# ---- block 1 ----
File: config.mk
export PLATFORM = sky130hd
export DESIGN_NAME = qs_srt_stack
export DESIGN_NICKNAME = d
export VERILOG_FILES = /design/src/rtl/qs_srt_stack.sv
export SDC_FILE = /design/constraint.sdc
export NUM_CORES = 1
export LEC_CHECK = 0
export ABC_AREA = 1
export CAP_MARGIN = 0
export CORE_UTILIZATION = 54
export DETAILED_ROUTE_END_ITERATION = 10
export PLACE_DENSITY = 0.74
export SYNTH_ARGS = -nofsm -noshare
export SYNTH_HDL_FRONTEND = slang
export SYNTH_SLANG_ARGS = --single-unit
File: constraint.sdc
create_clock -name clk -period 4.3 [get_ports clk]
set_clock_uncertainty 0.1 [all_clocks]
set_input_delay 0.645 -clock clk [delete_from_list [all_inputs] [get_ports clk]]
set_output_delay 0.645 -clock clk [all_outputs]
set_load 0.1 [all_outputs]
File: src/rtl/qs_srt_stack.sv
// rtl/qs_srt_stack.sv - parametrised LIFO for push/pop and call/ret with bypass, flush and sticky errors
module qs_srt_stack #(
  parameter int W = 16,
  parameter int N = 8
) (
  input  logic                 clk,
  input  logic                 rst,
  input  logic                 clr,
  input  logic                 push,
  input  logic [W-1:0]         push_dat,
  input  logic                 pop,
  output logic                 pop_dat_vld,
  output logic [W-1:0]         pop_dat,
  output logic [W-1:0]         top,
  output logic [$clog2(N):0]   cnt,
  output logic                 empty,
  output logic                 full,
  output logic                 err_ovf,
  output logic                 err_udf
);

  localparam int AW = $clog2(N);
  localparam int CW = AW + 1;
  localparam logic [CW-1:0] CNT_ONE = CW'(1);
  localparam logic [CW-1:0] CNT_MAX = CW'(N);

  logic [W-1:0]  mem_q [N];
  logic [CW-1:0] cnt_q, cnt_d;
  logic [W-1:0]  pop_dat_q, pop_dat_d;
  logic          pop_dat_vld_q, pop_dat_vld_d;
  logic          err_ovf_q, err_ovf_d;
  logic          err_udf_q, err_udf_d;

  logic          mem_we;
  logic [AW-1:0] mem_wa;
  logic [CW-1:0] cnt_m1;
  logic [AW-1:0] top_idx;
  logic [W-1:0]  top_ent;
  logic          is_empty;
  logic          is_full;

  assign cnt_m1   = cnt_q - CNT_ONE;
  assign top_idx  = cnt_m1[AW-1:0];
  assign top_ent  = mem_q[top_idx];
  assign is_empty = (cnt_q == '0);
  assign is_full  = (cnt_q == CNT_MAX);

  // Next-state for occupancy, pop register and error flags; also picks the single memory write.
  always_comb begin
    cnt_d         = cnt_q;
    pop_dat_d     = pop_dat_q;
    pop_dat_vld_d = 1'b0;
    err_ovf_d     = err_ovf_q;
    err_udf_d     = err_udf_q;
    mem_we        = 1'b0;
    mem_wa        = cnt_q[AW-1:0];
    if (clr) begin
      cnt_d     = '0;
      err_ovf_d = 1'b0;
      err_udf_d = 1'b0;
    end else if (push && pop) begin
      // Replace-top: occupancy unchanged; an empty stack bypasses push data straight out.
      pop_dat_vld_d = 1'b1;
      if (is_empty) begin
        pop_dat_d = push_dat;
      end else begin
        pop_dat_d = top_ent;
        mem_we    = 1'b1;
        mem_wa    = top_idx;
      end
    end else if (push) begin
      if (is_full) begin
        err_ovf_d = 1'b1;
      end else begin
        mem_we = 1'b1;
        cnt_d  = cnt_q + CNT_ONE;
      end
    end else if (pop) begin
      if (is_empty) begin
        err_udf_d = 1'b1;
      end else begin
        pop_dat_d     = top_ent;
        pop_dat_vld_d = 1'b1;
        cnt_d         = cnt_m1;
      end
    end
  end

  // Control and output registers with synchronous reset.
  always_ff @(posedge clk) begin
    if (rst) begin
      cnt_q         <= '0;
      pop_dat_q     <= '0;
      pop_dat_vld_q <= 1'b0;
      err_ovf_q     <= 1'b0;
      err_udf_q     <= 1'b0;
    end else begin
      cnt_q         <= cnt_d;
      pop_dat_q     <= pop_dat_d;
      pop_dat_vld_q <= pop_dat_vld_d;
      err_ovf_q     <= err_ovf_d;
      err_udf_q     <= err_udf_d;
    end
  end

  // Storage array is left unreset; writes are suppressed while reset or flush is active.
  always_ff @(posedge clk) begin
    if (!rst && mem_we) begin
      mem_q[mem_wa] <= push_dat;
    end
  end

  assign pop_dat_vld = pop_dat_vld_q;
  assign pop_dat     = pop_dat_q;
  assign top         = is_empty ? '0 : top_ent;
  assign cnt         = cnt_q;
  assign empty       = is_empty;
  assign full        = is_full;
  assign err_ovf     = err_ovf_q;
  assign err_udf     = err_udf_q;

endmodule

==> summary.txt <==
Physical implementation status

The library cells used most frequently in the layout, excluding fill and tap cells, are nand2_1 (228), edfxtp_1 (128), inv_1 (124), nand3_1 (103), clkdlybuf4s50_1 (43). The post-synth count of flops with an enable pin is 128. The cell area after synthesis stands at 0.00675 mm2. By area the synthesized netlist is led by edfxtp_1 (57%), nand2_1 (13%), nand3_1 (7.6%).

In the hold timing report, the worst path depth is 1. The placeable core region stands at 0.0121 mm2. The worst-case IR drop observed on VDD is 0.000404 V. In the global route stage, overall resource usage came out at 28.6%. The register with the most flip-flops in the final layout is mem_q. The most critical hold endpoint after final layout shows a slack of 0.368 ns. The starting density of the core stands at 55.7%. The layout has 128 inverters outside the clock class. The number of pins exceeding their max-slew limit in the final report stands at 0. The timing report gives the worst reg2reg path a setup slack of 1.03 ns. The number of cells in Yosys stat stands at 727. The first-pass GRT wire length stands at 27000 um. The wire length on met2 stands at 7830 um. The largest buffer count on any clock path stands at 2. The required time of the worst setup path stands at 3.56 ns. According to the hold report, the worst path is of the flop to flop type. The final count of hold timing violations stands at 0. The flow ran to the end, and the final reports show no timing, DRC or antenna violations. The post-route minimum period stands at 3.60 ns. Setup repair after global routing left no endpoint under its margin. The multiplexer fraction of the synthesized cell area stands at 0%. The remaining number of nets flagged by the antenna check after routing stands at 0. The initial antenna violation count was 0. The number of hold buffers added after CTS was 0.
==> block_1/congestion.png <==
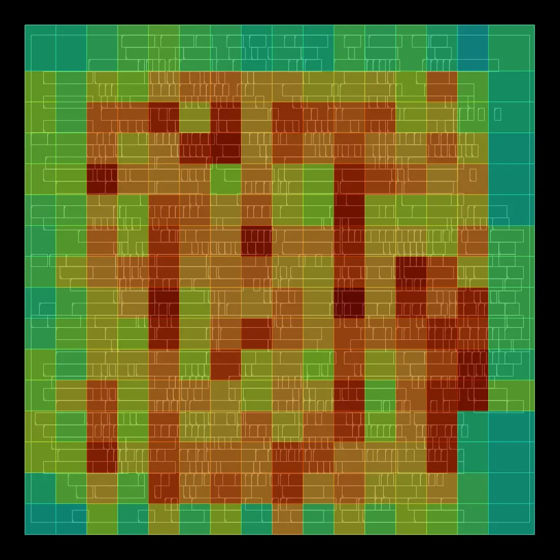
most congested layer reported by global routing: met2
Wirelength per Cell: 17.6 um
global-route met1 utilization: 39.9%
Util after Layout: 69.3%
met2 global-route usage: 43.5%


# ---- block 2 ----
==> block_2/layer_met1.png <==
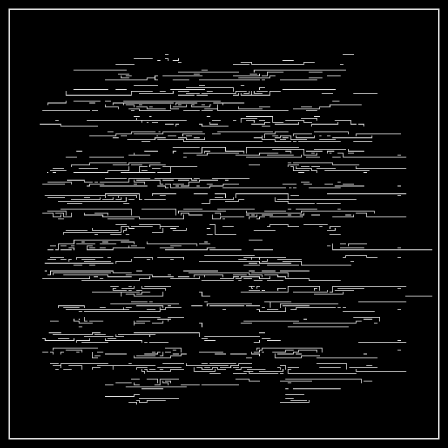
==> block_2/layer_met2.png <==
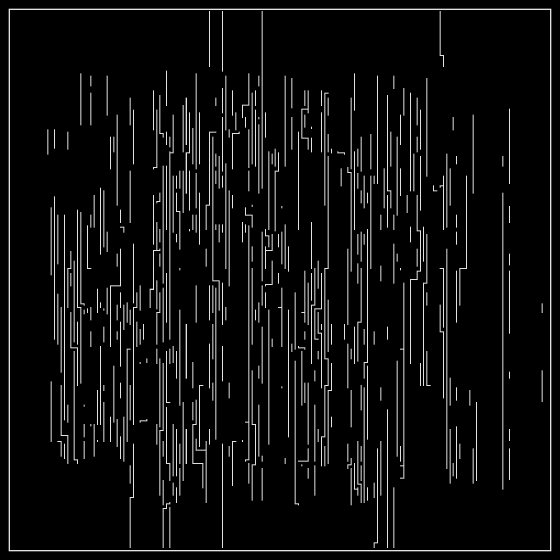
===== src/rtl/int_to_flop_if.sv =====
// Handshake bundle between an integer producer, the int_to_flop converter and
// the float-word consumer.
interface int_to_flop_if #(
  parameter int IN_W = 16
);
  logic            in_valid;
  logic            in_ready;
  logic [IN_W-1:0] in_data;
  logic            out_valid;
  logic            out_ready;
  logic [12:0]     result;
  logic            overflow;
  logic            inexact;

  modport master (
    output in_valid, in_data, out_ready,
    input  in_ready, out_valid, result, overflow, inexact
  );

  modport slave (
    input  in_valid, in_data, out_ready,
    output in_ready, out_valid, result, overflow, inexact
  );
endinterface


===== src/rtl/int_to_flop.sv =====
// Signed integer to 13-bit float word {sign, exp[3:0], mant[7:0]}, normalising one bit per cycle.
// Optional macro INT2FLOP_ROUND_EN selects round-to-nearest-even instead of truncation.
module int_to_flop #(
  parameter int IN_W       = 16,
  parameter int EXP_OFFSET = 1
) (
  input  logic          clk,
  input  logic          rst_n,
  int_to_flop_if.slave  bus
);

  typedef enum logic [1:0] {IDLE, NORM, PACK, OUT} state_t;

  state_t          r_state, w_next;
  logic [IN_W-1:0] r_mag;
  logic [3:0]      r_pos;
  logic            r_sign;
  logic            r_started;
  logic [12:0]     r_result;
  logic            r_ovf;
  logic            r_inx;

  logic            w_accept;
  logic [IN_W-1:0] w_abs;
  logic [IN_W+8:0] w_ext;
  logic [7:0]      w_mant;
  logic            w_guard;
  logic            w_sticky;
  logic [4:0]      w_exp;
  logic [7:0]      w_mant_f;
  logic [4:0]      w_exp_f;

  assign bus.in_ready  = (r_state == IDLE) && r_started;
  assign bus.out_valid = (r_state == OUT);
  assign bus.result    = r_result;
  assign bus.overflow  = r_ovf;
  assign bus.inexact   = r_inx;

  assign w_accept = bus.in_valid && bus.in_ready;
  // Two's-complement negate; the most negative input maps to 2^(IN_W-1) unsigned.
  assign w_abs    = bus.in_data[IN_W-1] ? (~bus.in_data + 1'b1) : bus.in_data;

  // Nine zero bits appended so guard/sticky indexing also works for IN_W == 9.
  assign w_ext    = {r_mag, 9'b0};
  assign w_mant   = w_ext[IN_W+7 -: 8];
  assign w_guard  = w_ext[IN_W-1];
  assign w_sticky = |w_ext[IN_W-2:0];
  assign w_exp    = {1'b0, r_pos} + 5'(EXP_OFFSET);

`ifdef INT2FLOP_ROUND_EN
  logic [8:0] w_rnd;
  assign w_rnd    = {1'b0, w_mant} + 9'(w_guard && (w_sticky || w_mant[0]));
  assign w_mant_f = w_rnd[7:0];
  assign w_exp_f  = w_exp + 5'(w_rnd[8]);
`else
  assign w_mant_f = w_mant;
  assign w_exp_f  = w_exp;
`endif

  always_ff @(posedge clk or negedge rst_n) begin
    if (!rst_n) begin
      r_state <= IDLE;
    end else begin
      r_state <= w_next;
    end
  end

  // NORM looks one shift ahead so the edge that sets the MSB also enters PACK.
  always_comb begin
    w_next = r_state;
    case (r_state)
      IDLE: begin
        if (w_accept) begin
          if (w_abs == '0)             w_next = OUT;
          else if (w_abs[IN_W-1])      w_next = PACK;
          else                         w_next = NORM;
        end
      end
      NORM: begin
        if (r_mag[IN_W-1] || r_mag[IN_W-2]) w_next = PACK;
      end
      PACK:    w_next = OUT;
      OUT: begin
        if (bus.out_ready) w_next = IDLE;
      end
      default: w_next = IDLE;
    endcase
  end

  always_ff @(posedge clk or negedge rst_n) begin
    if (!rst_n) begin
      r_started <= 1'b0;
      r_mag     <= '0;
      r_pos     <= '0;
      r_sign    <= 1'b0;
      r_result  <= '0;
      r_ovf     <= 1'b0;
      r_inx     <= 1'b0;
    end else begin
      r_started <= 1'b1;
      case (r_state)
        IDLE: begin
          if (w_accept) begin
            r_sign <= bus.in_data[IN_W-1];
            r_mag  <= w_abs;
            r_pos  <= 4'(IN_W-1);
            if (w_abs == '0) begin
              r_result <= '0;
              r_ovf    <= 1'b0;
              r_inx    <= 1'b0;
            end
          end
        end
        NORM: begin
          if (!r_mag[IN_W-1]) begin
            r_mag <= r_mag << 1;
            r_pos <= r_pos - 4'd1;
          end
        end
        PACK: begin
          r_inx <= w_guard | w_sticky;
          if (w_exp_f > 5'd15) begin
            r_result <= {r_sign, 4'hF, 8'hFF};
            r_ovf    <= 1'b1;
          end else begin
            r_result <= {r_sign, w_exp_f[3:0], w_mant_f};
            r_ovf    <= 1'b0;
          end
        end
        default: ;
      endcase
    end
  end

endmodule

===== src/flat_wrapper.sv =====
// flat-port wrapper written by rule: the top's interface ports become plain ports
module int_to_flop_flat 
#(
  parameter int IN_W       = 16,
  parameter int EXP_OFFSET = 1
)
  (clk, rst_n, bus_in_valid, bus_in_data, bus_out_ready, bus_in_ready, bus_out_valid, bus_result, bus_overflow, bus_inexact);
  int_to_flop_if #(.IN_W(IN_W)) bus_i ();
  input  logic clk;
  input  logic rst_n;
  input wire logic [$bits(bus_i.in_valid)-1:0] bus_in_valid;
  input wire logic [$bits(bus_i.in_data)-1:0] bus_in_data;
  input wire logic [$bits(bus_i.out_ready)-1:0] bus_out_ready;
  output wire logic [$bits(bus_i.in_ready)-1:0] bus_in_ready;
  output wire logic [$bits(bus_i.out_valid)-1:0] bus_out_valid;
  output wire logic [$bits(bus_i.result)-1:0] bus_result;
  output wire logic [$bits(bus_i.overflow)-1:0] bus_overflow;
  output wire logic [$bits(bus_i.inexact)-1:0] bus_inexact;
  assign bus_i.in_valid = bus_in_valid;
  assign bus_i.in_data = bus_in_data;
  assign bus_i.out_ready = bus_out_ready;
  assign bus_in_ready = bus_i.in_ready;
  assign bus_out_valid = bus_i.out_valid;
  assign bus_result = bus_i.result;
  assign bus_overflow = bus_i.overflow;
  assign bus_inexact = bus_i.inexact;
  int_to_flop #(.IN_W(IN_W), .EXP_OFFSET(EXP_OFFSET)) u_core (.clk(clk), .rst_n(rst_n), .bus(bus_i));
endmodule

===== config.mk =====
export PLATFORM = sky130hd
export DESIGN_NAME = int_to_flop_flat
export DESIGN_NICKNAME = d
export VERILOG_FILES = /design/src/rtl/int_to_flop_if.sv /design/src/rtl/int_to_flop.sv /design/src/flat_wrapper.sv
export SDC_FILE = /design/constraint.sdc
export NUM_CORES = 1
export LEC_CHECK = 0
export CORE_MARGIN = 5
export CORE_UTILIZATION = 60
export CTS_CLUSTER_SIZE = 14
export DETAILED_ROUTE_END_ITERATION = 8
export DONT_BUFFER_PORTS = 1
export PLACE_DENSITY = 0.73
export SLEW_MARGIN = 20
export SYNTH_ARGS = -nofsm -noshare
export SYNTH_HDL_FRONTEND = slang
export SYNTH_SLANG_ARGS = --single-unit

===== constraint.sdc =====
create_clock -name clk -period 3.5 [get_ports clk]
set_input_delay 1.05 -clock clk [delete_from_list [all_inputs] [get_ports clk]]
set_output_delay 1.05 -clock clk [all_outputs]
set_load 0.005 [all_outputs]

==> summary.txt <==
Physical implementation status

The flow ran to the end, and the final reports show no timing, DRC or antenna violations. The logic gate fraction of the total cell area stands at 54.6%. After the last flow step, the layout net total stands at 305. In this run the critical path is formed by inv_1, ha_1, nand4_1, a221oi_2, nor4b_4, nand4_2, and2_1, buf_4, o2bb2ai_2. Total power for the finished layout comes to 2.09 mW.

After synthesis the cells add up to 0.00256 mm2. The iteration count recorded for the first detailed-route pass is 4. The clock network accounts for 14.5% of the total power.

The leakage power stands at 1.14 nW. By area, the class that comes first in the final layout consists of multi-input combinational cells. The number of cells in the design after placement stands at 319.

The sequential portion of the cell area stands at 36.9%. Global routing consumed, on the met3 layer, 5.54% of the routing resources. Clock tree synthesis selected as its root buffer the cell clkbuf_8. The largest buffer count on any clock path stands at 2. For the clock group, total power comes out at 0.303 mW.

The proportion of power drawn by combinational gates stands at 43.6%. Among the non-sequential cells, AND-OR/OR-AND gates take the most area. CTS added clock buffers totalling 5. After detailed routing, the average wire length per cell comes to 16.4 um.

The setup slack on the worst flop-to-flop path stands at 0.87 ns. The switching component of the power was reported as 0.892 mW. The synthesis report lists the Yosys warning total as 0. The overall die height stands at 75.4 um. The area occupied by registers stands at 976 um2. In the Yosys report the total cell count is 282.

The utilization after layout stands at 65.1%. Looking at the cell usage after synthesis, the top flip-flop cell is dfrtp_1. The layout summary lists the proportion of cells stronger than drive strength 1 as 11.6%.

The number of clock buffers in the layout stands at 5. Wire segments on met3 add up to 420 um in the final route. The final count of hold timing violations stands at 0. The number of logic stages on the critical path including buffering stands at 9. The clock skew after layout stands at 0.00527 ns.

The biggest area contributor in the post-synthesis netlist is dfrtp_1. In this build the clock could be raised as far as 0.349 GHz. The initial antenna violation count is 0. The count of inserted antenna diode cells stands at 0. Entering global routing, the biggest net connects 40 pins. Among cell families on the critical path, the largest total delay comes from simple AND/OR/NAND/NOR gates.

The mean instance size in the synthesized netlist stands at 9.09 um2. The remaining number of nets flagged by the antenna check after routing stands at 0. The flow reports that sequential cells draw 41.8% of the design power. Counting flops with a built-in enable in the synthesized netlist gives 0.
About block_2/layer_met1.png:
The longest straight run is 17.5 um. The wires run mostly horizontal. The layer carries 2450 um of wire.
wirelength, routed: 5380 um
global-route met1 utilization: 30.6%
via count: 2020

About block_2/layer_met2.png:
229 nets have wire on it. The layer holds 46% of the routed length. The longest straight run is 41.3 um. The wires run mostly vertical. The layer carries 2460 um of wire.
met2 global-route usage: 32.2%


# ---- block 3 ----
===== config.mk =====
export PLATFORM = sky130hd
export DESIGN_NAME = vga_timing
export DESIGN_NICKNAME = d
export VERILOG_FILES = /design/src/rtl/vga_timing.sv
export SDC_FILE = /design/constraint.sdc
export NUM_CORES = 1
export LEC_CHECK = 0
export CAP_MARGIN = 20
export CORE_AREA = 4 4 52 88
export DETAILED_ROUTE_END_ITERATION = 7
export DIE_AREA = 0 0 56 92
export GPL_TIMING_DRIVEN = 0
export PLACE_DENSITY = 0.76
export SYNTH_ARGS = -nofsm -noshare
export SYNTH_HDL_FRONTEND = slang
export SYNTH_SLANG_ARGS = --single-unit

===== constraint.sdc =====
create_clock -name clk -period 2.35 [get_ports clk]
set_input_delay 0.3525 -clock clk [delete_from_list [all_inputs] [get_ports clk]]
set_output_delay 0.3525 -clock clk [all_outputs]
set_load 0.01 [all_outputs]

===== src/rtl/vga_timing.sv =====
// vga_timing: free-running VGA raster generator (640x480 @ 60 Hz by default).
// Produces pixel coordinates, sync pulses, blanking, line/frame strobes and a
// wrapping completed-frame counter. Every output comes straight from a flop;
// the decoded outputs are computed from next-state coordinates so they line up
// with the registered x/y on the same clock.
module vga_timing #(
  parameter int   H_ACTIVE    = 640,
  parameter int   H_FP        = 16,
  parameter int   H_SYNC      = 96,
  parameter int   H_BP        = 48,
  parameter int   V_ACTIVE    = 480,
  parameter int   V_FP        = 10,
  parameter int   V_SYNC      = 2,
  parameter int   V_BP        = 33,
  parameter logic SYNC_ACTIVE = 1'b0
) (
  input  logic       clk,
  input  logic       rst_n,
  output logic [9:0] x,
  output logic [9:0] y,
  output logic       hsync,
  output logic       vsync,
  output logic       blank,
  output logic       line_end,
  output logic       frame_end,
  output logic [7:0] frame_count
);

  localparam int H_TOTAL = H_ACTIVE + H_FP + H_SYNC + H_BP;
  localparam int V_TOTAL = V_ACTIVE + V_FP + V_SYNC + V_BP;

  // 11-bit thresholds so a sync window ending exactly at 1024 still compares correctly
  localparam logic [10:0] H_LAST     = 11'(H_TOTAL - 1);
  localparam logic [10:0] V_LAST     = 11'(V_TOTAL - 1);
  localparam logic [10:0] H_VIS      = 11'(H_ACTIVE);
  localparam logic [10:0] V_VIS      = 11'(V_ACTIVE);
  localparam logic [10:0] HS_START   = 11'(H_ACTIVE + H_FP);
  localparam logic [10:0] HS_END     = 11'(H_ACTIVE + H_FP + H_SYNC);
  localparam logic [10:0] VS_START   = 11'(V_ACTIVE + V_FP);
  localparam logic [10:0] VS_END     = 11'(V_ACTIVE + V_FP + V_SYNC);

  logic [9:0]  x_next;
  logic [9:0]  y_next;
  logic [10:0] x_next_wide;
  logic [10:0] y_next_wide;
  logic        x_wrap;
  logic        y_wrap;
  logic        line_end_next;

  // Next-state raster position: x wraps every line, y advances on x wrap
  always_comb begin
    x_wrap = ({1'b0, x} == H_LAST);
    y_wrap = ({1'b0, y} == V_LAST);
    x_next = x_wrap ? 10'd0 : x + 10'd1;
    y_next = y;
    if (x_wrap) begin
      y_next = y_wrap ? 10'd0 : y + 10'd1;
    end
    x_next_wide   = {1'b0, x_next};
    y_next_wide   = {1'b0, y_next};
    line_end_next = (x_next_wide == H_LAST);
  end

  // Counters and registered decodes; reset overrides every wrap and increment
  always_ff @(posedge clk) begin
    if (!rst_n) begin
      x           <= '0;
      y           <= '0;
      frame_count <= '0;
      hsync       <= ~SYNC_ACTIVE;
      vsync       <= ~SYNC_ACTIVE;
      blank       <= 1'b0;
      line_end    <= 1'b0;
      frame_end   <= 1'b0;
    end else begin
      x <= x_next;
      y <= y_next;
      if (x_wrap && y_wrap) begin
        frame_count <= frame_count + 8'd1;
      end
      hsync <= (x_next_wide >= HS_START && x_next_wide < HS_END) ? SYNC_ACTIVE : ~SYNC_ACTIVE;
      // y_next only moves on x wrap, so vsync only changes at line starts
      vsync <= (y_next_wide >= VS_START && y_next_wide < VS_END) ? SYNC_ACTIVE : ~SYNC_ACTIVE;
      blank     <= (x_next_wide >= H_VIS) || (y_next_wide >= V_VIS);
      line_end  <= line_end_next;
      frame_end <= line_end_next && (y_next_wide == V_LAST);
    end
  end

endmodule


==> block_3/layer_met1.png <==
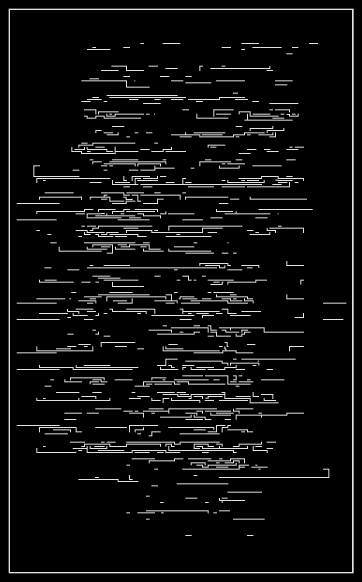
The wires run mostly horizontal. The longest straight run is 21.2 um. The layer carries 1800 um of wire. 246 nets have wire on it.
via count: 1778
global-route met1 utilization: 20.5%

==> block_3/layer_met2.png <==
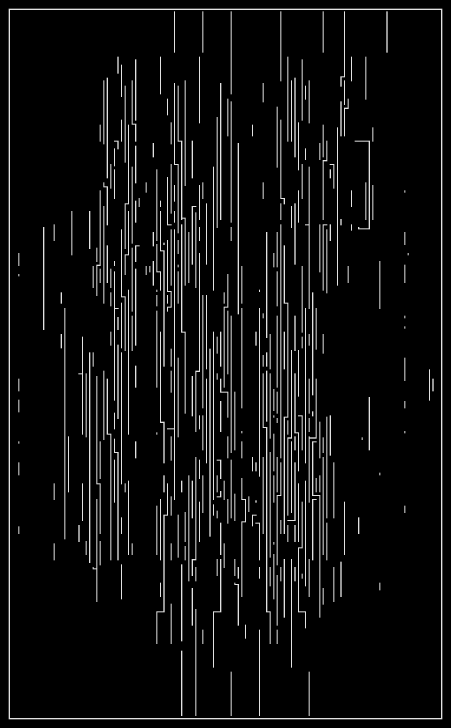
235 nets have wire on it. The wires run mostly vertical.

==> block_3/layer_met3.png <==
Scale bar: 20 um.
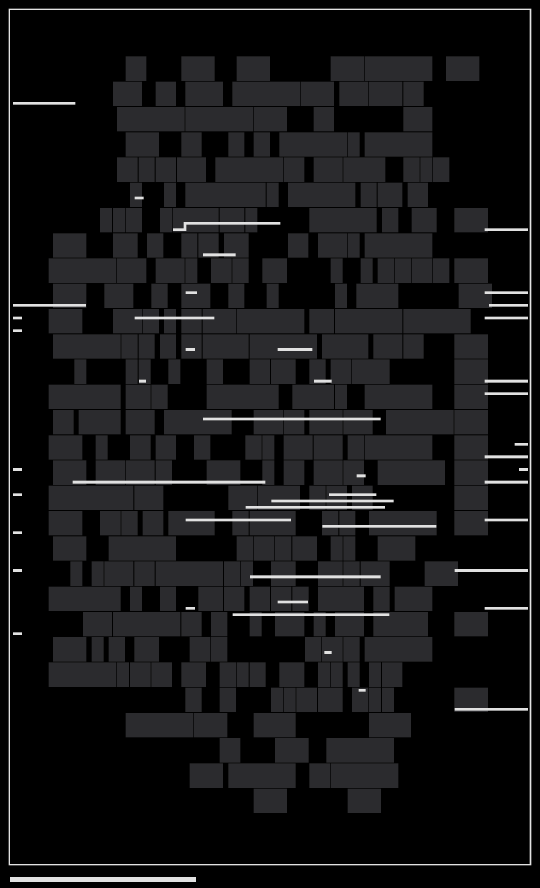
The layer holds 5.3% of the routed length. The layer carries 240 um of wire.

==> summary.txt <==
Physical implementation status

Overall power consumption after layout is estimated at 1.03 mW. Per the synth stats, the proportion of register bits with asynchronous set or reset is 0%. Setup repair after global routing left no endpoint under its margin. Ranked by power, first place goes to registers. The net count after synthesis stands at 235. The number of global-route vias before repair was 1777. Yosys reported a register bit count of 33. The internal power summed over all cells stands at 0.786 mW. The number of gates resized after CTS stands at 0.

Of the cells placed in the final design, the portion with a size suffix greater than 1 is 11.5%. The maximum fanout along the worst path stands at 10. Per the timing report, the most critical flop-to-flop path finishes at vsync. The number of instances in the synthesized netlist stands at 228. The number of search-and-repair iterations in the first detailed-routing pass stands at 4. The fraction of final cell area spent on non-clock buffers in this run is 16.7%. The placeable core region stands at 0.00390 mm2. The chip area line of the yosys report stands at 0.00193 mm2.

In this run, the synthesized area fraction spent on and/or/nand/nor cells is recorded as 36.3%. The total die size stands at 0.00515 mm2. For this run, combinational gates with multiple inputs come to 176. The top-area cell type share of the netlist area stands at 34.2%. The multi-input combinational cells in the finished layout cover a total of 0.00120 mm2. The setup TNS stands at 0 ns. Between the synthesized netlist and the finished layout, the area growth was recorded as 26.2%. The critical path is of the flop to flop type. The power in sequential cells stands at 0.571 mW. In this run, the synthesized area fraction spent on adder and majority cells is recorded as 3.24%. The layout has 6 inverters outside the clock class. The run reported a max-capacitance violation count of 0. The share of the Yosys chip area taken by registers is 34.2%.

TritonCTS built the clock tree. The synthesis stats list as the most numerous cell dfxtp_1. Before any placement, the netlist area is recorded as 0.00193 mm2. Detailed placement finished with a half-perimeter wire length of 3320 um. The timing report attributes the biggest portion of critical-path delay to simple AND/OR/NAND/NOR gates.

Of the total standard cell area in the layout, the multi-input combinational portion is 49.2%. The net count of the finished layout is 276. IR analysis of the VDD net gives a maximum drop of 0.000490 V.

The met3 layer wire length in the routed design stands at 240 um. The complex-gate fraction of the synthesized area stands at 13.9%. The flow ran to the end, and the final reports show no timing, DRC or antenna violations. Wires add up to 4530 um. The hold-critical path depth stands at 1. The wire length on met2 stands at 2310 um. Entering global routing, the biggest net connects 12 pins.

# ---- block 4 ----
==> block_4/layer_met1.png <==
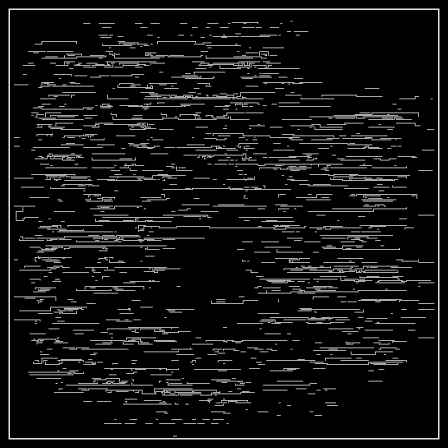
==> block_4/layer_met2.png <==
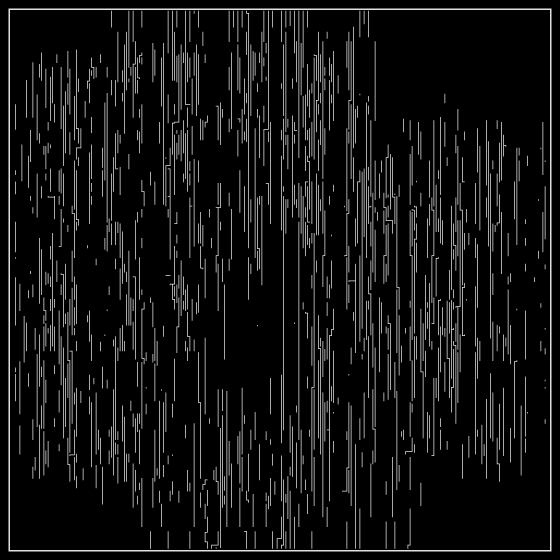
==> block_4/layer_met3.png <==
Scale bar: 20 um.
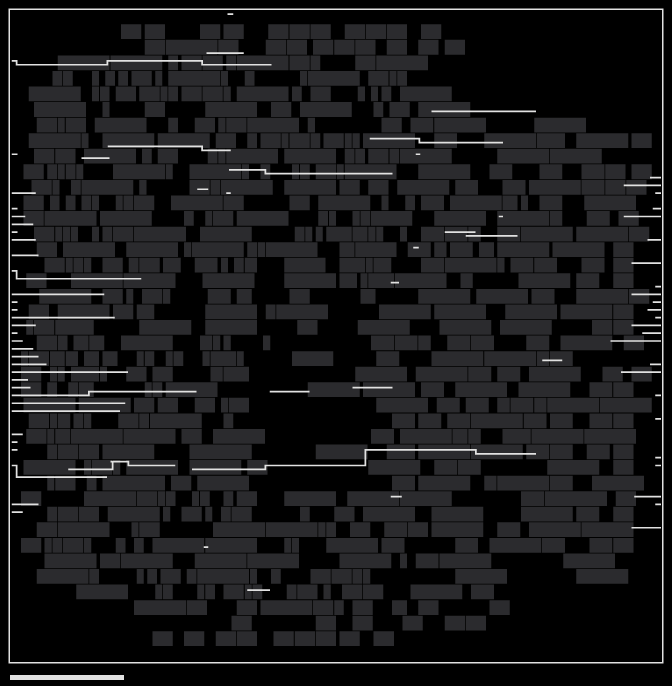
==> config.mk <==
export PLATFORM = sky130hd
export DESIGN_NAME = serial_subtractor
export DESIGN_NICKNAME = d
export VERILOG_FILES = /design/src/rtl/adder_pkg.sv /design/src/rtl/serial_sub_chunk.sv /design/src/rtl/serial_subtractor.sv
export SDC_FILE = /design/constraint.sdc
export NUM_CORES = 1
export LEC_CHECK = 0
export CAP_MARGIN = 20
export CORE_MARGIN = 1.5
export CORE_UTILIZATION = 47
export DETAILED_ROUTE_END_ITERATION = 8
export HOLD_SLACK_MARGIN = 0.08
export PLACE_DENSITY = 0.76
export SLEW_MARGIN = 20
export SYNTH_ARGS = -nofsm -noshare
export SYNTH_HDL_FRONTEND = slang
export SYNTH_HIERARCHICAL = 1
export SYNTH_SLANG_ARGS = --single-unit
==> constraint.sdc <==
create_clock -name clk -period 3.7 [get_ports clk]
set_input_delay 0.37 -clock clk [delete_from_list [all_inputs] [get_ports clk]]
set_output_delay 0.37 -clock clk [all_outputs]
set_load 0.1 [all_outputs]
==> src/rtl/adder_pkg.sv <==
// Shared definitions for the adder/subtractor family: architecture ids,
// the clog2 helper and the serial subtractor FSM encodings.
package adder_pkg;

  localparam int ARCH_SERIAL = 5;

  localparam logic [1:0] ST_IDLE = 2'd0;
  localparam logic [1:0] ST_RUN  = 2'd1;
  localparam logic [1:0] ST_DONE = 2'd2;

  // Bits needed to count 0..n-1, never less than one.
  function automatic int clog2(input int n);
    int r;
    r = 0;
    for (int i = 0; i < 31; i++) begin
      if ((1 << i) < n) r = i + 1;
    end
    if (r < 1) r = 1;
    return r;
  endfunction

endpackage

==> src/rtl/serial_sub_chunk.sv <==
// One CHUNK_W-bit slice of the serial subtractor: d = a + ~b + cin.
module serial_sub_chunk #(
  parameter int CHUNK_W = 4
) (
  input  logic [CHUNK_W-1:0] a,
  input  logic [CHUNK_W-1:0] b,
  input  logic               cin,
  output logic [CHUNK_W-1:0] d,
  output logic               cout
);

  logic [CHUNK_W:0] sum;

  assign sum  = {1'b0, a} + {1'b0, ~b} + {{CHUNK_W{1'b0}}, cin};
  assign d    = sum[CHUNK_W-1:0];
  assign cout = sum[CHUNK_W];

endmodule

==> src/rtl/serial_subtractor.sv <==
// Multi-cycle A - B, CHUNK_W bits per clock LSB first, borrow chain kept as a
// carry register in A + ~B + 1 form. One operation in flight at a time.
module serial_subtractor
  import adder_pkg::*;
#(
  parameter int WIDTH   = 32,
  parameter int CHUNK_W = 4
) (
  input  logic             clk,
  input  logic             rst,
  // Handshakes: a transfer happens on a rising edge where valid && ready.
  // in_ready is high only in IDLE; out_valid is high only in DONE and the
  // result holds until out_ready is seen.
  input  logic             in_valid,
  output logic             in_ready,
  input  logic [WIDTH-1:0] in_a,
  input  logic [WIDTH-1:0] in_b,
  output logic             out_valid,
  input  logic             out_ready,
  output logic [WIDTH-1:0] out_diff,
  output logic             out_borrow,
  output logic             out_ovf,
  output logic             out_zero,
  output logic             busy
);

  localparam int NCHUNK = WIDTH / CHUNK_W;
  localparam int CNT_W  = clog2(NCHUNK);
  localparam logic [CNT_W-1:0] LAST_CNT = CNT_W'(NCHUNK - 1);

  if (WIDTH < 2) begin : g_width_check
    $fatal(1, "serial_subtractor: WIDTH must be >= 2");
  end
  if (WIDTH % CHUNK_W != 0) begin : g_chunk_check
    $fatal(1, "serial_subtractor: WIDTH must be a multiple of CHUNK_W");
  end

  logic [1:0]         state;
  logic [CNT_W-1:0]   cnt;
  logic [WIDTH-1:0]   a_sh;
  logic [WIDTH-1:0]   b_sh;
  logic [WIDTH-1:0]   res;
  logic               carry;
  logic               sa;
  logic               sb;

  logic [CHUNK_W-1:0] chunk_d;
  logic               chunk_cout;
  logic [WIDTH-1:0]   res_next;

  serial_sub_chunk #(.CHUNK_W(CHUNK_W)) u_chunk (
    .a    (a_sh[CHUNK_W-1:0]),
    .b    (b_sh[CHUNK_W-1:0]),
    .cin  (carry),
    .d    (chunk_d),
    .cout (chunk_cout)
  );

  // New chunks enter from the MSB side so after NCHUNK steps res is aligned.
  if (NCHUNK == 1) begin : g_res_single
    assign res_next = chunk_d;
  end else begin : g_res_shift
    assign res_next = {chunk_d, res[WIDTH-1:CHUNK_W]};
  end

  assign in_ready  = (state == ST_IDLE);
  assign out_valid = (state == ST_DONE);
  assign busy      = (state != ST_IDLE);

  always_ff @(posedge clk or posedge rst) begin
    if (rst) begin
      state      <= ST_IDLE;
      cnt        <= '0;
      a_sh       <= '0;
      b_sh       <= '0;
      res        <= '0;
      carry      <= 1'b0;
      sa         <= 1'b0;
      sb         <= 1'b0;
      out_diff   <= '0;
      out_borrow <= 1'b0;
      out_ovf    <= 1'b0;
      out_zero   <= 1'b0;
    end else begin
      case (state)
        ST_IDLE: begin
          if (in_valid) begin
            a_sh  <= in_a;
            b_sh  <= in_b;
            sa    <= in_a[WIDTH-1];
            sb    <= in_b[WIDTH-1];
            carry <= 1'b1;
            cnt   <= '0;
            state <= ST_RUN;
          end
        end
        ST_RUN: begin
          a_sh  <= a_sh >> CHUNK_W;
          b_sh  <= b_sh >> CHUNK_W;
          res   <= res_next;
          carry <= chunk_cout;
          cnt   <= cnt + 1'b1;
          if (cnt == LAST_CNT) begin
            out_diff   <= res_next;
            out_borrow <= ~chunk_cout;
            out_ovf    <= (sa != sb) && (res_next[WIDTH-1] != sa);
            out_zero   <= (res_next == '0);
            state      <= ST_DONE;
          end
        end
        ST_DONE: begin
          if (out_ready) state <= ST_IDLE;
        end
        default: state <= ST_IDLE;
      endcase
    end
  end

endmodule

==> summary.txt <==
Physical implementation status

The adder-cell share of the synthesized area stands at 1.77%. In the synthesized netlist, the dominant kind of combinational cell is multiplexers. The final design instance area without fill stands at 0.00756 mm2. For this design, Yosys synthesis ends with a cell count of 476. The post-CTS clock slew at the launch and capture registers of the worst setup and hold paths stands at 0.05 ns. The number of flip-flops and latches stands at 135.

For this run the top cell type by instance count after synthesis was dfrtp_1. The number of placement rows stands at 40. In the global route stage, met1 resource usage came out at 22.9%.

The clock distribution area overhead in the final layout stands at 7.95%. The number of well taps stands at 147. The worst setup slack after placement stands at 1.34 ns. The placeable core region stands at 0.0120 mm2.

The count of buffers inserted at the top-level ports stands at 105. The script parses the final routing iteration and logs DRC violations as 0. The number of clock buffers added by TritonCTS is 17. Summing all placed instances gives a cell area of 0.00696 mm2. CTS placed an instance of clkbuf_16 at the clock tree root. The critical path crosses 3 cells after its start point. The Yosys step of the flow raised 6 warnings. Counting both buffers and inverters, the worst setup path holds a total of 2.

The fraction of the mapped netlist area in simple logic gates stands at 7.12%. The worst-case max-slew headroom was logged as 33.5%. The signed area change from the synthesized netlist to the final layout stands at 30.6%. The cell area after synthesis stands at 0.00579 mm2.

In this run, the synthesized area fraction spent on AND-OR/OR-AND gates is recorded as 7.14%. Per the STA report, the cell with the highest stage delay on the worst path is clkdlybuf4s50_1. STA classifies the critical path endpoint as a primary output. Checking hold timing, the worst path is listed with class input port to asynchronous set/reset pin. The die width stands at 114 um.

From bottom edge to top edge, the die measures 114 um. In the final timing run, aggregate negative setup slack is 0 ns. Setup repair after global routing left no endpoint under its margin. The flow ran to the end, and the final reports show no timing, DRC or antenna violations. Pin placement for this block handled 106 I/O pins. The net count reported at finish stands at 653. Sequential cells were found to cover 58.4% of the synthesized design area.

The most critical setup path has its endpoint at in_ready. The top-area cell type share of the netlist area stands at 58.4%. Across every metal layer, demand over resource in global routing totals 19.6%.

The area occupied by registers stands at 0.00338 mm2. Excluding fillers, the count of instances in the completed layout stands at 738. The number of logic inverters in the finished layout stands at 12.
About block_4/layer_met1.png:
574 nets have wire on it. The wires run mostly horizontal. The layer holds 41% of the routed length. The longest straight run is 32.2 um.

About block_4/layer_met2.png:
The layer carries 6100 um of wire. The layer holds 52% of the routed length. The longest straight run is 49.5 um. 582 nets have wire on it.
met2 global-route usage: 33.7%
via count: 3889
wirelength, routed: 11700 um

About block_4/layer_met3.png:
64 nets have wire on it. The wires run mostly horizontal. The layer holds 4.8% of the routed length.
met3 track demand over resource in global routing: 6.48%


# ---- block 5 ----
### src/rtl/light_pkg.sv
// Shared definitions for the light sequencer: mode encodings, sequence index
// bounds and the index-advance helper.
package light_pkg;

    typedef enum logic [1:0] {
        MODE_WHITE = 2'b00,
        MODE_OFF   = 2'b01,
        MODE_STEP  = 2'b10,
        MODE_AUTO  = 2'b11
    } mode_e;

    localparam int unsigned IDX_W     = 3;
    localparam logic [2:0]  IDX_FIRST = 3'd1;
    localparam logic [2:0]  IDX_LAST  = 3'd6;

    // Next colour in the sequence; wraps from the last entry back to the first.
    function automatic logic [IDX_W-1:0] next_idx(input logic [IDX_W-1:0] idx);
        return (idx == IDX_LAST) ? IDX_FIRST : IDX_W'(idx + IDX_W'(1));
    endfunction

endpackage

### src/rtl/colour_lut.sv
// Combinational colour table: sequence index -> {R,G,B}.
// Ports:
//   i_idx    sequence index (1..6 meaningful; 0 and 7 map to black)
//   o_rgb_c  colour, {R,G,B}, COLOR_W bits each
module colour_lut #(
    parameter int unsigned COLOR_W = 8
) (
    input  logic [2:0]           i_idx,
    output logic [3*COLOR_W-1:0] o_rgb_c
);

    localparam logic [COLOR_W-1:0] F = {COLOR_W{1'b1}};
    localparam logic [COLOR_W-1:0] Z = '0;

    always_comb begin
        o_rgb_c = {Z, Z, Z};
        case (i_idx)
            3'd1:    o_rgb_c = {F, Z, Z};
            3'd2:    o_rgb_c = {F, F, Z};
            3'd3:    o_rgb_c = {Z, F, Z};
            3'd4:    o_rgb_c = {Z, F, F};
            3'd5:    o_rgb_c = {Z, Z, F};
            3'd6:    o_rgb_c = {F, Z, F};
            default: o_rgb_c = {Z, Z, Z};
        endcase
    end

endmodule

### src/rtl/light_sequencer.sv
// Colour light sequencer: fixed white/off modes, button-stepped sequence and
// timed auto-advance with a per-colour dwell counter.
// Ports:
//   clk         rising-edge clock
//   rst         asynchronous active-low reset
//   enable      permits colour advance and dwell counting
//   mode        00 WHITE, 01 OFF, 10 STEP, 11 AUTO
//   button      level input; a rising edge is the event
//   light       registered colour {R,G,B}
//   colour_idx  registered sequence index
module light_sequencer
    import light_pkg::*;
#(
    parameter int unsigned COLOR_W = 8,
    parameter int unsigned DWELL   = 4
) (
    input  logic                 clk,
    input  logic                 rst,
    input  logic                 enable,
    input  logic [1:0]           mode,
    input  logic                 button,
    output logic [3*COLOR_W-1:0] light,
    output logic [2:0]           colour_idx
);

    localparam int unsigned LIGHT_W = 3 * COLOR_W;
    localparam int unsigned CNT_W   = (DWELL > 1) ? $clog2(DWELL) : 1;
    localparam logic [CNT_W-1:0] CNT_LAST = CNT_W'(DWELL - 1);

    logic [IDX_W-1:0]   r_idx;
    logic [CNT_W-1:0]   r_cnt;
    logic               r_btn_q;
    mode_e              r_mode_q;
    logic [LIGHT_W-1:0] r_light;

    mode_e              w_mode;
    logic               w_rise;
    logic [IDX_W-1:0]   w_idx_n;
    logic [CNT_W-1:0]   w_cnt_n;
    logic [LIGHT_W-1:0] w_light_n;
    logic [LIGHT_W-1:0] w_lut;

    assign w_mode = mode_e'(mode);
    assign w_rise = button & ~r_btn_q;

    colour_lut #(.COLOR_W(COLOR_W)) u_lut (
        .i_idx   (r_idx),
        .o_rgb_c (w_lut)
    );

    // Next index, dwell count and colour.
    always_comb begin
        w_idx_n   = r_idx;
        w_cnt_n   = r_cnt;
        w_light_n = '0;

        // A mode change only restarts the dwell; the index is kept.
        if (w_mode != r_mode_q) begin
            w_cnt_n = '0;
        end else begin
            case (w_mode)
                MODE_STEP: begin
                    if (w_rise && enable) begin
                        w_idx_n = next_idx(r_idx);
                    end
                end
                MODE_AUTO: begin
                    // Button restarts the dwell and beats a terminal count.
                    if (w_rise) begin
                        w_cnt_n = '0;
                    end else if (enable) begin
                        if (r_cnt == CNT_LAST) begin
                            w_idx_n = next_idx(r_idx);
                            w_cnt_n = '0;
                        end else begin
                            w_cnt_n = CNT_W'(r_cnt + CNT_W'(1));
                        end
                    end
                end
                default: ;
            endcase
        end

        case (w_mode)
            MODE_WHITE: w_light_n = '1;
            MODE_OFF:   w_light_n = '0;
            default:    w_light_n = w_lut;
        endcase
    end

    // State registers.
    always_ff @(posedge clk or negedge rst) begin
        if (!rst) begin
            r_idx    <= IDX_FIRST;
            r_cnt    <= '0;
            r_btn_q  <= 1'b0;
            r_mode_q <= MODE_OFF;
            r_light  <= '0;
        end else begin
            r_idx    <= w_idx_n;
            r_cnt    <= w_cnt_n;
            r_btn_q  <= button;
            r_mode_q <= w_mode;
            r_light  <= w_light_n;
        end
    end

    assign light      = r_light;
    assign colour_idx = r_idx;

endmodule

### config.mk
export PLATFORM = sky130hd
export DESIGN_NAME = light_sequencer
export DESIGN_NICKNAME = d
export VERILOG_FILES = /design/src/rtl/light_pkg.sv /design/src/rtl/colour_lut.sv /design/src/rtl/light_sequencer.sv
export SDC_FILE = /design/constraint.sdc
export NUM_CORES = 1
export LEC_CHECK = 0
export CORE_MARGIN = 5
export CORE_UTILIZATION = 40
export CTS_CLUSTER_SIZE = 10
export DETAILED_ROUTE_END_ITERATION = 6
export PLACE_DENSITY_LB_ADDON = 0.1
export RECOVER_POWER = 100
export SLEW_MARGIN = 20
export SYNTH_ARGS = -nofsm -noshare
export SYNTH_HDL_FRONTEND = slang
export SYNTH_HIERARCHICAL = 1
export SYNTH_SLANG_ARGS = --single-unit
### constraint.sdc
create_clock -name clk -period 2.7 [get_ports clk]
set_input_delay 0.54 -clock clk [delete_from_list [all_inputs] [get_ports clk]]
set_output_delay 0.54 -clock clk [all_outputs]
set_load 0.05 [all_outputs]
==> block_5/layer_met1.png <==
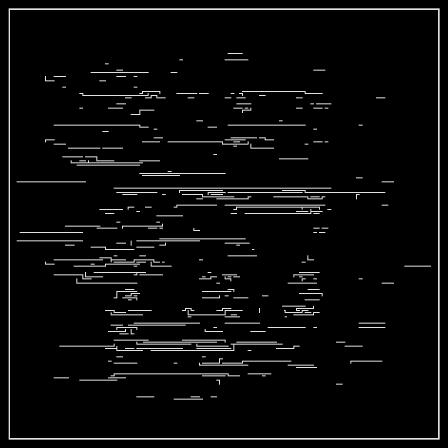
117 nets have wire on it. The layer carries 967 um of wire. The layer holds 40% of the routed length. The wires run mostly horizontal. The longest straight run is 35.0 um.
global-route met1 utilization: 11.4%
wirelength, routed: 2450 um

==> block_5/layer_met2.png <==
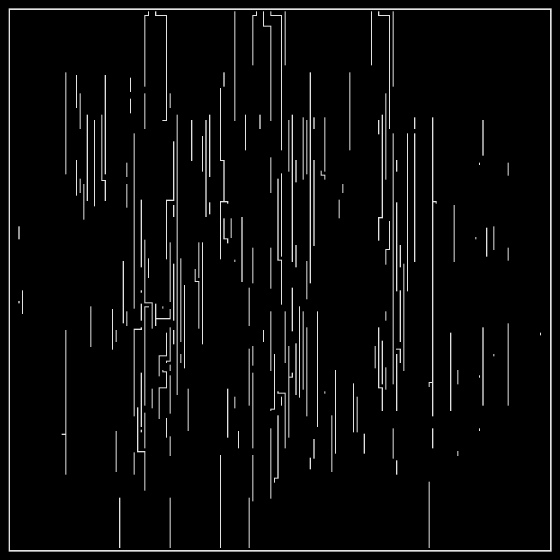
120 nets have wire on it. The layer holds 51% of the routed length.
met2 global-route usage: 19.8%
via count: 842

==> summary.txt <==
Physical implementation status

The final timing report lists a max-slew violation count of 33. The clock passes through at most 2 buffers. Counting both buffers and inverters, the worst setup path holds a total of 1.

Per the cell usage report, the commonest logic cells after layout are dlygate4sd3_1 (31), dfrtp_1 (30), a21o_1 (22), clkbuf_4 (5), nor2_1 (4). The total of max-cap violations stands at 1. STA lists the maximum fanout along the critical path as 8. The number of vias per cell after detailed routing stands at 4.76. The cell family contributing the most delay on the critical path is buffers and inverters.

Per the OpenROAD power report, leakage power amounts to 0.900 nW. Derived from the worst setup path, the maximum achievable clock frequency is 0.420 GHz. Of the total synthesized cell area, the portion taken by XOR and XNOR cells is 1.88%.

Buffers inserted during clock tree synthesis total 5. The floorplan step records an initial core utilization of 41.5%. By area the synthesized netlist is led by dfrtp_1 (54%), a21o_1 (12%), buf_4 (11%). The report gives the cell count of the worst hold path as 2. The total die size stands at 0.00477 mm2. In this run the worst hold path is classified as flop to flop. The run finished, with violations left. The arrival time of data at the critical path endpoint stands at 1.84 ns.

The met3 layer wire length in the routed design stands at 190 um. Setup violations remaining at the end of the flow were counted as 0. Looking at the power breakdown, combinational cells take 31.6% of the total.

The clock skew after layout stands at 0.00244 ns. The final reports fail on max-capacitance violations, max-slew violations. The met1 wire length stands at 967 um. The H-tree was split into 2 levels. Before any placement, the netlist area is recorded as 0.00140 mm2.

Looking at hold timing, the worst path starts from r_cnt[1]. The clock period could shrink to 2.38 ns.
==> block_5/layer_met3.png <==
Scale bar: 20 um.
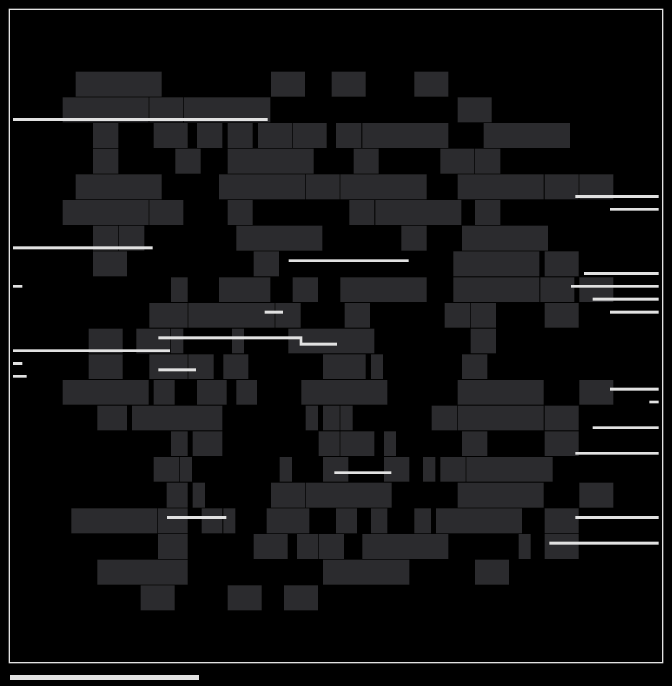
The layer holds 7.8% of the routed length. 20 nets have wire on it.
met3 track demand over resource in global routing: 6.54%


# ---- block 6 ----
==> block_6/layer_met1.png <==
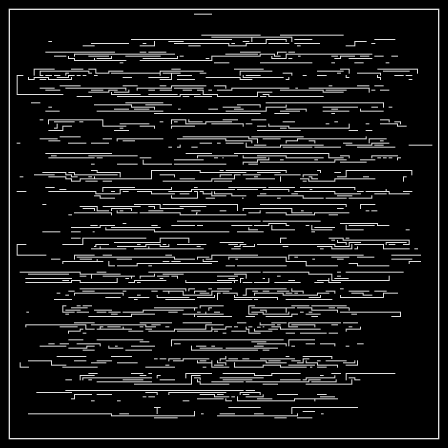
## config.mk

```make
export PLATFORM = sky130hd
export DESIGN_NAME = forward_hazard_unit
export DESIGN_NICKNAME = d
export VERILOG_FILES = /design/src/rtl/mips_pkg.sv /design/src/rtl/fwd_select.sv /design/src/rtl/forward_hazard_unit.sv
export SDC_FILE = /design/constraint.sdc
export NUM_CORES = 1
export LEC_CHECK = 0
export ABC_AREA = 0
export CORE_UTILIZATION = 51
export CTS_CLUSTER_DIAMETER = 40
export CTS_CLUSTER_SIZE = 28
export DETAILED_ROUTE_END_ITERATION = 8
export PLACE_DENSITY = 0.8
export SLEW_MARGIN = 20
export SYNTH_ARGS = -nofsm -noshare
export SYNTH_HDL_FRONTEND = slang
export SYNTH_SLANG_ARGS = --single-unit
```

## constraint.sdc

```tcl
create_clock -name clk -period 2.11 [get_ports clk]
set_input_delay 0.422 -clock clk [delete_from_list [all_inputs] [get_ports clk]]
set_output_delay 0.422 -clock clk [all_outputs]
set_load 0.02 [all_outputs]
```

## src/rtl/mips_pkg.sv

```systemverilog
// Shared pipeline definitions: operand-mux select codes and the per-stage
// control tag carried through EX/MEM and MEM/WB.
package mips_pkg;

    localparam int REG_W = 5;

    localparam logic [1:0] FWD_RF    = 2'b00;
    localparam logic [1:0] FWD_WB    = 2'b01;
    localparam logic [1:0] FWD_EXMEM = 2'b10;

    localparam logic [REG_W-1:0] REG_ZERO = '0;

    typedef struct packed {
        logic [REG_W-1:0] dest;
        logic             regwrite;
        logic             memread;
    } pipe_tag_t;

endpackage

```

## src/rtl/fwd_select.sv

```systemverilog
// Select for one ALU operand mux; EX/MEM beats MEM/WB, a load in EX/MEM is
// never a source, and $0 is never forwarded.
module fwd_select
    import mips_pkg::*;
(
    input  logic [REG_W-1:0] src,
    input  pipe_tag_t        exmem,
    input  pipe_tag_t        memwb,
    output logic [1:0]       sel
);

    // A load result is valid in MEM/WB, so its memread bit plays no role here.
    logic memwb_memread_unused;
    assign memwb_memread_unused = memwb.memread;

    always_comb begin
        sel = FWD_RF;
        if (memwb.regwrite && (memwb.dest != REG_ZERO) && (memwb.dest == src)) begin
            sel = FWD_WB;
        end
        if (exmem.regwrite && !exmem.memread &&
            (exmem.dest != REG_ZERO) && (exmem.dest == src)) begin
            sel = FWD_EXMEM;
        end
    end

endmodule

```

## src/rtl/forward_hazard_unit.sv

```systemverilog
// Tracks destination tags through ID/EX, EX/MEM and MEM/WB, drives the two
// ALU operand-mux selects and requests a one-cycle load-use stall.
module forward_hazard_unit
    import mips_pkg::*;
#(
    parameter int REG_ADDR_W = REG_W,
    parameter int CNT_W      = 16
) (
    input  logic                  clk,
    input  logic                  rst_n,
    input  logic                  pipe_en,
    input  logic                  flush,
    input  logic                  id_valid,
    input  logic [REG_ADDR_W-1:0] id_rs,
    input  logic [REG_ADDR_W-1:0] id_rt,
    input  logic                  id_uses_rt,
    input  logic [REG_ADDR_W-1:0] id_dest,
    input  logic                  id_regwrite,
    input  logic                  id_memread,
    output logic [1:0]            fwd_a_sel,
    output logic [1:0]            fwd_b_sel,
    output logic                  stall,
    output logic [CNT_W-1:0]      stall_count
);

    logic [REG_ADDR_W-1:0] idex_rs;
    logic [REG_ADDR_W-1:0] idex_rt;
    pipe_tag_t             idex_tag;
    pipe_tag_t             exmem_tag;
    pipe_tag_t             memwb_tag;
    logic                  load_use;

    // The stall bubble clears idex memread, so the request drops after one cycle.
    always_comb begin
        load_use = idex_tag.memread && idex_tag.regwrite && (idex_tag.dest != REG_ZERO) &&
                   ((idex_tag.dest == id_rs) || (id_uses_rt && (idex_tag.dest == id_rt)));
        stall    = id_valid && !flush && load_use;
    end

    always_ff @(posedge clk) begin
        if (!rst_n) begin
            idex_rs     <= '0;
            idex_rt     <= '0;
            idex_tag    <= '0;
            exmem_tag   <= '0;
            memwb_tag   <= '0;
            stall_count <= '0;
        end else if (pipe_en) begin
            memwb_tag <= exmem_tag;
            exmem_tag <= idex_tag;
            if (stall || flush || !id_valid) begin
                idex_rs  <= '0;
                idex_rt  <= '0;
                idex_tag <= '0;
            end else begin
                idex_rs           <= id_rs;
                idex_rt           <= id_rt;
                idex_tag.dest     <= id_dest;
                idex_tag.regwrite <= id_regwrite;
                idex_tag.memread  <= id_memread;
            end
            // Saturate rather than wrap so a long run never reads as few stalls.
            if (stall && (stall_count != '1)) begin
                stall_count <= stall_count + CNT_W'(1);
            end
        end
    end

    fwd_select u_fwd_a (
        .src   (idex_rs),
        .exmem (exmem_tag),
        .memwb (memwb_tag),
        .sel   (fwd_a_sel)
    );

    fwd_select u_fwd_b (
        .src   (idex_rt),
        .exmem (exmem_tag),
        .memwb (memwb_tag),
        .sel   (fwd_b_sel)
    );

endmodule

```

==> summary.txt <==
Physical implementation status

The flow ran to the end, but the final reports show violations. The checks that failed: negative setup slack. The clock latency at the later pin of the worst-skew pair stands at 0.31 ns. After Yosys synthesis, and, or, nand and nor cells account for 19.7% of the synthesized area. The count of plain and timing-repair buffers stands at 99. The critical path in this run is classified as flop to primary output. The final-report setup violation count stands at 5. The tightest min-delay check is of the input port to flop type. STA classifies the critical path startpoint as a flop. The met2 routing resource usage after global routing stands at 47.9%. The count of hold-fix buffers inserted at cts stands at 0. The dominant power group in this design is registers. Buffers outside the clock tree occupy 25.8% of the routed design's cell area.

The final worst setup slack stands at -0.196 ns. Endpoints failing hold in the final report were tallied at 0. Per the layout area report, the combinational fraction of cell area is 41.4%. The final HPWL from detailed placement stands at 4660 um. The clock distribution area overhead in the final layout stands at 2.74%. The normalized max-slew margin stands at 54.4%.
## Picture notes: block_6/layer_met1.png
326 nets have wire on it. The wires run mostly horizontal.
via count: 2380
global-route met1 utilization: 38.9%


# ---- block 7 ----
==> block_7/layer_met1.png <==
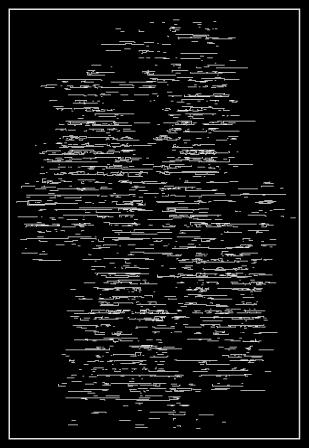
==> block_7/layer_met2.png <==
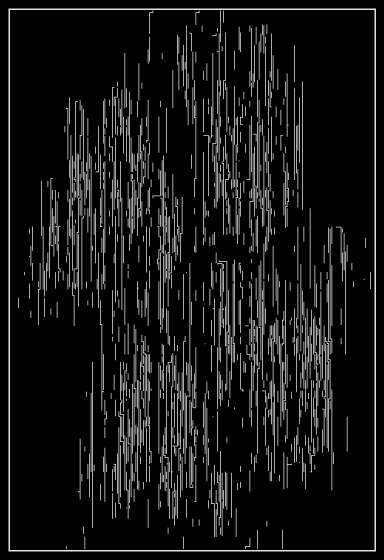
==> block_7/layer_met3.png <==
Scale bar: 20 um.
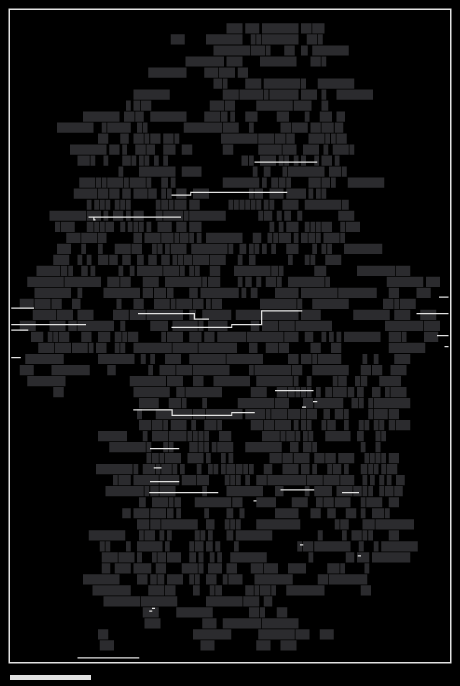
$ cat config.mk
export PLATFORM = sky130hd
export DESIGN_NAME = key_debounce
export DESIGN_NICKNAME = d
export VERILOG_FILES = /design/src/rtl/key_debounce.sv
export SDC_FILE = /design/constraint.sdc
export NUM_CORES = 1
export LEC_CHECK = 0
export ABC_AREA = 1
export CAP_MARGIN = 25
export CORE_ASPECT_RATIO = 1.5
export CORE_MARGIN = 2
export CORE_UTILIZATION = 31
export CTS_BUF_LIST = sky130_fd_sc_hd__clkbuf_8
export CTS_CLUSTER_DIAMETER = 120
export CTS_CLUSTER_SIZE = 40
export DETAILED_ROUTE_END_ITERATION = 8
export PLACE_DENSITY = 0.57
export SLEW_MARGIN = 20
export SYNTH_ARGS = -nofsm -noshare
export SYNTH_HDL_FRONTEND = slang
export SYNTH_SLANG_ARGS = --single-unit
$ cat constraint.sdc
create_clock -name clk -period 1.3 [get_ports clk]
set_input_delay 0.26 -clock clk [delete_from_list [all_inputs] [get_ports clk]]
set_output_delay 0.26 -clock clk [all_outputs]
set_load 0.01 [all_outputs]
$ cat src/rtl/key_debounce.sv
// Purpose: synchronise and debounce active-low pushbuttons, emitting a stable level plus press/release pulses.
// Latency: a raw change first sampled at edge E reaches key_stable (and its pulse) at edge E+DEBOUNCE_CYCLES+1.
// Backpressure: none; outputs are free-running levels and single-cycle event pulses.
module key_debounce #(
  parameter int NUM_KEYS        = 4,
  parameter int DEBOUNCE_CYCLES = 500000
) (
  input  logic                clk,
  input  logic                reset_n,
  input  logic [NUM_KEYS-1:0] key_raw,
  output logic [NUM_KEYS-1:0] key_stable,
  output logic [NUM_KEYS-1:0] key_press,
  output logic [NUM_KEYS-1:0] key_release
);

  // Counter only has to reach DEBOUNCE_CYCLES-1, so ceil(log2(DEBOUNCE_CYCLES)) bits suffice.
  localparam int              CNT_W   = (DEBOUNCE_CYCLES > 2) ? $clog2(DEBOUNCE_CYCLES) : 1;
  localparam logic [CNT_W-1:0] CNT_MAX = CNT_W'(DEBOUNCE_CYCLES - 1);
  localparam logic [CNT_W-1:0] CNT_ONE = CNT_W'(1);

  logic [NUM_KEYS-1:0]            sync1;
  logic [NUM_KEYS-1:0]            sync2;
  logic [NUM_KEYS-1:0][CNT_W-1:0] cnt_q;
  logic [NUM_KEYS-1:0][CNT_W-1:0] cnt_d;
  logic [NUM_KEYS-1:0]            stable_d;
  logic [NUM_KEYS-1:0]            press_d;
  logic [NUM_KEYS-1:0]            release_d;

  // Two-flop synchroniser; resets to "released" so no spurious event follows reset.
  always_ff @(posedge clk or negedge reset_n) begin
    if (!reset_n) begin
      sync1 <= '1;
      sync2 <= '1;
    end else begin
      sync1 <= key_raw;
      sync2 <= sync1;
    end
  end

  // Per-key stability counter: any agreement restarts the count, a full run of
  // disagreement accepts the new level and raises the matching event.
  always_comb begin
    cnt_d     = cnt_q;
    stable_d  = key_stable;
    press_d   = '0;
    release_d = '0;
    for (int i = 0; i < NUM_KEYS; i++) begin
      if (sync2[i] == key_stable[i]) begin
        cnt_d[i] = '0;
      end else if (cnt_q[i] == CNT_MAX) begin
        cnt_d[i]     = '0;
        stable_d[i]  = sync2[i];
        press_d[i]   = ~sync2[i];
        release_d[i] = sync2[i];
      end else begin
        cnt_d[i] = cnt_q[i] + CNT_ONE;
      end
    end
  end

  // Register counters, accepted levels and event pulses together so pulses align with the level change.
  always_ff @(posedge clk or negedge reset_n) begin
    if (!reset_n) begin
      cnt_q       <= '0;
      key_stable  <= '1;
      key_press   <= '0;
      key_release <= '0;
    end else begin
      cnt_q       <= cnt_d;
      key_stable  <= stable_d;
      key_press   <= press_d;
      key_release <= release_d;
    end
  end

  // A key cannot both press and release on the same edge.
  always @(posedge clk) begin
    if (reset_n) begin
      assert ((key_press & key_release) == '0);
    end
  end

endmodule

==> summary.txt <==
Physical implementation status

The flow ran to the end, but the final reports show violations. The final reports fail on negative setup slack. The count of hold-fix buffers inserted at cts stands at 1. After global routing the overflow that remains totals 0. OpenSTA, run right after detailed placement, puts the worst setup slack at -0.121 ns. Warnings reported by Yosys during synthesis add up to 0. The logic gate fraction of the total cell area stands at 42.2%. For this design the static power due to leakage is 3.16 nW. The footprint of the multi-input gates stands at 0.00319 mm2. The proportion of synthesized chip area in sequential cells stands at 47.5%. The register with the most flip-flops in the layout has 76 of them. TritonCTS built the clock tree. The clock buffer count from CTS stands at 9. The path class of the tightest hold or removal check is input port to flop. The global-route total usage across every layer stands at 14.5%. The proportion of power drawn by combinational gates stands at 7.2%. The final design instance area without fill stands at 0.00755 mm2. Per STA, the endpoint of the critical path is cnt_q[34]. The initial antenna violation count is 0. Yosys stat counts 656 cells in the synthesized netlist. The final-report setup violation count stands at 28. During placement, the flow inserted port buffers numbering 17. The final count of hold timing violations stands at 0. The slew check shows that the tightest pin keeps a relative margin of 72.3%.

In this run the worst setup path begins at cnt_q[24]. The synthesis run shows multiplexers occupying 0% of the cell area. The overall die height stands at 161 um. Once routing completed, OpenROAD measured the worst setup slack at -0.0517 ns.

Routing resource usage on met3 recorded by global route was 1.95%. The endpoint identified for the worst register-to-register timing path is cnt_q[34]. The internal power summed over all cells stands at 4.15 mW.

The placeable core region stands at 0.0161 mm2. Per the detail_route log, the uppermost layer with routed signals is met4. The routed design shows a wire length per standard cell of 12.5 um.

The adder-cell share of the synthesized area stands at 0.983%. The timing report shows that the slowest cell on the worst path is dfrtp_1.
About block_7/layer_met1.png:
The longest straight run is 27.6 um. The layer carries 4940 um of wire. 749 nets have wire on it. The wires run mostly horizontal.

About block_7/layer_met2.png:
The wires run mostly vertical. The longest straight run is 49.3 um.
via count: 4595
wirelength, routed: 12600 um
met2 global-route usage: 27.1%

About block_7/layer_met3.png:
The layer carries 267 um of wire. The layer holds 2.1% of the routed length.


# ---- block 8 ----
==> block_8/layer_met2.png <==
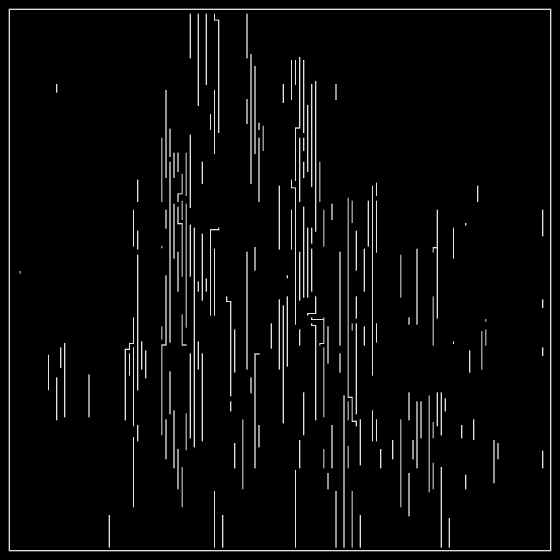
### config.mk
export PLATFORM = sky130hd
export DESIGN_NAME = mips_multicycle_ctrl
export DESIGN_NICKNAME = d
export VERILOG_FILES = /design/src/rtl/mips_ctrl_pkg.sv /design/src/rtl/mips_multicycle_ctrl_alu_decoder.sv /design/src/rtl/mips_multicycle_ctrl.sv
export SDC_FILE = /design/constraint.sdc
export NUM_CORES = 1
export LEC_CHECK = 0
export CAP_MARGIN = 25
export CELL_PAD_IN_SITES_DETAIL_PLACEMENT = 1
export CELL_PAD_IN_SITES_GLOBAL_PLACEMENT = 2
export CORE_MARGIN = 2
export CORE_UTILIZATION = 22
export DETAILED_ROUTE_END_ITERATION = 6
export PLACE_DENSITY_LB_ADDON = 0.3
export SLEW_MARGIN = 20
export SYNTH_ARGS = -nofsm -noshare
export SYNTH_HDL_FRONTEND = slang
export SYNTH_SLANG_ARGS = --single-unit
### constraint.sdc
create_clock -name clock -period 4.48 [get_ports clock]
set_input_delay 0.896 -clock clock [delete_from_list [all_inputs] [get_ports clock]]
set_output_delay 0.896 -clock clock [all_outputs]
set_load 0.1 [all_outputs]
### src/rtl/mips_ctrl_pkg.sv
// Shared encodings for the multicycle MIPS control unit:
// FSM states, opcodes, funct codes, ALU control and ALUOp.
package mips_ctrl_pkg;

  localparam int STATE_BITS = 4;

  typedef enum logic [STATE_BITS-1:0] {
    S_FETCH  = 4'd0,
    S_DECODE = 4'd1,
    S_MEMADR = 4'd2,
    S_MEMRD  = 4'd3,
    S_MEMWB  = 4'd4,
    S_MEMWR  = 4'd5,
    S_EXEC   = 4'd6,
    S_ALUWB  = 4'd7,
    S_BRANCH = 4'd8,
    S_ADDIEX = 4'd9,
    S_ADDIWB = 4'd10,
    S_JUMP   = 4'd11
  } state_t;

  localparam logic [5:0] OP_RTYPE = 6'b000000;
  localparam logic [5:0] OP_LW    = 6'b100011;
  localparam logic [5:0] OP_SW    = 6'b101011;
  localparam logic [5:0] OP_BEQ   = 6'b000100;
  localparam logic [5:0] OP_ADDI  = 6'b001000;
  localparam logic [5:0] OP_J     = 6'b000010;

  localparam logic [5:0] FN_ADD = 6'b100000;
  localparam logic [5:0] FN_SUB = 6'b100010;
  localparam logic [5:0] FN_AND = 6'b100100;
  localparam logic [5:0] FN_OR  = 6'b100101;
  localparam logic [5:0] FN_SLT = 6'b101010;

  localparam logic [2:0] ALU_ADD = 3'b010;
  localparam logic [2:0] ALU_SUB = 3'b110;
  localparam logic [2:0] ALU_AND = 3'b000;
  localparam logic [2:0] ALU_OR  = 3'b001;
  localparam logic [2:0] ALU_SLT = 3'b111;

  localparam logic [1:0] ALUOP_ADD   = 2'b00;
  localparam logic [1:0] ALUOP_SUB   = 2'b01;
  localparam logic [1:0] ALUOP_FUNCT = 2'b10;

endpackage

### src/rtl/mips_multicycle_ctrl_alu_decoder.sv
// ALUOp + funct to ALUControl; flags funct codes
// the datapath does not implement.
module alu_decoder
  import mips_ctrl_pkg::*;
(
  input  logic [1:0] alu_op,
  input  logic [5:0] funct,
  output logic [2:0] alu_control,
  output logic       bad_funct
);

  always_comb begin
    alu_control = ALU_ADD;
    bad_funct   = 1'b0;
    case (alu_op)
      ALUOP_SUB: alu_control = ALU_SUB;
      ALUOP_FUNCT: begin
        case (funct)
          FN_ADD:  alu_control = ALU_ADD;
          FN_SUB:  alu_control = ALU_SUB;
          FN_AND:  alu_control = ALU_AND;
          FN_OR:   alu_control = ALU_OR;
          FN_SLT:  alu_control = ALU_SLT;
          default: bad_funct   = 1'b1;
        endcase
      end
      default: alu_control = ALU_ADD;
    endcase
  end

endmodule

### src/rtl/mips_multicycle_ctrl.sv
// Moore FSM sequencing the shared-memory multicycle MIPS
// datapath; drives every mux select and write enable.
module mips_multicycle_ctrl
  import mips_ctrl_pkg::*;
#(
  parameter int STATE_W = 4
) (
  input  logic       clock,
  input  logic       reset,
  input  logic [5:0] op,
  input  logic [5:0] funct,
  input  logic       zero,
  output logic       IorD,
  output logic       MemWrite,
  output logic       IRWrite,
  output logic       RegDst,
  output logic       MemtoReg,
  output logic       RegWrite,
  output logic       ALUSrcA,
  output logic [1:0] ALUSrcB,
  output logic [2:0] ALUControl,
  output logic [1:0] PCSrc,
  output logic       PCEn,
  output logic       instr_done,
  output logic       illegal
);

  logic [STATE_W-1:0] state_q, state_d;
  logic               illegal_q, illegal_d;
  logic               skip_wb_q, skip_wb_d;
  state_t             state, nxt;
  logic [1:0]         alu_op;
  logic               bad_funct;
  logic               pc_write;
  logic               branch;

  assign state = state_t'(state_q[STATE_BITS-1:0]);
  assign illegal = illegal_q;

  alu_decoder u_alu_dec (
    .alu_op      (alu_op),
    .funct       (funct),
    .alu_control (ALUControl),
    .bad_funct   (bad_funct)
  );

  always_comb begin
    IorD       = 1'b0;
    MemWrite   = 1'b0;
    IRWrite    = 1'b0;
    RegDst     = 1'b0;
    MemtoReg   = 1'b0;
    RegWrite   = 1'b0;
    ALUSrcA    = 1'b0;
    ALUSrcB    = 2'b00;
    PCSrc      = 2'b00;
    instr_done = 1'b0;
    alu_op     = ALUOP_ADD;
    pc_write   = 1'b0;
    branch     = 1'b0;
    nxt        = state;
    illegal_d  = illegal_q;
    skip_wb_d  = skip_wb_q;

    if (reset) begin
      // FETCH selects, but every write enable held off
      ALUSrcB   = 2'b01;
      nxt       = S_FETCH;
      illegal_d = 1'b0;
      skip_wb_d = 1'b0;
    end else begin
      case (state)
        S_FETCH: begin
          IRWrite  = 1'b1;
          ALUSrcB  = 2'b01;
          pc_write = 1'b1;
          nxt      = S_DECODE;
        end
        S_DECODE: begin
          ALUSrcB = 2'b11;
          case (op)
            OP_LW, OP_SW: nxt = S_MEMADR;
            OP_RTYPE:     nxt = S_EXEC;
            OP_BEQ:       nxt = S_BRANCH;
            OP_ADDI:      nxt = S_ADDIEX;
            OP_J:         nxt = S_JUMP;
            default: begin
              nxt        = S_FETCH;
              illegal_d  = 1'b1;
              instr_done = 1'b1;
            end
          endcase
        end
        S_MEMADR: begin
          ALUSrcA = 1'b1;
          ALUSrcB = 2'b10;
          nxt     = (op == OP_LW) ? S_MEMRD : S_MEMWR;
        end
        S_MEMRD: begin
          IorD = 1'b1;
          nxt  = S_MEMWB;
        end
        S_MEMWB: begin
          MemtoReg   = 1'b1;
          RegWrite   = 1'b1;
          instr_done = 1'b1;
          nxt        = S_FETCH;
        end
        S_MEMWR: begin
          IorD       = 1'b1;
          MemWrite   = 1'b1;
          instr_done = 1'b1;
          nxt        = S_FETCH;
        end
        S_EXEC: begin
          ALUSrcA   = 1'b1;
          alu_op    = ALUOP_FUNCT;
          skip_wb_d = bad_funct;
          illegal_d = illegal_q | bad_funct;
          nxt       = S_ALUWB;
        end
        S_ALUWB: begin
          RegDst     = 1'b1;
          RegWrite   = ~skip_wb_q;
          instr_done = 1'b1;
          skip_wb_d  = 1'b0;
          nxt        = S_FETCH;
        end
        S_BRANCH: begin
          ALUSrcA    = 1'b1;
          alu_op     = ALUOP_SUB;
          PCSrc      = 2'b01;
          branch     = 1'b1;
          instr_done = 1'b1;
          nxt        = S_FETCH;
        end
        S_ADDIEX: begin
          ALUSrcA = 1'b1;
          ALUSrcB = 2'b10;
          nxt     = S_ADDIWB;
        end
        S_ADDIWB: begin
          RegWrite   = 1'b1;
          instr_done = 1'b1;
          nxt        = S_FETCH;
        end
        S_JUMP: begin
          PCSrc      = 2'b10;
          pc_write   = 1'b1;
          instr_done = 1'b1;
          nxt        = S_FETCH;
        end
        default: nxt = S_FETCH;
      endcase
    end

    PCEn    = pc_write | (branch & zero);
    state_d = STATE_W'(nxt);
  end

  always_ff @(posedge clock) begin
    state_q   <= state_d;
    illegal_q <= illegal_d;
    skip_wb_q <= skip_wb_d;
  end

endmodule
==> summary.txt <==
Physical implementation status

The run finished with clean final reports. The total power density per cell area stands at 173 mW/mm2. On the final layout, the worst hold slack is 0.477 ns. The initial detailed-routing violation count stands at 15. Counting instances in the post-synthesis netlist gives the leading cell types as nor2_1 (16), nor3_1 (8), a21oi_1 (7).

For the pin with the worst max-slew slack, the measured transition is 0.963 ns. The clock net sink count stands at 6. Buffers inserted to repair hold after CTS numbered 0. The largest buffer count on any clock path stands at 2. The number of global-route vias before repair came to 785.

Per the detail_route log, met2 wirelength is 1010 um. The stage-log warning count stands at 27. The global-route total usage across every layer stands at 13.1%. The met3 layer wire length in the routed design stands at 130 um.

The number of multi-input combinational cells stands at 88. In the routed design, unresolved DRC markers number 0. The most critical setup path has its startpoint at reset. The die width stands at 61.3 um.

The congestion estimate from routability-driven global placement came to 0.747. According to the timing report, the critical path is captured at ALUControl[1]. The worst-case reg-to-reg setup slack stands at 2.43 ns. Of the post-synthesis cell area, the part taken by muxes is 3.11%. The layout report gives the register share of total cell area as 11.0%. After detailed routing, the number of vias per cell comes to 4.90. The post-route minimum period stands at 3.56 ns. CTS placed an instance of clkbuf_4 at the clock tree root.

The share of power burned in registers stands at 31.4%. The post-CTS clock slew at the launch and capture registers of the worst setup and hold paths stands at 0.05 ns. For reference, XOR and XNOR gates occupy 2.42% of the area reported after synthesis.

Looking at the clock tree report, the H-tree level count equals 1. Sequential cells were found to cover 16.6% of the synthesized design area. The count of inserted antenna diode cells stands at 0.
## Picture notes: block_8/layer_met2.png
The layer carries 1010 um of wire. The wires run mostly vertical. The layer holds 43% of the routed length. 133 nets have wire on it. The longest straight run is 24.8 um.
wirelength, routed: 2350 um
via count: 872
met2 global-route usage: 19.0%


# ---- block 9 ----
File: src/rtl/spi_xfer_sequencer.sv
// SPI transaction sequencer: CS assert -> setup -> shift -> hold -> CS deassert,
// with SCLK generation, sample/shift strobes and chipselect_select pulses.
module spi_xfer_sequencer #(
  parameter int NUM_CS = 4,
  parameter int CNT_W  = 8,
  localparam int SEL_W = (NUM_CS > 1) ? $clog2(NUM_CS) : 1
) (
  input  logic              clk,
  input  logic              reset,
  input  logic              enable,
  input  logic              cs_auto,
  input  logic [SEL_W-1:0]  cs_sel,
  input  logic [4:0]        word_size,
  input  logic              cpol,
  input  logic              burst,
  input  logic [CNT_W-1:0]  baud_div,
  input  logic [CNT_W-1:0]  setup_cycles,
  input  logic [CNT_W-1:0]  hold_cycles,
  input  logic              tx_valid,
  output logic              tx_ready,
  output logic              cs_pull_low,
  output logic              cs_pull_high,
  output logic [NUM_CS-1:0] select,
  output logic              sclk,
  output logic              sample_en,
  output logic              shift_en,
  output logic              busy,
  output logic              done
);

  typedef enum logic [2:0] {
    S_IDLE, S_ASSERT, S_SETUP, S_TXRX, S_HOLD, S_DEASSERT
  } state_t;

  state_t             state, state_nxt;
  logic [CNT_W-1:0]   wait_cnt, wait_nxt;
  logic [CNT_W-1:0]   half_cnt, half_nxt;
  logic [5:0]         bits_left, bits_nxt;
  logic               phase, phase_nxt;
  logic               sclk_nxt, sample_nxt, shift_nxt;
  logic [NUM_CS-1:0]  select_nxt, sel_onehot;
  logic               half_exp, last_edge, hold_end, accept;

  assign sel_onehot = NUM_CS'(1) << cs_sel;
  assign half_exp   = (half_cnt == '0);
  assign last_edge  = (state == S_TXRX) && half_exp && phase && (bits_left == 6'd1);
  // A zero hold time makes the final trailing edge itself the end of hold.
  assign hold_end   = ((state == S_HOLD) && (wait_cnt == '0)) ||
                      (last_edge && (hold_cycles == '0));

  // tx_valid/tx_ready: a word is taken on a rising clk edge where both are high;
  // tx_ready is combinational and only high in IDLE or at the end of a burst hold.
  assign tx_ready = enable && !reset && ((state == S_IDLE) || (hold_end && burst));
  assign accept   = tx_valid && tx_ready;

  always_ff @(posedge clk) begin
    if (reset) begin
      state        <= S_IDLE;
      wait_cnt     <= '0;
      half_cnt     <= '0;
      bits_left    <= '0;
      phase        <= 1'b0;
      sclk         <= cpol;
      sample_en    <= 1'b0;
      shift_en     <= 1'b0;
      select       <= '0;
      cs_pull_low  <= 1'b0;
      cs_pull_high <= 1'b0;
      busy         <= 1'b0;
      done         <= 1'b0;
    end else begin
      state        <= state_nxt;
      wait_cnt     <= wait_nxt;
      half_cnt     <= half_nxt;
      bits_left    <= bits_nxt;
      phase        <= phase_nxt;
      sclk         <= sclk_nxt;
      sample_en    <= sample_nxt;
      shift_en     <= shift_nxt;
      select       <= select_nxt;
      cs_pull_low  <= (state_nxt == S_ASSERT) && cs_auto;
      cs_pull_high <= (state_nxt == S_DEASSERT) && cs_auto;
      busy         <= (state_nxt != S_IDLE);
      done         <= (state == S_DEASSERT) && enable;
    end
  end

  always_comb begin
    state_nxt = state;
    case (state)
      S_IDLE:     if (accept) state_nxt = S_ASSERT;
      S_ASSERT:   state_nxt = (setup_cycles == '0) ? S_TXRX : S_SETUP;
      S_SETUP:    if (wait_cnt == '0) state_nxt = S_TXRX;
      S_TXRX:     if (last_edge) state_nxt = hold_end ? (accept ? S_TXRX : S_DEASSERT) : S_HOLD;
      S_HOLD:     if (wait_cnt == '0) state_nxt = accept ? S_TXRX : S_DEASSERT;
      S_DEASSERT: state_nxt = S_IDLE;
      default:    state_nxt = S_IDLE;
    endcase
    if (!enable) state_nxt = S_IDLE;
  end

  always_comb begin
    wait_nxt   = wait_cnt;
    half_nxt   = half_cnt;
    bits_nxt   = bits_left;
    phase_nxt  = phase;
    sclk_nxt   = sclk;
    sample_nxt = 1'b0;
    shift_nxt  = 1'b0;
    select_nxt = select;
    case (state)
      S_ASSERT: begin
        half_nxt = baud_div;
        wait_nxt = (setup_cycles != '0) ? setup_cycles - CNT_W'(1) : '0;
      end
      S_SETUP: begin
        half_nxt = baud_div;
        if (wait_cnt != '0) wait_nxt = wait_cnt - CNT_W'(1);
      end
      S_TXRX: begin
        if (half_exp) begin
          half_nxt = baud_div;
          sclk_nxt = ~sclk;
          if (!phase) begin
            sample_nxt = 1'b1;
            phase_nxt  = 1'b1;
          end else begin
            shift_nxt  = 1'b1;
            phase_nxt  = 1'b0;
            bits_nxt   = bits_left - 6'd1;
          end
        end else begin
          half_nxt = half_cnt - CNT_W'(1);
        end
        if (last_edge) begin
          sclk_nxt = cpol;
          wait_nxt = (hold_cycles != '0) ? hold_cycles - CNT_W'(1) : '0;
        end
      end
      S_HOLD: if (wait_cnt != '0) wait_nxt = wait_cnt - CNT_W'(1);
      default: ;
    endcase
    // A new word (first or burst continuation) restarts the bit sequence.
    if (accept) begin
      bits_nxt  = {1'b0, word_size} + 6'd1;
      phase_nxt = 1'b0;
      half_nxt  = baud_div;
    end
    if (state == S_IDLE) select_nxt = sel_onehot;
    if (state_nxt == S_IDLE) begin
      wait_nxt   = '0;
      half_nxt   = '0;
      bits_nxt   = '0;
      phase_nxt  = 1'b0;
      sclk_nxt   = cpol;
      sample_nxt = 1'b0;
      shift_nxt  = 1'b0;
      select_nxt = enable ? sel_onehot : '0;
    end
  end

endmodule

File: config.mk
export PLATFORM = sky130hd
export DESIGN_NAME = spi_xfer_sequencer
export DESIGN_NICKNAME = d
export VERILOG_FILES = /design/src/rtl/spi_xfer_sequencer.sv
export SDC_FILE = /design/constraint.sdc
export NUM_CORES = 1
export LEC_CHECK = 0
export ABC_AREA = 1
export CAP_MARGIN = 20
export CORE_MARGIN = 4
export CORE_UTILIZATION = 50
export CTS_CLUSTER_DIAMETER = 200
export CTS_CLUSTER_SIZE = 10
export DETAILED_ROUTE_END_ITERATION = 6
export GPL_TIMING_DRIVEN = 0
export HOLD_SLACK_MARGIN = 0.02
export PLACE_DENSITY = 0.84
export SYNTH_ARGS = -nofsm -noshare
export SYNTH_HDL_FRONTEND = slang
export SYNTH_SLANG_ARGS = --single-unit
File: constraint.sdc
create_clock -name clk -period 7.1 [get_ports clk]
set_input_delay 1.42 -clock clk [delete_from_list [all_inputs] [get_ports clk]]
set_output_delay 1.42 -clock clk [all_outputs]
set_load 0.02 [all_outputs]
==> block_9/layer_met1.png <==
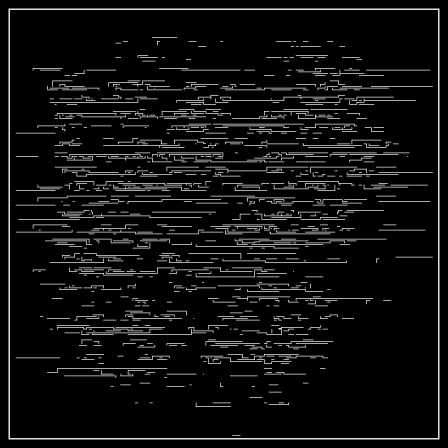
The layer carries 2780 um of wire. The layer holds 44% of the routed length. The wires run mostly horizontal.
wirelength, routed: 6320 um
global-route met1 utilization: 24.3%
via count: 2669

==> summary.txt <==
Physical implementation status

The post-CTS clock slew at the launch and capture registers of the worst setup and hold paths stands at 0.08 ns. The fraction of final cell area spent on non-clock buffers in this run is 15.9%. The mapped netlist covers 0.00266 mm2. In the final routing, the length of wire on met1 measures 2780 um. The floorplan report gives the top-level pin count as 50. The stage-log warning count stands at 29. The flow ran to the end, and the final reports show no timing, DRC or antenna violations. Counting every sink on the clock net gives 37.

Of the synthesized area, sequential elements account for 28.3%. The met3 layer wire length in the routed design stands at 357 um. After Yosys synthesis, XOR and XNOR cells account for 7.91% of the synthesized area. The multiplexer fraction of the synthesized cell area stands at 0%. Per STA, the highest per-stage delay on the worst path measures 0.67 ns. The worst path needs 5.06 ns of the cycle, external delays included.

In the finished layout, the clock tree contains a buffer count of 5. The flow reports power dissipated in combinational cells as 0.0768 mW. The synth_stat.txt file lists the number of cells as 395. The leakage power stands at 1.39 nW.

The met2 routing resource usage after global routing stands at 36.9%. Buffers added to address setup during post-CTS repair amount to 0. Per STA, the worst path is made up of clkdlybuf4s50_1, inv_1, ha_1, nand2_1, nor2_1, nand3_2, nand2_1, nand2_1, a21oi_1, clkdlybuf4s50_1. The proportion of layout cells with a drive suffix above 1 stands at 11.5%. The number of search-and-repair iterations in the first detailed-routing pass stands at 5. The number of cells in the design after placement stands at 514. The worst vdd rail ir drop stands at 0.000145 V. The area occupied by registers stands at 751 um2. Global routing put the most usage on met2. The registers reported with the highest flop counts are half_cnt x8, wait_cnt x8, bits_left x6.

The final layout report lists a non-clock buffer count of 54. The internal portion of the total power is 0.351 mW. The worst setup path is captured at a primary output. The top-area cell type share of the netlist area stands at 27.1%. The overall die height stands at 80.9 um. In this run the cell area measured after placement is 0.00323 mm2. The count of hold-fix buffers inserted at cts stands at 0. Of the total power, registers draw 45.3%. The detailed router used layers up to and including met4.

Per the detail_route report, DRC violations left total 0.

# ---- block 10 ----
==> block_10/layer_met1.png <==
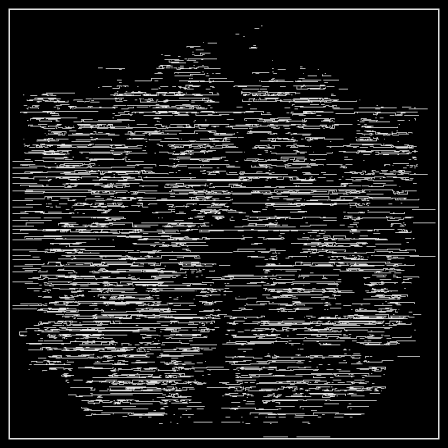
==> block_10/layer_met4.png <==
Scale bar: 50 um.
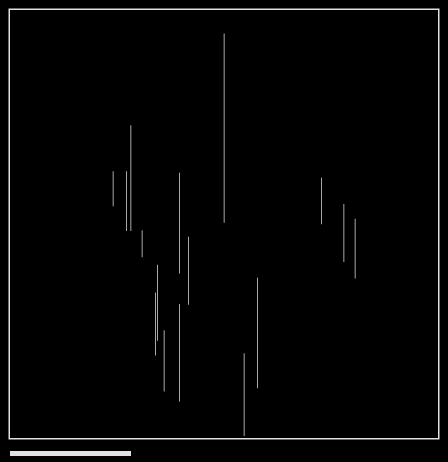
### config.mk
export PLATFORM = sky130hd
export DESIGN_NAME = fight_engine
export DESIGN_NICKNAME = d
export VERILOG_FILES = /design/src/rtl/fight_pkg.sv /design/src/rtl/fighter_fsm.sv /design/src/rtl/fight_engine.sv
export SDC_FILE = /design/constraint.sdc
export NUM_CORES = 1
export LEC_CHECK = 0
export CAP_MARGIN = 5
export CORE_MARGIN = 4
export CORE_UTILIZATION = 40
export DETAILED_ROUTE_END_ITERATION = 10
export SLEW_MARGIN = 40
export SYNTH_ARGS = -nofsm -noshare
export SYNTH_HDL_FRONTEND = slang
export SYNTH_SLANG_ARGS = --single-unit
### constraint.sdc
create_clock -name clk -period 11.7 [get_ports clk]
set_input_delay 2.34 -clock clk [delete_from_list [all_inputs] [get_ports clk]]
set_output_delay 2.34 -clock clk [all_outputs]
set_load 0.03 [all_outputs]
### src/rtl/fight_pkg.sv
// -----------------------------------------------------------------------------
// fight_pkg
// Shared definitions for the two-player fighting game engine:
//   - button bit positions inside the 7-bit player input vector
//   - bit positions inside the 7-bit one-hot action vector
//   - jump and attack state encodings
//   - winner codes
//   - action_onehot(): priority encoder for the action vector
// -----------------------------------------------------------------------------
package fight_pkg;

    // Player button vector bit positions
    localparam int IN_CENTER = 0;
    localparam int IN_LEFT   = 1;
    localparam int IN_RIGHT  = 2;
    localparam int IN_UP     = 3;
    localparam int IN_DOWN   = 4;
    localparam int IN_ATTACK = 5;
    localparam int IN_SHIELD = 6;

    // Action vector bit positions (one-hot)
    localparam int ACT_IDLE     = 0;
    localparam int ACT_JUMP     = 1;
    localparam int ACT_SHIELD   = 2;
    localparam int ACT_ATTACK   = 3;
    localparam int ACT_COOLDOWN = 4;
    localparam int ACT_HIT      = 5;
    localparam int ACT_KO       = 6;

    typedef enum logic [1:0] {
        JUMP_GROUND = 2'd0,
        JUMP_RISE   = 2'd1,
        JUMP_FALL   = 2'd2
    } jump_state_e;

    typedef enum logic [1:0] {
        ATK_IDLE     = 2'd0,
        ATK_ACTIVE   = 2'd1,
        ATK_COOLDOWN = 2'd2
    } atk_state_e;

    localparam logic [1:0] WIN_NONE = 2'b00;
    localparam logic [1:0] WIN_P1   = 2'b01;
    localparam logic [1:0] WIN_P2   = 2'b10;
    localparam logic [1:0] WIN_DRAW = 2'b11;

    // Highest-priority active condition wins; idle when nothing else applies.
    function automatic logic [6:0] action_onehot(
        input logic ko,
        input logic hit,
        input logic cooldown,
        input logic attack,
        input logic shield,
        input logic jump
    );
        logic [6:0] a;
        a = '0;
        if (ko)            a[ACT_KO]       = 1'b1;
        else if (hit)      a[ACT_HIT]      = 1'b1;
        else if (cooldown) a[ACT_COOLDOWN] = 1'b1;
        else if (attack)   a[ACT_ATTACK]   = 1'b1;
        else if (shield)   a[ACT_SHIELD]   = 1'b1;
        else if (jump)     a[ACT_JUMP]     = 1'b1;
        else               a[ACT_IDLE]     = 1'b1;
        return a;
    endfunction

endpackage

### src/rtl/fighter_fsm.sv
// -----------------------------------------------------------------------------
// fighter_fsm
// One player's vertical jump FSM and attack FSM, advanced on game ticks.
//   Jump:   GROUND -> RISE (JUMP_H ticks, y-1 each) -> FALL (JUMP_H ticks,
//           y+1 each) -> GROUND. The tick that accepts "up" is the first
//           rising tick, so y sits at GROUND_Y-JUMP_H after JUMP_H ticks and
//           back at GROUND_Y after 2*JUMP_H ticks.
//   Attack: IDLE -> ACTIVE (1 tick) -> COOLDOWN (ATTACK_CD ticks) -> IDLE.
// Ports:
//   clk, reset        clock, synchronous active-high reset
//   tick_i            one-cycle game tick strobe
//   freeze_i          hold all state (game over)
//   up_i, attack_i    player buttons
//   y_o               sprite top-left y
//   jump_st_o         jump state
//   atk_st_o          attack state
// -----------------------------------------------------------------------------
module fighter_fsm
    import fight_pkg::*;
#(
    parameter int GROUND_Y  = 300,
    parameter int JUMP_H    = 64,
    parameter int ATTACK_CD = 32
) (
    input  logic        clk,
    input  logic        reset,
    input  logic        tick_i,
    input  logic        freeze_i,
    input  logic        up_i,
    input  logic        attack_i,
    output logic [9:0]  y_o,
    output jump_state_e jump_st_o,
    output atk_state_e  atk_st_o
);

    localparam logic [9:0]  Y0        = 10'(GROUND_Y);
    localparam logic [15:0] JUMP_LAST = 16'(JUMP_H - 1);
    localparam logic [15:0] CD_LAST   = 16'(ATTACK_CD - 1);

    jump_state_e jump_q;
    atk_state_e  atk_q;
    logic [9:0]  y_q;
    logic [15:0] jcnt_q;
    logic [15:0] acnt_q;

    always_ff @(posedge clk) begin
        if (reset) begin
            jump_q <= JUMP_GROUND;
            y_q    <= Y0;
            jcnt_q <= '0;
            atk_q  <= ATK_IDLE;
            acnt_q <= '0;
        end else if (tick_i && !freeze_i) begin
            case (jump_q)
                JUMP_GROUND: begin
                    if (up_i) begin
                        y_q <= y_q - 10'd1;
                        if (JUMP_H == 1) begin
                            jump_q <= JUMP_FALL;
                            jcnt_q <= '0;
                        end else begin
                            jump_q <= JUMP_RISE;
                            jcnt_q <= 16'd1;
                        end
                    end
                end
                JUMP_RISE: begin
                    y_q <= y_q - 10'd1;
                    if (jcnt_q == JUMP_LAST) begin
                        jump_q <= JUMP_FALL;
                        jcnt_q <= '0;
                    end else begin
                        jcnt_q <= jcnt_q + 16'd1;
                    end
                end
                JUMP_FALL: begin
                    y_q <= y_q + 10'd1;
                    if (jcnt_q == JUMP_LAST) begin
                        jump_q <= JUMP_GROUND;
                        jcnt_q <= '0;
                    end else begin
                        jcnt_q <= jcnt_q + 16'd1;
                    end
                end
                default: begin
                    jump_q <= JUMP_GROUND;
                    y_q    <= Y0;
                    jcnt_q <= '0;
                end
            endcase

            case (atk_q)
                ATK_IDLE: begin
                    if (attack_i) atk_q <= ATK_ACTIVE;
                end
                ATK_ACTIVE: begin
                    atk_q  <= ATK_COOLDOWN;
                    acnt_q <= '0;
                end
                ATK_COOLDOWN: begin
                    if (acnt_q == CD_LAST) begin
                        atk_q  <= ATK_IDLE;
                        acnt_q <= '0;
                    end else begin
                        acnt_q <= acnt_q + 16'd1;
                    end
                end
                default: begin
                    atk_q  <= ATK_IDLE;
                    acnt_q <= '0;
                end
            endcase
        end
    end

    assign y_o       = y_q;
    assign jump_st_o = jump_q;
    assign atk_st_o  = atk_q;

endmodule

### src/rtl/fight_engine.sv
// -----------------------------------------------------------------------------
// fight_engine
// Two-player fighting game state engine. A divider produces a one-cycle game
// tick every TICK_DIV clocks; positions, jumps, attacks, damage and shield
// regeneration only advance on that tick. Once either health reaches zero the
// game freezes until reset.
// Optional feature (macro FIGHT_ENGINE_SHIELD_REGEN_EN): shield regains one
// point every 64 ticks while the shield button is released, up to HP_MAX.
// Ports:
//   clk, reset                  clock, synchronous active-high reset
//   p1_inputs, p2_inputs        buttons {shield,attack,down,up,right,left,center}
//   p1_x/p1_y, p2_x/p2_y        sprite top-left pixel
//   p1/p2_health, p1/p2_shield  bar values
//   p1_action, p2_action        one-hot {ko,hit,cooldown,attack,shield,jump,idle}
//   game_over, winner           end-of-game flag, 01 p1 / 10 p2 / 11 draw
// -----------------------------------------------------------------------------
module fight_engine
    import fight_pkg::*;
#(
    parameter int CHAR_W    = 128,
    parameter int SCREEN_W  = 1024,
    parameter int GROUND_Y  = 300,
    parameter int HP_MAX    = 15,
    parameter int TICK_DIV  = 800000,
    parameter int REACH     = 16,
    parameter int JUMP_H    = 64,
    parameter int ATTACK_CD = 32
) (
    input  logic       clk,
    input  logic       reset,
    input  logic [6:0] p1_inputs,
    input  logic [6:0] p2_inputs,
    output logic [9:0] p1_x,
    output logic [9:0] p1_y,
    output logic [9:0] p2_x,
    output logic [9:0] p2_y,
    output logic [7:0] p1_health,
    output logic [7:0] p1_shield,
    output logic [7:0] p2_health,
    output logic [7:0] p2_shield,
    output logic [6:0] p1_action,
    output logic [6:0] p2_action,
    output logic       game_over,
    output logic [1:0] winner
);

    // p2 starts mirrored from the right edge but never overlapping p1
    localparam int P1_X0_I  = 200;
    localparam int P2_RAW_I = SCREEN_W - CHAR_W - 200;
    localparam int P2_MIN_I = P1_X0_I + CHAR_W;
    localparam int P2_X0_I  = (P2_RAW_I < P2_MIN_I) ? P2_MIN_I : P2_RAW_I;

    localparam logic [9:0]  P1_X0     = 10'(P1_X0_I);
    localparam logic [9:0]  P2_X0     = 10'(P2_X0_I);
    localparam logic [7:0]  HP8       = 8'(HP_MAX);
    localparam logic [11:0] CW12      = 12'(CHAR_W);
    localparam logic [11:0] XMAX12    = 12'(SCREEN_W - CHAR_W);
    localparam logic [11:0] REACH12   = 12'(REACH);
    localparam logic [31:0] TICK_LAST = 32'(TICK_DIV - 1);

    logic [31:0] tcnt_q, tcnt_d;
    logic [9:0]  x1_q, x1_d, x2_q, x2_d;
    logic [7:0]  h1_q, h1_d, h2_q, h2_d;
    logic [7:0]  s1_q, s1_d, s2_q, s2_d;
    logic        hit1_q, hit1_d, hit2_q, hit2_d;
    logic        game_over_q, game_over_d;
    logic [1:0]  winner_q, winner_d;

    logic        tick;
    logic        freeze;
    logic [9:0]  y1, y2;
    jump_state_e jst1, jst2;
    atk_state_e  ast1, ast2;

    // center and down have no effect in this engine
    logic unused_buttons;
    assign unused_buttons = ^{p1_inputs[IN_CENTER], p1_inputs[IN_DOWN],
                              p2_inputs[IN_CENTER], p2_inputs[IN_DOWN]};

    assign tick   = (tcnt_q == TICK_LAST);
    assign tcnt_d = tick ? '0 : tcnt_q + 32'd1;

    // Freeze also covers the cycle between health hitting zero and game_over
    assign freeze = game_over_q || (h1_q == 8'd0) || (h2_q == 8'd0);

    fighter_fsm #(
        .GROUND_Y (GROUND_Y),
        .JUMP_H   (JUMP_H),
        .ATTACK_CD(ATTACK_CD)
    ) u_p1 (
        .clk      (clk),
        .reset    (reset),
        .tick_i   (tick),
        .freeze_i (freeze),
        .up_i     (p1_inputs[IN_UP]),
        .attack_i (p1_inputs[IN_ATTACK]),
        .y_o      (y1),
        .jump_st_o(jst1),
        .atk_st_o (ast1)
    );

    fighter_fsm #(
        .GROUND_Y (GROUND_Y),
        .JUMP_H   (JUMP_H),
        .ATTACK_CD(ATTACK_CD)
    ) u_p2 (
        .clk      (clk),
        .reset    (reset),
        .tick_i   (tick),
        .freeze_i (freeze),
        .up_i     (p2_inputs[IN_UP]),
        .attack_i (p2_inputs[IN_ATTACK]),
        .y_o      (y2),
        .jump_st_o(jst2),
        .atk_st_o (ast2)
    );

`ifdef FIGHT_ENGINE_SHIELD_REGEN_EN
    logic [5:0] regen_q;
    logic       regen_tick;

    always_ff @(posedge clk) begin
        if (reset)                 regen_q <= '0;
        else if (tick && !freeze)  regen_q <= regen_q + 6'd1;
    end

    assign regen_tick = (regen_q == 6'd63);
`else
    logic regen_tick;
    assign regen_tick = 1'b0;
`endif

    // Shield absorbs the hit when raised and non-empty, otherwise health pays.
    function automatic logic [15:0] take_hit(
        input logic [7:0] h,
        input logic [7:0] s,
        input logic       guard
    );
        logic [7:0] h_n;
        logic [7:0] s_n;
        h_n = h;
        s_n = s;
        if (guard && s != 8'd0) s_n = s - 8'd1;
        else if (h != 8'd0)     h_n = h - 8'd1;
        return {h_n, s_n};
    endfunction

    // Horizontal movement with edge clamping and the p1-left-of-p2 rule
    logic [11:0] x1w, x2w, x1c, x2c;
    logic        p1_ok, p2_ok;

    always_comb begin
        x1w = {2'b00, x1_q};
        x2w = {2'b00, x2_q};
        x1c = x1w;
        x2c = x2w;
        if (p1_inputs[IN_LEFT]) begin
            if (x1w != 12'd0) x1c = x1w - 12'd1;
        end else if (p1_inputs[IN_RIGHT]) begin
            if (x1w < XMAX12) x1c = x1w + 12'd1;
        end
        if (p2_inputs[IN_LEFT]) begin
            if (x2w != 12'd0) x2c = x2w - 12'd1;
        end else if (p2_inputs[IN_RIGHT]) begin
            if (x2w < XMAX12) x2c = x2w + 12'd1;
        end
        p1_ok = (x1c + CW12) <= x2w;
        p2_ok = (x1w + CW12) <= x2c;
        // At gap 1 both closing moves are individually legal; p1 gets the pixel
        if (p1_ok && p2_ok && ((x1c + CW12) > x2c)) p2_ok = 1'b0;
    end

    // Hit geometry: the gap is never negative because p1 stays left of p2
    logic [11:0] gap;
    logic        in_reach;
    logic        hit_on_p1, hit_on_p2;

    assign gap       = x2w - (x1w + CW12);
    assign in_reach  = (gap <= REACH12) && (y1 == y2);
    assign hit_on_p2 = (ast1 == ATK_ACTIVE) && in_reach;
    assign hit_on_p1 = (ast2 == ATK_ACTIVE) && in_reach;

    always_comb begin
        x1_d        = x1_q;
        x2_d        = x2_q;
        h1_d        = h1_q;
        h2_d        = h2_q;
        s1_d        = s1_q;
        s2_d        = s2_q;
        hit1_d      = hit1_q;
        hit2_d      = hit2_q;
        game_over_d = game_over_q;
        winner_d    = winner_q;

        if (tick && !freeze) begin
            if (p1_ok) x1_d = x1c[9:0];
            if (p2_ok) x2_d = x2c[9:0];
            hit1_d = hit_on_p1;
            hit2_d = hit_on_p2;
            if (hit_on_p1)
                {h1_d, s1_d} = take_hit(h1_q, s1_q, p1_inputs[IN_SHIELD]);
            else if (regen_tick && !p1_inputs[IN_SHIELD] && s1_q < HP8)
                s1_d = s1_q + 8'd1;
            if (hit_on_p2)
                {h2_d, s2_d} = take_hit(h2_q, s2_q, p2_inputs[IN_SHIELD]);
            else if (regen_tick && !p2_inputs[IN_SHIELD] && s2_q < HP8)
                s2_d = s2_q + 8'd1;
        end

        if (!game_over_q && (h1_q == 8'd0 || h2_q == 8'd0)) begin
            game_over_d = 1'b1;
            if (h1_q == 8'd0 && h2_q == 8'd0) winner_d = WIN_DRAW;
            else if (h1_q == 8'd0)            winner_d = WIN_P2;
            else                              winner_d = WIN_P1;
        end
    end

    always_ff @(posedge clk) begin
        if (reset) begin
            tcnt_q      <= '0;
            x1_q        <= P1_X0;
            x2_q        <= P2_X0;
            h1_q        <= HP8;
            h2_q        <= HP8;
            s1_q        <= HP8;
            s2_q        <= HP8;
            hit1_q      <= 1'b0;
            hit2_q      <= 1'b0;
            game_over_q <= 1'b0;
            winner_q    <= WIN_NONE;
        end else begin
            tcnt_q      <= tcnt_d;
            x1_q        <= x1_d;
            x2_q        <= x2_d;
            h1_q        <= h1_d;
            h2_q        <= h2_d;
            s1_q        <= s1_d;
            s2_q        <= s2_d;
            hit1_q      <= hit1_d;
            hit2_q      <= hit2_d;
            game_over_q <= game_over_d;
            winner_q    <= winner_d;
        end
    end

    assign p1_x      = x1_q;
    assign p2_x      = x2_q;
    assign p1_y      = y1;
    assign p2_y      = y2;
    assign p1_health = h1_q;
    assign p2_health = h2_q;
    assign p1_shield = s1_q;
    assign p2_shield = s2_q;
    assign game_over = game_over_q;
    assign winner    = winner_q;

    assign p1_action = action_onehot(h1_q == 8'd0, hit1_q, ast1 == ATK_COOLDOWN,
                                     ast1 == ATK_ACTIVE, p1_inputs[IN_SHIELD],
                                     jst1 != JUMP_GROUND);
    assign p2_action = action_onehot(h2_q == 8'd0, hit2_q, ast2 == ATK_COOLDOWN,
                                     ast2 == ATK_ACTIVE, p2_inputs[IN_SHIELD],
                                     jst2 != JUMP_GROUND);

endmodule

==> summary.txt <==
Physical implementation status

The multiplexer fraction of the synthesized cell area stands at 2.44%. The maximum fanout along the worst path stands at 4. The fraction of area in non-clock buffers stands at 8.10%.

The top-area cell type share of the netlist area stands at 31.5%. The worst hold path begins at tcnt_q[0]. Hold timing on the final database bottoms out at a slack of 0.452 ns. For reference, the final report shows the hold violation count at 0. The chip area line of the yosys report stands at 0.0115 mm2.

For this run, combinational gates with multiple inputs come to 1135. The number of global-route vias before repair is 9802. Per STA, the worst path is made up of clkdlybuf4s50_1, nor4_2, nor2b_1, clkdlybuf4s50_1. In the floorplan report the effective utilization is 40.9%. Entering global routing, the biggest net connects 68 pins.

The count of inserted antenna diode cells stands at 0. Of the cells placed in the final design, the portion with a size suffix greater than 1 is 5.32%. Among cell families on the critical path, the largest total delay comes from buffers and inverters. The power in sequential cells stands at 0.620 mW.

The number of warnings issued by yosys stands at 0. After layout, the setup clock skew is reported as 0.0105 ns. The flow ran to the end, and the final reports show no timing, DRC or antenna violations. The slew at the pin with the worst max-slew slack stands at 0.811 ns. The most numerous cell type found on the critical path is clkdlybuf4s50_1. The number of pins exceeding their max-slew limit in the final report stands at 0. dfxtp_1 takes more of the synthesized area than any other cell.

The net count of the finished layout is 1617. The timing report gives the worst reg2reg path a setup slack of 6.86 ns. The global routing report lists combined usage of all routing layers as 18.9%.

The net switching power figure stands at 0.301 mW. The capture point of the critical path was reported as p1_action[1]. The design has 181 sequential cells. The count of plain and timing-repair buffers stands at 109.

The layer flagged by global routing as most heavily used is met2. The register with the most flip-flops in the final layout is tcnt_q. TritonCTS built the clock tree. Per the summary, power density relative to cell area is 93.4 mW/mm2.
Notes on block_10/layer_met1.png above:
The layer carries 14800 um of wire. The wires run mostly horizontal.

Notes on block_10/layer_met4.png above:
The layer holds 1.7% of the routed length. The longest straight run is 78.2 um.
wirelength, routed: 29600 um
via count: 10500


# ---- block 11 ----
==> src/rtl/cmd_fetch_pkg.sv <==
// Shared types and constants for the command fetch controller.
package cmd_fetch_pkg;

  typedef enum logic [0:0] {
    StIdle = 1'b0,
    StRun  = 1'b1
  } fetch_state_e;

  // Prefetch buffer depth and the width needed to count 0..FifoDepth.
  localparam int unsigned FifoDepth = 2;
  localparam int unsigned FifoCntW  = $clog2(FifoDepth + 1);
  localparam int unsigned FifoPtrW  = $clog2(FifoDepth);

endpackage

==> src/rtl/cmd_fetch_fifo.sv <==
// Small prefetch FIFO holding fetched commands together with their memory addresses.
module cmd_fetch_fifo
  import cmd_fetch_pkg::*;
#(
  parameter int unsigned CMD_WIDTH  = 128,
  parameter int unsigned ADDR_WIDTH = 8
) (
  input  logic                  clk,
  input  logic                  reset,
  input  logic                  push_i,
  input  logic [CMD_WIDTH-1:0]  push_data_i,
  input  logic [ADDR_WIDTH-1:0] push_addr_i,
  input  logic                  pop_i,
  input  logic                  flush_i,
  output logic [FifoCntW-1:0]   count_o,
  output logic [CMD_WIDTH-1:0]  head_data_o,
  output logic [ADDR_WIDTH-1:0] head_addr_o
);

  logic [CMD_WIDTH-1:0]  data_q [FifoDepth];
  logic [ADDR_WIDTH-1:0] addr_q [FifoDepth];
  logic [FifoPtrW-1:0]   rd_ptr_q, rd_ptr_d;
  logic [FifoPtrW-1:0]   wr_ptr_q, wr_ptr_d;
  logic [FifoCntW-1:0]   count_q, count_d;
  logic                  do_push, do_pop;

  // Pointer and occupancy update; flush discards everything, including a same-cycle push.
  always_comb begin
    do_pop   = pop_i && (count_q != '0);
    do_push  = push_i && ((count_q < FifoCntW'(FifoDepth)) || do_pop);
    rd_ptr_d = rd_ptr_q;
    wr_ptr_d = wr_ptr_q;
    count_d  = count_q;
    if (flush_i) begin
      rd_ptr_d = '0;
      wr_ptr_d = '0;
      count_d  = '0;
    end else begin
      if (do_push) wr_ptr_d = wr_ptr_q + FifoPtrW'(1);
      if (do_pop)  rd_ptr_d = rd_ptr_q + FifoPtrW'(1);
      count_d = count_q + FifoCntW'(do_push) - FifoCntW'(do_pop);
    end
  end

  // Pointer/count registers and entry storage.
  always_ff @(posedge clk) begin
    if (reset) begin
      rd_ptr_q <= '0;
      wr_ptr_q <= '0;
      count_q  <= '0;
      for (int i = 0; i < int'(FifoDepth); i++) begin
        data_q[i] <= '0;
        addr_q[i] <= '0;
      end
    end else begin
      rd_ptr_q <= rd_ptr_d;
      wr_ptr_q <= wr_ptr_d;
      count_q  <= count_d;
      if (do_push && !flush_i) begin
        data_q[wr_ptr_q] <= push_data_i;
        addr_q[wr_ptr_q] <= push_addr_i;
      end
    end
  end

  assign count_o     = count_q;
  assign head_data_o = data_q[rd_ptr_q];
  assign head_addr_o = addr_q[rd_ptr_q];

endmodule

==> src/rtl/cmd_fetch_ctrl.sv <==
// Command fetch controller: streams commands from an external registered-read memory to the
// core through a 2-entry prefetch FIFO, with jump/halt redirects and a host program-load port.
module cmd_fetch_ctrl
  import cmd_fetch_pkg::*;
#(
  parameter int unsigned CMD_WIDTH  = 128,
  parameter int unsigned ADDR_WIDTH = 8
) (
  input  logic                  clk,
  input  logic                  reset,
  input  logic                  start,
  input  logic [ADDR_WIDTH-1:0] start_addr,
  input  logic                  halt,
  input  logic                  jump_en,
  input  logic [ADDR_WIDTH-1:0] jump_addr,
  output logic [CMD_WIDTH-1:0]  cmd,
  output logic [ADDR_WIDTH-1:0] cmd_addr,
  output logic                  cmd_valid,
  input  logic                  cmd_ready,
  output logic                  running,
  input  logic                  host_we,
  input  logic [ADDR_WIDTH-1:0] host_addr,
  input  logic [CMD_WIDTH-1:0]  host_data,
  output logic                  host_rejected,
  output logic [ADDR_WIDTH-1:0] mem_read_address,
  output logic                  mem_write_enable,
  output logic [ADDR_WIDTH-1:0] mem_write_address,
  output logic [CMD_WIDTH-1:0]  mem_cmd_in,
  input  logic [CMD_WIDTH-1:0]  mem_cmd_out
);

  fetch_state_e          state_q, state_d;
  logic [ADDR_WIDTH-1:0] ptr_q, ptr_d;
  logic                  inflight_q, inflight_d;
  logic [ADDR_WIDTH-1:0] inflight_addr_q, inflight_addr_d;
  logic                  mem_we_q, mem_we_d;
  logic [ADDR_WIDTH-1:0] mem_wa_q, mem_wa_d;
  logic [CMD_WIDTH-1:0]  mem_wd_q, mem_wd_d;
  logic                  host_rej_q, host_rej_d;

  logic                  is_run, pop, flush, push, issue;
  logic [FifoCntW-1:0]   fifo_count;
  logic [FifoCntW:0]     occupancy;

  // Next-state, fetch pointer, read issue and host-port decisions.
  always_comb begin
    is_run = (state_q == StRun);
    pop    = cmd_valid && cmd_ready;
    // Redirects empty the buffer and drop the read whose data returns this cycle.
    flush  = is_run && (halt || jump_en);
    push   = inflight_q && !flush;
    // Buffered plus returning entries, after this cycle's pop, must leave room for one more.
    occupancy = (FifoCntW + 1)'(fifo_count) + (FifoCntW + 1)'(inflight_q)
              - (FifoCntW + 1)'(pop);
    issue  = is_run && !halt && !jump_en && (occupancy < (FifoCntW + 1)'(FifoDepth));

    state_d = state_q;
    case (state_q)
      StIdle:  if (start && !halt) state_d = StRun;
      StRun:   if (halt) state_d = StIdle;
      default: state_d = StIdle;
    endcase

    ptr_d = ptr_q;
    if (!is_run && start && !halt) begin
      ptr_d = start_addr;
    end else if (is_run && jump_en && !halt) begin
      ptr_d = jump_addr;
    end else if (issue) begin
      ptr_d = ptr_q + ADDR_WIDTH'(1);
    end

    inflight_d      = issue;
    inflight_addr_d = issue ? ptr_q : inflight_addr_q;

    // Program loads only land while idle; otherwise flag the drop for one cycle.
    mem_we_d   = host_we && !is_run;
    host_rej_d = host_we && is_run;
    mem_wa_d   = mem_we_d ? host_addr : mem_wa_q;
    mem_wd_d   = mem_we_d ? host_data : mem_wd_q;
  end

  // Control and host-port registers.
  always_ff @(posedge clk) begin
    if (reset) begin
      state_q         <= StIdle;
      ptr_q           <= '0;
      inflight_q      <= 1'b0;
      inflight_addr_q <= '0;
      mem_we_q        <= 1'b0;
      mem_wa_q        <= '0;
      mem_wd_q        <= '0;
      host_rej_q      <= 1'b0;
    end else begin
      state_q         <= state_d;
      ptr_q           <= ptr_d;
      inflight_q      <= inflight_d;
      inflight_addr_q <= inflight_addr_d;
      mem_we_q        <= mem_we_d;
      mem_wa_q        <= mem_wa_d;
      mem_wd_q        <= mem_wd_d;
      host_rej_q      <= host_rej_d;
    end
  end

  cmd_fetch_fifo #(
    .CMD_WIDTH  (CMD_WIDTH),
    .ADDR_WIDTH (ADDR_WIDTH)
  ) u_fifo (
    .clk         (clk),
    .reset       (reset),
    .push_i      (push),
    .push_data_i (mem_cmd_out),
    .push_addr_i (inflight_addr_q),
    .pop_i       (pop),
    .flush_i     (flush),
    .count_o     (fifo_count),
    .head_data_o (cmd),
    .head_addr_o (cmd_addr)
  );

  assign cmd_valid         = (fifo_count != '0);
  assign running           = (state_q == StRun);
  assign mem_read_address  = ptr_q;
  assign mem_write_enable  = mem_we_q;
  assign mem_write_address = mem_wa_q;
  assign mem_cmd_in        = mem_wd_q;
  assign host_rejected     = host_rej_q;

endmodule

==> config.mk <==
export PLATFORM = sky130hd
export DESIGN_NAME = cmd_fetch_ctrl
export DESIGN_NICKNAME = d
export VERILOG_FILES = /design/src/rtl/cmd_fetch_pkg.sv /design/src/rtl/cmd_fetch_fifo.sv /design/src/rtl/cmd_fetch_ctrl.sv
export SDC_FILE = /design/constraint.sdc
export NUM_CORES = 1
export LEC_CHECK = 0
export CAP_MARGIN = 20
export CORE_AREA = 2 2 223 225
export CTS_CLUSTER_SIZE = 10
export DETAILED_ROUTE_END_ITERATION = 8
export DIE_AREA = 0 0 225 227
export GPL_TIMING_DRIVEN = 0
export HOLD_SLACK_MARGIN = 0.1
export MAX_ROUTING_LAYER = met4
export PLACE_DENSITY = 0.65
export SLEW_MARGIN = 5
export SYNTH_ARGS = -nofsm -noshare
export SYNTH_HDL_FRONTEND = slang
export SYNTH_SLANG_ARGS = --single-unit
==> constraint.sdc <==
create_clock -name clk -period 14.2 [get_ports clk]
set_input_delay 1.42 -clock clk [delete_from_list [all_inputs] [get_ports clk]]
set_output_delay 1.42 -clock clk [all_outputs]
set_load 0.05 [all_outputs]
==> block_11/layer_met1.png <==
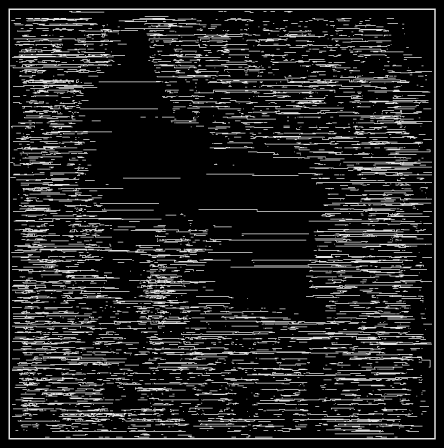
The layer holds 36% of the routed length. 2215 nets have wire on it. The longest straight run is 66.7 um.

==> summary.txt <==
Physical implementation status

The largest buffer count on any clock path stands at 3. In the power breakdown, the biggest contributor is registers. For hold timing, the worst endpoint is mem_cmd_in[61]. The number of instances in the synthesized netlist stands at 1460. The total placed instance area stands at 0.0242 mm2. For this run, the top clock speed supported by timing is 0.208 GHz.

The hold-critical path depth stands at 2. The most critical min-delay path falls under flop to flop. TritonCTS built the clock tree.

The number of flip-flops and latches stands at 433. STA reports a reg2reg setup slack of 11.14 ns. The most common logic cells in the final layout are clkdlybuf4s50_1 (568), nand2_1 (291), and2_1 (274), edfxtp_1 (272), dfxtp_1 (161).

The critical path's slowest stage uses the library cell clkdlybuf4s50_1. The number of global-route vias before repair stands at 13300. The clock arrives with 0.0205 ns of skew.

Per the detail_route report, routed wire per instance is 20.7 um. Sorting the synthesized cells by area gives the leading types as edfxtp_1 (47%), dfxtp_1 (18%), and2_1 (9.8%). The count of inserted antenna diode cells stands at 16.

After Yosys synthesis, AND-OR and OR-AND compound gates account for 5.17% of the synthesized area. The global-route total usage across every layer stands at 22.3%. Overall power consumption after layout is estimated at 3.17 mW. The tree is rooted in a clkbuf_16. The number of I/O pins stands at 571. The count of hold-fix buffers inserted at cts stands at 0. The number of clock buffers in the layout stands at 77. The post-synthesis xor/xnor area fraction stands at 0.451%. The number of search-and-repair iterations in the first detailed-routing pass stands at 6. The normalized max-slew margin stands at 40.9%. Routing resource usage on met3 recorded by global route was 7.09%. The maximum fanout along the worst path stands at 10. The total buffers and inverters traversed by the critical path stands at 4. Per the synthesis report, the dominant area consumer among library cells is edfxtp_1. STA classifies the critical path endpoint as a primary output.

Per the layout area report, the register area comes to 0.0114 mm2. Among the stages of the critical path, the cell type that occurs most often is buf_2. Walking the worst path, the cells encountered are clkbuf_1, buf_2, buf_2, mux2_2, clkdlybuf4s50_1. The flow ran to the end, and the final reports show no timing, DRC or antenna violations. The sequential portion of the cell area stands at 44.4%. The total die size stands at 0.0511 mm2. The worst setup path is launched from a flop.

The final count of hold timing violations stands at 0. The OpenROAD report gives the critical path a required time of 12.78 ns.
==> block_11/layer_met2.png <==
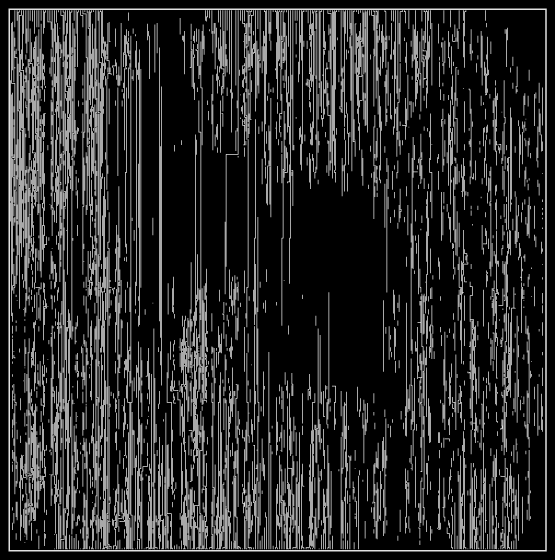
The longest straight run is 132 um. The layer carries 29.9 mm of wire. The layer holds 52% of the routed length. 2116 nets have wire on it.


# ---- block 12 ----
--- src/rtl/led_pkg.sv ---
// Shared encodings and pattern helpers for the LED sequencer.
package led_pkg;

   typedef enum logic [1:0] {
      MODE_CHASE    = 2'd0,
      MODE_BAR      = 2'd1,
      MODE_PINGPONG = 2'd2,
      MODE_BLINK    = 2'd3
   } mode_e;

   // Two-bit encoding leaves spare codes; the FSM folds them back to PP_UP.
   typedef enum logic [1:0] {
      PP_UP   = 2'b01,
      PP_DOWN = 2'b10
   } pp_state_e;

   localparam logic [7:0] PAT_RESET = 8'h01;

   function automatic logic [7:0] onehot8(input logic [2:0] idx);
      return 8'h01 << idx;
   endfunction

   function automatic logic [7:0] therm8(input logic [2:0] idx);
      return 8'hFF >> (3'd7 - idx);
   endfunction

endpackage

--- src/rtl/led_pwm.sv ---
// Free-running PWM counter; on is high for duty of every 2^PWM_W cycles.
module led_pwm #(
   parameter int PWM_W = 4
) (
   input  logic             clk,
   input  logic             reset,
   input  logic [PWM_W-1:0] duty,
   output logic             on
);

   localparam logic [PWM_W-1:0] CNT_ONE = {{(PWM_W-1){1'b0}}, 1'b1};

   logic [PWM_W-1:0] pwm_cnt;

   always_ff @(posedge clk or negedge reset) begin
      if (!reset) pwm_cnt <= '0;
      else        pwm_cnt <= pwm_cnt + CNT_ONE;
   end

   assign on = (pwm_cnt < duty);

endmodule

--- src/rtl/led_seq_drv.sv ---
// LED pattern sequencer: steps on upstream count changes, dims with PWM.
//   state   | meaning
//   PP_UP   | pingpong position climbs toward 7 on each step
//   PP_DOWN | pingpong position falls toward 0 on each step
module led_seq_drv
   import led_pkg::*;
#(
   parameter int PWM_W = 4
) (
   input  logic             clk,
   input  logic             reset,
   input  logic [2:0]       count,
   input  logic             en,
   input  logic [1:0]       mode,
   input  logic [PWM_W-1:0] duty,
   output logic [7:0]       led,
   output logic             step
);

   logic [2:0] count_q;
   logic [2:0] count_qq;
   logic       armed;
   logic       en_q;
   logic       step_ok;

   mode_e      mode_q, mode_nxt, mode_sel;
   pp_state_e  pp_state, state_nxt;
   logic [2:0] pos, pos_nxt;
   logic [7:0] pattern, pattern_nxt;
   logic       upd;
   logic       entering;
   logic       pwm_on;

   assign mode_sel = mode_e'(mode);

   led_pwm #(.PWM_W(PWM_W)) u_pwm (
      .clk   (clk),
      .reset (reset),
      .duty  (duty),
      .on    (pwm_on)
   );

   // armed suppresses a step on the first edge after reset release.
   always_ff @(posedge clk or negedge reset) begin
      if (!reset) begin
         count_q  <= 3'd0;
         count_qq <= 3'd0;
         armed    <= 1'b0;
         en_q     <= 1'b0;
         step     <= 1'b0;
         step_ok  <= 1'b0;
      end else begin
         armed    <= 1'b1;
         count_q  <= count;
         count_qq <= count_q;
         en_q     <= en;
         step     <= armed && (count != count_q);
         step_ok  <= armed && (count != count_q) && en && en_q;
      end
   end

   always_ff @(posedge clk or negedge reset) begin
      if (!reset) begin
         mode_q   <= MODE_CHASE;
         pattern  <= PAT_RESET;
         pos      <= 3'd0;
         pp_state <= PP_UP;
         led      <= 8'h00;
      end else begin
         mode_q   <= mode_nxt;
         pattern  <= pattern_nxt;
         pos      <= pos_nxt;
         pp_state <= state_nxt;
         led      <= (en && pwm_on) ? pattern_nxt : 8'h00;
      end
   end

   always_comb begin
      upd         = step_ok && en;
      entering    = 1'b0;
      mode_nxt    = mode_q;
      pattern_nxt = pattern;
      pos_nxt     = pos;
      state_nxt   = (pp_state == PP_DOWN) ? PP_DOWN : PP_UP;

      if (upd) begin
         mode_nxt = mode_sel;
         entering = (mode_sel != mode_q);
         case (mode_sel)
            MODE_CHASE: pattern_nxt = onehot8(count_q);
            MODE_BAR:   pattern_nxt = therm8(count_q);
            MODE_PINGPONG: begin
               if (entering) begin
                  pos_nxt   = 3'd0;
                  state_nxt = PP_UP;
               end else begin
                  case (pp_state)
                     PP_UP: begin
                        if (pos == 3'd7) begin
                           state_nxt = PP_DOWN;
                           pos_nxt   = 3'd6;
                        end else begin
                           pos_nxt   = pos + 3'd1;
                        end
                     end
                     PP_DOWN: begin
                        if (pos == 3'd0) begin
                           state_nxt = PP_UP;
                           pos_nxt   = 3'd1;
                        end else begin
                           pos_nxt   = pos - 3'd1;
                        end
                     end
                     default: begin
                        state_nxt = PP_UP;
                        pos_nxt   = pos;
                     end
                  endcase
               end
               pattern_nxt = onehot8(pos_nxt);
            end
            MODE_BLINK: begin
               if (entering)
                  pattern_nxt = 8'hFF;
               else if ((count_q == 3'd0) && (count_qq == 3'd7))
                  pattern_nxt = ~pattern;
            end
         endcase
      end
   end

endmodule

--- config.mk ---
export PLATFORM = sky130hd
export DESIGN_NAME = led_seq_drv
export DESIGN_NICKNAME = d
export VERILOG_FILES = /design/src/rtl/led_pkg.sv /design/src/rtl/led_pwm.sv /design/src/rtl/led_seq_drv.sv
export SDC_FILE = /design/constraint.sdc
export NUM_CORES = 1
export LEC_CHECK = 0
export ABC_AREA = 1
export CAP_MARGIN = 40
export CORE_ASPECT_RATIO = 2
export CORE_MARGIN = 2
export CORE_UTILIZATION = 60
export CTS_BUF_LIST = sky130_fd_sc_hd__clkbuf_16
export CTS_CLUSTER_SIZE = 24
export DETAILED_ROUTE_END_ITERATION = 10
export HOLD_SLACK_MARGIN = 0.12
export PLACE_DENSITY_LB_ADDON = 0.08
export REMOVE_ABC_BUFFERS = 1
export SYNTH_ARGS = -nofsm -noshare
export SYNTH_HDL_FRONTEND = slang
export SYNTH_SLANG_ARGS = --single-unit
export TNS_END_PERCENT = 20
--- constraint.sdc ---
create_clock -name clk -period 4.12 [get_ports clk]
set_clock_uncertainty 0.05 [all_clocks]
set_input_delay 0.618 -clock clk [delete_from_list [all_inputs] [get_ports clk]]
set_output_delay 0.618 -clock clk [all_outputs]
set_load 0.01 [all_outputs]
==> block_12/layer_met1.png <==
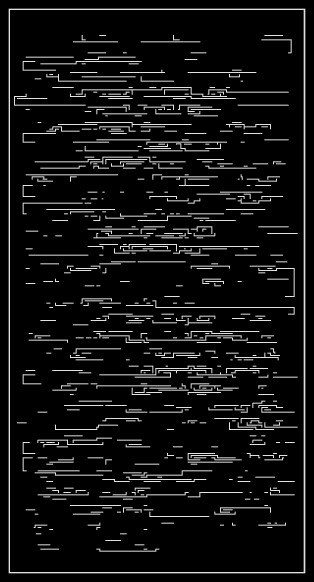
The layer carries 1780 um of wire. The layer holds 39% of the routed length. The wires run mostly horizontal. The longest straight run is 21.6 um.
wirelength, routed: 4580 um
global-route met1 utilization: 28.6%
via count: 1716

==> summary.txt <==
Physical implementation status

The worst setup slack after placement stands at 1.47 ns. Per the OpenROAD floorplan log, the area of the die is 0.00403 mm2. The internal portion of the total power is 0.697 mW. The count of hold-fix buffers inserted at cts stands at 0. The die width stands at 45.9 um. The number of enable-type register cells in the synthesized netlist stands at 0. The complex-gate fraction of the synthesized area stands at 9.86%. By instance count, the leading cell after synthesis is nand2_1. In the layout the commonest cells are nand2_1 (77), inv_1 (38), dfrtp_1 (35), clkdlybuf4s50_1 (19), o21ai_0 (18).

For this run, the final setup violation count is recorded as 0. In this build the clock could be raised as far as 0.418 GHz. The count of buffers inserted at the top-level ports stands at 20. During tapcell insertion the tool placed 32 well taps. Per the synth stats, the flop cell with the highest instance count is dfrtp_1. The filler cell count stands at 281.

Setup repair after global routing left no endpoint under its margin. Global routing consumed, over all layers together, 26.9% of the routing resources. The wire length on met2 stands at 2550 um.

Of the total standard cell area in the layout, the sequential portion is 37.8%. Ranked by instance count, the synthesized netlist is headed by nand2_1 (77), inv_1 (37), dfrtp_1 (35). The power in sequential cells stands at 0.429 mW. The clock group total power stands at 0.356 mW. The run finished with clean final reports.

Of the available clock period, the critical path in the final layout requires 58.1%. Summing the areas of all fa, ha and maj instances in the mapped netlist gives 5.35% of the synthesized area. In this run the tightest slew margin relative to its limit is 46.8%. The number of instances in the synthesized netlist stands at 265.

The number of logic stages on the critical path including buffering stands at 12. The data required time reported for the critical path is 4.20 ns. The number of flip-flops and latches stands at 37. The net switching power figure stands at 0.267 mW.

Excluding fillers, the count of instances in the completed layout stands at 323. The final count of hold timing violations stands at 0. The first-pass GRT wire length stands at 7710 um.

Before any placement, the netlist area is recorded as 0.00211 mm2. For the pin with the worst max-slew slack, the measured transition is 0.797 ns. The final HPWL from detailed placement stands at 3450 um.

Summing the areas of all xor and xnor instances in the mapped netlist gives 2.91% of the synthesized area. Following the worst setup path forward leads to its endpoint at led[2]. The worst hold slack stands at 0.370 ns. Per the final report, max-transition violations number 0. The multiplexer fraction of the synthesized cell area stands at 0%.

The reported combinational group power stands at 0.179 mW.

# ---- block 13 ----
==> block_13/congestion.png <==
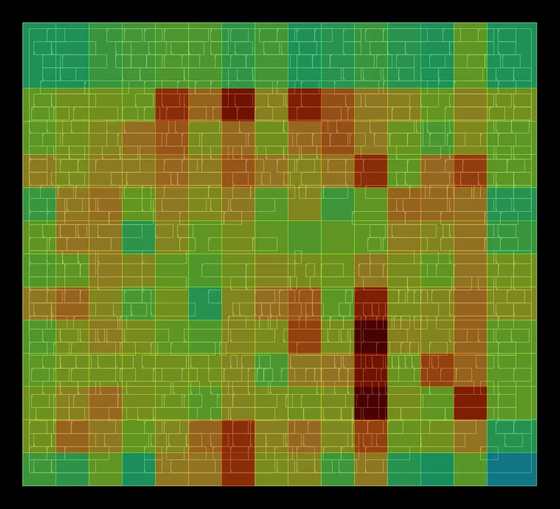
==> block_13/layer_met3.png <==
Scale bar: 20 um.
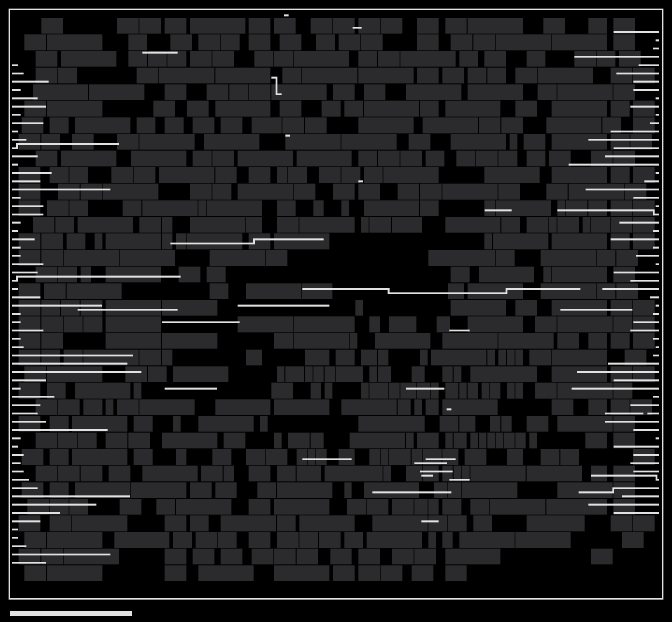
==> block_13/layer_met1.png <==
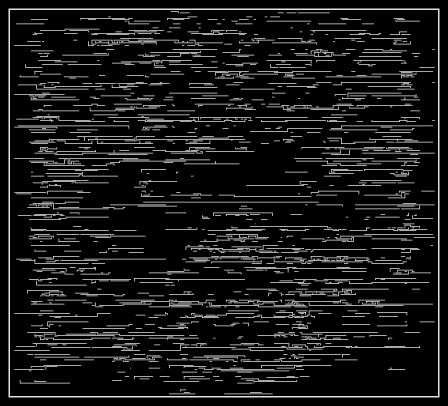
[config.mk]
export PLATFORM = sky130hd
export DESIGN_NAME = alu_op_sequencer_flat
export DESIGN_NICKNAME = d
export VERILOG_FILES = /design/src/rtl/alu_op_sequencer_if.sv /design/src/rtl/alu_op_sequencer.sv /design/src/flat_wrapper.sv
export SDC_FILE = /design/constraint.sdc
export NUM_CORES = 1
export LEC_CHECK = 0
export CAP_MARGIN = 10
export CORE_ASPECT_RATIO = 0.9
export CORE_UTILIZATION = 44
export DETAILED_ROUTE_END_ITERATION = 10
export GPL_TIMING_DRIVEN = 0
export PLACE_DENSITY = 0.86
export SYNTH_ARGS = -nofsm -noshare
export SYNTH_HDL_FRONTEND = slang
export SYNTH_SLANG_ARGS = --single-unit
[constraint.sdc]
create_clock -name clk -period 5.98 [get_ports clk]
set_clock_uncertainty 0.1 [all_clocks]
set_input_delay 1.196 -clock clk [delete_from_list [all_inputs] [get_ports clk]]
set_output_delay 1.196 -clock clk [all_outputs]
set_load 0.02 [all_outputs]
[src/rtl/alu_op_sequencer_if.sv]
// Request/response handshake plus ALU datapath drive/return for alu_op_sequencer.
// slave = the sequencer; master = requester, consumer and ALU model.
interface alu_op_sequencer_if;
  logic        req_valid;
  logic        req_ready;
  logic [5:0]  req_op;
  logic [31:0] req_a;
  logic [31:0] req_b;
  logic [5:0]  alu_signal;
  logic [31:0] alu_dataA;
  logic [31:0] alu_dataB;
  logic [31:0] alu_result;
  logic        rsp_valid;
  logic        rsp_ready;
  logic [31:0] rsp_data;
  logic        rsp_err;
  logic        busy;

  modport slave (
    input  req_valid, req_op, req_a, req_b, alu_result, rsp_ready,
    output req_ready, alu_signal, alu_dataA, alu_dataB, rsp_valid, rsp_data, rsp_err, busy
  );

  modport master (
    output req_valid, req_op, req_a, req_b, alu_result, rsp_ready,
    input  req_ready, alu_signal, alu_dataA, alu_dataB, rsp_valid, rsp_data, rsp_err, busy
  );
endinterface

[src/rtl/alu_op_sequencer.sv]
// Issues one op at a time onto the shared ALU/shifter/multiplier/HiLo datapath,
// holds it for the op's latency, samples the result and returns it as a response.
module alu_op_sequencer #(
  parameter int unsigned ALU_LAT    = 2,
  parameter int unsigned MUL_CYCLES = 33,
  parameter logic [5:0]  IDLE_OP    = 6'b100000
) (
  input  logic                 clk,
  input  logic                 reset,
  alu_op_sequencer_if.slave    bus
);

  localparam int unsigned CNT_W = 6;
  localparam int unsigned DW    = 32;

  localparam logic [5:0] OP_AND   = 6'd36;
  localparam logic [5:0] OP_OR    = 6'd37;
  localparam logic [5:0] OP_ADD   = 6'd32;
  localparam logic [5:0] OP_SUB   = 6'd34;
  localparam logic [5:0] OP_SLL   = 6'd0;
  localparam logic [5:0] OP_SLT   = 6'd42;
  localparam logic [5:0] OP_MULTU = 6'd25;
  localparam logic [5:0] OP_MFHI  = 6'd16;
  localparam logic [5:0] OP_MFLO  = 6'd18;

  if (ALU_LAT == 0 || ALU_LAT > 63) begin : g_bad_alu_lat
    $error("ALU_LAT must be in 1..63");
  end
  if (MUL_CYCLES == 0 || MUL_CYCLES > 63) begin : g_bad_mul_cycles
    $error("MUL_CYCLES must be in 1..63");
  end

  typedef enum logic [1:0] {
    ST_IDLE = 2'd0,
    ST_RUN  = 2'd1,
    ST_RESP = 2'd2
  } state_e;

  state_e           state_q;
  logic [CNT_W-1:0] cnt_q;
  logic             mul_q;
  logic             req_ready_q;
  logic             rsp_valid_q;
  logic [DW-1:0]    rsp_data_q;
  logic             rsp_err_q;
  logic             busy_q;
  logic [5:0]       alu_signal_q;
  logic [DW-1:0]    alu_a_q;
  logic [DW-1:0]    alu_b_q;

  logic op_ok_c;
  logic op_mul_c;

  always_comb begin
    op_ok_c  = 1'b0;
    op_mul_c = (bus.req_op == OP_MULTU);
    case (bus.req_op)
      OP_AND, OP_OR, OP_ADD, OP_SUB, OP_SLL,
      OP_SLT, OP_MULTU, OP_MFHI, OP_MFLO: op_ok_c = 1'b1;
      default:                            op_ok_c = 1'b0;
    endcase
  end

  // rsp_valid rises one cycle after entering RESP, giving ALU_LAT+1 / MUL_CYCLES+1 / 1 latency.
  always_ff @(posedge clk or negedge reset) begin
    if (!reset) begin
      state_q      <= ST_IDLE;
      cnt_q        <= '0;
      mul_q        <= 1'b0;
      req_ready_q  <= 1'b1;
      rsp_valid_q  <= 1'b0;
      rsp_data_q   <= '0;
      rsp_err_q    <= 1'b0;
      busy_q       <= 1'b0;
      alu_signal_q <= IDLE_OP;
      alu_a_q      <= '0;
      alu_b_q      <= '0;
    end else begin
      case (state_q)
        ST_IDLE: begin
          if (bus.req_valid && req_ready_q) begin
            req_ready_q <= 1'b0;
            busy_q      <= 1'b1;
            if (op_ok_c) begin
              alu_signal_q <= bus.req_op;
              alu_a_q      <= bus.req_a;
              alu_b_q      <= bus.req_b;
              mul_q        <= op_mul_c;
              cnt_q        <= op_mul_c ? CNT_W'(MUL_CYCLES) : CNT_W'(ALU_LAT);
              state_q      <= ST_RUN;
            end else begin
              rsp_err_q  <= 1'b1;
              rsp_data_q <= '0;
              state_q    <= ST_RESP;
            end
          end
        end
        ST_RUN: begin
          cnt_q <= cnt_q - CNT_W'(1);
          // Releasing the datapath exactly here keeps the multiplier from restarting.
          if (cnt_q == CNT_W'(1)) begin
            rsp_data_q   <= mul_q ? '0 : bus.alu_result;
            rsp_err_q    <= 1'b0;
            alu_signal_q <= IDLE_OP;
            alu_a_q      <= '0;
            alu_b_q      <= '0;
            state_q      <= ST_RESP;
          end
        end
        ST_RESP: begin
          if (!rsp_valid_q) begin
            rsp_valid_q <= 1'b1;
          end else if (bus.rsp_ready) begin
            rsp_valid_q <= 1'b0;
            req_ready_q <= 1'b1;
            busy_q      <= 1'b0;
            state_q     <= ST_IDLE;
          end
        end
        default: state_q <= ST_IDLE;
      endcase
    end
  end

  assign bus.req_ready  = req_ready_q;
  assign bus.rsp_valid  = rsp_valid_q;
  assign bus.rsp_data   = rsp_data_q;
  assign bus.rsp_err    = rsp_err_q;
  assign bus.busy       = busy_q;
  assign bus.alu_signal = alu_signal_q;
  assign bus.alu_dataA  = alu_a_q;
  assign bus.alu_dataB  = alu_b_q;

endmodule
[src/flat_wrapper.sv]
// flat-port wrapper written by rule: the top's interface ports become plain ports
module alu_op_sequencer_flat 
#(
  parameter int unsigned ALU_LAT    = 2,
  parameter int unsigned MUL_CYCLES = 33,
  parameter logic [5:0]  IDLE_OP    = 6'b100000
)
  (clk, reset, bus_req_valid, bus_req_op, bus_req_a, bus_req_b, bus_alu_result, bus_rsp_ready, bus_req_ready, bus_alu_signal, bus_alu_dataA, bus_alu_dataB, bus_rsp_valid, bus_rsp_data, bus_rsp_err, bus_busy);
  alu_op_sequencer_if bus_i ();
  input  logic clk;
  input  logic reset;
  input wire logic [$bits(bus_i.req_valid)-1:0] bus_req_valid;
  input wire logic [$bits(bus_i.req_op)-1:0] bus_req_op;
  input wire logic [$bits(bus_i.req_a)-1:0] bus_req_a;
  input wire logic [$bits(bus_i.req_b)-1:0] bus_req_b;
  input wire logic [$bits(bus_i.alu_result)-1:0] bus_alu_result;
  input wire logic [$bits(bus_i.rsp_ready)-1:0] bus_rsp_ready;
  output wire logic [$bits(bus_i.req_ready)-1:0] bus_req_ready;
  output wire logic [$bits(bus_i.alu_signal)-1:0] bus_alu_signal;
  output wire logic [$bits(bus_i.alu_dataA)-1:0] bus_alu_dataA;
  output wire logic [$bits(bus_i.alu_dataB)-1:0] bus_alu_dataB;
  output wire logic [$bits(bus_i.rsp_valid)-1:0] bus_rsp_valid;
  output wire logic [$bits(bus_i.rsp_data)-1:0] bus_rsp_data;
  output wire logic [$bits(bus_i.rsp_err)-1:0] bus_rsp_err;
  output wire logic [$bits(bus_i.busy)-1:0] bus_busy;
  assign bus_i.req_valid = bus_req_valid;
  assign bus_i.req_op = bus_req_op;
  assign bus_i.req_a = bus_req_a;
  assign bus_i.req_b = bus_req_b;
  assign bus_i.alu_result = bus_alu_result;
  assign bus_i.rsp_ready = bus_rsp_ready;
  assign bus_req_ready = bus_i.req_ready;
  assign bus_alu_signal = bus_i.alu_signal;
  assign bus_alu_dataA = bus_i.alu_dataA;
  assign bus_alu_dataB = bus_i.alu_dataB;
  assign bus_rsp_valid = bus_i.rsp_valid;
  assign bus_rsp_data = bus_i.rsp_data;
  assign bus_rsp_err = bus_i.rsp_err;
  assign bus_busy = bus_i.busy;
  alu_op_sequencer #(.ALU_LAT(ALU_LAT), .MUL_CYCLES(MUL_CYCLES), .IDLE_OP(IDLE_OP)) u_core (.clk(clk), .reset(reset), .bus(bus_i));
endmodule
==> summary.txt <==
Physical implementation status

The run finished with clean final reports. STA classifies the critical path startpoint as an input port. In this run the critical register-to-register path is captured at u_core.bus.rsp_data[1]. For this run, the number of standard cells in the final layout without fillers is 691. The first-pass GRT wire length stands at 18900 um. The total placed instance area stands at 0.00665 mm2. The overall die height stands at 96.4 um. The total buffers and inverters traversed by the critical path stands at 3. The number of instances in the synthesized netlist stands at 322. After floorplanning, the core was sized to cover 0.00966 mm2. By instance count after routing, the leading logic cell types are clkdlybuf4s50_1 (210), dfrtp_1 (113), a22o_1 (102), clkbuf_1 (19), clkbuf_16 (16). The final-report setup violation count stands at 0. In this run the VDD rail shows a maximum IR drop of 0.000213 V.

Per the synth log, the flip-flop and latch total comes to 115. The logic gate fraction of the total cell area stands at 18.6%. The total power draw stands at 3.02 mW. The startpoint identified for the worst hold timing path is u_core.bus.alu_signal[5]. The fraction of the mapped netlist area in simple logic gates stands at 4.25%. CTS placed an instance of clkbuf_8 at the clock tree root. The fraction of area in non-clock buffers stands at 31.0%. The internal power summed over all cells stands at 2.10 mW. The number of logic stages on the critical path including buffering stands at 8. The number of I/O pins stands at 212.

The switching power share of the total stands at 30.4%. The worst setup path is captured at a flop. The required time at the worst endpoint is listed as 6.31 ns.

The share of power burned in registers stands at 36.0%. The clock period could shrink to 3.39 ns. The first routing iteration left 211 violations. The layout report lists the clock-cell share of area as 8.04%. The top-area cell type share of the netlist area stands at 64.9%.

The repair_antennas step left the layout with diodes totalling 0. The synthesized netlist was found by Yosys to have 322 cells. The report lists the number of cells resized after CTS as 0. The number of placement rows stands at 34. Tracing the worst setup path back leads to its startpoint at bus_req_op[1]. The number of distinct library cells after synthesis stands at 40. The net switching power figure stands at 0.920 mW. Per the post-synthesis stats, the area per cell is 13.5 um2.

In this run, the combinational gates consume 31.1% of the power. The maximum level of the CTS H-tree stands at 4. For this run, the chip area from Yosys synthesis comes to 0.00436 mm2.
## Picture notes: block_13/congestion.png
met3 track demand over resource in global routing: 7.65%
global-route met1 utilization: 31.9%
Wirelength per Cell: 17.9 um
most congested layer reported by global routing: met2

## Picture notes: block_13/layer_met3.png
The wires run mostly horizontal. 134 nets have wire on it. The layer holds 7.0% of the routed length. The layer carries 863 um of wire.
via count: 3673
wirelength, routed: 12400 um

## Picture notes: block_13/layer_met1.png
The layer holds 44% of the routed length. The longest straight run is 43.7 um.


# ---- block 14 ----
==> block_14/layer_met2.png <==
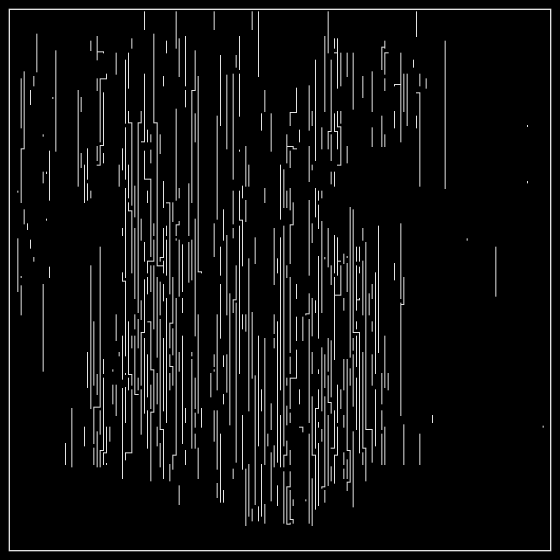
==> block_14/layer_met3.png <==
Scale bar: 20 um.
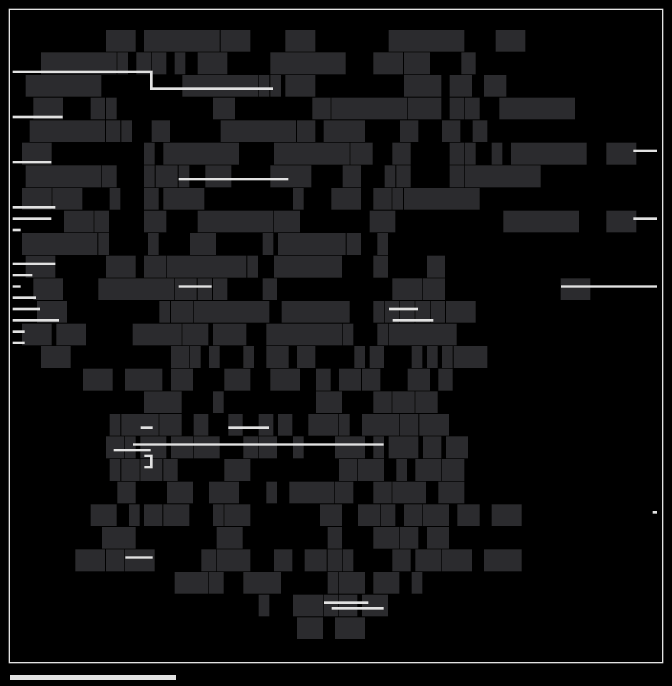
==> block_14/layer_met1.png <==
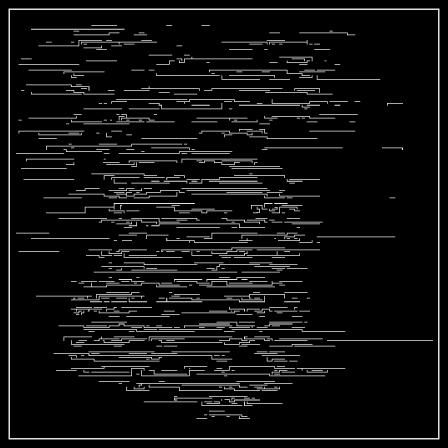
## config.mk

```make
export PLATFORM = sky130hd
export DESIGN_NAME = channel_scheduler
export DESIGN_NICKNAME = d
export VERILOG_FILES = /design/src/rtl/channel_scheduler.sv
export SDC_FILE = /design/constraint.sdc
export NUM_CORES = 1
export LEC_CHECK = 0
export CORE_UTILIZATION = 35
export DETAILED_ROUTE_END_ITERATION = 16
export PLACE_DENSITY_LB_ADDON = 0.25
export SLEW_MARGIN = 0
export SYNTH_ARGS = -nofsm -noshare
export SYNTH_HDL_FRONTEND = slang
export SYNTH_SLANG_ARGS = --single-unit
```

## constraint.sdc

```tcl
create_clock -name clk -period 9 [get_ports clk]
set_clock_uncertainty 0.15 [all_clocks]
set_input_delay 0.9 -clock clk [delete_from_list [all_inputs] [get_ports clk]]
set_output_delay 0.9 -clock clk [all_outputs]
set_load 0.01 [all_outputs]
```

## src/rtl/channel_scheduler.sv

```systemverilog
// -----------------------------------------------------------------------------
// channel_scheduler
//
// Grants one of eight request channels at a time. IDs 7..5 form a high
// class arbitrated by fixed priority (7 > 6 > 5). IDs 4..0 form a low class
// arbitrated round-robin whenever no high-class request is present. A grant
// is held until the owner signals done, drops its request, or MAX_HOLD
// cycles elapse. The grant is never preempted. Every grant is followed by a
// one-cycle GAP and then at least one IDLE cycle before the next grant.
//
// Parameters
//   MAX_HOLD      maximum number of cycles one grant may be held (2..256)
//
// Ports
//   clk           sole clock, rising edge
//   rst_n         asynchronous active-low reset
//   req[7:0]      level-sensitive request per channel ID (bit n = ID n)
//   done          granted channel finished; only looked at while holding
//   grant_valid   a grant is active this cycle
//   grant_id      granted ID, 0 when no grant is active
//   grant_onehot  one-hot form of grant_id, all zero when no grant is active
//   timeout       one-cycle pulse in GAP after a grant expired at MAX_HOLD
//   busy          high whenever the scheduler is not IDLE
//
// All outputs come straight from flops.
// -----------------------------------------------------------------------------
module channel_scheduler #(
  parameter int MAX_HOLD = 16
) (
  input  logic       clk,
  input  logic       rst_n,
  input  logic [7:0] req,
  input  logic       done,
  output logic       grant_valid,
  output logic [2:0] grant_id,
  output logic [7:0] grant_onehot,
  output logic       timeout,
  output logic       busy
);

  // Hold counter is wide enough for 0..MAX_HOLD-1; the grant always ends at
  // MAX_HOLD-1, so the counter never has to wrap.
  localparam int               CNT_W     = (MAX_HOLD > 1) ? $clog2(MAX_HOLD) : 1;
  localparam logic [CNT_W-1:0] HOLD_LAST = CNT_W'(MAX_HOLD - 1);

  // Round-robin pointer value after reset: the search starts at ID 4.
  localparam logic [2:0] RR_START = 3'd4;

  typedef enum logic [1:0] {
    IDLE = 2'd0,
    HOLD = 2'd1,
    GAP  = 2'd2
  } state_t;

  state_t           state,  state_d;
  logic [CNT_W-1:0] hold_cnt, hold_cnt_d;
  logic [2:0]       rr_ptr, rr_ptr_d;

  logic             grant_valid_d;
  logic [2:0]       grant_id_d;
  logic [7:0]       grant_onehot_d;
  logic             timeout_d;
  logic             busy_d;

  // Arbitration result for the current request vector.
  logic [2:0]       win_id;
  logic             win_low;

  // Grant termination conditions while holding.
  logic             expired;
  logic             owner_dropped;
  logic             hold_end;

  // ---------------------------------------------------------------------------
  // Low-class round-robin search: start at ptr, walk downward, wrap 0 -> 4.
  // Only consulted when at least one of req[4:0] is set.
  // ---------------------------------------------------------------------------
  function automatic logic [2:0] rr_pick(input logic [7:0] r, input logic [2:0] ptr);
    logic [2:0] idx;
    logic       found;
    rr_pick = '0;
    found   = 1'b0;
    idx     = ptr;
    for (int i = 0; i < 5; i++) begin
      if (!found && r[idx]) begin
        rr_pick = idx;
        found   = 1'b1;
      end
      idx = (idx == 3'd0) ? 3'd4 : idx - 3'd1;
    end
  endfunction

  // ---------------------------------------------------------------------------
  // Winner selection: high class by fixed priority, else low-class round-robin.
  // ---------------------------------------------------------------------------
  always_comb begin
    win_id  = '0;
    win_low = 1'b0;
    if (req[7]) begin
      win_id = 3'd7;
    end else if (req[6]) begin
      win_id = 3'd6;
    end else if (req[5]) begin
      win_id = 3'd5;
    end else begin
      win_low = 1'b1;
      win_id  = rr_pick(req, rr_ptr);
    end
  end

  // ---------------------------------------------------------------------------
  // Next-state and next-output logic.
  // ---------------------------------------------------------------------------
  // NOTE: every signal assigned here gets a default first, so no path through
  // the case statement can leave one unassigned and infer a latch.
  always_comb begin
    state_d        = state;
    hold_cnt_d     = hold_cnt;
    rr_ptr_d       = rr_ptr;
    grant_valid_d  = grant_valid;
    grant_id_d     = grant_id;
    grant_onehot_d = grant_onehot;
    timeout_d      = 1'b0;

    expired        = (hold_cnt == HOLD_LAST);
    owner_dropped  = !req[grant_id];
    hold_end       = done || owner_dropped || expired;

    unique case (state)
      IDLE: begin
        if (req != 8'h00) begin
          state_d        = HOLD;
          grant_valid_d  = 1'b1;
          grant_id_d     = win_id;
          grant_onehot_d = 8'b1 << win_id;
          hold_cnt_d     = '0;
          // Only low-class grants advance the pointer, to just below the winner.
          if (win_low) begin
            rr_ptr_d = (win_id == 3'd0) ? RR_START : win_id - 3'd1;
          end
        end
      end

      HOLD: begin
        if (hold_end) begin
          state_d        = GAP;
          grant_valid_d  = 1'b0;
          grant_id_d     = '0;
          grant_onehot_d = '0;
          hold_cnt_d     = '0;
          // A timeout is reported only when expiry is the sole reason to stop.
          timeout_d      = expired && !done && !owner_dropped;
        end else begin
          hold_cnt_d = hold_cnt + CNT_W'(1);
        end
      end

      GAP: begin
        state_d = IDLE;
      end

      default: begin
        state_d        = IDLE;
        grant_valid_d  = 1'b0;
        grant_id_d     = '0;
        grant_onehot_d = '0;
        hold_cnt_d     = '0;
      end
    endcase

    busy_d = (state_d != IDLE);
  end

  // ---------------------------------------------------------------------------
  // State and output registers.
  // ---------------------------------------------------------------------------
  // NOTE: sequential state uses non-blocking assignments so every flop
  // samples the pre-edge values regardless of statement order.
  // NOTE: reset is asynchronous, so a grant is dropped the instant rst_n
  // falls, without waiting for a clock edge and without a timeout pulse.
  always_ff @(posedge clk or negedge rst_n) begin
    if (!rst_n) begin
      state        <= IDLE;
      hold_cnt     <= '0;
      rr_ptr       <= RR_START;
      grant_valid  <= 1'b0;
      grant_id     <= '0;
      grant_onehot <= '0;
      timeout      <= 1'b0;
      busy         <= 1'b0;
    end else begin
      state        <= state_d;
      hold_cnt     <= hold_cnt_d;
      rr_ptr       <= rr_ptr_d;
      grant_valid  <= grant_valid_d;
      grant_id     <= grant_id_d;
      grant_onehot <= grant_onehot_d;
      timeout      <= timeout_d;
      busy         <= busy_d;
    end
  end

endmodule

```

==> summary.txt <==
Physical implementation status

For reference, the final report shows the hold violation count at 0. Ranked by instance count, the synthesized netlist is headed by nand2_1 (23), dfrtp_1 (22), nor2_1 (16). The highest metal layer carrying signal wires in the routed design is met4. The power in sequential cells stands at 0.194 mW. Post-CTS repair ended up resizing 0 cells.

Of the total synthesized cell area, the portion taken by AND-OR and OR-AND cells is 29.7%. STA shows the worst reg2reg path with a cell count of 17. The signed area change from the synthesized netlist to the final layout stands at 14.4%. The run finished with clean final reports.

The detail-routed net length per standard cell stands at 16.7 um. The filler-free cell count of the finished design stands at 321. The maximum achievable frequency stands at 0.222 GHz.

Synthesis produced a netlist whose cell count is 238. For this run, the leading register cell type out of synthesis is dfrtp_1. The worst setup slack after placement stands at 4.56 ns. The post-route utilization of the core is recorded as 42.0%. Per report_power, the Clock row totals 0.0648 mW. The met3 layer wire length in the routed design stands at 171 um. The share of power burned in registers stands at 19.0%. The flow reported a cell area power density of 436 mW/mm2.

The cell family contributing the most delay on the critical path is AND-OR/OR-AND gates. In the post-synthesis netlist, the cell with the most instances is nand2_1. The net switching power figure stands at 0.528 mW.

The number of logic inverters in the finished layout stands at 7. The registers reported with the highest flop counts are grant_onehot x8, hold_cnt x4. Counting flops and latches in the post-synthesis netlist gives 23. Per the timing report, the most critical flop-to-flop path finishes at grant_onehot[5]. The number of warnings reported in the stage logs is 26. The cell area after synthesis stands at 0.00205 mm2. The total of max-cap violations stands at 0. The reported combinational group power stands at 0.763 mW. TritonCTS built the clock tree. Of the post-synthesis cell area, the dominant cell type holds 26.9%. The multiplexer fraction of the synthesized cell area stands at 10.6%. The number of search-and-repair iterations in the first detailed-routing pass stands at 4.

The timing report shows that the slowest cell on the worst path is dfrtp_1. The timing report notes that buffer and inverter cells on the critical path total 0. The first global-routing pass estimated 9160 um of wire. Counting stages on the worst path, the most repeated cell is nor2_1.
Notes on block_14/layer_met2.png above:
The wires run mostly vertical. The longest straight run is 32.0 um.

Notes on block_14/layer_met3.png above:
The layer carries 171 um of wire. The layer holds 3.2% of the routed length.

Notes on block_14/layer_met1.png above:
The layer carries 2670 um of wire. 240 nets have wire on it. The longest straight run is 26.2 um. The layer holds 50% of the routed length.
via count: 1895
wirelength, routed: 5350 um
global-route met1 utilization: 27.2%


# ---- block 15 ----
`config.mk`:
```
export PLATFORM = sky130hd
export DESIGN_NAME = rsa_xcel_naive_xcel_mgr
export DESIGN_NICKNAME = d
export VERILOG_FILES = /design/src/rtl/rsa_xcel_naive_xcel_mgr.sv
export SDC_FILE = /design/constraint.sdc
export NUM_CORES = 1
export LEC_CHECK = 0
export CORE_ASPECT_RATIO = 1.75
export CORE_MARGIN = 2
export CORE_UTILIZATION = 47
export CTS_BUF_LIST = sky130_fd_sc_hd__clkbuf_16
export CTS_CLUSTER_SIZE = 28
export DETAILED_ROUTE_END_ITERATION = 8
export PLACE_DENSITY = 0.8
export SYNTH_ARGS = -nofsm -noshare
export SYNTH_HDL_FRONTEND = slang
export SYNTH_SLANG_ARGS = --single-unit
```
`constraint.sdc`:
```
create_clock -name clk -period 1.6 [get_ports clk]
set_input_delay 0.32 -clock clk [delete_from_list [all_inputs] [get_ports clk]]
set_output_delay 0.32 -clock clk [all_outputs]
set_load 0.02 [all_outputs]
```
`src/rtl/rsa_xcel_naive_xcel_mgr.sv`:
```
// Accelerator-register front end for the naive RSA ModExp unit: decodes xcel
// register reads/writes, launches one job per go write and captures its result.
module rsa_xcel_naive_xcel_mgr (
  input  logic        clk,
  input  logic        reset,
  input  logic        xreq_val,
  output logic        xreq_rdy,
  input  logic        xreq_type,
  input  logic [4:0]  xreq_addr,
  input  logic [31:0] xreq_data,
  input  logic [7:0]  xreq_opaque,
  output logic        xresp_val,
  input  logic        xresp_rdy,
  output logic        xresp_type,
  output logic [31:0] xresp_data,
  output logic [7:0]  xresp_opaque,
  output logic [95:0] modexp_istream_msg,
  output logic        modexp_istream_val,
  input  logic        modexp_istream_rdy,
  input  logic [31:0] modexp_ostream_msg,
  input  logic        modexp_ostream_val,
  output logic        modexp_ostream_rdy
);

  typedef enum logic [1:0] {
    IDLE = 2'd0,
    SEND = 2'd1,
    WAIT = 2'd2,
    RESP = 2'd3
  } state_t;

  state_t      state_r;
  logic [31:0] b_r;
  logic [31:0] e_r;
  logic [31:0] n_r;
  logic [31:0] result_r;
  logic [31:0] data_r;
  logic        type_r;
  logic [7:0]  opaque_r;
  logic [31:0] rd_data_s;

  // Read-data selection over the accelerator register map
  always_comb begin
    rd_data_s = 32'd0;
    case (xreq_addr)
      5'd0:    rd_data_s = result_r;
      5'd1:    rd_data_s = b_r;
      5'd2:    rd_data_s = e_r;
      5'd3:    rd_data_s = n_r;
      default: rd_data_s = 32'd0;
    endcase
  end

  // Transaction FSM together with the operand, result and response registers
  always_ff @(posedge clk) begin
    if (!reset) begin
      state_r  <= IDLE;
      b_r      <= 32'd0;
      e_r      <= 32'd0;
      n_r      <= 32'd0;
      result_r <= 32'd0;
      data_r   <= 32'd0;
      type_r   <= 1'b0;
      opaque_r <= 8'd0;
    end else begin
      case (state_r)
        IDLE: begin
          if (xreq_val) begin
            type_r   <= xreq_type;
            opaque_r <= xreq_opaque;
            if (xreq_type) begin
              data_r <= 32'd0;
              case (xreq_addr)
                5'd1:    b_r <= xreq_data;
                5'd2:    e_r <= xreq_data;
                5'd3:    n_r <= xreq_data;
                default: b_r <= b_r;
              endcase
              // A go write holds its response until the job has finished
              state_r <= (xreq_addr == 5'd0) ? SEND : RESP;
            end else begin
              data_r  <= rd_data_s;
              state_r <= RESP;
            end
          end else begin
            state_r <= IDLE;
          end
        end
        SEND: begin
          if (modexp_istream_rdy) begin
            state_r <= WAIT;
          end else begin
            state_r <= SEND;
          end
        end
        WAIT: begin
          if (modexp_ostream_val) begin
            result_r <= modexp_ostream_msg;
            state_r  <= RESP;
          end else begin
            state_r <= WAIT;
          end
        end
        RESP: begin
          if (xresp_rdy) begin
            state_r <= IDLE;
          end else begin
            state_r <= RESP;
          end
        end
        default: state_r <= IDLE;
      endcase
    end
  end

  // Handshake outputs are pure state decodes, forced low while reset is held
  assign xreq_rdy           = reset && (state_r == IDLE);
  assign modexp_istream_val = reset && (state_r == SEND);
  assign modexp_ostream_rdy = reset && (state_r == WAIT);
  assign xresp_val          = reset && (state_r == RESP);

  assign xresp_type         = type_r;
  assign xresp_data         = data_r;
  assign xresp_opaque       = opaque_r;
  assign modexp_istream_msg = {n_r, e_r, b_r};

endmodule

```
==> block_15/layer_met1.png <==
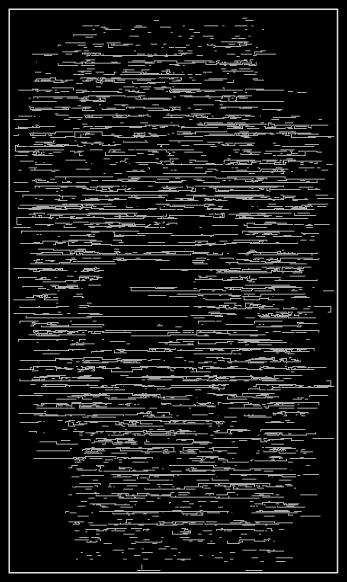
972 nets have wire on it. The layer holds 36% of the routed length. The wires run mostly horizontal. The longest straight run is 35.9 um.

==> summary.txt <==
Physical implementation status

Recorded from the global router log, the overflow total was 0. The cell area that synthesis handed to floorplanning was 0.00736 mm2. The area occupied by registers stands at 0.00343 mm2. According to the timing report, the data required time at the worst endpoint equals 1.95 ns. Cells fill 69.6% of the core in the end. The run finished with clean final reports.

The met2 routing resource usage after global routing stands at 47.9%. The number of clock buffers in the layout stands at 17. Clock tree synthesis selected as its root buffer the cell clkbuf_16.

The met1 wire length stands at 8550 um. The chip area line of the yosys report stands at 0.00736 mm2. The sequential portion of the cell area stands at 32.0%. The maximum achievable frequency stands at 0.626 GHz. Setup repair after global routing could not meet its margin everywhere. For the pin with the worst max-slew slack, the measured transition is 0.577 ns. The synthesized netlist devotes 0% of its cell area to adder and majority cells.

The count of hold-fix buffers inserted at cts stands at 0. The total power density per cell area stands at 896 mW/mm2. Sequential cells were found to cover 46.5% of the synthesized design area.

After layout, the design draws a total of 9.60 mW. The fraction of the mapped netlist area in simple logic gates stands at 14.5%. In the finished design, the share of the clock period the worst path needs comes to 99.9%. For the worst min-delay path, the startpoint reported by OpenROAD is reset. STA classifies the critical path startpoint as a flop. After detailed routing, the met3 layer carries 1400 um of wire. The clock buffer count from CTS stands at 17. The worst setup path is of the flop to flop kind. Per the detail_route log, the uppermost layer with routed signals is met4. The top-area cell type share of the netlist area stands at 46.5%. Per report_power, the clock group accounts for 42.7% of the total. The first-pass GRT wire length stands at 35100 um. The worst hold slack stands at 0.202 ns. The arrival time of data at the critical path endpoint stands at 1.95 ns. The floorplan step defined a die boundary enclosing 0.0167 mm2.
==> block_15/layer_met2.png <==
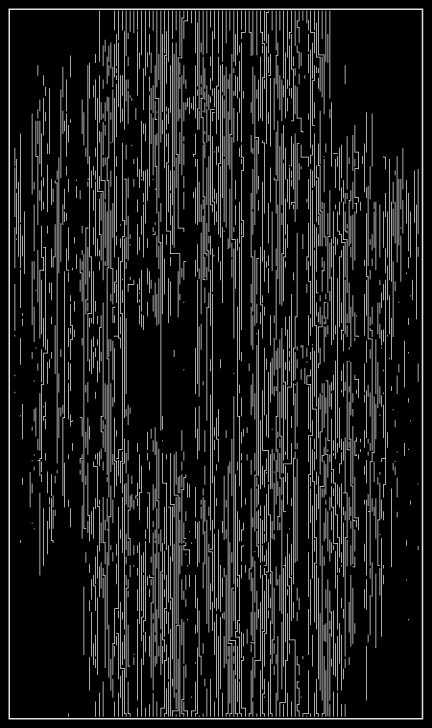
The layer carries 12600 um of wire. 994 nets have wire on it. The layer holds 53% of the routed length. The longest straight run is 67.1 um.


# ---- block 16 ----
===== src/rtl/unstriping.sv =====
// Unstriping: merges two striped lanes back into one ordered word stream.
// Lane 0 carries the 1st, 3rd, ... words and lane 1 the 2nd, 4th, ... words.
// Each lane is buffered in a small FIFO, and the FIFOs are drained alternately.
// The selector only advances when the chosen FIFO has a word, so the original
// order is kept even when one lane runs ahead of the other.
module unstriping #(
   parameter int WIDTH = 32,
   parameter int DEPTH = 4
) (
   input  logic             clk_2f,
   input  logic             reset,
   input  logic [WIDTH-1:0] lane_0,
   input  logic             valid_0,
   input  logic [WIDTH-1:0] lane_1,
   input  logic             valid_1,
   output logic [WIDTH-1:0] data_out,
   output logic             valid_out,
   output logic             err_overflow
);

   localparam int AW = $clog2(DEPTH);
   localparam int CW = AW + 1;
   localparam logic [CW-1:0] FULL_CNT = CW'(DEPTH);

   logic [WIDTH-1:0] mem_0 [DEPTH];
   logic [WIDTH-1:0] mem_1 [DEPTH];
   logic [AW-1:0]    wr_ptr_0, rd_ptr_0, wr_ptr_1, rd_ptr_1;
   logic [CW-1:0]    cnt_0, cnt_1;
   logic             sel;

   logic empty_0, empty_1, full_0, full_1;
   logic rd_0, rd_1, wr_0, wr_1, ovf;

   // Empty/full come from the registered counts, so a word written on an edge
   // cannot be read on that same edge. A full FIFO still accepts a write when
   // it is being read on the same edge.
   assign empty_0 = (cnt_0 == '0);
   assign empty_1 = (cnt_1 == '0);
   assign full_0  = (cnt_0 == FULL_CNT);
   assign full_1  = (cnt_1 == FULL_CNT);
   assign rd_0    = !sel && !empty_0;
   assign rd_1    =  sel && !empty_1;
   assign wr_0    = valid_0 && (!full_0 || rd_0);
   assign wr_1    = valid_1 && (!full_1 || rd_1);
   assign ovf     = (valid_0 && full_0 && !rd_0) || (valid_1 && full_1 && !rd_1);

   // Lane storage; never observable while its count is zero, so it has no reset.
   always_ff @(posedge clk_2f) begin
      if (wr_0) mem_0[wr_ptr_0] <= lane_0;
      if (wr_1) mem_1[wr_ptr_1] <= lane_1;
   end

   // FIFO pointers and occupancy; pointers wrap naturally because DEPTH is a power of two.
   always_ff @(posedge clk_2f or negedge reset) begin
      if (!reset) begin
         wr_ptr_0 <= '0;
         rd_ptr_0 <= '0;
         cnt_0    <= '0;
         wr_ptr_1 <= '0;
         rd_ptr_1 <= '0;
         cnt_1    <= '0;
      end else begin
         if (wr_0) wr_ptr_0 <= wr_ptr_0 + AW'(1);
         if (rd_0) rd_ptr_0 <= rd_ptr_0 + AW'(1);
         if (wr_1) wr_ptr_1 <= wr_ptr_1 + AW'(1);
         if (rd_1) rd_ptr_1 <= rd_ptr_1 + AW'(1);
         cnt_0 <= cnt_0 + CW'(wr_0) - CW'(rd_0);
         cnt_1 <= cnt_1 + CW'(wr_1) - CW'(rd_1);
      end
   end

   // Merge register: pop the selected lane when it has data, otherwise hold the
   // selector and emit an idle (zero) cycle; overflow is sticky until reset.
   always_ff @(posedge clk_2f or negedge reset) begin
      if (!reset) begin
         data_out     <= '0;
         valid_out    <= 1'b0;
         sel          <= 1'b0;
         err_overflow <= 1'b0;
      end else begin
         if (rd_0) begin
            data_out  <= mem_0[rd_ptr_0];
            valid_out <= 1'b1;
            sel       <= 1'b1;
         end else if (rd_1) begin
            data_out  <= mem_1[rd_ptr_1];
            valid_out <= 1'b1;
            sel       <= 1'b0;
         end else begin
            data_out  <= '0;
            valid_out <= 1'b0;
         end
         if (ovf) err_overflow <= 1'b1;
      end
   end

endmodule


===== config.mk =====
export PLATFORM = sky130hd
export DESIGN_NAME = unstriping
export DESIGN_NICKNAME = d
export VERILOG_FILES = /design/src/rtl/unstriping.sv
export SDC_FILE = /design/constraint.sdc
export NUM_CORES = 1
export LEC_CHECK = 0
export ABC_CLOCK_PERIOD_IN_PS = 4800
export CAP_MARGIN = 10
export CORE_UTILIZATION = 49
export DETAILED_ROUTE_END_ITERATION = 8
export GPL_ROUTABILITY_DRIVEN = 0
export PLACE_DENSITY_LB_ADDON = 0.25
export SKIP_LAST_GASP = 1
export SLEW_MARGIN = 20
export SYNTH_ARGS = -nofsm -noshare
export SYNTH_HDL_FRONTEND = slang
export SYNTH_SLANG_ARGS = --single-unit
export TNS_END_PERCENT = 30

===== constraint.sdc =====
create_clock -name clk_2f -period 4.8 [get_ports clk_2f]
set_input_delay 1.44 -clock clk_2f [delete_from_list [all_inputs] [get_ports clk_2f]]
set_output_delay 1.44 -clock clk_2f [all_outputs]
set_load 0.005 [all_outputs]

==> block_16/layer_met1.png <==
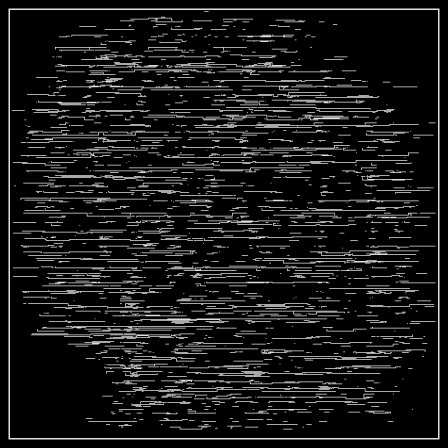
The wires run mostly horizontal. The layer carries 8920 um of wire.
wirelength, routed: 21400 um
global-route met1 utilization: 23.7%
via count: 5048

==> block_16/layer_met2.png <==
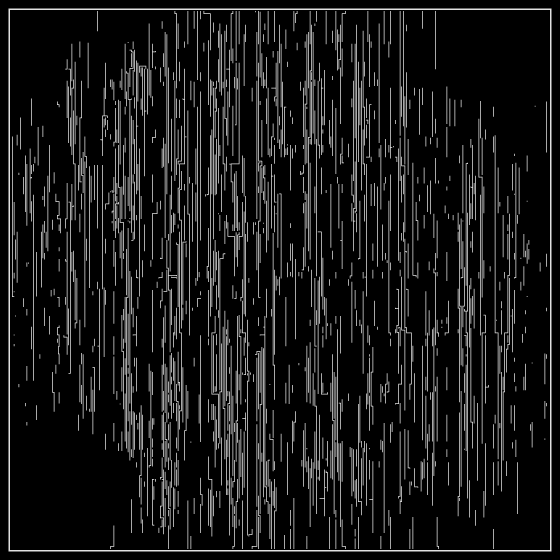
The layer carries 11200 um of wire. The wires run mostly vertical. The longest straight run is 56.4 um. The layer holds 53% of the routed length.
met2 global-route usage: 33.1%

==> summary.txt <==
Physical implementation status

Registers represent a cell area share of 65.6%. Global routing put the most usage on met2. The number of design rule violations left after detail routing stands at 0. The final antenna diode tally reported by the flow is 0. Data on the critical path is required at its endpoint by 5.26 ns.

By area, the class that comes first in the final layout consists of sequential cells. The number of cells in the design after placement stands at 852. The number of register bits inferred by synthesis stands at 305. After detailed routing, the number of vias per cell comes to 5.56. Grouping non-sequential cells by family puts the most area in multiplexers. The critical path's slowest stage uses the library cell clkdlybuf4s50_1. On the worst path, the slowest cell contributes a delay of 0.48 ns. The run finished with clean final reports. The met1 wire length stands at 8920 um. The critical path starts at valid_0. Data on the critical path arrives at its endpoint at 3.75 ns. The cell area after synthesis stands at 0.0114 mm2. Per the layout area report, the combinational gate area comes to 0.00227 mm2. The clock net sink count stands at 305.
==> block_16/layer_met3.png <==
Scale bar: 50 um.
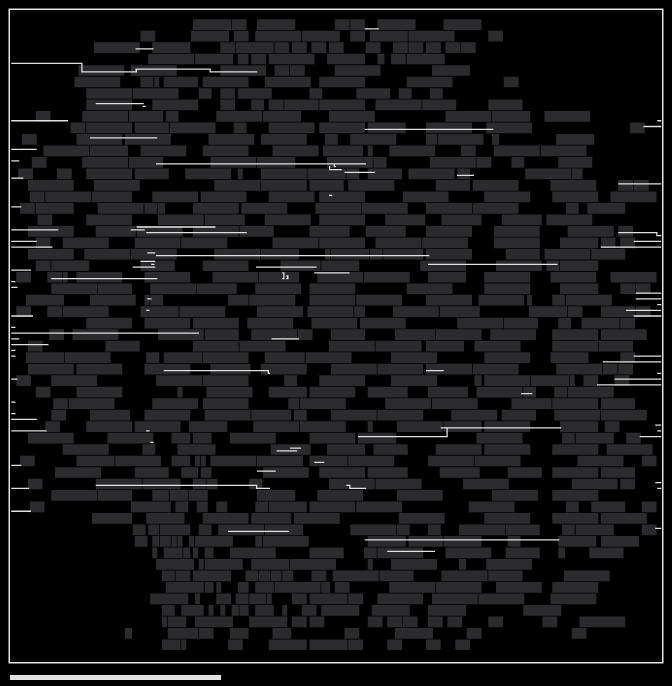
The layer holds 4.1% of the routed length. The wires run mostly horizontal. The longest straight run is 64.4 um.


# ---- block 17 ----
--- config.mk ---
export PLATFORM = sky130hd
export DESIGN_NAME = mem_wb_stage
export DESIGN_NICKNAME = d
export VERILOG_FILES = /design/src/rtl/mem_wb_stage_pkg.sv /design/src/rtl/load_extend.sv /design/src/rtl/mem_wb_stage.sv
export SDC_FILE = /design/constraint.sdc
export NUM_CORES = 1
export LEC_CHECK = 0
export CAP_MARGIN = 20
export CORE_MARGIN = 2
export CORE_UTILIZATION = 47
export CTS_BUF_LIST = sky130_fd_sc_hd__clkbuf_2
export CTS_CLUSTER_SIZE = 14
export DETAILED_ROUTE_END_ITERATION = 6
export PLACE_DENSITY = 0.85
export SETUP_SLACK_MARGIN = 0.4
export SYNTH_ARGS = -nofsm -noshare
export SYNTH_HDL_FRONTEND = slang
export SYNTH_HIERARCHICAL = 1
export SYNTH_SLANG_ARGS = --single-unit
--- constraint.sdc ---
create_clock -name CLK -period 3.3 [get_ports CLK]
set_input_delay 0.66 -clock CLK [delete_from_list [all_inputs] [get_ports CLK]]
set_output_delay 0.66 -clock CLK [all_outputs]
set_load 0.01 [all_outputs]
--- src/rtl/mem_wb_stage_pkg.sv ---
// ---------------------------------------------------------------------------
// mem_wb_stage_pkg
//   Shared constants for the MEM/WB writeback stage of the 5-stage MIPS
//   pipeline: writeback source selects, load format codes and the link
//   offset used for jump-and-link writeback.
//
//   Contents:
//     wb_sel_e    - writeback source select (2 bits, code 3 reserved)
//     ld_type_e   - load format (3 bits, codes 5..7 reserved)
//     LINK_OFFSET - return address offset past the branch delay slot
//     sext8/sext16/zext8/zext16 - lane extension helpers
// ---------------------------------------------------------------------------
package mem_wb_stage_pkg;

   typedef enum logic [1:0] {
      WB_SEL_ALU  = 2'd0,
      WB_SEL_MEM  = 2'd1,
      WB_SEL_LINK = 2'd2,
      WB_SEL_RSVD = 2'd3
   } wb_sel_e;

   typedef enum logic [2:0] {
      LD_W     = 3'd0,
      LD_H     = 3'd1,
      LD_HU    = 3'd2,
      LD_B     = 3'd3,
      LD_BU    = 3'd4,
      LD_RSVD5 = 3'd5,
      LD_RSVD6 = 3'd6,
      LD_RSVD7 = 3'd7
   } ld_type_e;

   // Link register receives PC+8: the instruction after the delay slot.
   localparam logic [31:0] LINK_OFFSET = 32'd8;

   function automatic logic [31:0] sext8(input logic [7:0] b);
      return {{24{b[7]}}, b};
   endfunction

   function automatic logic [31:0] zext8(input logic [7:0] b);
      return {24'd0, b};
   endfunction

   function automatic logic [31:0] sext16(input logic [15:0] h);
      return {{16{h[15]}}, h};
   endfunction

   function automatic logic [31:0] zext16(input logic [15:0] h);
      return {16'd0, h};
   endfunction

endpackage

--- src/rtl/load_extend.sv ---
// ---------------------------------------------------------------------------
// load_extend
//   Combinational load formatter. Picks the byte or halfword lane out of the
//   raw aligned memory word (little-endian lanes) and sign/zero-extends it.
//   Flags alignment violations and reserved load codes as misaligned.
//
//   Ports:
//     ld_type  in  3   load format (ld_type_e)
//     addr_lo  in  2   data address bits [1:0]
//     raw      in  32  raw aligned word from data memory
//     data     out 32  formatted load value
//     misalign out 1   access not legal for this load format
// ---------------------------------------------------------------------------
module load_extend
   import mem_wb_stage_pkg::*;
(
   input  logic [2:0]  ld_type,
   input  logic [1:0]  addr_lo,
   input  logic [31:0] raw,
   output logic [31:0] data,
   output logic        misalign
);

   logic [7:0]  byte_lane [4];
   logic [7:0]  byte_sel;
   logic [15:0] half_sel;

   // Split the word into its four byte lanes; lane gi holds address offset gi.
   for (genvar gi = 0; gi < 4; gi++) begin : g_lane
      assign byte_lane[gi] = raw[8*gi +: 8];
   end

   assign byte_sel = byte_lane[addr_lo];
   assign half_sel = addr_lo[1] ? raw[31:16] : raw[15:0];

   always_comb begin
      data     = 32'd0;
      misalign = 1'b0;
      case (ld_type_e'(ld_type))
         LD_W: begin
            data     = raw;
            misalign = (addr_lo != 2'd0);
         end
         LD_H: begin
            data     = sext16(half_sel);
            misalign = addr_lo[0];
         end
         LD_HU: begin
            data     = zext16(half_sel);
            misalign = addr_lo[0];
         end
         LD_B:  data = sext8(byte_sel);
         LD_BU: data = zext8(byte_sel);
         default: begin
            // Reserved formats are rejected the same way as bad alignment.
            data     = raw;
            misalign = 1'b1;
         end
      endcase
   end

endmodule

--- src/rtl/mem_wb_stage.sv ---
// ---------------------------------------------------------------------------
// mem_wb_stage
//   MEM/WB pipeline latch and writeback formatter. Captures the memory-stage
//   result on the rising edge, selects the writeback source, formats
//   sub-word loads and drives the register-file write port. The register
//   file writes on the falling edge, so these flop outputs are stable for
//   half a cycle before the write and for the whole cycle as the EX
//   forwarding source.
//
//   Ports:
//     CLK          in  1   pipeline clock (posedge)
//     RST          in  1   synchronous active-high reset
//     stall        in  1   hold all WB state
//     flush        in  1   insert bubble (overrides stall)
//     mem_valid    in  1   MEM holds a real instruction
//     mem_rwd      in  5   destination register (0 = no write)
//     mem_wb_sel   in  2   writeback source (wb_sel_e)
//     mem_ld_type  in  3   load format (ld_type_e)
//     mem_addr_lo  in  2   data address bits [1:0]
//     mem_alu_res  in  32  ALU result
//     mem_ld_data  in  32  raw aligned data memory word
//     mem_pc       in  32  PC of the MEM instruction
//     rwd          out 5   register-file write index
//     wb_data      out 32  register-file write data
//     wb_valid     out 1   WB holds a real instruction
//     wb_misalign  out 1   captured load was misaligned, write suppressed
//     retired_cnt  out 32  count of valid instructions captured (wraps)
// ---------------------------------------------------------------------------
module mem_wb_stage
   import mem_wb_stage_pkg::*;
(
   input  logic        CLK,
   input  logic        RST,
   input  logic        stall,
   input  logic        flush,
   input  logic        mem_valid,
   input  logic [4:0]  mem_rwd,
   input  logic [1:0]  mem_wb_sel,
   input  logic [2:0]  mem_ld_type,
   input  logic [1:0]  mem_addr_lo,
   input  logic [31:0] mem_alu_res,
   input  logic [31:0] mem_ld_data,
   input  logic [31:0] mem_pc,
   output logic [4:0]  rwd,
   output logic [31:0] wb_data,
   output logic        wb_valid,
   output logic        wb_misalign,
   output logic [31:0] retired_cnt
);

   logic [31:0] ld_fmt;
   logic        ld_misalign;

   logic [4:0]  cap_rwd;
   logic [31:0] cap_data;
   logic        cap_misalign;

   logic [4:0]  rwd_reg,         rwd_next;
   logic [31:0] wb_data_reg,     wb_data_next;
   logic        wb_valid_reg,    wb_valid_next;
   logic        wb_misalign_reg, wb_misalign_next;
   logic [31:0] retired_cnt_reg, retired_cnt_next;

   load_extend u_load_extend (
      .ld_type  (mem_ld_type),
      .addr_lo  (mem_addr_lo),
      .raw      (mem_ld_data),
      .data     (ld_fmt),
      .misalign (ld_misalign)
   );

   // Writeback value for a valid instruction. Load format and alignment only
   // matter when the source is memory.
   always_comb begin
      cap_rwd      = mem_rwd;
      cap_data     = 32'd0;
      cap_misalign = 1'b0;
      case (wb_sel_e'(mem_wb_sel))
         WB_SEL_ALU: cap_data = mem_alu_res;
         WB_SEL_MEM: begin
            if (ld_misalign) begin
               // Suppress the write but keep the raw word visible for debug.
               cap_rwd      = 5'd0;
               cap_misalign = 1'b1;
               cap_data     = mem_ld_data;
            end else begin
               cap_data = ld_fmt;
            end
         end
         WB_SEL_LINK: cap_data = mem_pc + LINK_OFFSET;
         default: begin
            cap_rwd  = 5'd0;
            cap_data = 32'd0;
         end
      endcase
   end

   // Flush (or an empty MEM slot when not stalled) makes a bubble: write
   // index and flags clear, wb_data and the counter keep their values.
   always_comb begin
      rwd_next         = rwd_reg;
      wb_data_next     = wb_data_reg;
      wb_valid_next    = wb_valid_reg;
      wb_misalign_next = wb_misalign_reg;
      retired_cnt_next = retired_cnt_reg;
      if (flush || (!stall && !mem_valid)) begin
         rwd_next         = 5'd0;
         wb_valid_next    = 1'b0;
         wb_misalign_next = 1'b0;
      end else if (!stall) begin
         rwd_next         = cap_rwd;
         wb_data_next     = cap_data;
         wb_valid_next    = 1'b1;
         wb_misalign_next = cap_misalign;
         retired_cnt_next = retired_cnt_reg + 32'd1;
      end
   end

   always_ff @(posedge CLK) begin
      if (RST) begin
         rwd_reg         <= 5'd0;
         wb_data_reg     <= 32'd0;
         wb_valid_reg    <= 1'b0;
         wb_misalign_reg <= 1'b0;
         retired_cnt_reg <= 32'd0;
      end else begin
         rwd_reg         <= rwd_next;
         wb_data_reg     <= wb_data_next;
         wb_valid_reg    <= wb_valid_next;
         wb_misalign_reg <= wb_misalign_next;
         retired_cnt_reg <= retired_cnt_next;
      end
   end

   assign rwd         = rwd_reg;
   assign wb_data     = wb_data_reg;
   assign wb_valid    = wb_valid_reg;
   assign wb_misalign = wb_misalign_reg;
   assign retired_cnt = retired_cnt_reg;

endmodule
==> block_17/layer_met2.png <==
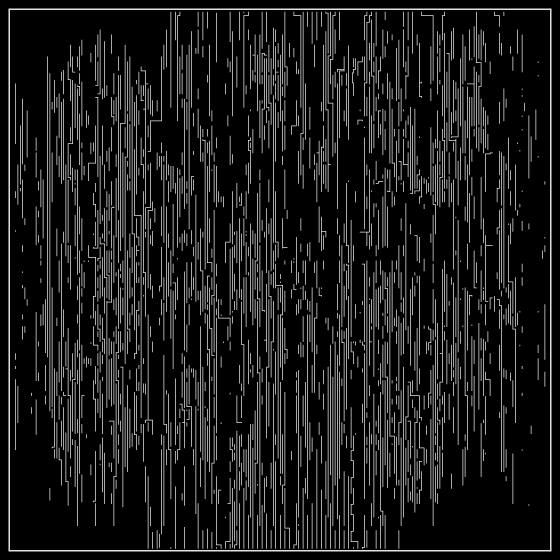
The layer holds 46% of the routed length. The longest straight run is 68.0 um. The wires run mostly vertical. The layer carries 8860 um of wire. 862 nets have wire on it.
via count: 6026
met2 global-route usage: 52.4%

==> block_17/congestion.png <==
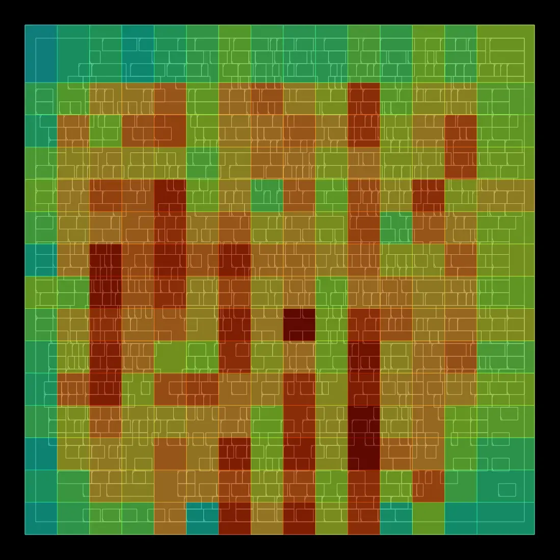
Util after Layout: 68.5%
Overall Global Routing Usage: 32.6%
global-route met1 utilization: 42.8%

==> summary.txt <==
Physical implementation status

After the flow finishes, the layout carries non-filler instances totaling 1007. The proportion of synthesized chip area in sequential cells stands at 27.5%. In the routed design, unresolved DRC markers number 0.

The number of global-route vias before repair stands at 5637. TritonCTS built the clock tree. In this run the standard cell core region covers 0.0108 mm2. Based on the critical path, the design can be clocked at up to 0.376 GHz.

The required time of the worst setup path stands at 3.77 ns. Fill cells in the final layout number 915. The number of warnings issued by yosys stands at 6. The critical path runs through a total of 10 cells. The signed area change from the synthesized netlist to the final layout stands at 42.9%.

The run finished with clean final reports. For the final database, setup skew stands at 0.0364 ns. Counting flops with a built-in enable in the synthesized netlist gives 0. The total of max-cap violations stands at 0.

# ---- block 18 ----
==> block_18/layer_met1.png <==
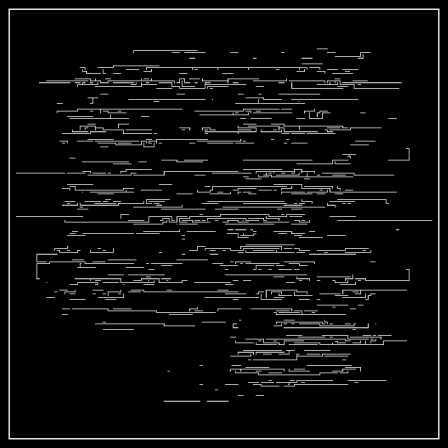
### config.mk
export PLATFORM = sky130hd
export DESIGN_NAME = ds1302_write_phy_flat
export DESIGN_NICKNAME = d
export VERILOG_FILES = /design/src/rtl/ds1302_write_phy_if.sv /design/src/rtl/ds1302_write_phy.sv /design/src/flat_wrapper.sv
export SDC_FILE = /design/constraint.sdc
export NUM_CORES = 1
export LEC_CHECK = 0
export CAP_MARGIN = 20
export CORE_MARGIN = 5
export CORE_UTILIZATION = 45
export DETAILED_ROUTE_END_ITERATION = 10
export PLACE_DENSITY = 0.65
export SLEW_MARGIN = 25
export SYNTH_ARGS = -nofsm -noshare
export SYNTH_HDL_FRONTEND = slang
export SYNTH_SLANG_ARGS = --single-unit
### constraint.sdc
create_clock -name clk -period 2.79 [get_ports clk]
set_input_delay 0.279 -clock clk [delete_from_list [all_inputs] [get_ports clk]]
set_output_delay 0.279 -clock clk [all_outputs]
set_load 0.05 [all_outputs]
### src/rtl/ds1302_write_phy_if.sv
// Request/acknowledge handshake between the RTC controller and the DS1302 write PHY.
interface ds1302_write_phy_if;
  logic       write_en;
  logic [7:0] write_addr;
  logic [7:0] write_data;
  logic       write_done;
  logic       write_err;
  logic       busy;

  // Requester side (RTC controller).
  modport master (
    output write_en,
    output write_addr,
    output write_data,
    input  write_done,
    input  write_err,
    input  busy
  );

  // Serial engine side.
  modport slave (
    input  write_en,
    input  write_addr,
    input  write_data,
    output write_done,
    output write_err,
    output busy
  );
endinterface

### src/rtl/ds1302_write_phy.sv
// DS1302 3-wire serial write engine: shifts one command byte and one data byte LSB-first
// on CE/SCLK/IO, then pulses write_done after CE drops and holds busy through CE recovery.
// All pad outputs are registered so they are glitch-free.
module ds1302_write_phy #(
  parameter int unsigned HALF_DIV = 100,
  parameter int unsigned CE_SETUP = 400,
  parameter int unsigned CE_HOLD  = 100,
  parameter int unsigned CE_REC   = 400
) (
  input  logic                 clk,
  input  logic                 rst,
  ds1302_write_phy_if.slave    bus,
  output logic                 rtc_ce,
  output logic                 rtc_sclk,
  output logic                 rtc_io_out,
  output logic                 rtc_io_oe
);

  localparam int unsigned Max1   = (HALF_DIV > CE_SETUP) ? HALF_DIV : CE_SETUP;
  localparam int unsigned Max2   = (CE_HOLD > CE_REC) ? CE_HOLD : CE_REC;
  localparam int unsigned MaxCnt = (Max1 > Max2) ? Max1 : Max2;
  localparam int unsigned CntW   = (MaxCnt < 2) ? 1 : $clog2(MaxCnt + 1);

  localparam logic [CntW-1:0] SetupLast = CntW'(CE_SETUP - 1);
  localparam logic [CntW-1:0] HalfLast  = CntW'(HALF_DIV - 1);
  // The DONE cycle is the final hold cycle, so HOLD itself runs one cycle short.
  localparam logic [CntW-1:0] HoldLast  = CntW'(CE_HOLD - 2);
  localparam logic [CntW-1:0] RecLast   = CntW'(CE_REC - 1);
  localparam logic [4:0]      LastBit   = 5'd15;

  typedef enum logic [2:0] {
    StIdle,
    StSetup,
    StShiftLo,
    StShiftHi,
    StHold,
    StDone,
    StRecover
  } state_e;

  state_e          state_q, state_d;
  logic [CntW-1:0] cnt_q, cnt_d;
  logic [4:0]      bit_q, bit_d;
  logic [15:0]     shift_q, shift_d;
  logic            rej_q, rej_d;
  logic            ce_q, ce_d;
  logic            sclk_q, sclk_d;
  logic            io_q, io_d;
  logic            oe_q, oe_d;
  logic            busy_q, busy_d;
  logic            done_q, done_d;
  logic            err_q, err_d;

  // Next-state and registered-output logic for the transfer sequencer.
  always_comb begin
    state_d = state_q;
    cnt_d   = cnt_q;
    bit_d   = bit_q;
    shift_d = shift_q;
    rej_d   = rej_q;
    ce_d    = ce_q;
    sclk_d  = sclk_q;
    io_d    = io_q;
    oe_d    = oe_q;
    busy_d  = busy_q;
    done_d  = 1'b0;
    err_d   = 1'b0;

    unique case (state_q)
      StIdle: begin
        if (bus.write_en) begin
          // Command bit0 is the read/write select and is forced to write.
          shift_d = {bus.write_data, bus.write_addr & 8'hFE};
          busy_d  = 1'b1;
          cnt_d   = '0;
          bit_d   = '0;
          if (!bus.write_addr[7]) begin
            // Not a valid DS1302 command: report an error without touching the bus.
            rej_d   = 1'b1;
            state_d = StDone;
          end else begin
            rej_d   = 1'b0;
            ce_d    = 1'b1;
            oe_d    = 1'b1;
            io_d    = 1'b0;
            sclk_d  = 1'b0;
            state_d = StSetup;
          end
        end
      end

      StSetup: begin
        if (cnt_q == SetupLast) begin
          cnt_d   = '0;
          state_d = StShiftLo;
        end else begin
          cnt_d = cnt_q + 1'b1;
        end
      end

      StShiftLo: begin
        if (cnt_q == HalfLast) begin
          cnt_d   = '0;
          sclk_d  = 1'b1;
          state_d = StShiftHi;
        end else begin
          cnt_d = cnt_q + 1'b1;
        end
      end

      StShiftHi: begin
        if (cnt_q == HalfLast) begin
          cnt_d  = '0;
          sclk_d = 1'b0;
          bit_d  = bit_q + 1'b1;
          if (bit_q == LastBit) begin
            state_d = (CE_HOLD > 1) ? StHold : StDone;
          end else begin
            // IO only moves on the falling edge so the DS1302 sees it stable at the rise.
            shift_d = shift_q >> 1;
            io_d    = shift_q[1];
            state_d = StShiftLo;
          end
        end else begin
          cnt_d = cnt_q + 1'b1;
        end
      end

      StHold: begin
        if (cnt_q == HoldLast) begin
          cnt_d   = '0;
          state_d = StDone;
        end else begin
          cnt_d = cnt_q + 1'b1;
        end
      end

      StDone: begin
        ce_d    = 1'b0;
        oe_d    = 1'b0;
        io_d    = 1'b0;
        sclk_d  = 1'b0;
        done_d  = 1'b1;
        err_d   = rej_q;
        cnt_d   = '0;
        state_d = StRecover;
      end

      StRecover: begin
        // Recovery is counted from the write_done cycle so CE stays low long enough.
        if (cnt_q == RecLast) begin
          cnt_d   = '0;
          busy_d  = 1'b0;
          state_d = StIdle;
        end else begin
          cnt_d = cnt_q + 1'b1;
        end
      end

      default: begin
        state_d = StIdle;
      end
    endcase
  end

  // State and output registers with synchronous reset; reset mid-transfer aborts silently.
  always_ff @(posedge clk) begin
    if (rst) begin
      state_q <= StIdle;
      cnt_q   <= '0;
      bit_q   <= '0;
      shift_q <= '0;
      rej_q   <= 1'b0;
      ce_q    <= 1'b0;
      sclk_q  <= 1'b0;
      io_q    <= 1'b0;
      oe_q    <= 1'b0;
      busy_q  <= 1'b0;
      done_q  <= 1'b0;
      err_q   <= 1'b0;
    end else begin
      state_q <= state_d;
      cnt_q   <= cnt_d;
      bit_q   <= bit_d;
      shift_q <= shift_d;
      rej_q   <= rej_d;
      ce_q    <= ce_d;
      sclk_q  <= sclk_d;
      io_q    <= io_d;
      oe_q    <= oe_d;
      busy_q  <= busy_d;
      done_q  <= done_d;
      err_q   <= err_d;
    end
  end

  assign rtc_ce         = ce_q;
  assign rtc_sclk       = sclk_q;
  assign rtc_io_out     = io_q;
  assign rtc_io_oe      = oe_q;
  assign bus.write_done = done_q;
  assign bus.write_err  = err_q;
  assign bus.busy       = busy_q;

endmodule

### src/flat_wrapper.sv
// flat-port wrapper written by rule: the top's interface ports become plain ports
module ds1302_write_phy_flat 
#(
  parameter int unsigned HALF_DIV = 100,
  parameter int unsigned CE_SETUP = 400,
  parameter int unsigned CE_HOLD  = 100,
  parameter int unsigned CE_REC   = 400
)
  (clk, rst, rtc_ce, rtc_sclk, rtc_io_out, rtc_io_oe, bus_write_en, bus_write_addr, bus_write_data, bus_write_done, bus_write_err, bus_busy);
  ds1302_write_phy_if bus_i ();
  input  logic clk;
  input  logic rst;
  output logic rtc_ce;
  output logic rtc_sclk;
  output logic rtc_io_out;
  output logic rtc_io_oe;
  input wire logic [$bits(bus_i.write_en)-1:0] bus_write_en;
  input wire logic [$bits(bus_i.write_addr)-1:0] bus_write_addr;
  input wire logic [$bits(bus_i.write_data)-1:0] bus_write_data;
  output wire logic [$bits(bus_i.write_done)-1:0] bus_write_done;
  output wire logic [$bits(bus_i.write_err)-1:0] bus_write_err;
  output wire logic [$bits(bus_i.busy)-1:0] bus_busy;
  assign bus_i.write_en = bus_write_en;
  assign bus_i.write_addr = bus_write_addr;
  assign bus_i.write_data = bus_write_data;
  assign bus_write_done = bus_i.write_done;
  assign bus_write_err = bus_i.write_err;
  assign bus_busy = bus_i.busy;
  ds1302_write_phy #(.HALF_DIV(HALF_DIV), .CE_SETUP(CE_SETUP), .CE_HOLD(CE_HOLD), .CE_REC(CE_REC)) u_core (.clk(clk), .rst(rst), .bus(bus_i), .rtc_ce(rtc_ce), .rtc_sclk(rtc_sclk), .rtc_io_out(rtc_io_out), .rtc_io_oe(rtc_io_oe));
endmodule
==> summary.txt <==
Physical implementation status

STA lists the startpoint of the worst hold path as u_core.rtc_io_out. The number of cells on the worst reg-to-reg path is 6. The worst setup slack after placement stands at 0.513 ns. Measured against the total synthesized area, the mux share comes to 0.492%. The capture point of the critical path was reported as u_core.shift_q[2]. Yosys reports a chip area of 0.00203 mm2. The placer congestion estimate stands at 0.784. The clock power share stands at 31.6%. The floorplan step set the die height to 77.2 um. The layout stage reports a final design area of 0.00238 mm2. The commonest register cell is dfxtp_1. Among the non-sequential cells, simple AND/OR/NAND/NOR gates take the most area. STA classifies the critical path startpoint as a flop.

The number of post-CTS setup repair buffers stands at 0. Cells with a size suffix above 1 make up 12.2% of the layout. The number of vias per cell after detailed routing stands at 5.57. The run finished with clean final reports. The total power density per cell area stands at 617 mW/mm2.

The final HPWL from detailed placement stands at 2930 um. Tap insertion was completed with 52 tapcells. The number of flip-flops in the largest register stands at 15. In the hold report, the worst path ends at u_core.rtc_io_out.

The layout report gives the multi-input gate share of total cell area as 46.8%.
## Picture notes: block_18/layer_met1.png
The layer carries 2140 um of wire. 249 nets have wire on it. The layer holds 51% of the routed length.


# ---- block 19 ----
==> block_19/layer_met1.png <==
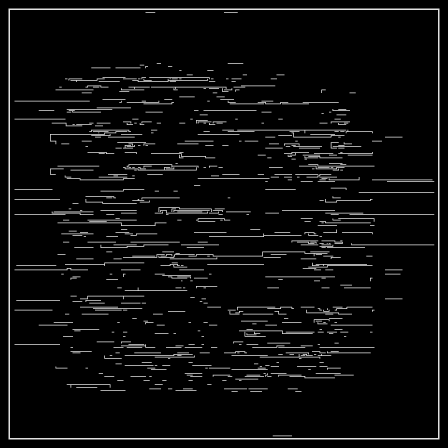
==> block_19/layer_met2.png <==
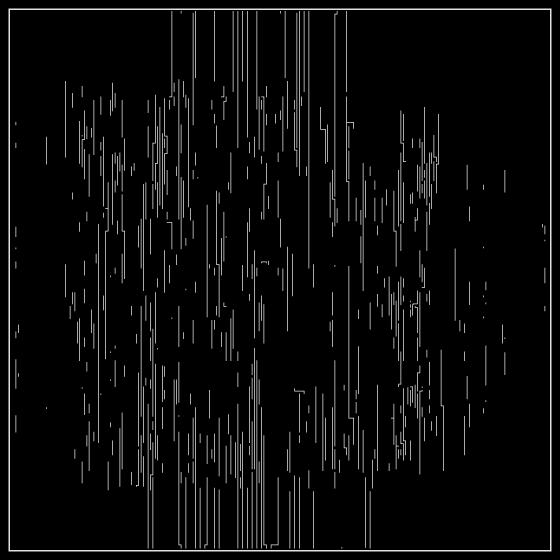
==> block_19/layer_met3.png <==
Scale bar: 20 um.
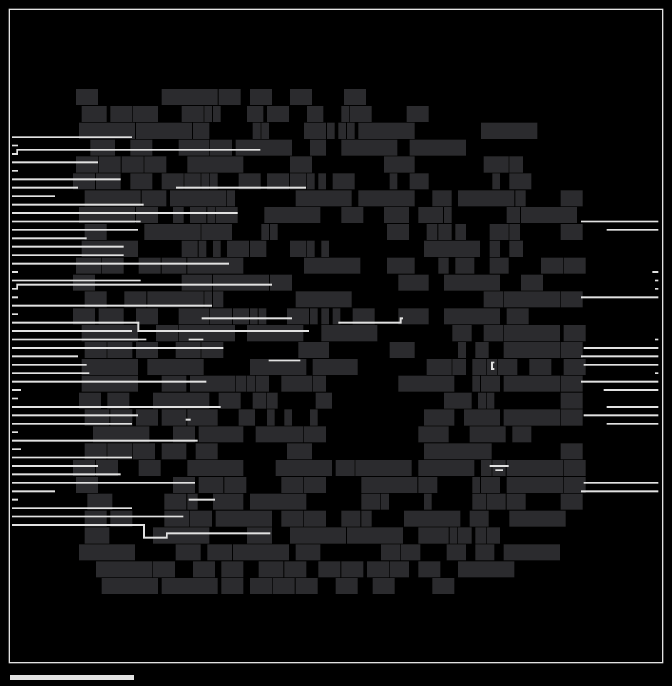
===== src/rtl/alu_issue_capture_if.sv =====
// Issue (upstream) and result (downstream) valid/ready handshakes of alu_issue_capture.
// The block itself connects through the slave modport; its producer/consumer uses master.
interface alu_issue_capture_if #(
  parameter int WIDTH   = 8,
  parameter int SHIFT_W = 5
);
  logic               in_valid;
  logic               in_ready;
  logic [3:0]         in_opcode;
  logic [WIDTH-1:0]   in_a;
  logic [WIDTH-1:0]   in_b;
  logic [SHIFT_W-1:0] in_shift;

  logic               out_valid;
  logic               out_ready;
  logic [WIDTH-1:0]   out_result;
  logic               out_carry;
  logic               out_zero;
  logic               out_overflow;
  logic               out_illegal;

  modport master (
    output in_valid, in_opcode, in_a, in_b, in_shift, out_ready,
    input  in_ready, out_valid, out_result, out_carry, out_zero, out_overflow, out_illegal
  );

  modport slave (
    input  in_valid, in_opcode, in_a, in_b, in_shift, out_ready,
    output in_ready, out_valid, out_result, out_carry, out_zero, out_overflow, out_illegal
  );
endinterface


===== src/rtl/alu_issue_capture.sv =====
// Two-stage issue/capture pipeline around an external combinational ALU, with
// opcode legality checking and completion / illegal-packet counters.
module alu_issue_capture #(
  parameter int WIDTH   = 8,
  parameter int SHIFT_W = 5,
  parameter int MAX_OP  = 5,
  parameter int CNT_W   = 16
) (
  input  logic               clk,
  input  logic               rst,
  input  logic               flush,
  alu_issue_capture_if.slave bus,
  output logic [3:0]         alu_opcode,
  output logic [WIDTH-1:0]   alu_input1,
  output logic [WIDTH-1:0]   alu_input2,
  output logic [SHIFT_W-1:0] alu_shiftValue,
  input  logic [WIDTH-1:0]   alu_result,
  input  logic               alu_carry,
  input  logic               alu_zero,
  input  logic               alu_overflow,
  output logic [CNT_W-1:0]   op_count,
  output logic [7:0]         illegal_count
);
  localparam logic [3:0] MAX_OP_L = 4'(MAX_OP);

  logic s1_valid;
  logic s1_illegal;
  logic s2_take;
  logic s1_adv;
  logic accept;
  logic complete;

  // Ready looks through both stages combinationally so a full pipe still takes
  // one packet per cycle while the consumer is accepting.
  assign s2_take      = !bus.out_valid || bus.out_ready;
  assign s1_adv       = s1_valid && s2_take;
  assign bus.in_ready = !rst && !flush && (!s1_valid || s1_adv);
  assign accept       = bus.in_valid && bus.in_ready;
  assign complete     = bus.out_valid && bus.out_ready;

  // NOTE: every register here is updated with <= so all stages see pre-edge values.
  always_ff @(posedge clk or posedge rst) begin
    if (rst) begin
      s1_valid         <= 1'b0;
      s1_illegal       <= 1'b0;
      alu_opcode       <= '0;
      alu_input1       <= '0;
      alu_input2       <= '0;
      alu_shiftValue   <= '0;
      bus.out_valid    <= 1'b0;
      bus.out_result   <= '0;
      bus.out_carry    <= 1'b0;
      bus.out_zero     <= 1'b0;
      bus.out_overflow <= 1'b0;
      bus.out_illegal  <= 1'b0;
      op_count         <= '0;
      illegal_count    <= '0;
    end else begin
      // Issue stage: the raw opcode reaches the ALU even when it is illegal.
      if (accept) begin
        s1_valid       <= 1'b1;
        s1_illegal     <= (bus.in_opcode > MAX_OP_L);
        alu_opcode     <= bus.in_opcode;
        alu_input1     <= bus.in_a;
        alu_input2     <= bus.in_b;
        alu_shiftValue <= bus.in_shift;
      end else if (s1_adv) begin
        s1_valid <= 1'b0;
      end

      // Capture stage: a flush drops the hand-off, so the data registers keep their contents.
      if (s1_adv && !flush) begin
        bus.out_valid   <= 1'b1;
        bus.out_illegal <= s1_illegal;
        if (s1_illegal) begin
          bus.out_result   <= '0;
          bus.out_carry    <= 1'b0;
          bus.out_zero     <= 1'b0;
          bus.out_overflow <= 1'b0;
        end else begin
          bus.out_result   <= alu_result;
          bus.out_carry    <= alu_carry;
          bus.out_zero     <= alu_zero;
          bus.out_overflow <= alu_overflow;
        end
      end else if (bus.out_ready) begin
        bus.out_valid <= 1'b0;
      end

      if (flush) begin
        s1_valid      <= 1'b0;
        bus.out_valid <= 1'b0;
      end

      // A handshake completing alongside a flush is still counted.
      if (complete) begin
        op_count <= op_count + CNT_W'(1);
        if (bus.out_illegal && (illegal_count != 8'hFF)) begin
          illegal_count <= illegal_count + 8'd1;
        end
      end
    end
  end
endmodule


===== src/flat_wrapper.sv =====
// flat-port wrapper written by rule: the top's interface ports become plain ports
module alu_issue_capture_flat 
#(
  parameter int WIDTH   = 8,
  parameter int SHIFT_W = 5,
  parameter int MAX_OP  = 5,
  parameter int CNT_W   = 16
)
  (clk, rst, flush, alu_opcode, alu_input1, alu_input2, alu_shiftValue, alu_result, alu_carry, alu_zero, alu_overflow, op_count, illegal_count, bus_in_valid, bus_in_opcode, bus_in_a, bus_in_b, bus_in_shift, bus_out_ready, bus_in_ready, bus_out_valid, bus_out_result, bus_out_carry, bus_out_zero, bus_out_overflow, bus_out_illegal);
  alu_issue_capture_if #(.WIDTH(WIDTH), .SHIFT_W(SHIFT_W)) bus_i ();
  input  logic clk;
  input  logic rst;
  input  logic flush;
  output logic [3:0] alu_opcode;
  output logic [WIDTH-1:0] alu_input1;
  output logic [WIDTH-1:0] alu_input2;
  output logic [SHIFT_W-1:0] alu_shiftValue;
  input  logic [WIDTH-1:0] alu_result;
  input  logic alu_carry;
  input  logic alu_zero;
  input  logic alu_overflow;
  output logic [CNT_W-1:0] op_count;
  output logic [7:0] illegal_count;
  input wire logic [$bits(bus_i.in_valid)-1:0] bus_in_valid;
  input wire logic [$bits(bus_i.in_opcode)-1:0] bus_in_opcode;
  input wire logic [$bits(bus_i.in_a)-1:0] bus_in_a;
  input wire logic [$bits(bus_i.in_b)-1:0] bus_in_b;
  input wire logic [$bits(bus_i.in_shift)-1:0] bus_in_shift;
  input wire logic [$bits(bus_i.out_ready)-1:0] bus_out_ready;
  output wire logic [$bits(bus_i.in_ready)-1:0] bus_in_ready;
  output wire logic [$bits(bus_i.out_valid)-1:0] bus_out_valid;
  output wire logic [$bits(bus_i.out_result)-1:0] bus_out_result;
  output wire logic [$bits(bus_i.out_carry)-1:0] bus_out_carry;
  output wire logic [$bits(bus_i.out_zero)-1:0] bus_out_zero;
  output wire logic [$bits(bus_i.out_overflow)-1:0] bus_out_overflow;
  output wire logic [$bits(bus_i.out_illegal)-1:0] bus_out_illegal;
  assign bus_i.in_valid = bus_in_valid;
  assign bus_i.in_opcode = bus_in_opcode;
  assign bus_i.in_a = bus_in_a;
  assign bus_i.in_b = bus_in_b;
  assign bus_i.in_shift = bus_in_shift;
  assign bus_i.out_ready = bus_out_ready;
  assign bus_in_ready = bus_i.in_ready;
  assign bus_out_valid = bus_i.out_valid;
  assign bus_out_result = bus_i.out_result;
  assign bus_out_carry = bus_i.out_carry;
  assign bus_out_zero = bus_i.out_zero;
  assign bus_out_overflow = bus_i.out_overflow;
  assign bus_out_illegal = bus_i.out_illegal;
  alu_issue_capture #(.WIDTH(WIDTH), .SHIFT_W(SHIFT_W), .MAX_OP(MAX_OP), .CNT_W(CNT_W)) u_core (.clk(clk), .rst(rst), .flush(flush), .bus(bus_i), .alu_opcode(alu_opcode), .alu_input1(alu_input1), .alu_input2(alu_input2), .alu_shiftValue(alu_shiftValue), .alu_result(alu_result), .alu_carry(alu_carry), .alu_zero(alu_zero), .alu_overflow(alu_overflow), .op_count(op_count), .illegal_count(illegal_count));
endmodule

===== config.mk =====
export PLATFORM = sky130hd
export DESIGN_NAME = alu_issue_capture_flat
export DESIGN_NICKNAME = d
export VERILOG_FILES = /design/src/rtl/alu_issue_capture_if.sv /design/src/rtl/alu_issue_capture.sv /design/src/flat_wrapper.sv
export SDC_FILE = /design/constraint.sdc
export NUM_CORES = 1
export LEC_CHECK = 0
export CORE_MARGIN = 10
export CORE_UTILIZATION = 37
export DETAILED_ROUTE_END_ITERATION = 8
export PLACE_DENSITY = 0.69
export SYNTH_ARGS = -nofsm -noshare
export SYNTH_HDL_FRONTEND = slang
export SYNTH_SLANG_ARGS = --single-unit
export TNS_END_PERCENT = 5

===== constraint.sdc =====
create_clock -name clk -period 2.76 [get_ports clk]
set_input_delay 0.552 -clock clk [delete_from_list [all_inputs] [get_ports clk]]
set_output_delay 0.552 -clock clk [all_outputs]
set_load 0.03 [all_outputs]

==> summary.txt <==
Physical implementation status

The maximum fanout along the worst path stands at 2. Summed over all layers, the global routing overflow is 0. The critical path starts at rst.

The synthesized netlist devotes 16.3% of its cell area to simple gates. The chip area line of the yosys report stands at 0.00268 mm2. The layer flagged by global routing as most heavily used is met2. The area occupied by registers stands at 0.00160 mm2. Multi-input combinational cells in the finished layout were counted as 138. Per the synth log, the flip-flop and latch total comes to 64.

Data on the critical path is required at its endpoint by 2.21 ns. The switching power share of the total stands at 31.6%. The number of gates resized after CTS stands at 0.

The final-report setup violation count stands at 0. In the layout the commonest cells are clkdlybuf4s50_1 (102), dfrtp_1 (64), nand2_1 (35), mux2_2 (28), xnor2_1 (17). Per the post-synthesis report, the number of cells in the design is 210.

The routed design could run at a clock period as short as 2.36 ns. The number of logic inverters in the finished layout stands at 3. The run finished with clean final reports. The met1 wire length stands at 2590 um. Of the total standard cell area in the layout, the multi-input combinational portion is 25.4%.
About block_19/layer_met1.png:
The layer holds 39% of the routed length. The wires run mostly horizontal. The layer carries 2590 um of wire. 311 nets have wire on it.
global-route met1 utilization: 12.4%
wirelength, routed: 6710 um
via count: 1993

About block_19/layer_met2.png:
The layer carries 2990 um of wire. 326 nets have wire on it.
met2 global-route usage: 18.5%

About block_19/layer_met3.png:
69 nets have wire on it. The wires run mostly horizontal. The longest straight run is 40.9 um. The layer carries 1060 um of wire. The layer holds 16% of the routed length.
met3 track demand over resource in global routing: 10.4%


# ---- block 20 ----
==> block_20/layer_met1.png <==
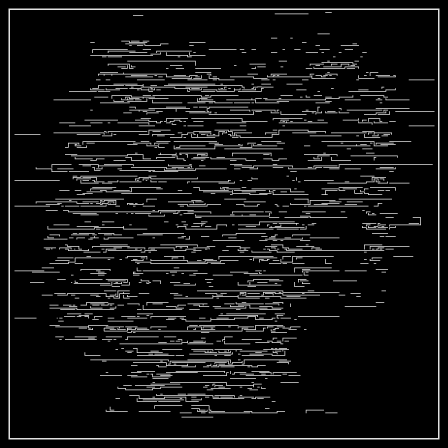
==> block_20/layer_met2.png <==
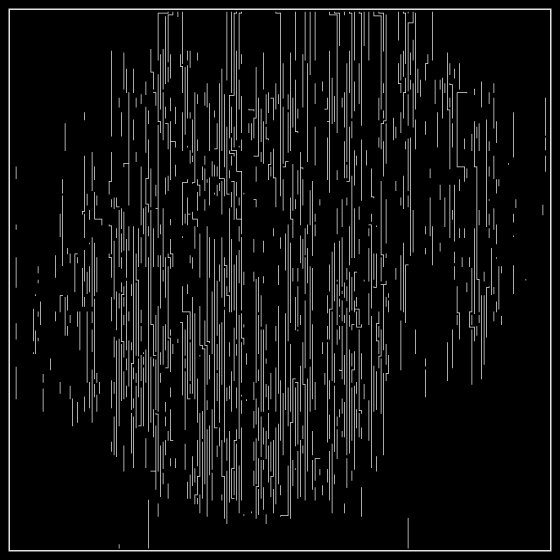
**config.mk**
```make
export PLATFORM = sky130hd
export DESIGN_NAME = clp_out_writer
export DESIGN_NICKNAME = d
export VERILOG_FILES = /design/src/rtl/clp_out_writer.sv
export SDC_FILE = /design/constraint.sdc
export NUM_CORES = 1
export LEC_CHECK = 0
export CORE_MARGIN = 4
export CORE_UTILIZATION = 45
export CTS_CLUSTER_DIAMETER = 40
export CTS_CLUSTER_SIZE = 12
export DETAILED_ROUTE_END_ITERATION = 10
export PLACE_DENSITY = 0.77
export SLEW_MARGIN = 15
export SYNTH_ARGS = -nofsm -noshare
export SYNTH_HDL_FRONTEND = slang
export SYNTH_SLANG_ARGS = --single-unit
export TNS_END_PERCENT = 100
```
**constraint.sdc**
```tcl
create_clock -name clk -period 2.1 [get_ports clk]
set_input_delay 0.315 -clock clk [delete_from_list [all_inputs] [get_ports clk]]
set_output_delay 0.315 -clock clk [all_outputs]
set_load 0.005 [all_outputs]
```
**src/rtl/clp_out_writer.sv**
```systemverilog
// clp_out_writer
// Collects signed results from the CLP pipeline for one output feature map
// and streams them into the output buffer as registered write strobes.
// One run writes out_dim*out_dim samples to consecutive addresses from a
// programmable base, with optional ReLU clamping. The run also produces
// per-row and end-of-layer pulses. An illegal geometry at start skips the
// run and raises a sticky configuration error.

module clp_out_writer (
    input  logic        clk,
    input  logic        rst,
    input  logic        start,
    input  logic [7:0]  feature_size,
    input  logic [2:0]  current_kernel_size,
    input  logic [11:0] base_addr,
    input  logic        relu_en,
    input  logic        CLP_enable,
    input  logic        CLP_data_ready,
    input  logic [15:0] clp_result,
    output logic        wr_en,
    output logic [11:0] wr_addr,
    output logic [15:0] wr_data,
    output logic        row_done,
    output logic        layer_done,
    output logic        busy,
    output logic        cfg_err
);

    localparam logic [1:0] ST_IDLE = 2'd0;
    localparam logic [1:0] ST_RUN  = 2'd1;
    localparam logic [1:0] ST_DONE = 2'd2;

    // Control state
    logic [1:0]  state_q, state_d;
    logic        last_q, last_d;        // final sample taken, waiting for its write to leave
    logic        cfg_err_q, cfg_err_d;

    // Run configuration, captured on an accepted start
    logic [7:0]  out_dim_q, out_dim_d;
    logic        relu_q, relu_d;

    // Position counters
    logic [7:0]  col_q, col_d;
    logic [7:0]  row_q, row_d;
    logic [11:0] addr_cnt_q, addr_cnt_d;

    // Registered write port and status pulses
    logic        wr_en_q, wr_en_d;
    logic [11:0] wr_addr_q, wr_addr_d;
    logic [15:0] wr_data_q, wr_data_d;
    logic        row_done_q, row_done_d;
    logic        layer_done_q, layer_done_d;
    logic        busy_q, busy_d;

    // Combinational helpers
    logic [7:0]  k_eff;
    logic        cfg_illegal;
    logic        start_ok;
    logic        accept;
    logic [7:0]  dim_m1;
    logic        col_last;
    logic        row_last;

    // Map the kernel code onto its effective size; unknown codes act as 1x1.
    always_comb begin
        k_eff = 8'd1;
        case (current_kernel_size)
            3'd3:    k_eff = 8'd3;
            3'd5:    k_eff = 8'd5;
            default: k_eff = 8'd1;
        endcase
    end

    // Start qualification, sample acceptance and end-of-row/end-of-map detection.
    always_comb begin
        cfg_illegal = (feature_size == 8'd0) || (feature_size < k_eff);
        start_ok    = (state_q == ST_IDLE) && start;
        // Once the final sample is taken, further qualifier cycles are ignored.
        accept      = (state_q == ST_RUN) && !last_q && CLP_enable && CLP_data_ready;
        dim_m1      = out_dim_q - 8'd1;
        col_last    = (col_q == dim_m1);
        row_last    = (row_q == dim_m1);
    end

    // FSM next state. RUN ends only after the final write has been presented,
    // so DONE (and layer_done) follows the last wr_en strobe by one cycle.
    always_comb begin
        // NOTE: every signal assigned here gets a default first; a path that
        // leaves one unassigned would infer a latch.
        state_d   = state_q;
        last_d    = last_q;
        cfg_err_d = cfg_err_q;
        case (state_q)
            ST_IDLE: begin
                if (start_ok) begin
                    if (cfg_illegal) begin
                        state_d   = ST_DONE;
                        cfg_err_d = 1'b1;
                    end else begin
                        state_d   = ST_RUN;
                        cfg_err_d = 1'b0;
                    end
                    last_d = 1'b0;
                end
            end
            ST_RUN: begin
                if (accept && col_last && row_last) begin
                    last_d = 1'b1;
                end else if (last_q) begin
                    state_d = ST_DONE;
                end
            end
            ST_DONE: begin
                state_d = ST_IDLE;
                last_d  = 1'b0;
            end
            default: begin
                state_d = ST_IDLE;
                last_d  = 1'b0;
            end
        endcase
    end

    // Configuration capture and column/row/address counters.
    always_comb begin
        out_dim_d  = out_dim_q;
        relu_d     = relu_q;
        col_d      = col_q;
        row_d      = row_q;
        addr_cnt_d = addr_cnt_q;
        if (start_ok && !cfg_illegal) begin
            out_dim_d  = feature_size - k_eff + 8'd1;
            relu_d     = relu_en;
            col_d      = 8'd0;
            row_d      = 8'd0;
            addr_cnt_d = base_addr;
        end else if (accept) begin
            // 12-bit address counter wraps naturally modulo 4096.
            addr_cnt_d = addr_cnt_q + 12'd1;
            if (col_last) begin
                col_d = 8'd0;
                row_d = row_q + 8'd1;
            end else begin
                col_d = col_q + 8'd1;
            end
        end
    end

    // Write staging: an accepted sample appears on the write port one cycle later.
    always_comb begin
        wr_en_d    = 1'b0;
        row_done_d = 1'b0;
        wr_addr_d  = wr_addr_q;
        wr_data_d  = wr_data_q;
        if (accept) begin
            wr_en_d    = 1'b1;
            row_done_d = col_last;
            wr_addr_d  = addr_cnt_q;
            wr_data_d  = (relu_q && clp_result[15]) ? 16'h0000 : clp_result;
        end
    end

    // Status outputs are registered from the next-state so they line up with the state.
    always_comb begin
        layer_done_d = (state_d == ST_DONE) && (state_q != ST_DONE);
        busy_d       = (state_d != ST_IDLE);
    end

    // Control and status registers.
    always_ff @(posedge clk or negedge rst) begin
        if (!rst) begin
            state_q      <= ST_IDLE;
            last_q       <= 1'b0;
            cfg_err_q    <= 1'b0;
            layer_done_q <= 1'b0;
            busy_q       <= 1'b0;
        end else begin
            // NOTE: non-blocking assignments so every flop samples pre-edge values.
            state_q      <= state_d;
            last_q       <= last_d;
            cfg_err_q    <= cfg_err_d;
            layer_done_q <= layer_done_d;
            busy_q       <= busy_d;
        end
    end

    // Datapath registers: configuration, counters and the write port.
    always_ff @(posedge clk or negedge rst) begin
        if (!rst) begin
            out_dim_q  <= 8'd0;
            relu_q     <= 1'b0;
            col_q      <= 8'd0;
            row_q      <= 8'd0;
            addr_cnt_q <= 12'd0;
            wr_en_q    <= 1'b0;
            wr_addr_q  <= 12'd0;
            wr_data_q  <= 16'd0;
            row_done_q <= 1'b0;
        end else begin
            out_dim_q  <= out_dim_d;
            relu_q     <= relu_d;
            col_q      <= col_d;
            row_q      <= row_d;
            addr_cnt_q <= addr_cnt_d;
            wr_en_q    <= wr_en_d;
            wr_addr_q  <= wr_addr_d;
            wr_data_q  <= wr_data_d;
            row_done_q <= row_done_d;
        end
    end

    assign wr_en      = wr_en_q;
    assign wr_addr    = wr_addr_q;
    assign wr_data    = wr_data_q;
    assign row_done   = row_done_q;
    assign layer_done = layer_done_q;
    assign busy       = busy_q;
    assign cfg_err    = cfg_err_q;

endmodule

```
==> summary.txt <==
Physical implementation status

The clock network burns 17.8% of the power. In the final report, the number of hold violations comes to 0. In this run the standard cell core region covers 0.00834 mm2.

The cell-mix breakdown from Yosys lists the XOR/XNOR area share as 9.18%. The number of warnings issued by yosys stands at 0. The overall die height stands at 101 um. The dominant power group in this design is combinational logic. The internal power of the cells totals 3.95 mW.

The placer congestion estimate stands at 0.851. The total placed instance area stands at 0.00509 mm2. The report counts max-capacitance violations totalling 0. The critical path in the final layout is reported with a setup slack of -0.165 ns. On the reported timing paths, the clock transition at the registers reads 0.08 ns.

Per STA, the worst path accumulates the most delay in the family simple AND/OR/NAND/NOR gates. Per the slew report, the remaining headroom to the max-slew limit stands at 68.2%. The final HPWL from detailed placement stands at 6890 um.

The cell depth of the worst flop-to-flop path stands at 9. The leakage power stands at 2.52 nW. Per the OpenROAD power report, switching power amounts to 2.27 mW. The last timing report of the flow puts the setup violation total at 15. The clock passes through at most 2 buffers.

In this run the remaining antenna-violating nets after routing total 0. Per the synth stats, the flop cell with the highest instance count is dfrtp_1. Sorting the synthesized cells by area gives the leading types as dfrtp_1 (47%), nand2_1 (10%), ha_1 (4.8%). Once iteration 0 of detailed routing completed, the report listed 191 DRC markers. The final reports fail on negative setup slack. The run finished, with violations left. The worst hold path belongs to the class flop to flop.
About block_20/layer_met1.png:
The layer carries 4390 um of wire. The layer holds 44% of the routed length.

About block_20/layer_met2.png:
519 nets have wire on it. The longest straight run is 35.4 um. The layer carries 4950 um of wire. The layer holds 49% of the routed length.
via count: 3482
met2 global-route usage: 31.5%


# ---- block 21 ----
--- src/rtl/alu_op_sequencer.sv ---
// alu_op_sequencer: latches operands and an opcode mask, walks the enabled opcodes through an
// external combinational ALU and streams each (opcode, result) pair over valid/ready.
module alu_op_sequencer #(
    parameter int DW = 4,
    parameter int RW = 8
) (
    input  logic          clk,
    input  logic          rst,
    input  logic          start,
    input  logic [DW-1:0] op_a,
    input  logic [DW-1:0] op_b,
    input  logic [7:0]    op_mask,
    output logic          busy,
    output logic [DW-1:0] alu_a,
    output logic [DW-1:0] alu_b,
    output logic [2:0]    alu_s,
    input  logic [RW-1:0] alu_y,
    output logic          res_valid,
    input  logic          res_ready,
    output logic [2:0]    res_op,
    output logic [RW-1:0] res_data,
    output logic          done
);
    typedef enum logic [1:0] {IDLE, ISSUE, HOLD, DONE} state_t;

    state_t        state_q, state_d;
    logic [DW-1:0] alu_a_q, alu_a_d, alu_b_q, alu_b_d;
    logic [2:0]    alu_s_q, alu_s_d, res_op_q, res_op_d;
    logic [7:0]    rem_q, rem_d;
    logic          res_valid_q, res_valid_d;
    logic [RW-1:0] res_data_q, res_data_d;

    function automatic logic [2:0] lowest(input logic [7:0] m);
        lowest = 3'd0;
        for (int i = 7; i >= 0; i--) if (m[i]) lowest = 3'(i);
    endfunction

    always_comb begin
        state_d     = state_q;
        alu_a_d     = alu_a_q;
        alu_b_d     = alu_b_q;
        alu_s_d     = alu_s_q;
        rem_d       = rem_q;
        res_valid_d = res_valid_q;
        res_op_d    = res_op_q;
        res_data_d  = res_data_q;
        case (state_q)
            IDLE: if (start) begin
                alu_a_d = op_a;
                alu_b_d = op_b;
                rem_d   = op_mask;
                alu_s_d = (op_mask == 8'd0) ? alu_s_q : lowest(op_mask);
                state_d = (op_mask == 8'd0) ? DONE : ISSUE;
            end
            ISSUE: begin
                res_data_d  = alu_y;
                res_op_d    = alu_s_q;
                res_valid_d = 1'b1;
                state_d     = HOLD;
            end
            HOLD: if (res_ready) begin
                // retire the accepted opcode before choosing the next one
                res_valid_d = 1'b0;
                rem_d       = rem_q & ~(8'd1 << res_op_q);
                alu_s_d     = (rem_d == 8'd0) ? alu_s_q : lowest(rem_d);
                state_d     = (rem_d == 8'd0) ? DONE : ISSUE;
            end
            default: state_d = IDLE;
        endcase
    end

    always_ff @(posedge clk) begin
        if (rst) begin
            state_q     <= IDLE;
            alu_a_q     <= '0;
            alu_b_q     <= '0;
            alu_s_q     <= '0;
            rem_q       <= '0;
            res_valid_q <= 1'b0;
            res_op_q    <= '0;
            res_data_q  <= '0;
        end else begin
            state_q     <= state_d;
            alu_a_q     <= alu_a_d;
            alu_b_q     <= alu_b_d;
            alu_s_q     <= alu_s_d;
            rem_q       <= rem_d;
            res_valid_q <= res_valid_d;
            res_op_q    <= res_op_d;
            res_data_q  <= res_data_d;
        end
    end

    assign busy      = state_q != IDLE;
    assign done      = state_q == DONE;
    assign alu_a     = alu_a_q;
    assign alu_b     = alu_b_q;
    assign alu_s     = alu_s_q;
    assign res_valid = res_valid_q;
    assign res_op    = res_op_q;
    assign res_data  = res_data_q;
endmodule

--- config.mk ---
export PLATFORM = sky130hd
export DESIGN_NAME = alu_op_sequencer
export DESIGN_NICKNAME = d
export VERILOG_FILES = /design/src/rtl/alu_op_sequencer.sv
export SDC_FILE = /design/constraint.sdc
export NUM_CORES = 1
export LEC_CHECK = 0
export CAP_MARGIN = 20
export CORE_UTILIZATION = 46
export CTS_CLUSTER_SIZE = 25
export DETAILED_ROUTE_END_ITERATION = 8
export GPL_TIMING_DRIVEN = 0
export PLACE_DENSITY = 0.77
export SYNTH_ARGS = -nofsm -noshare
export SYNTH_HDL_FRONTEND = slang
export SYNTH_SLANG_ARGS = --single-unit
--- constraint.sdc ---
create_clock -name clk -period 2.1 [get_ports clk]
set_clock_uncertainty 0.05 [all_clocks]
set_input_delay 0.21 -clock clk [delete_from_list [all_inputs] [get_ports clk]]
set_output_delay 0.21 -clock clk [all_outputs]
set_load 0.03 [all_outputs]
==> block_21/layer_met1.png <==
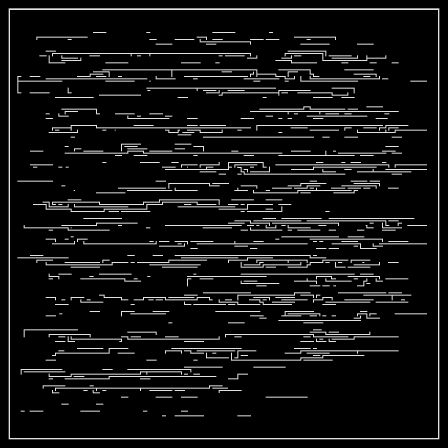
The wires run mostly horizontal. 269 nets have wire on it. The longest straight run is 29.0 um. The layer holds 49% of the routed length.
wirelength, routed: 4100 um
via count: 1646
global-route met1 utilization: 29.7%

==> block_21/layer_met2.png <==
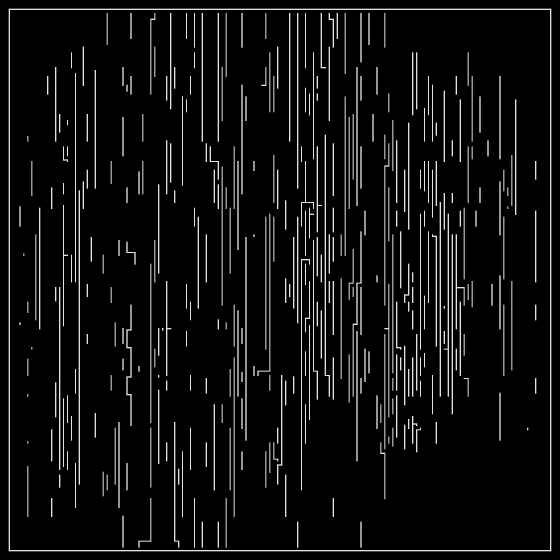
The layer holds 45% of the routed length. The layer carries 1860 um of wire. The wires run mostly vertical. The longest straight run is 34.0 um. 249 nets have wire on it.
met2 global-route usage: 35.6%

==> summary.txt <==
Physical implementation status

The flow ran to the end, and the final reports show no timing, DRC or antenna violations. The footprint of the multi-input gates stands at 933 um2. The synthesis report gives the async set-or-reset register share as 0%. The multiplexer fraction of the synthesized cell area stands at 1.78%. The startpoint identified for the worst register-to-register timing path is res_op[0].

The number of vias per cell after detailed routing stands at 5.10. The net count reported at finish stands at 304. The number of instances in the synthesized netlist stands at 218. The power in sequential cells stands at 0.718 mW. After detailed routing, the met2 layer carries 1860 um of wire. The clock distribution area overhead in the final layout stands at 3.63%. The number of global-route vias before repair stands at 1523. Signal routing reaches up to met4. The stage-log warning count stands at 26. The CTS report gives the tree buffer count as 5. The top-area cell type share of the netlist area stands at 39.1%. The final timing report derives a shortest allowable period of 2.00 ns. In the layout the tool counted multi-input logic cells amounting to 164. The largest buffer count on any clock path stands at 2. The area occupied by registers stands at 661 um2.

The number of register bits inferred by synthesis stands at 33. The remaining number of nets flagged by the antenna check after routing stands at 0. Looking at the hold checks, the worst path lands on alu_s[0]. The worst hold slack stands at 0.149 ns. Clock tree synthesis selected as its root buffer the cell clkbuf_4.

The number of clock buffers in the layout stands at 7. For this design, Yosys synthesis ends with a cell count of 218.

# ---- block 22 ----
`config.mk`:
```
export PLATFORM = sky130hd
export DESIGN_NAME = id_ex_stage_flat
export DESIGN_NICKNAME = d
export VERILOG_FILES = /design/src/rtl/id_ex_stage_if.sv /design/src/rtl/id_ex_stage.sv /design/src/flat_wrapper.sv
export SDC_FILE = /design/constraint.sdc
export NUM_CORES = 1
export LEC_CHECK = 0
export CORE_MARGIN = 5
export CORE_UTILIZATION = 38
export DETAILED_ROUTE_END_ITERATION = 7
export PLACE_DENSITY = 0.74
export SLEW_MARGIN = 20
export SYNTH_ARGS = -nofsm -noshare
export SYNTH_HDL_FRONTEND = slang
export SYNTH_SLANG_ARGS = --single-unit
```
`constraint.sdc`:
```
create_clock -name clk -period 4.4 [get_ports clk]
set_input_delay 0.44 -clock clk [delete_from_list [all_inputs] [get_ports clk]]
set_output_delay 0.44 -clock clk [all_outputs]
set_load 0.1 [all_outputs]
```
`src/rtl/id_ex_stage_if.sv`:
```
// ID/EX stage bus: decoded-instruction inputs, pipeline control, forwarding sources
// and the operand/control outputs that feed the ALU and later stages.
interface id_ex_stage_if #(
  parameter int XLEN = 32,
  parameter int REGW = 5
);
  logic            id_valid;
  logic [XLEN-1:0] id_pc;
  logic [XLEN-1:0] id_rs1_data;
  logic [XLEN-1:0] id_rs2_data;
  logic [XLEN-1:0] id_imm;
  logic [REGW-1:0] id_rs1;
  logic [REGW-1:0] id_rs2;
  logic [REGW-1:0] id_rd;
  logic [3:0]      id_alu_control;
  logic            id_alu_src;
  logic            id_reg_write;
  logic            id_mem_read;
  logic            id_mem_write;
  logic            stall;
  logic            flush;
  logic            mem_reg_write;
  logic [REGW-1:0] mem_rd;
  logic [XLEN-1:0] mem_result;
  logic            wb_reg_write;
  logic [REGW-1:0] wb_rd;
  logic [XLEN-1:0] wb_result;
  logic            load_use_stall;
  logic            ex_valid;
  logic [XLEN-1:0] alu_a;
  logic [XLEN-1:0] alu_b;
  logic [3:0]      ex_alu_control;
  logic [XLEN-1:0] ex_store_data;
  logic [XLEN-1:0] ex_pc;
  logic [REGW-1:0] ex_rd;
  logic            ex_reg_write;
  logic            ex_mem_read;
  logic            ex_mem_write;

  modport master (
    output id_valid, id_pc, id_rs1_data, id_rs2_data, id_imm, id_rs1, id_rs2, id_rd,
           id_alu_control, id_alu_src, id_reg_write, id_mem_read, id_mem_write,
           stall, flush, mem_reg_write, mem_rd, mem_result, wb_reg_write, wb_rd, wb_result,
    input  load_use_stall, ex_valid, alu_a, alu_b, ex_alu_control, ex_store_data,
           ex_pc, ex_rd, ex_reg_write, ex_mem_read, ex_mem_write
  );

  modport slave (
    input  id_valid, id_pc, id_rs1_data, id_rs2_data, id_imm, id_rs1, id_rs2, id_rd,
           id_alu_control, id_alu_src, id_reg_write, id_mem_read, id_mem_write,
           stall, flush, mem_reg_write, mem_rd, mem_result, wb_reg_write, wb_rd, wb_result,
    output load_use_stall, ex_valid, alu_a, alu_b, ex_alu_control, ex_store_data,
           ex_pc, ex_rd, ex_reg_write, ex_mem_read, ex_mem_write
  );
endinterface

```
`src/rtl/id_ex_stage.sv`:
```
// ID/EX pipeline register with MEM/WB operand forwarding, load-use bubble
// insertion, stall and flush.
module id_ex_stage #(
  parameter int XLEN = 32,
  parameter int REGW = 5
) (
  input  logic          clk,
  input  logic          rst,
  id_ex_stage_if.slave  bus
);
  logic            valid_q,     valid_d;
  logic [XLEN-1:0] pc_q,        pc_d;
  logic [XLEN-1:0] rs1_data_q,  rs1_data_d;
  logic [XLEN-1:0] rs2_data_q,  rs2_data_d;
  logic [XLEN-1:0] imm_q,       imm_d;
  logic [REGW-1:0] rs1_q,       rs1_d;
  logic [REGW-1:0] rs2_q,       rs2_d;
  logic [REGW-1:0] rd_q,        rd_d;
  logic [3:0]      alu_ctl_q,   alu_ctl_d;
  logic            alu_src_q,   alu_src_d;
  logic            reg_write_q, reg_write_d;
  logic            mem_read_q,  mem_read_d;
  logic            mem_write_q, mem_write_d;

  logic            load_use_s;
  logic [XLEN-1:0] fwd_a_s;
  logic [XLEN-1:0] fwd_b_s;

  // A load in EX whose destination is read by the instruction in ID forces a bubble.
  assign load_use_s = bus.id_valid & valid_q & mem_read_q & (rd_q != {REGW{1'b0}}) &
                      ((rd_q == bus.id_rs1) | (rd_q == bus.id_rs2));

  always_comb begin
    valid_d     = valid_q;
    pc_d        = pc_q;
    rs1_data_d  = rs1_data_q;
    rs2_data_d  = rs2_data_q;
    imm_d       = imm_q;
    rs1_d       = rs1_q;
    rs2_d       = rs2_q;
    rd_d        = rd_q;
    alu_ctl_d   = alu_ctl_q;
    alu_src_d   = alu_src_q;
    reg_write_d = reg_write_q;
    mem_read_d  = mem_read_q;
    mem_write_d = mem_write_q;
    if (bus.flush || (!bus.stall && load_use_s)) begin
      // Kill or bubble: only the valid/control bits drop, data fields hold.
      valid_d     = 1'b0;
      reg_write_d = 1'b0;
      mem_read_d  = 1'b0;
      mem_write_d = 1'b0;
    end else if (bus.stall) begin
      valid_d     = valid_q;
    end else begin
      valid_d     = bus.id_valid;
      pc_d        = bus.id_pc;
      rs1_data_d  = bus.id_rs1_data;
      rs2_data_d  = bus.id_rs2_data;
      imm_d       = bus.id_imm;
      rs1_d       = bus.id_rs1;
      rs2_d       = bus.id_rs2;
      rd_d        = bus.id_rd;
      alu_ctl_d   = bus.id_alu_control;
      alu_src_d   = bus.id_alu_src;
      reg_write_d = bus.id_reg_write & bus.id_valid;
      mem_read_d  = bus.id_mem_read & bus.id_valid;
      mem_write_d = bus.id_mem_write & bus.id_valid;
    end
  end

  always_ff @(posedge clk or posedge rst) begin
    if (rst) begin
      valid_q     <= 1'b0;
      pc_q        <= {XLEN{1'b0}};
      rs1_data_q  <= {XLEN{1'b0}};
      rs2_data_q  <= {XLEN{1'b0}};
      imm_q       <= {XLEN{1'b0}};
      rs1_q       <= {REGW{1'b0}};
      rs2_q       <= {REGW{1'b0}};
      rd_q        <= {REGW{1'b0}};
      alu_ctl_q   <= 4'b0000;
      alu_src_q   <= 1'b0;
      reg_write_q <= 1'b0;
      mem_read_q  <= 1'b0;
      mem_write_q <= 1'b0;
    end else begin
      valid_q     <= valid_d;
      pc_q        <= pc_d;
      rs1_data_q  <= rs1_data_d;
      rs2_data_q  <= rs2_data_d;
      imm_q       <= imm_d;
      rs1_q       <= rs1_d;
      rs2_q       <= rs2_d;
      rd_q        <= rd_d;
      alu_ctl_q   <= alu_ctl_d;
      alu_src_q   <= alu_src_d;
      reg_write_q <= reg_write_d;
      mem_read_q  <= mem_read_d;
      mem_write_q <= mem_write_d;
    end
  end

  // MEM is the younger producer, so it wins over WB; x0 is never forwarded.
  always_comb begin
    fwd_a_s = rs1_data_q;
    if (bus.mem_reg_write && (bus.mem_rd != {REGW{1'b0}}) && (bus.mem_rd == rs1_q)) begin
      fwd_a_s = bus.mem_result;
    end else if (bus.wb_reg_write && (bus.wb_rd != {REGW{1'b0}}) && (bus.wb_rd == rs1_q)) begin
      fwd_a_s = bus.wb_result;
    end else begin
      fwd_a_s = rs1_data_q;
    end
  end

  always_comb begin
    fwd_b_s = rs2_data_q;
    if (bus.mem_reg_write && (bus.mem_rd != {REGW{1'b0}}) && (bus.mem_rd == rs2_q)) begin
      fwd_b_s = bus.mem_result;
    end else if (bus.wb_reg_write && (bus.wb_rd != {REGW{1'b0}}) && (bus.wb_rd == rs2_q)) begin
      fwd_b_s = bus.wb_result;
    end else begin
      fwd_b_s = rs2_data_q;
    end
  end

  assign bus.load_use_stall = load_use_s;
  assign bus.ex_valid       = valid_q;
  assign bus.alu_a          = fwd_a_s;
  assign bus.alu_b          = alu_src_q ? imm_q : fwd_b_s;
  assign bus.ex_store_data  = fwd_b_s;
  assign bus.ex_alu_control = alu_ctl_q;
  assign bus.ex_pc          = pc_q;
  assign bus.ex_rd          = rd_q;
  assign bus.ex_reg_write   = reg_write_q;
  assign bus.ex_mem_read    = mem_read_q;
  assign bus.ex_mem_write   = mem_write_q;
endmodule

```
`src/flat_wrapper.sv`:
```
// flat-port wrapper written by rule: the top's interface ports become plain ports
module id_ex_stage_flat 
#(
  parameter int XLEN = 32,
  parameter int REGW = 5
)
  (clk, rst, bus_id_valid, bus_id_pc, bus_id_rs1_data, bus_id_rs2_data, bus_id_imm, bus_id_rs1, bus_id_rs2, bus_id_rd, bus_id_alu_control, bus_id_alu_src, bus_id_reg_write, bus_id_mem_read, bus_id_mem_write, bus_stall, bus_flush, bus_mem_reg_write, bus_mem_rd, bus_mem_result, bus_wb_reg_write, bus_wb_rd, bus_wb_result, bus_load_use_stall, bus_ex_valid, bus_alu_a, bus_alu_b, bus_ex_alu_control, bus_ex_store_data, bus_ex_pc, bus_ex_rd, bus_ex_reg_write, bus_ex_mem_read, bus_ex_mem_write);
  id_ex_stage_if #(.XLEN(XLEN), .REGW(REGW)) bus_i ();
  input  logic clk;
  input  logic rst;
  input wire logic [$bits(bus_i.id_valid)-1:0] bus_id_valid;
  input wire logic [$bits(bus_i.id_pc)-1:0] bus_id_pc;
  input wire logic [$bits(bus_i.id_rs1_data)-1:0] bus_id_rs1_data;
  input wire logic [$bits(bus_i.id_rs2_data)-1:0] bus_id_rs2_data;
  input wire logic [$bits(bus_i.id_imm)-1:0] bus_id_imm;
  input wire logic [$bits(bus_i.id_rs1)-1:0] bus_id_rs1;
  input wire logic [$bits(bus_i.id_rs2)-1:0] bus_id_rs2;
  input wire logic [$bits(bus_i.id_rd)-1:0] bus_id_rd;
  input wire logic [$bits(bus_i.id_alu_control)-1:0] bus_id_alu_control;
  input wire logic [$bits(bus_i.id_alu_src)-1:0] bus_id_alu_src;
  input wire logic [$bits(bus_i.id_reg_write)-1:0] bus_id_reg_write;
  input wire logic [$bits(bus_i.id_mem_read)-1:0] bus_id_mem_read;
  input wire logic [$bits(bus_i.id_mem_write)-1:0] bus_id_mem_write;
  input wire logic [$bits(bus_i.stall)-1:0] bus_stall;
  input wire logic [$bits(bus_i.flush)-1:0] bus_flush;
  input wire logic [$bits(bus_i.mem_reg_write)-1:0] bus_mem_reg_write;
  input wire logic [$bits(bus_i.mem_rd)-1:0] bus_mem_rd;
  input wire logic [$bits(bus_i.mem_result)-1:0] bus_mem_result;
  input wire logic [$bits(bus_i.wb_reg_write)-1:0] bus_wb_reg_write;
  input wire logic [$bits(bus_i.wb_rd)-1:0] bus_wb_rd;
  input wire logic [$bits(bus_i.wb_result)-1:0] bus_wb_result;
  output wire logic [$bits(bus_i.load_use_stall)-1:0] bus_load_use_stall;
  output wire logic [$bits(bus_i.ex_valid)-1:0] bus_ex_valid;
  output wire logic [$bits(bus_i.alu_a)-1:0] bus_alu_a;
  output wire logic [$bits(bus_i.alu_b)-1:0] bus_alu_b;
  output wire logic [$bits(bus_i.ex_alu_control)-1:0] bus_ex_alu_control;
  output wire logic [$bits(bus_i.ex_store_data)-1:0] bus_ex_store_data;
  output wire logic [$bits(bus_i.ex_pc)-1:0] bus_ex_pc;
  output wire logic [$bits(bus_i.ex_rd)-1:0] bus_ex_rd;
  output wire logic [$bits(bus_i.ex_reg_write)-1:0] bus_ex_reg_write;
  output wire logic [$bits(bus_i.ex_mem_read)-1:0] bus_ex_mem_read;
  output wire logic [$bits(bus_i.ex_mem_write)-1:0] bus_ex_mem_write;
  assign bus_i.id_valid = bus_id_valid;
  assign bus_i.id_pc = bus_id_pc;
  assign bus_i.id_rs1_data = bus_id_rs1_data;
  assign bus_i.id_rs2_data = bus_id_rs2_data;
  assign bus_i.id_imm = bus_id_imm;
  assign bus_i.id_rs1 = bus_id_rs1;
  assign bus_i.id_rs2 = bus_id_rs2;
  assign bus_i.id_rd = bus_id_rd;
  assign bus_i.id_alu_control = bus_id_alu_control;
  assign bus_i.id_alu_src = bus_id_alu_src;
  assign bus_i.id_reg_write = bus_id_reg_write;
  assign bus_i.id_mem_read = bus_id_mem_read;
  assign bus_i.id_mem_write = bus_id_mem_write;
  assign bus_i.stall = bus_stall;
  assign bus_i.flush = bus_flush;
  assign bus_i.mem_reg_write = bus_mem_reg_write;
  assign bus_i.mem_rd = bus_mem_rd;
  assign bus_i.mem_result = bus_mem_result;
  assign bus_i.wb_reg_write = bus_wb_reg_write;
  assign bus_i.wb_rd = bus_wb_rd;
  assign bus_i.wb_result = bus_wb_result;
  assign bus_load_use_stall = bus_i.load_use_stall;
  assign bus_ex_valid = bus_i.ex_valid;
  assign bus_alu_a = bus_i.alu_a;
  assign bus_alu_b = bus_i.alu_b;
  assign bus_ex_alu_control = bus_i.ex_alu_control;
  assign bus_ex_store_data = bus_i.ex_store_data;
  assign bus_ex_pc = bus_i.ex_pc;
  assign bus_ex_rd = bus_i.ex_rd;
  assign bus_ex_reg_write = bus_i.ex_reg_write;
  assign bus_ex_mem_read = bus_i.ex_mem_read;
  assign bus_ex_mem_write = bus_i.ex_mem_write;
  id_ex_stage #(.XLEN(XLEN), .REGW(REGW)) u_core (.clk(clk), .rst(rst), .bus(bus_i));
endmodule
```
==> block_22/layer_met1.png <==
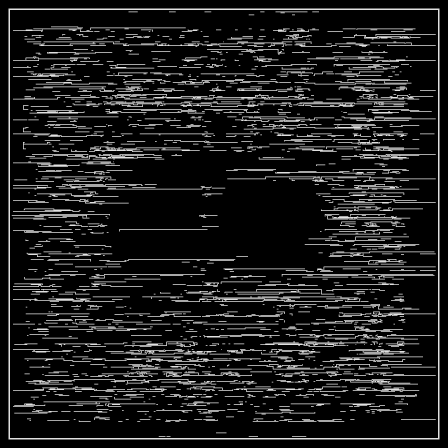
The layer holds 38% of the routed length. The wires run mostly horizontal. The longest straight run is 54.7 um.

==> block_22/layer_met2.png <==
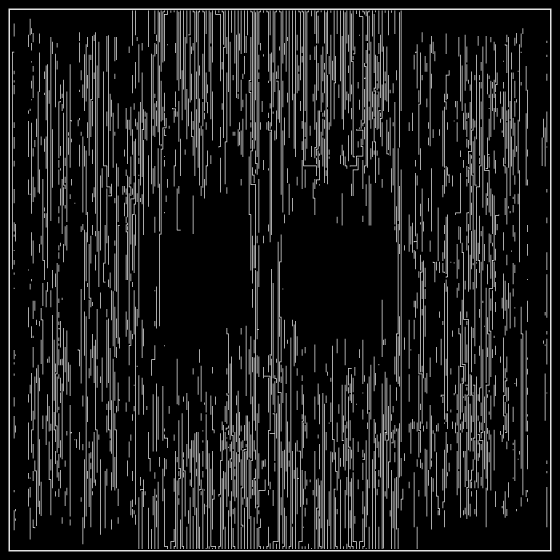
The layer carries 14300 um of wire. The longest straight run is 78.2 um. The layer holds 50% of the routed length. 1161 nets have wire on it. The wires run mostly vertical.

==> summary.txt <==
Physical implementation status

The number of cells reported by Yosys stat comes to 712. The final worst setup slack stands at 0.679 ns. The slew at the pin with the worst max-slew slack stands at 1.04 ns. The flow reports that combinational logic draws 51.4% of the design power. The clock buffer count from CTS stands at 17. The final count of hold timing violations stands at 0. The total die size stands at 0.0241 mm2.

Buffers inserted to repair hold after CTS numbered 0. The number of antenna diodes in the final layout is 2. The initial detailed-routing violation count stands at 291. After clock tree synthesis, the repair step resized 0 gates. The largest share of the power goes to combinational logic. The synthesis stats list as the most numerous cell mux2_2.

The met3 usage in global routing stands at 7.90%. The proportion of layout cells with a drive suffix above 1 stands at 30.0%. The detail-routed net length per standard cell stands at 21.2 um. The number of logic inverters in the finished layout stands at 33. The number of placement rows stands at 53. The remaining number of nets flagged by the antenna check after routing stands at 0.

For this run, the post-layout net count is 1298. The stage-log warning count stands at 26. In this run the worst setup path terminates at bus_alu_b[15]. In the power breakdown, the internal column shows 3.79 mW. Broken down by cell family, the worst path's largest delay share belongs to AND-OR/OR-AND gates.

The run finished with clean final reports. Looking at the clock tree report, the root buffer type is clkbuf_16. The clock skew after layout stands at 0.0100 ns. Summed over all layers, the global routing overflow is 0. Non-clock buffers in the final layout number 386. The number of setup buffers added after CTS is 0. The chip area line of the yosys report stands at 0.00802 mm2. Among the non-sequential cells, multiplexers take the most area.

Counting instances in the post-synthesis netlist gives the leading cell types as mux2_2 (177), dfrtp_1 (152), o21ai_0 (66).
==> block_22/layer_met3.png <==
Scale bar: 50 um.
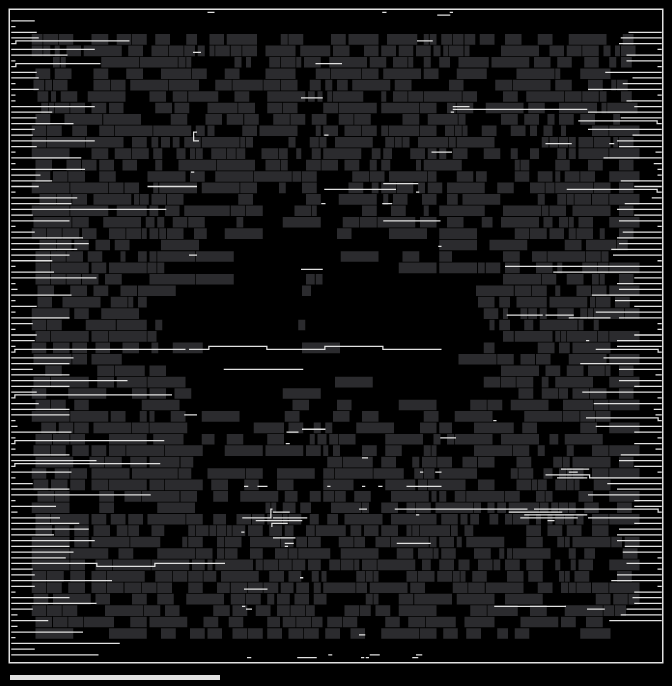
The longest straight run is 40.5 um. The wires run mostly horizontal. 260 nets have wire on it. The layer carries 2670 um of wire.


# ---- block 23 ----
--- src/rtl/wisc_pkg.sv ---
// Shared definitions for the WISC-SP22 core: opcodes, instruction field positions,
// scoreboard slot layout and hazard-controller FSM encoding.
package wisc_pkg;

    localparam int unsigned OPC_LSB = 11;
    localparam int unsigned OPC_W   = 5;
    localparam int unsigned RS_LSB  = 8;
    localparam int unsigned RT_LSB  = 5;
    localparam int unsigned RD_LSB  = 2;
    localparam int unsigned REG_W   = 3;

    localparam logic [OPC_W-1:0] OP_HALT = 5'b00000;
    localparam logic [OPC_W-1:0] OP_NOP  = 5'b00001;
    localparam logic [OPC_W-1:0] OP_SIIC = 5'b00010;
    localparam logic [OPC_W-1:0] OP_RTI  = 5'b00011;
    localparam logic [OPC_W-1:0] OP_J    = 5'b00100;
    localparam logic [OPC_W-1:0] OP_JAL  = 5'b00110;
    localparam logic [OPC_W-1:0] OP_JALR = 5'b00111;
    localparam logic [OPC_W-1:0] OP_ST   = 5'b10000;
    localparam logic [OPC_W-1:0] OP_LD   = 5'b10001;
    localparam logic [OPC_W-1:0] OP_SLBI = 5'b10010;
    localparam logic [OPC_W-1:0] OP_STU  = 5'b10011;
    localparam logic [OPC_W-1:0] OP_LBI  = 5'b11000;
    localparam logic [OPC_W-1:0] OP_BTR  = 5'b11001;

    localparam logic [REG_W-1:0] LINK_REG = 3'd7;

    typedef struct packed {
        logic             valid;
        logic [REG_W-1:0] rnum;
    } sb_slot_t;

    typedef logic [1:0] fsm_state_t;
    localparam fsm_state_t ST_RUN    = 2'd0;
    localparam fsm_state_t ST_DRAIN  = 2'd1;
    localparam fsm_state_t ST_HALTED = 2'd2;

    localparam logic [1:0] DRAIN_CYCLES = 2'd3;

    // True when an in-flight slot will write the given register.
    function automatic logic slot_hit(input sb_slot_t slot, input logic [REG_W-1:0] rnum);
        return slot.valid && (slot.rnum == rnum);
    endfunction

endpackage

--- src/rtl/hazard_ctrl_if.sv ---
// Decode-side control bundle between the pipeline and the hazard controller.
interface hazard_ctrl_if #(
    parameter int unsigned STALL_CNT_W = 16
);
    logic [15:0]            id_instr;
    logic                   id_valid;
    logic                   ex_redirect;
    logic                   stall;
    logic                   bubble;
    logic                   flush;
    logic                   halted;
    logic [STALL_CNT_W-1:0] stall_cnt;

    modport master (
        output id_instr, id_valid, ex_redirect,
        input  stall, bubble, flush, halted, stall_cnt
    );

    modport slave (
        input  id_instr, id_valid, ex_redirect,
        output stall, bubble, flush, halted, stall_cnt
    );
endinterface

--- src/rtl/reg_use_decode.sv ---
// Combinational register-usage decode: which sources an instruction reads and
// which register (if any) it writes.
module reg_use_decode
    import wisc_pkg::*;
(
    input  logic [15:0]      instr,
    output logic             rs_used,
    output logic [REG_W-1:0] rs,
    output logic             rt_used,
    output logic [REG_W-1:0] rt,
    output logic             dst_valid,
    output logic [REG_W-1:0] dst
);

    logic [OPC_W-1:0] opcode;
    logic             unused_lsb;

    assign opcode     = instr[OPC_LSB +: OPC_W];
    assign rs         = instr[RS_LSB +: REG_W];
    assign rt         = instr[RT_LSB +: REG_W];
    assign unused_lsb = ^instr[1:0];

    always_comb begin
        rs_used = 1'b1;
        case (opcode)
            OP_HALT, OP_NOP, OP_SIIC, OP_RTI, OP_J, OP_JAL, OP_LBI: rs_used = 1'b0;
            default: ;
        endcase
    end

    always_comb begin
        rt_used = 1'b0;
        casez (opcode)
            5'b1101?, 5'b111??, OP_ST, OP_STU: rt_used = 1'b1;
            default: ;
        endcase
    end

    // Destination field moves with the instruction format.
    always_comb begin
        dst_valid = 1'b0;
        dst       = instr[RD_LSB +: REG_W];
        casez (opcode)
            5'b1101?, 5'b111??, OP_BTR: begin
                dst_valid = 1'b1;
                dst       = instr[RD_LSB +: REG_W];
            end
            5'b010??, 5'b101??, OP_LD: begin
                dst_valid = 1'b1;
                dst       = instr[RT_LSB +: REG_W];
            end
            OP_STU, OP_SLBI, OP_LBI: begin
                dst_valid = 1'b1;
                dst       = instr[RS_LSB +: REG_W];
            end
            OP_JAL, OP_JALR: begin
                dst_valid = 1'b1;
                dst       = LINK_REG;
            end
            default: ;
        endcase
    end

endmodule

--- src/rtl/hazard_ctrl.sv ---
// Pipeline hazard controller: RAW scoreboard over EX/MEM(/WB), redirect flush,
// and the HALT drain sequence for the five-stage WISC-SP22 core.
module hazard_ctrl
    import wisc_pkg::*;
#(
    parameter bit          WB_BYPASS   = 1'b1,
    parameter int unsigned STALL_CNT_W = 16
) (
    input  logic          clk,
    input  logic          rst,
    hazard_ctrl_if.slave  bus
);

    localparam bit WB_CHECK = (WB_BYPASS == 1'b0);

    logic             rs_used;
    logic             rt_used;
    logic             dst_valid;
    logic [REG_W-1:0] rs;
    logic [REG_W-1:0] rt;
    logic [REG_W-1:0] dst;

    sb_slot_t   sb_ex;
    sb_slot_t   sb_mem;
    sb_slot_t   sb_wb;
    sb_slot_t   ex_load_c;

    fsm_state_t state;
    fsm_state_t state_nxt;
    logic [1:0] drain_cnt;
    logic [1:0] drain_cnt_nxt;
    logic       halted_q;
    logic [STALL_CNT_W-1:0] stall_cnt_q;

    logic rs_hit_c;
    logic rt_hit_c;
    logic raw_c;
    logic halt_c;
    logic stall_c;
    logic bubble_c;
    logic flush_c;
    logic advance_c;
    logic count_raw_c;

    reg_use_decode u_decode (
        .instr     (bus.id_instr),
        .rs_used   (rs_used),
        .rs        (rs),
        .rt_used   (rt_used),
        .rt        (rt),
        .dst_valid (dst_valid),
        .dst       (dst)
    );

    // Decode compares only against older instructions, so a self-read never stalls.
    assign rs_hit_c = slot_hit(sb_ex, rs) | slot_hit(sb_mem, rs) | (WB_CHECK & slot_hit(sb_wb, rs));
    assign rt_hit_c = slot_hit(sb_ex, rt) | slot_hit(sb_mem, rt) | (WB_CHECK & slot_hit(sb_wb, rt));
    assign raw_c    = bus.id_valid & ((rs_used & rs_hit_c) | (rt_used & rt_hit_c));
    assign halt_c   = bus.id_valid & (bus.id_instr[OPC_LSB +: OPC_W] == OP_HALT);

    // Next-state and control decode; redirect outranks raw and HALT in RUN.
    always_comb begin
        state_nxt     = state;
        drain_cnt_nxt = drain_cnt;
        stall_c       = 1'b0;
        bubble_c      = 1'b0;
        flush_c       = 1'b0;
        advance_c     = 1'b0;
        count_raw_c   = 1'b0;
        case (state)
            ST_RUN: begin
                if (bus.ex_redirect) begin
                    flush_c  = 1'b1;
                    bubble_c = 1'b1;
                end else if (raw_c) begin
                    stall_c     = 1'b1;
                    bubble_c    = 1'b1;
                    count_raw_c = 1'b1;
                end else begin
                    advance_c = bus.id_valid;
                    if (halt_c) begin
                        state_nxt     = ST_DRAIN;
                        drain_cnt_nxt = DRAIN_CYCLES;
                    end
                end
            end
            ST_DRAIN: begin
                stall_c       = 1'b1;
                bubble_c      = 1'b1;
                drain_cnt_nxt = 2'(drain_cnt - 2'd1);
                if (drain_cnt == 2'd1) begin
                    state_nxt = ST_HALTED;
                end
            end
            ST_HALTED: begin
                stall_c  = 1'b1;
                bubble_c = 1'b1;
            end
            default: begin
                state_nxt = ST_RUN;
            end
        endcase
    end

    always_comb begin
        ex_load_c.valid = advance_c & dst_valid;
        ex_load_c.rnum  = dst;
    end

    always_ff @(posedge clk or posedge rst) begin
        if (rst) begin
            state     <= ST_RUN;
            drain_cnt <= 2'd0;
        end else begin
            state     <= state_nxt;
            drain_cnt <= drain_cnt_nxt;
        end
    end

    // Scoreboard shift, sticky halted flag and saturating RAW-stall counter.
    always_ff @(posedge clk or posedge rst) begin
        if (rst) begin
            sb_ex       <= '0;
            sb_mem      <= '0;
            sb_wb       <= '0;
            halted_q    <= 1'b0;
            stall_cnt_q <= '0;
        end else begin
            sb_ex    <= ex_load_c;
            sb_mem   <= sb_ex;
            sb_wb    <= sb_mem;
            halted_q <= (state_nxt == ST_HALTED);
            if (count_raw_c && !(&stall_cnt_q)) begin
                stall_cnt_q <= stall_cnt_q + STALL_CNT_W'(1);
            end
        end
    end

    assign bus.stall     = stall_c & ~rst;
    assign bus.bubble    = bubble_c & ~rst;
    assign bus.flush     = flush_c & ~rst;
    assign bus.halted    = halted_q;
    assign bus.stall_cnt = stall_cnt_q;

endmodule
--- src/flat_wrapper.sv ---
// flat-port wrapper written by rule: the top's interface ports become plain ports
module hazard_ctrl_flat import wisc_pkg::*;
#(
    parameter bit          WB_BYPASS   = 1'b1,
    parameter int unsigned STALL_CNT_W = 16
)
  (clk, rst, bus_id_instr, bus_id_valid, bus_ex_redirect, bus_stall, bus_bubble, bus_flush, bus_halted, bus_stall_cnt);
  hazard_ctrl_if #(.STALL_CNT_W(STALL_CNT_W)) bus_i ();
  input  logic clk;
  input  logic rst;
  input wire logic [$bits(bus_i.id_instr)-1:0] bus_id_instr;
  input wire logic [$bits(bus_i.id_valid)-1:0] bus_id_valid;
  input wire logic [$bits(bus_i.ex_redirect)-1:0] bus_ex_redirect;
  output wire logic [$bits(bus_i.stall)-1:0] bus_stall;
  output wire logic [$bits(bus_i.bubble)-1:0] bus_bubble;
  output wire logic [$bits(bus_i.flush)-1:0] bus_flush;
  output wire logic [$bits(bus_i.halted)-1:0] bus_halted;
  output wire logic [$bits(bus_i.stall_cnt)-1:0] bus_stall_cnt;
  assign bus_i.id_instr = bus_id_instr;
  assign bus_i.id_valid = bus_id_valid;
  assign bus_i.ex_redirect = bus_ex_redirect;
  assign bus_stall = bus_i.stall;
  assign bus_bubble = bus_i.bubble;
  assign bus_flush = bus_i.flush;
  assign bus_halted = bus_i.halted;
  assign bus_stall_cnt = bus_i.stall_cnt;
  hazard_ctrl #(.WB_BYPASS(WB_BYPASS), .STALL_CNT_W(STALL_CNT_W)) u_core (.clk(clk), .rst(rst), .bus(bus_i));
endmodule
--- config.mk ---
export PLATFORM = sky130hd
export DESIGN_NAME = hazard_ctrl_flat
export DESIGN_NICKNAME = d
export VERILOG_FILES = /design/src/rtl/wisc_pkg.sv /design/src/rtl/hazard_ctrl_if.sv /design/src/rtl/reg_use_decode.sv /design/src/rtl/hazard_ctrl.sv /design/src/flat_wrapper.sv
export SDC_FILE = /design/constraint.sdc
export NUM_CORES = 1
export LEC_CHECK = 0
export ABC_AREA = 1
export CAP_MARGIN = 10
export CORE_ASPECT_RATIO = 1.1
export CORE_UTILIZATION = 52
export DETAILED_ROUTE_END_ITERATION = 16
export PLACE_DENSITY = 0.89
export SYNTH_ARGS = -nofsm -noshare
export SYNTH_HDL_FRONTEND = slang
export SYNTH_SLANG_ARGS = --single-unit
--- constraint.sdc ---
create_clock -name clk -period 2.1 [get_ports clk]
set_input_delay 0.21 -clock clk [delete_from_list [all_inputs] [get_ports clk]]
set_output_delay 0.21 -clock clk [all_outputs]
set_load 0.005 [all_outputs]
==> block_23/layer_met1.png <==
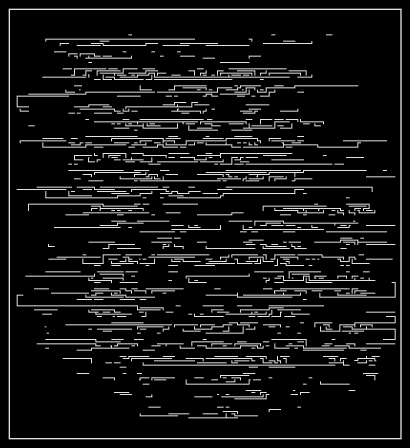
354 nets have wire on it. The longest straight run is 30.8 um. The layer holds 46% of the routed length. The layer carries 2280 um of wire.

==> summary.txt <==
Physical implementation status

STA classifies the critical path startpoint as an input port. The synthesized netlist devotes 5.93% of its cell area to compound gates. The total wire length after detailed routing stands at 4990 um. The dominant power group in this design is registers. The synthesized netlist handed to floorplanning was reported with a cell count of 308. Summing over every cut layer, the via total after detailed routing is 2161. In the routed layout, each cell is associated on average with a via count of 5.27.

The signed area change from the synthesized netlist to the final layout stands at 27.6%. TritonCTS built the clock tree. Multi-input gates account for 44.8% of the area. The arrival time of data at the critical path endpoint stands at 1.77 ns. After detailed placement, the total cell area comes to 0.00259 mm2. The detailed router used layers up to and including met4. In this run, post-CTS repair resized a total of 5 instances. The flow ran to the end, and the final reports show no timing, DRC or antenna violations. The cell depth of the worst flop-to-flop path stands at 9. Sequential cells consume a total of 0.586 mW. Per the log, the first TritonRoute iteration ended with a DRC count of 123. The clock group total power stands at 0.462 mW. The iteration count recorded for the first detailed-route pass is 4. The worst hold path was traced through 3 stages. The count of buffers inserted at the top-level ports stands at 37. The total of max-cap violations stands at 0. The design has 29 sequential cells. Buffers inserted during clock tree synthesis total 5.
==> block_23/layer_met2.png <==
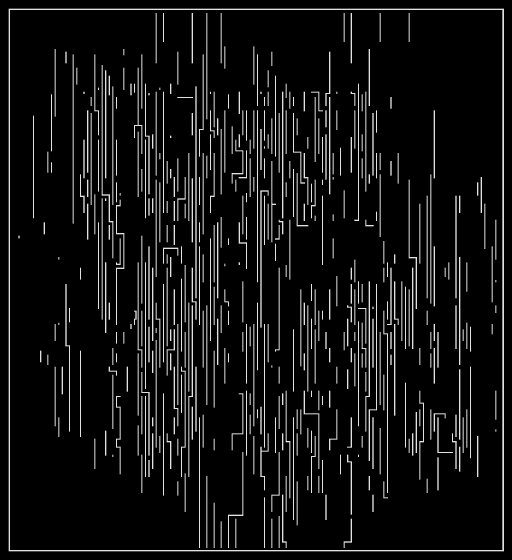
The layer carries 2400 um of wire. The longest straight run is 26.9 um. The layer holds 48% of the routed length. The wires run mostly vertical.


# ---- block 24 ----
==> block_24/layer_met1.png <==
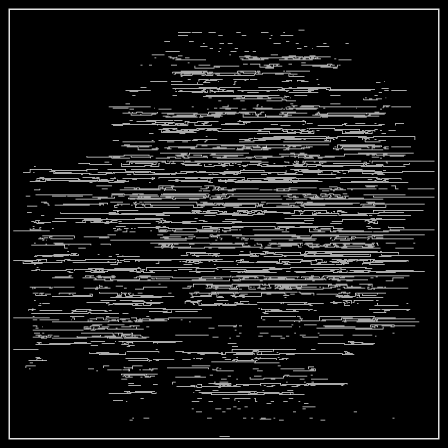
==> block_24/layer_met2.png <==
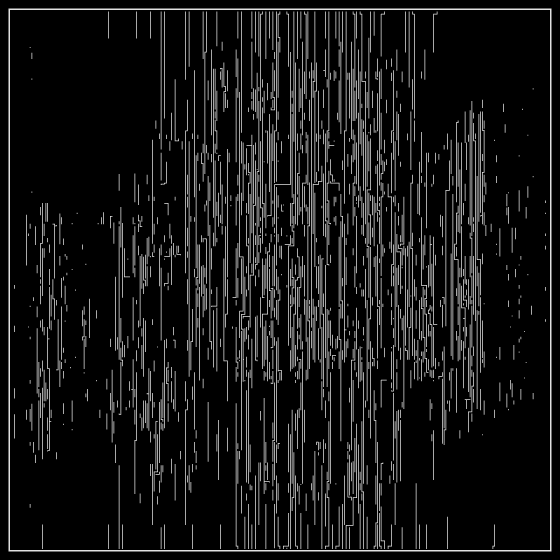
File: config.mk
export PLATFORM = sky130hd
export DESIGN_NAME = lsu_master
export DESIGN_NICKNAME = d
export VERILOG_FILES = /design/src/rtl/lsu_master.sv
export SDC_FILE = /design/constraint.sdc
export NUM_CORES = 1
export LEC_CHECK = 0
export CORE_MARGIN = 4
export CORE_UTILIZATION = 31
export DETAILED_ROUTE_END_ITERATION = 6
export HOLD_SLACK_MARGIN = 0.08
export PLACE_DENSITY = 0.6
export SLEW_MARGIN = 10
export SYNTH_ARGS = -nofsm -noshare
export SYNTH_HDL_FRONTEND = slang
export SYNTH_SLANG_ARGS = --single-unit
File: constraint.sdc
create_clock -name clk -period 6.4 [get_ports clk]
set_clock_uncertainty 0.05 [all_clocks]
set_input_delay 1.28 -clock clk [delete_from_list [all_inputs] [get_ports clk]]
set_output_delay 1.28 -clock clk [all_outputs]
set_load 0.005 [all_outputs]
File: src/rtl/lsu_master.sv
`default_nettype none
// ============================================================================
// Module   : lsu_master
// Brief    : CPU load/store unit bus master with byte/half extraction and
//            read-modify-write for sub-word stores.
// Revision : 1.0
// ============================================================================
module lsu_master #(
    parameter int          TIMEOUT   = 16,
    parameter logic [31:0] ADDR_MASK = 32'h00000FFC
) (
    input  logic        clk,
    input  logic        reset,
    input  logic        req,
    input  logic        we,
    input  logic [1:0]  size,
    input  logic        sext,
    input  logic [31:0] addr,
    input  logic [31:0] wdata,
    output logic        busy,
    output logic        done,
    output logic [31:0] rdata,
    output logic        align_err,
    output logic        bus_err,
    output logic        mem_req,
    output logic        mem_we,
    output logic [31:0] mem_addr,
    output logic [31:0] mem_wdata,
    input  logic [31:0] mem_rdata,
    input  logic        mem_ack
);

    localparam logic [1:0] c_IDLE = 2'd0;
    localparam logic [1:0] c_RD   = 2'd1;
    localparam logic [1:0] c_WR   = 2'd2;
    localparam logic [1:0] c_FIN  = 2'd3;

    localparam int              c_CW   = (TIMEOUT > 1) ? $clog2(TIMEOUT) : 1;
    localparam logic [c_CW-1:0] c_LAST = c_CW'(TIMEOUT - 1);

    logic [1:0]      r_state;
    logic [1:0]      w_nextState;
    logic            r_we;
    logic            r_sext;
    logic [1:0]      r_size;
    logic [1:0]      r_lane;
    logic [31:0]     r_memAddr;
    logic [31:0]     r_memWdata;
    logic [31:0]     r_rdata;
    logic [c_CW-1:0] r_count;
    logic            r_gap;
    logic            r_alignErr;
    logic            r_busErr;

    logic            w_active;
    logic            w_ack;
    logic            w_timeout;
    logic            w_misalign;
    logic [7:0]      w_byte;
    logic [15:0]     w_half;
    logic [31:0]     w_loadData;
    logic [31:0]     w_mergeData;

    // r_gap masks the request for one cycle after a read-phase ack of an RMW.
    assign w_active   = ((r_state == c_RD) || (r_state == c_WR)) && !r_gap;
    assign w_ack      = w_active && mem_ack;
    assign w_timeout  = w_active && !mem_ack && (r_count == c_LAST);
    assign w_misalign = (size == 2'b11) ||
                        ((size == 2'b01) && addr[0]) ||
                        ((size == 2'b00) && (addr[1:0] != 2'b00));

    always_ff @(posedge clk) begin
        if (reset) begin
            r_state <= c_IDLE;
        end else begin
            r_state <= w_nextState;
        end
    end

    always_comb begin
        w_nextState = r_state;
        case (r_state)
            c_IDLE: begin
                if (req) begin
                    if (w_misalign) begin
                        w_nextState = c_FIN;
                    end else if (!we || (size != 2'b00)) begin
                        w_nextState = c_RD;
                    end else begin
                        w_nextState = c_WR;
                    end
                end
            end
            c_RD: begin
                if (w_ack) begin
                    w_nextState = r_we ? c_WR : c_FIN;
                end else if (w_timeout) begin
                    w_nextState = c_FIN;
                end
            end
            c_WR: begin
                if (w_ack || w_timeout) begin
                    w_nextState = c_FIN;
                end
            end
            default: w_nextState = c_IDLE;
        endcase
    end

    always_comb begin
        busy      = (r_state != c_IDLE);
        done      = (r_state == c_FIN);
        mem_req   = w_active;
        mem_we    = (r_state == c_WR);
        align_err = (r_state == c_FIN) && r_alignErr;
        bus_err   = (r_state == c_FIN) && r_busErr;
    end

    assign rdata     = r_rdata;
    assign mem_addr  = r_memAddr;
    assign mem_wdata = r_memWdata;

    always_comb begin
        w_byte      = mem_rdata[{r_lane, 3'b000} +: 8];
        w_half      = mem_rdata[{r_lane[1], 4'b0000} +: 16];
        w_loadData  = mem_rdata;
        w_mergeData = mem_rdata;
        if (r_size == 2'b10) begin
            w_loadData = {{24{r_sext & w_byte[7]}}, w_byte};
            w_mergeData[{r_lane, 3'b000} +: 8] = r_memWdata[7:0];
        end else if (r_size == 2'b01) begin
            w_loadData = {{16{r_sext & w_half[15]}}, w_half};
            w_mergeData[{r_lane[1], 4'b0000} +: 16] = r_memWdata[15:0];
        end
    end

    always_ff @(posedge clk) begin
        if (reset) begin
            r_we       <= 1'b0;
            r_sext     <= 1'b0;
            r_size     <= 2'b00;
            r_lane     <= 2'b00;
            r_memAddr  <= 32'd0;
            r_memWdata <= 32'd0;
            r_rdata    <= 32'd0;
            r_count    <= '0;
            r_gap      <= 1'b0;
            r_alignErr <= 1'b0;
            r_busErr   <= 1'b0;
        end else begin
            r_gap <= 1'b0;
            if ((r_state == c_IDLE) && req) begin
                r_we       <= we;
                r_sext     <= sext;
                r_size     <= size;
                r_lane     <= addr[1:0];
                r_memAddr  <= addr & ADDR_MASK;
                r_memWdata <= wdata;
                r_count    <= '0;
                r_alignErr <= w_misalign;
                r_busErr   <= 1'b0;
            end else if (w_ack) begin
                r_count <= '0;
                if (r_state == c_RD) begin
                    if (r_we) begin
                        r_memWdata <= w_mergeData;
                        r_gap      <= 1'b1;
                    end else begin
                        r_rdata <= w_loadData;
                    end
                end
            end else if (w_timeout) begin
                r_busErr <= 1'b1;
            end else if (w_active) begin
                r_count <= r_count + 1'b1;
            end
        end
    end

endmodule
`default_nettype wire

==> summary.txt <==
Physical implementation status

The flow ran to the end, and the final reports show no timing, DRC or antenna violations. The met1 wire length stands at 8950 um. The required time of the worst setup path stands at 6.55 ns. After synthesis, flip-flops and latches occupy 31.9% of the total area. The global-route total usage across every layer stands at 19.6%. According to the timing report, the critical path is launched from mem_ack. In this run, placement finished with an instance count of 1027. Per STA, the worst path accumulates the most delay in the family AND-OR/OR-AND gates.

The final-report setup violation count stands at 0. Summing the areas of all compound-gate instances in the mapped netlist gives 32.8% of the synthesized area. The number of clock buffers in the layout stands at 11. The multiplexer fraction of the synthesized cell area stands at 4.84%.

Per report_power, the clock group accounts for 25.2% of the total. After legalization and detailed placement, the total HPWL measured 14300 um. Timing would allow up to 0.281 GHz. The first-pass GRT wire length stands at 31400 um. All stages included, the depth of the critical timing path comes to 5. The highest supply drop recorded on VDD is 0.000221 V. The worst setup path is captured at a flop. The number of gates resized after CTS stands at 0. The synthesis run shows the most used standard cells to be dfxtp_1 (89), nand2_1 (60), o21ai_0 (43). The number of pins exceeding their max-slew limit in the final report stands at 0.
About block_24/layer_met1.png:
The layer holds 44% of the routed length. The wires run mostly horizontal. The longest straight run is 43.9 um.
global-route met1 utilization: 27.1%
wirelength, routed: 20200 um

About block_24/layer_met2.png:
The longest straight run is 69.7 um. The layer carries 9250 um of wire.
met2 global-route usage: 30.9%
via count: 5714



==> screenshots <==
Signal wires on met4.
(a)
Scale bar: 20 um.
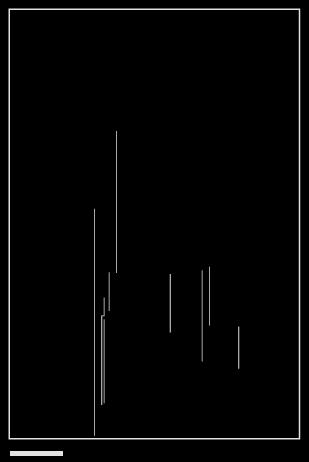
(b)
Scale bar: 20 um.
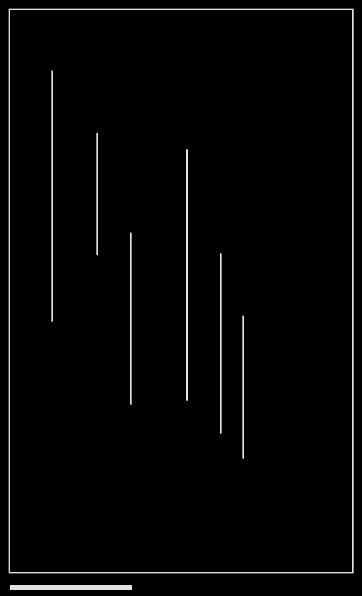
(c)
Scale bar: 50 um.
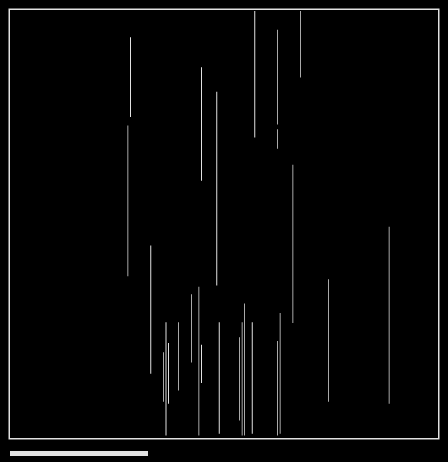
(d)
Scale bar: 20 um.
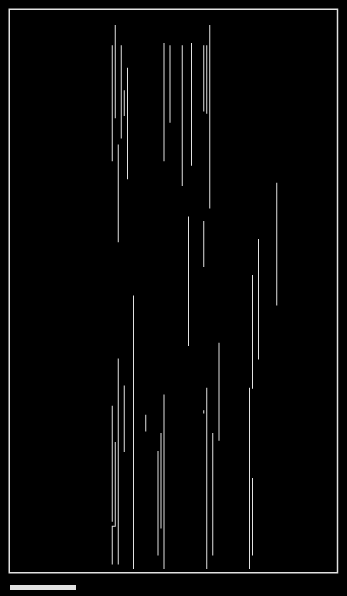
(e)
Scale bar: 50 um.
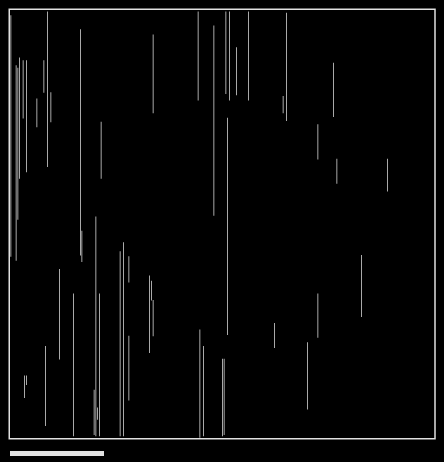
(f)
Scale bar: 20 um.
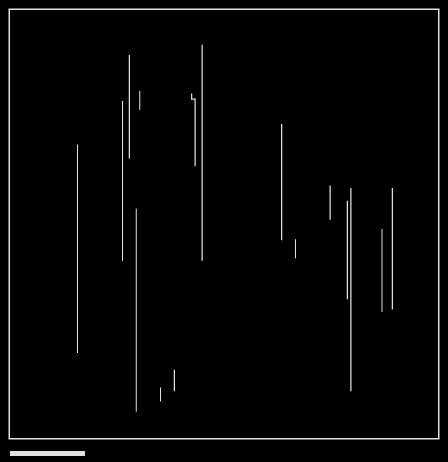
(d): block 15
(a): block 7
(b): block 3
(c): block 22
(e): block 11
(f): block 1
Of these, smallest die: (b)

Key to (e):
The wires run mostly vertical. The layer holds 4.2% of the routed length. The longest straight run is 128 um.


==> layout pictures side by side <==
M2 wires.
panel A
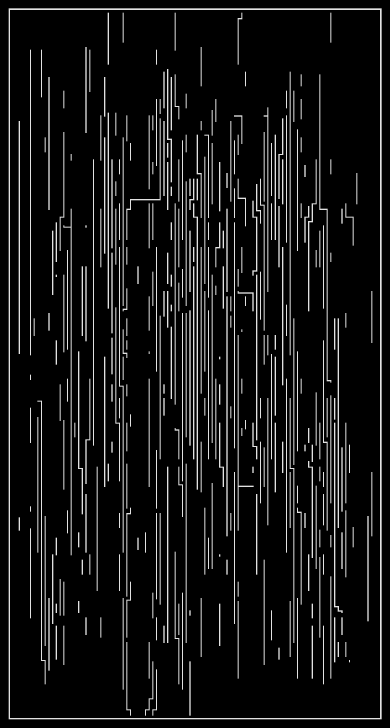
panel B
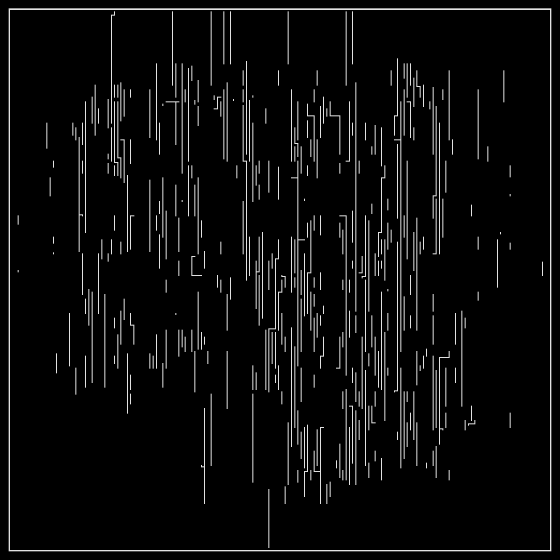
panel C
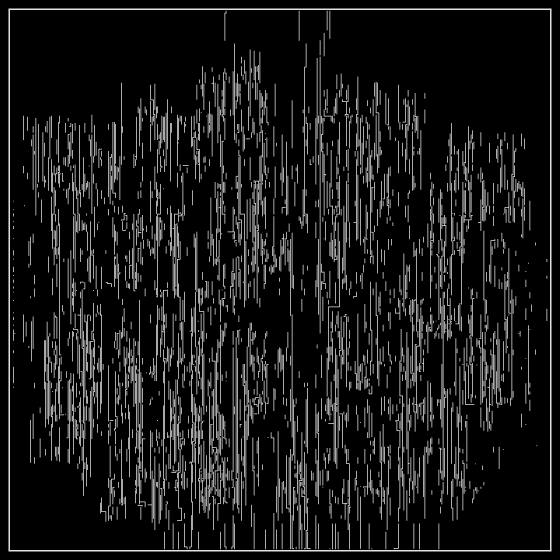
panel D
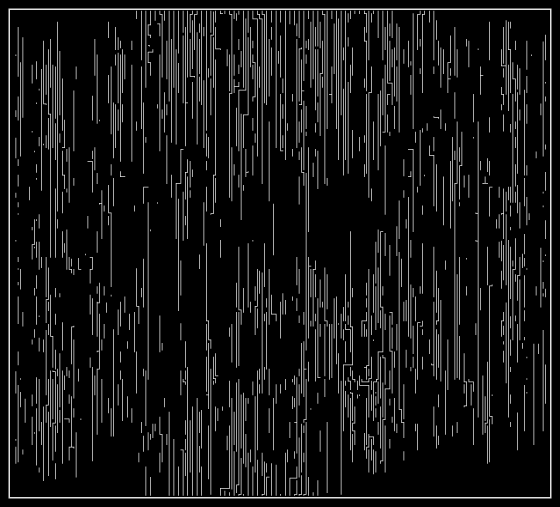
panel E
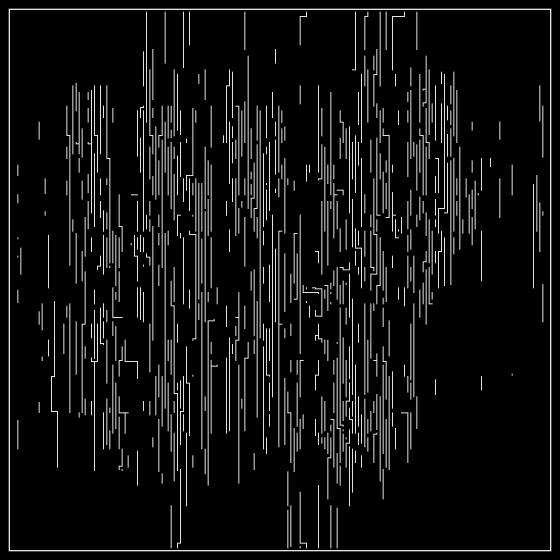
panel F
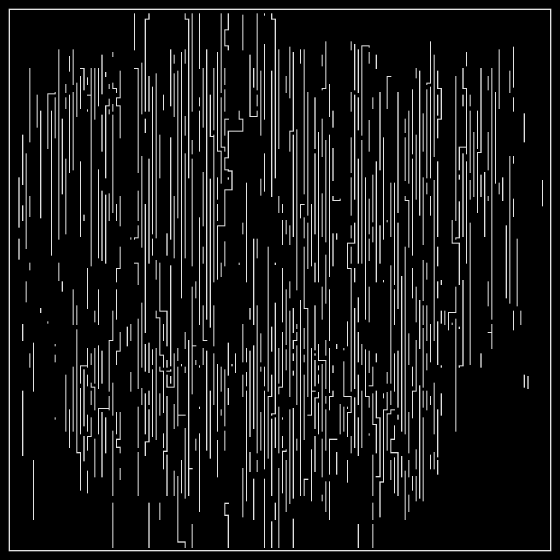
Panel F is block 6.
Panel C is block 10.
Panel A is block 12.
Panel E is block 9.
Panel B is block 18.
Panel D is block 13.

Power is estimated from default activity; no workload was simulated.
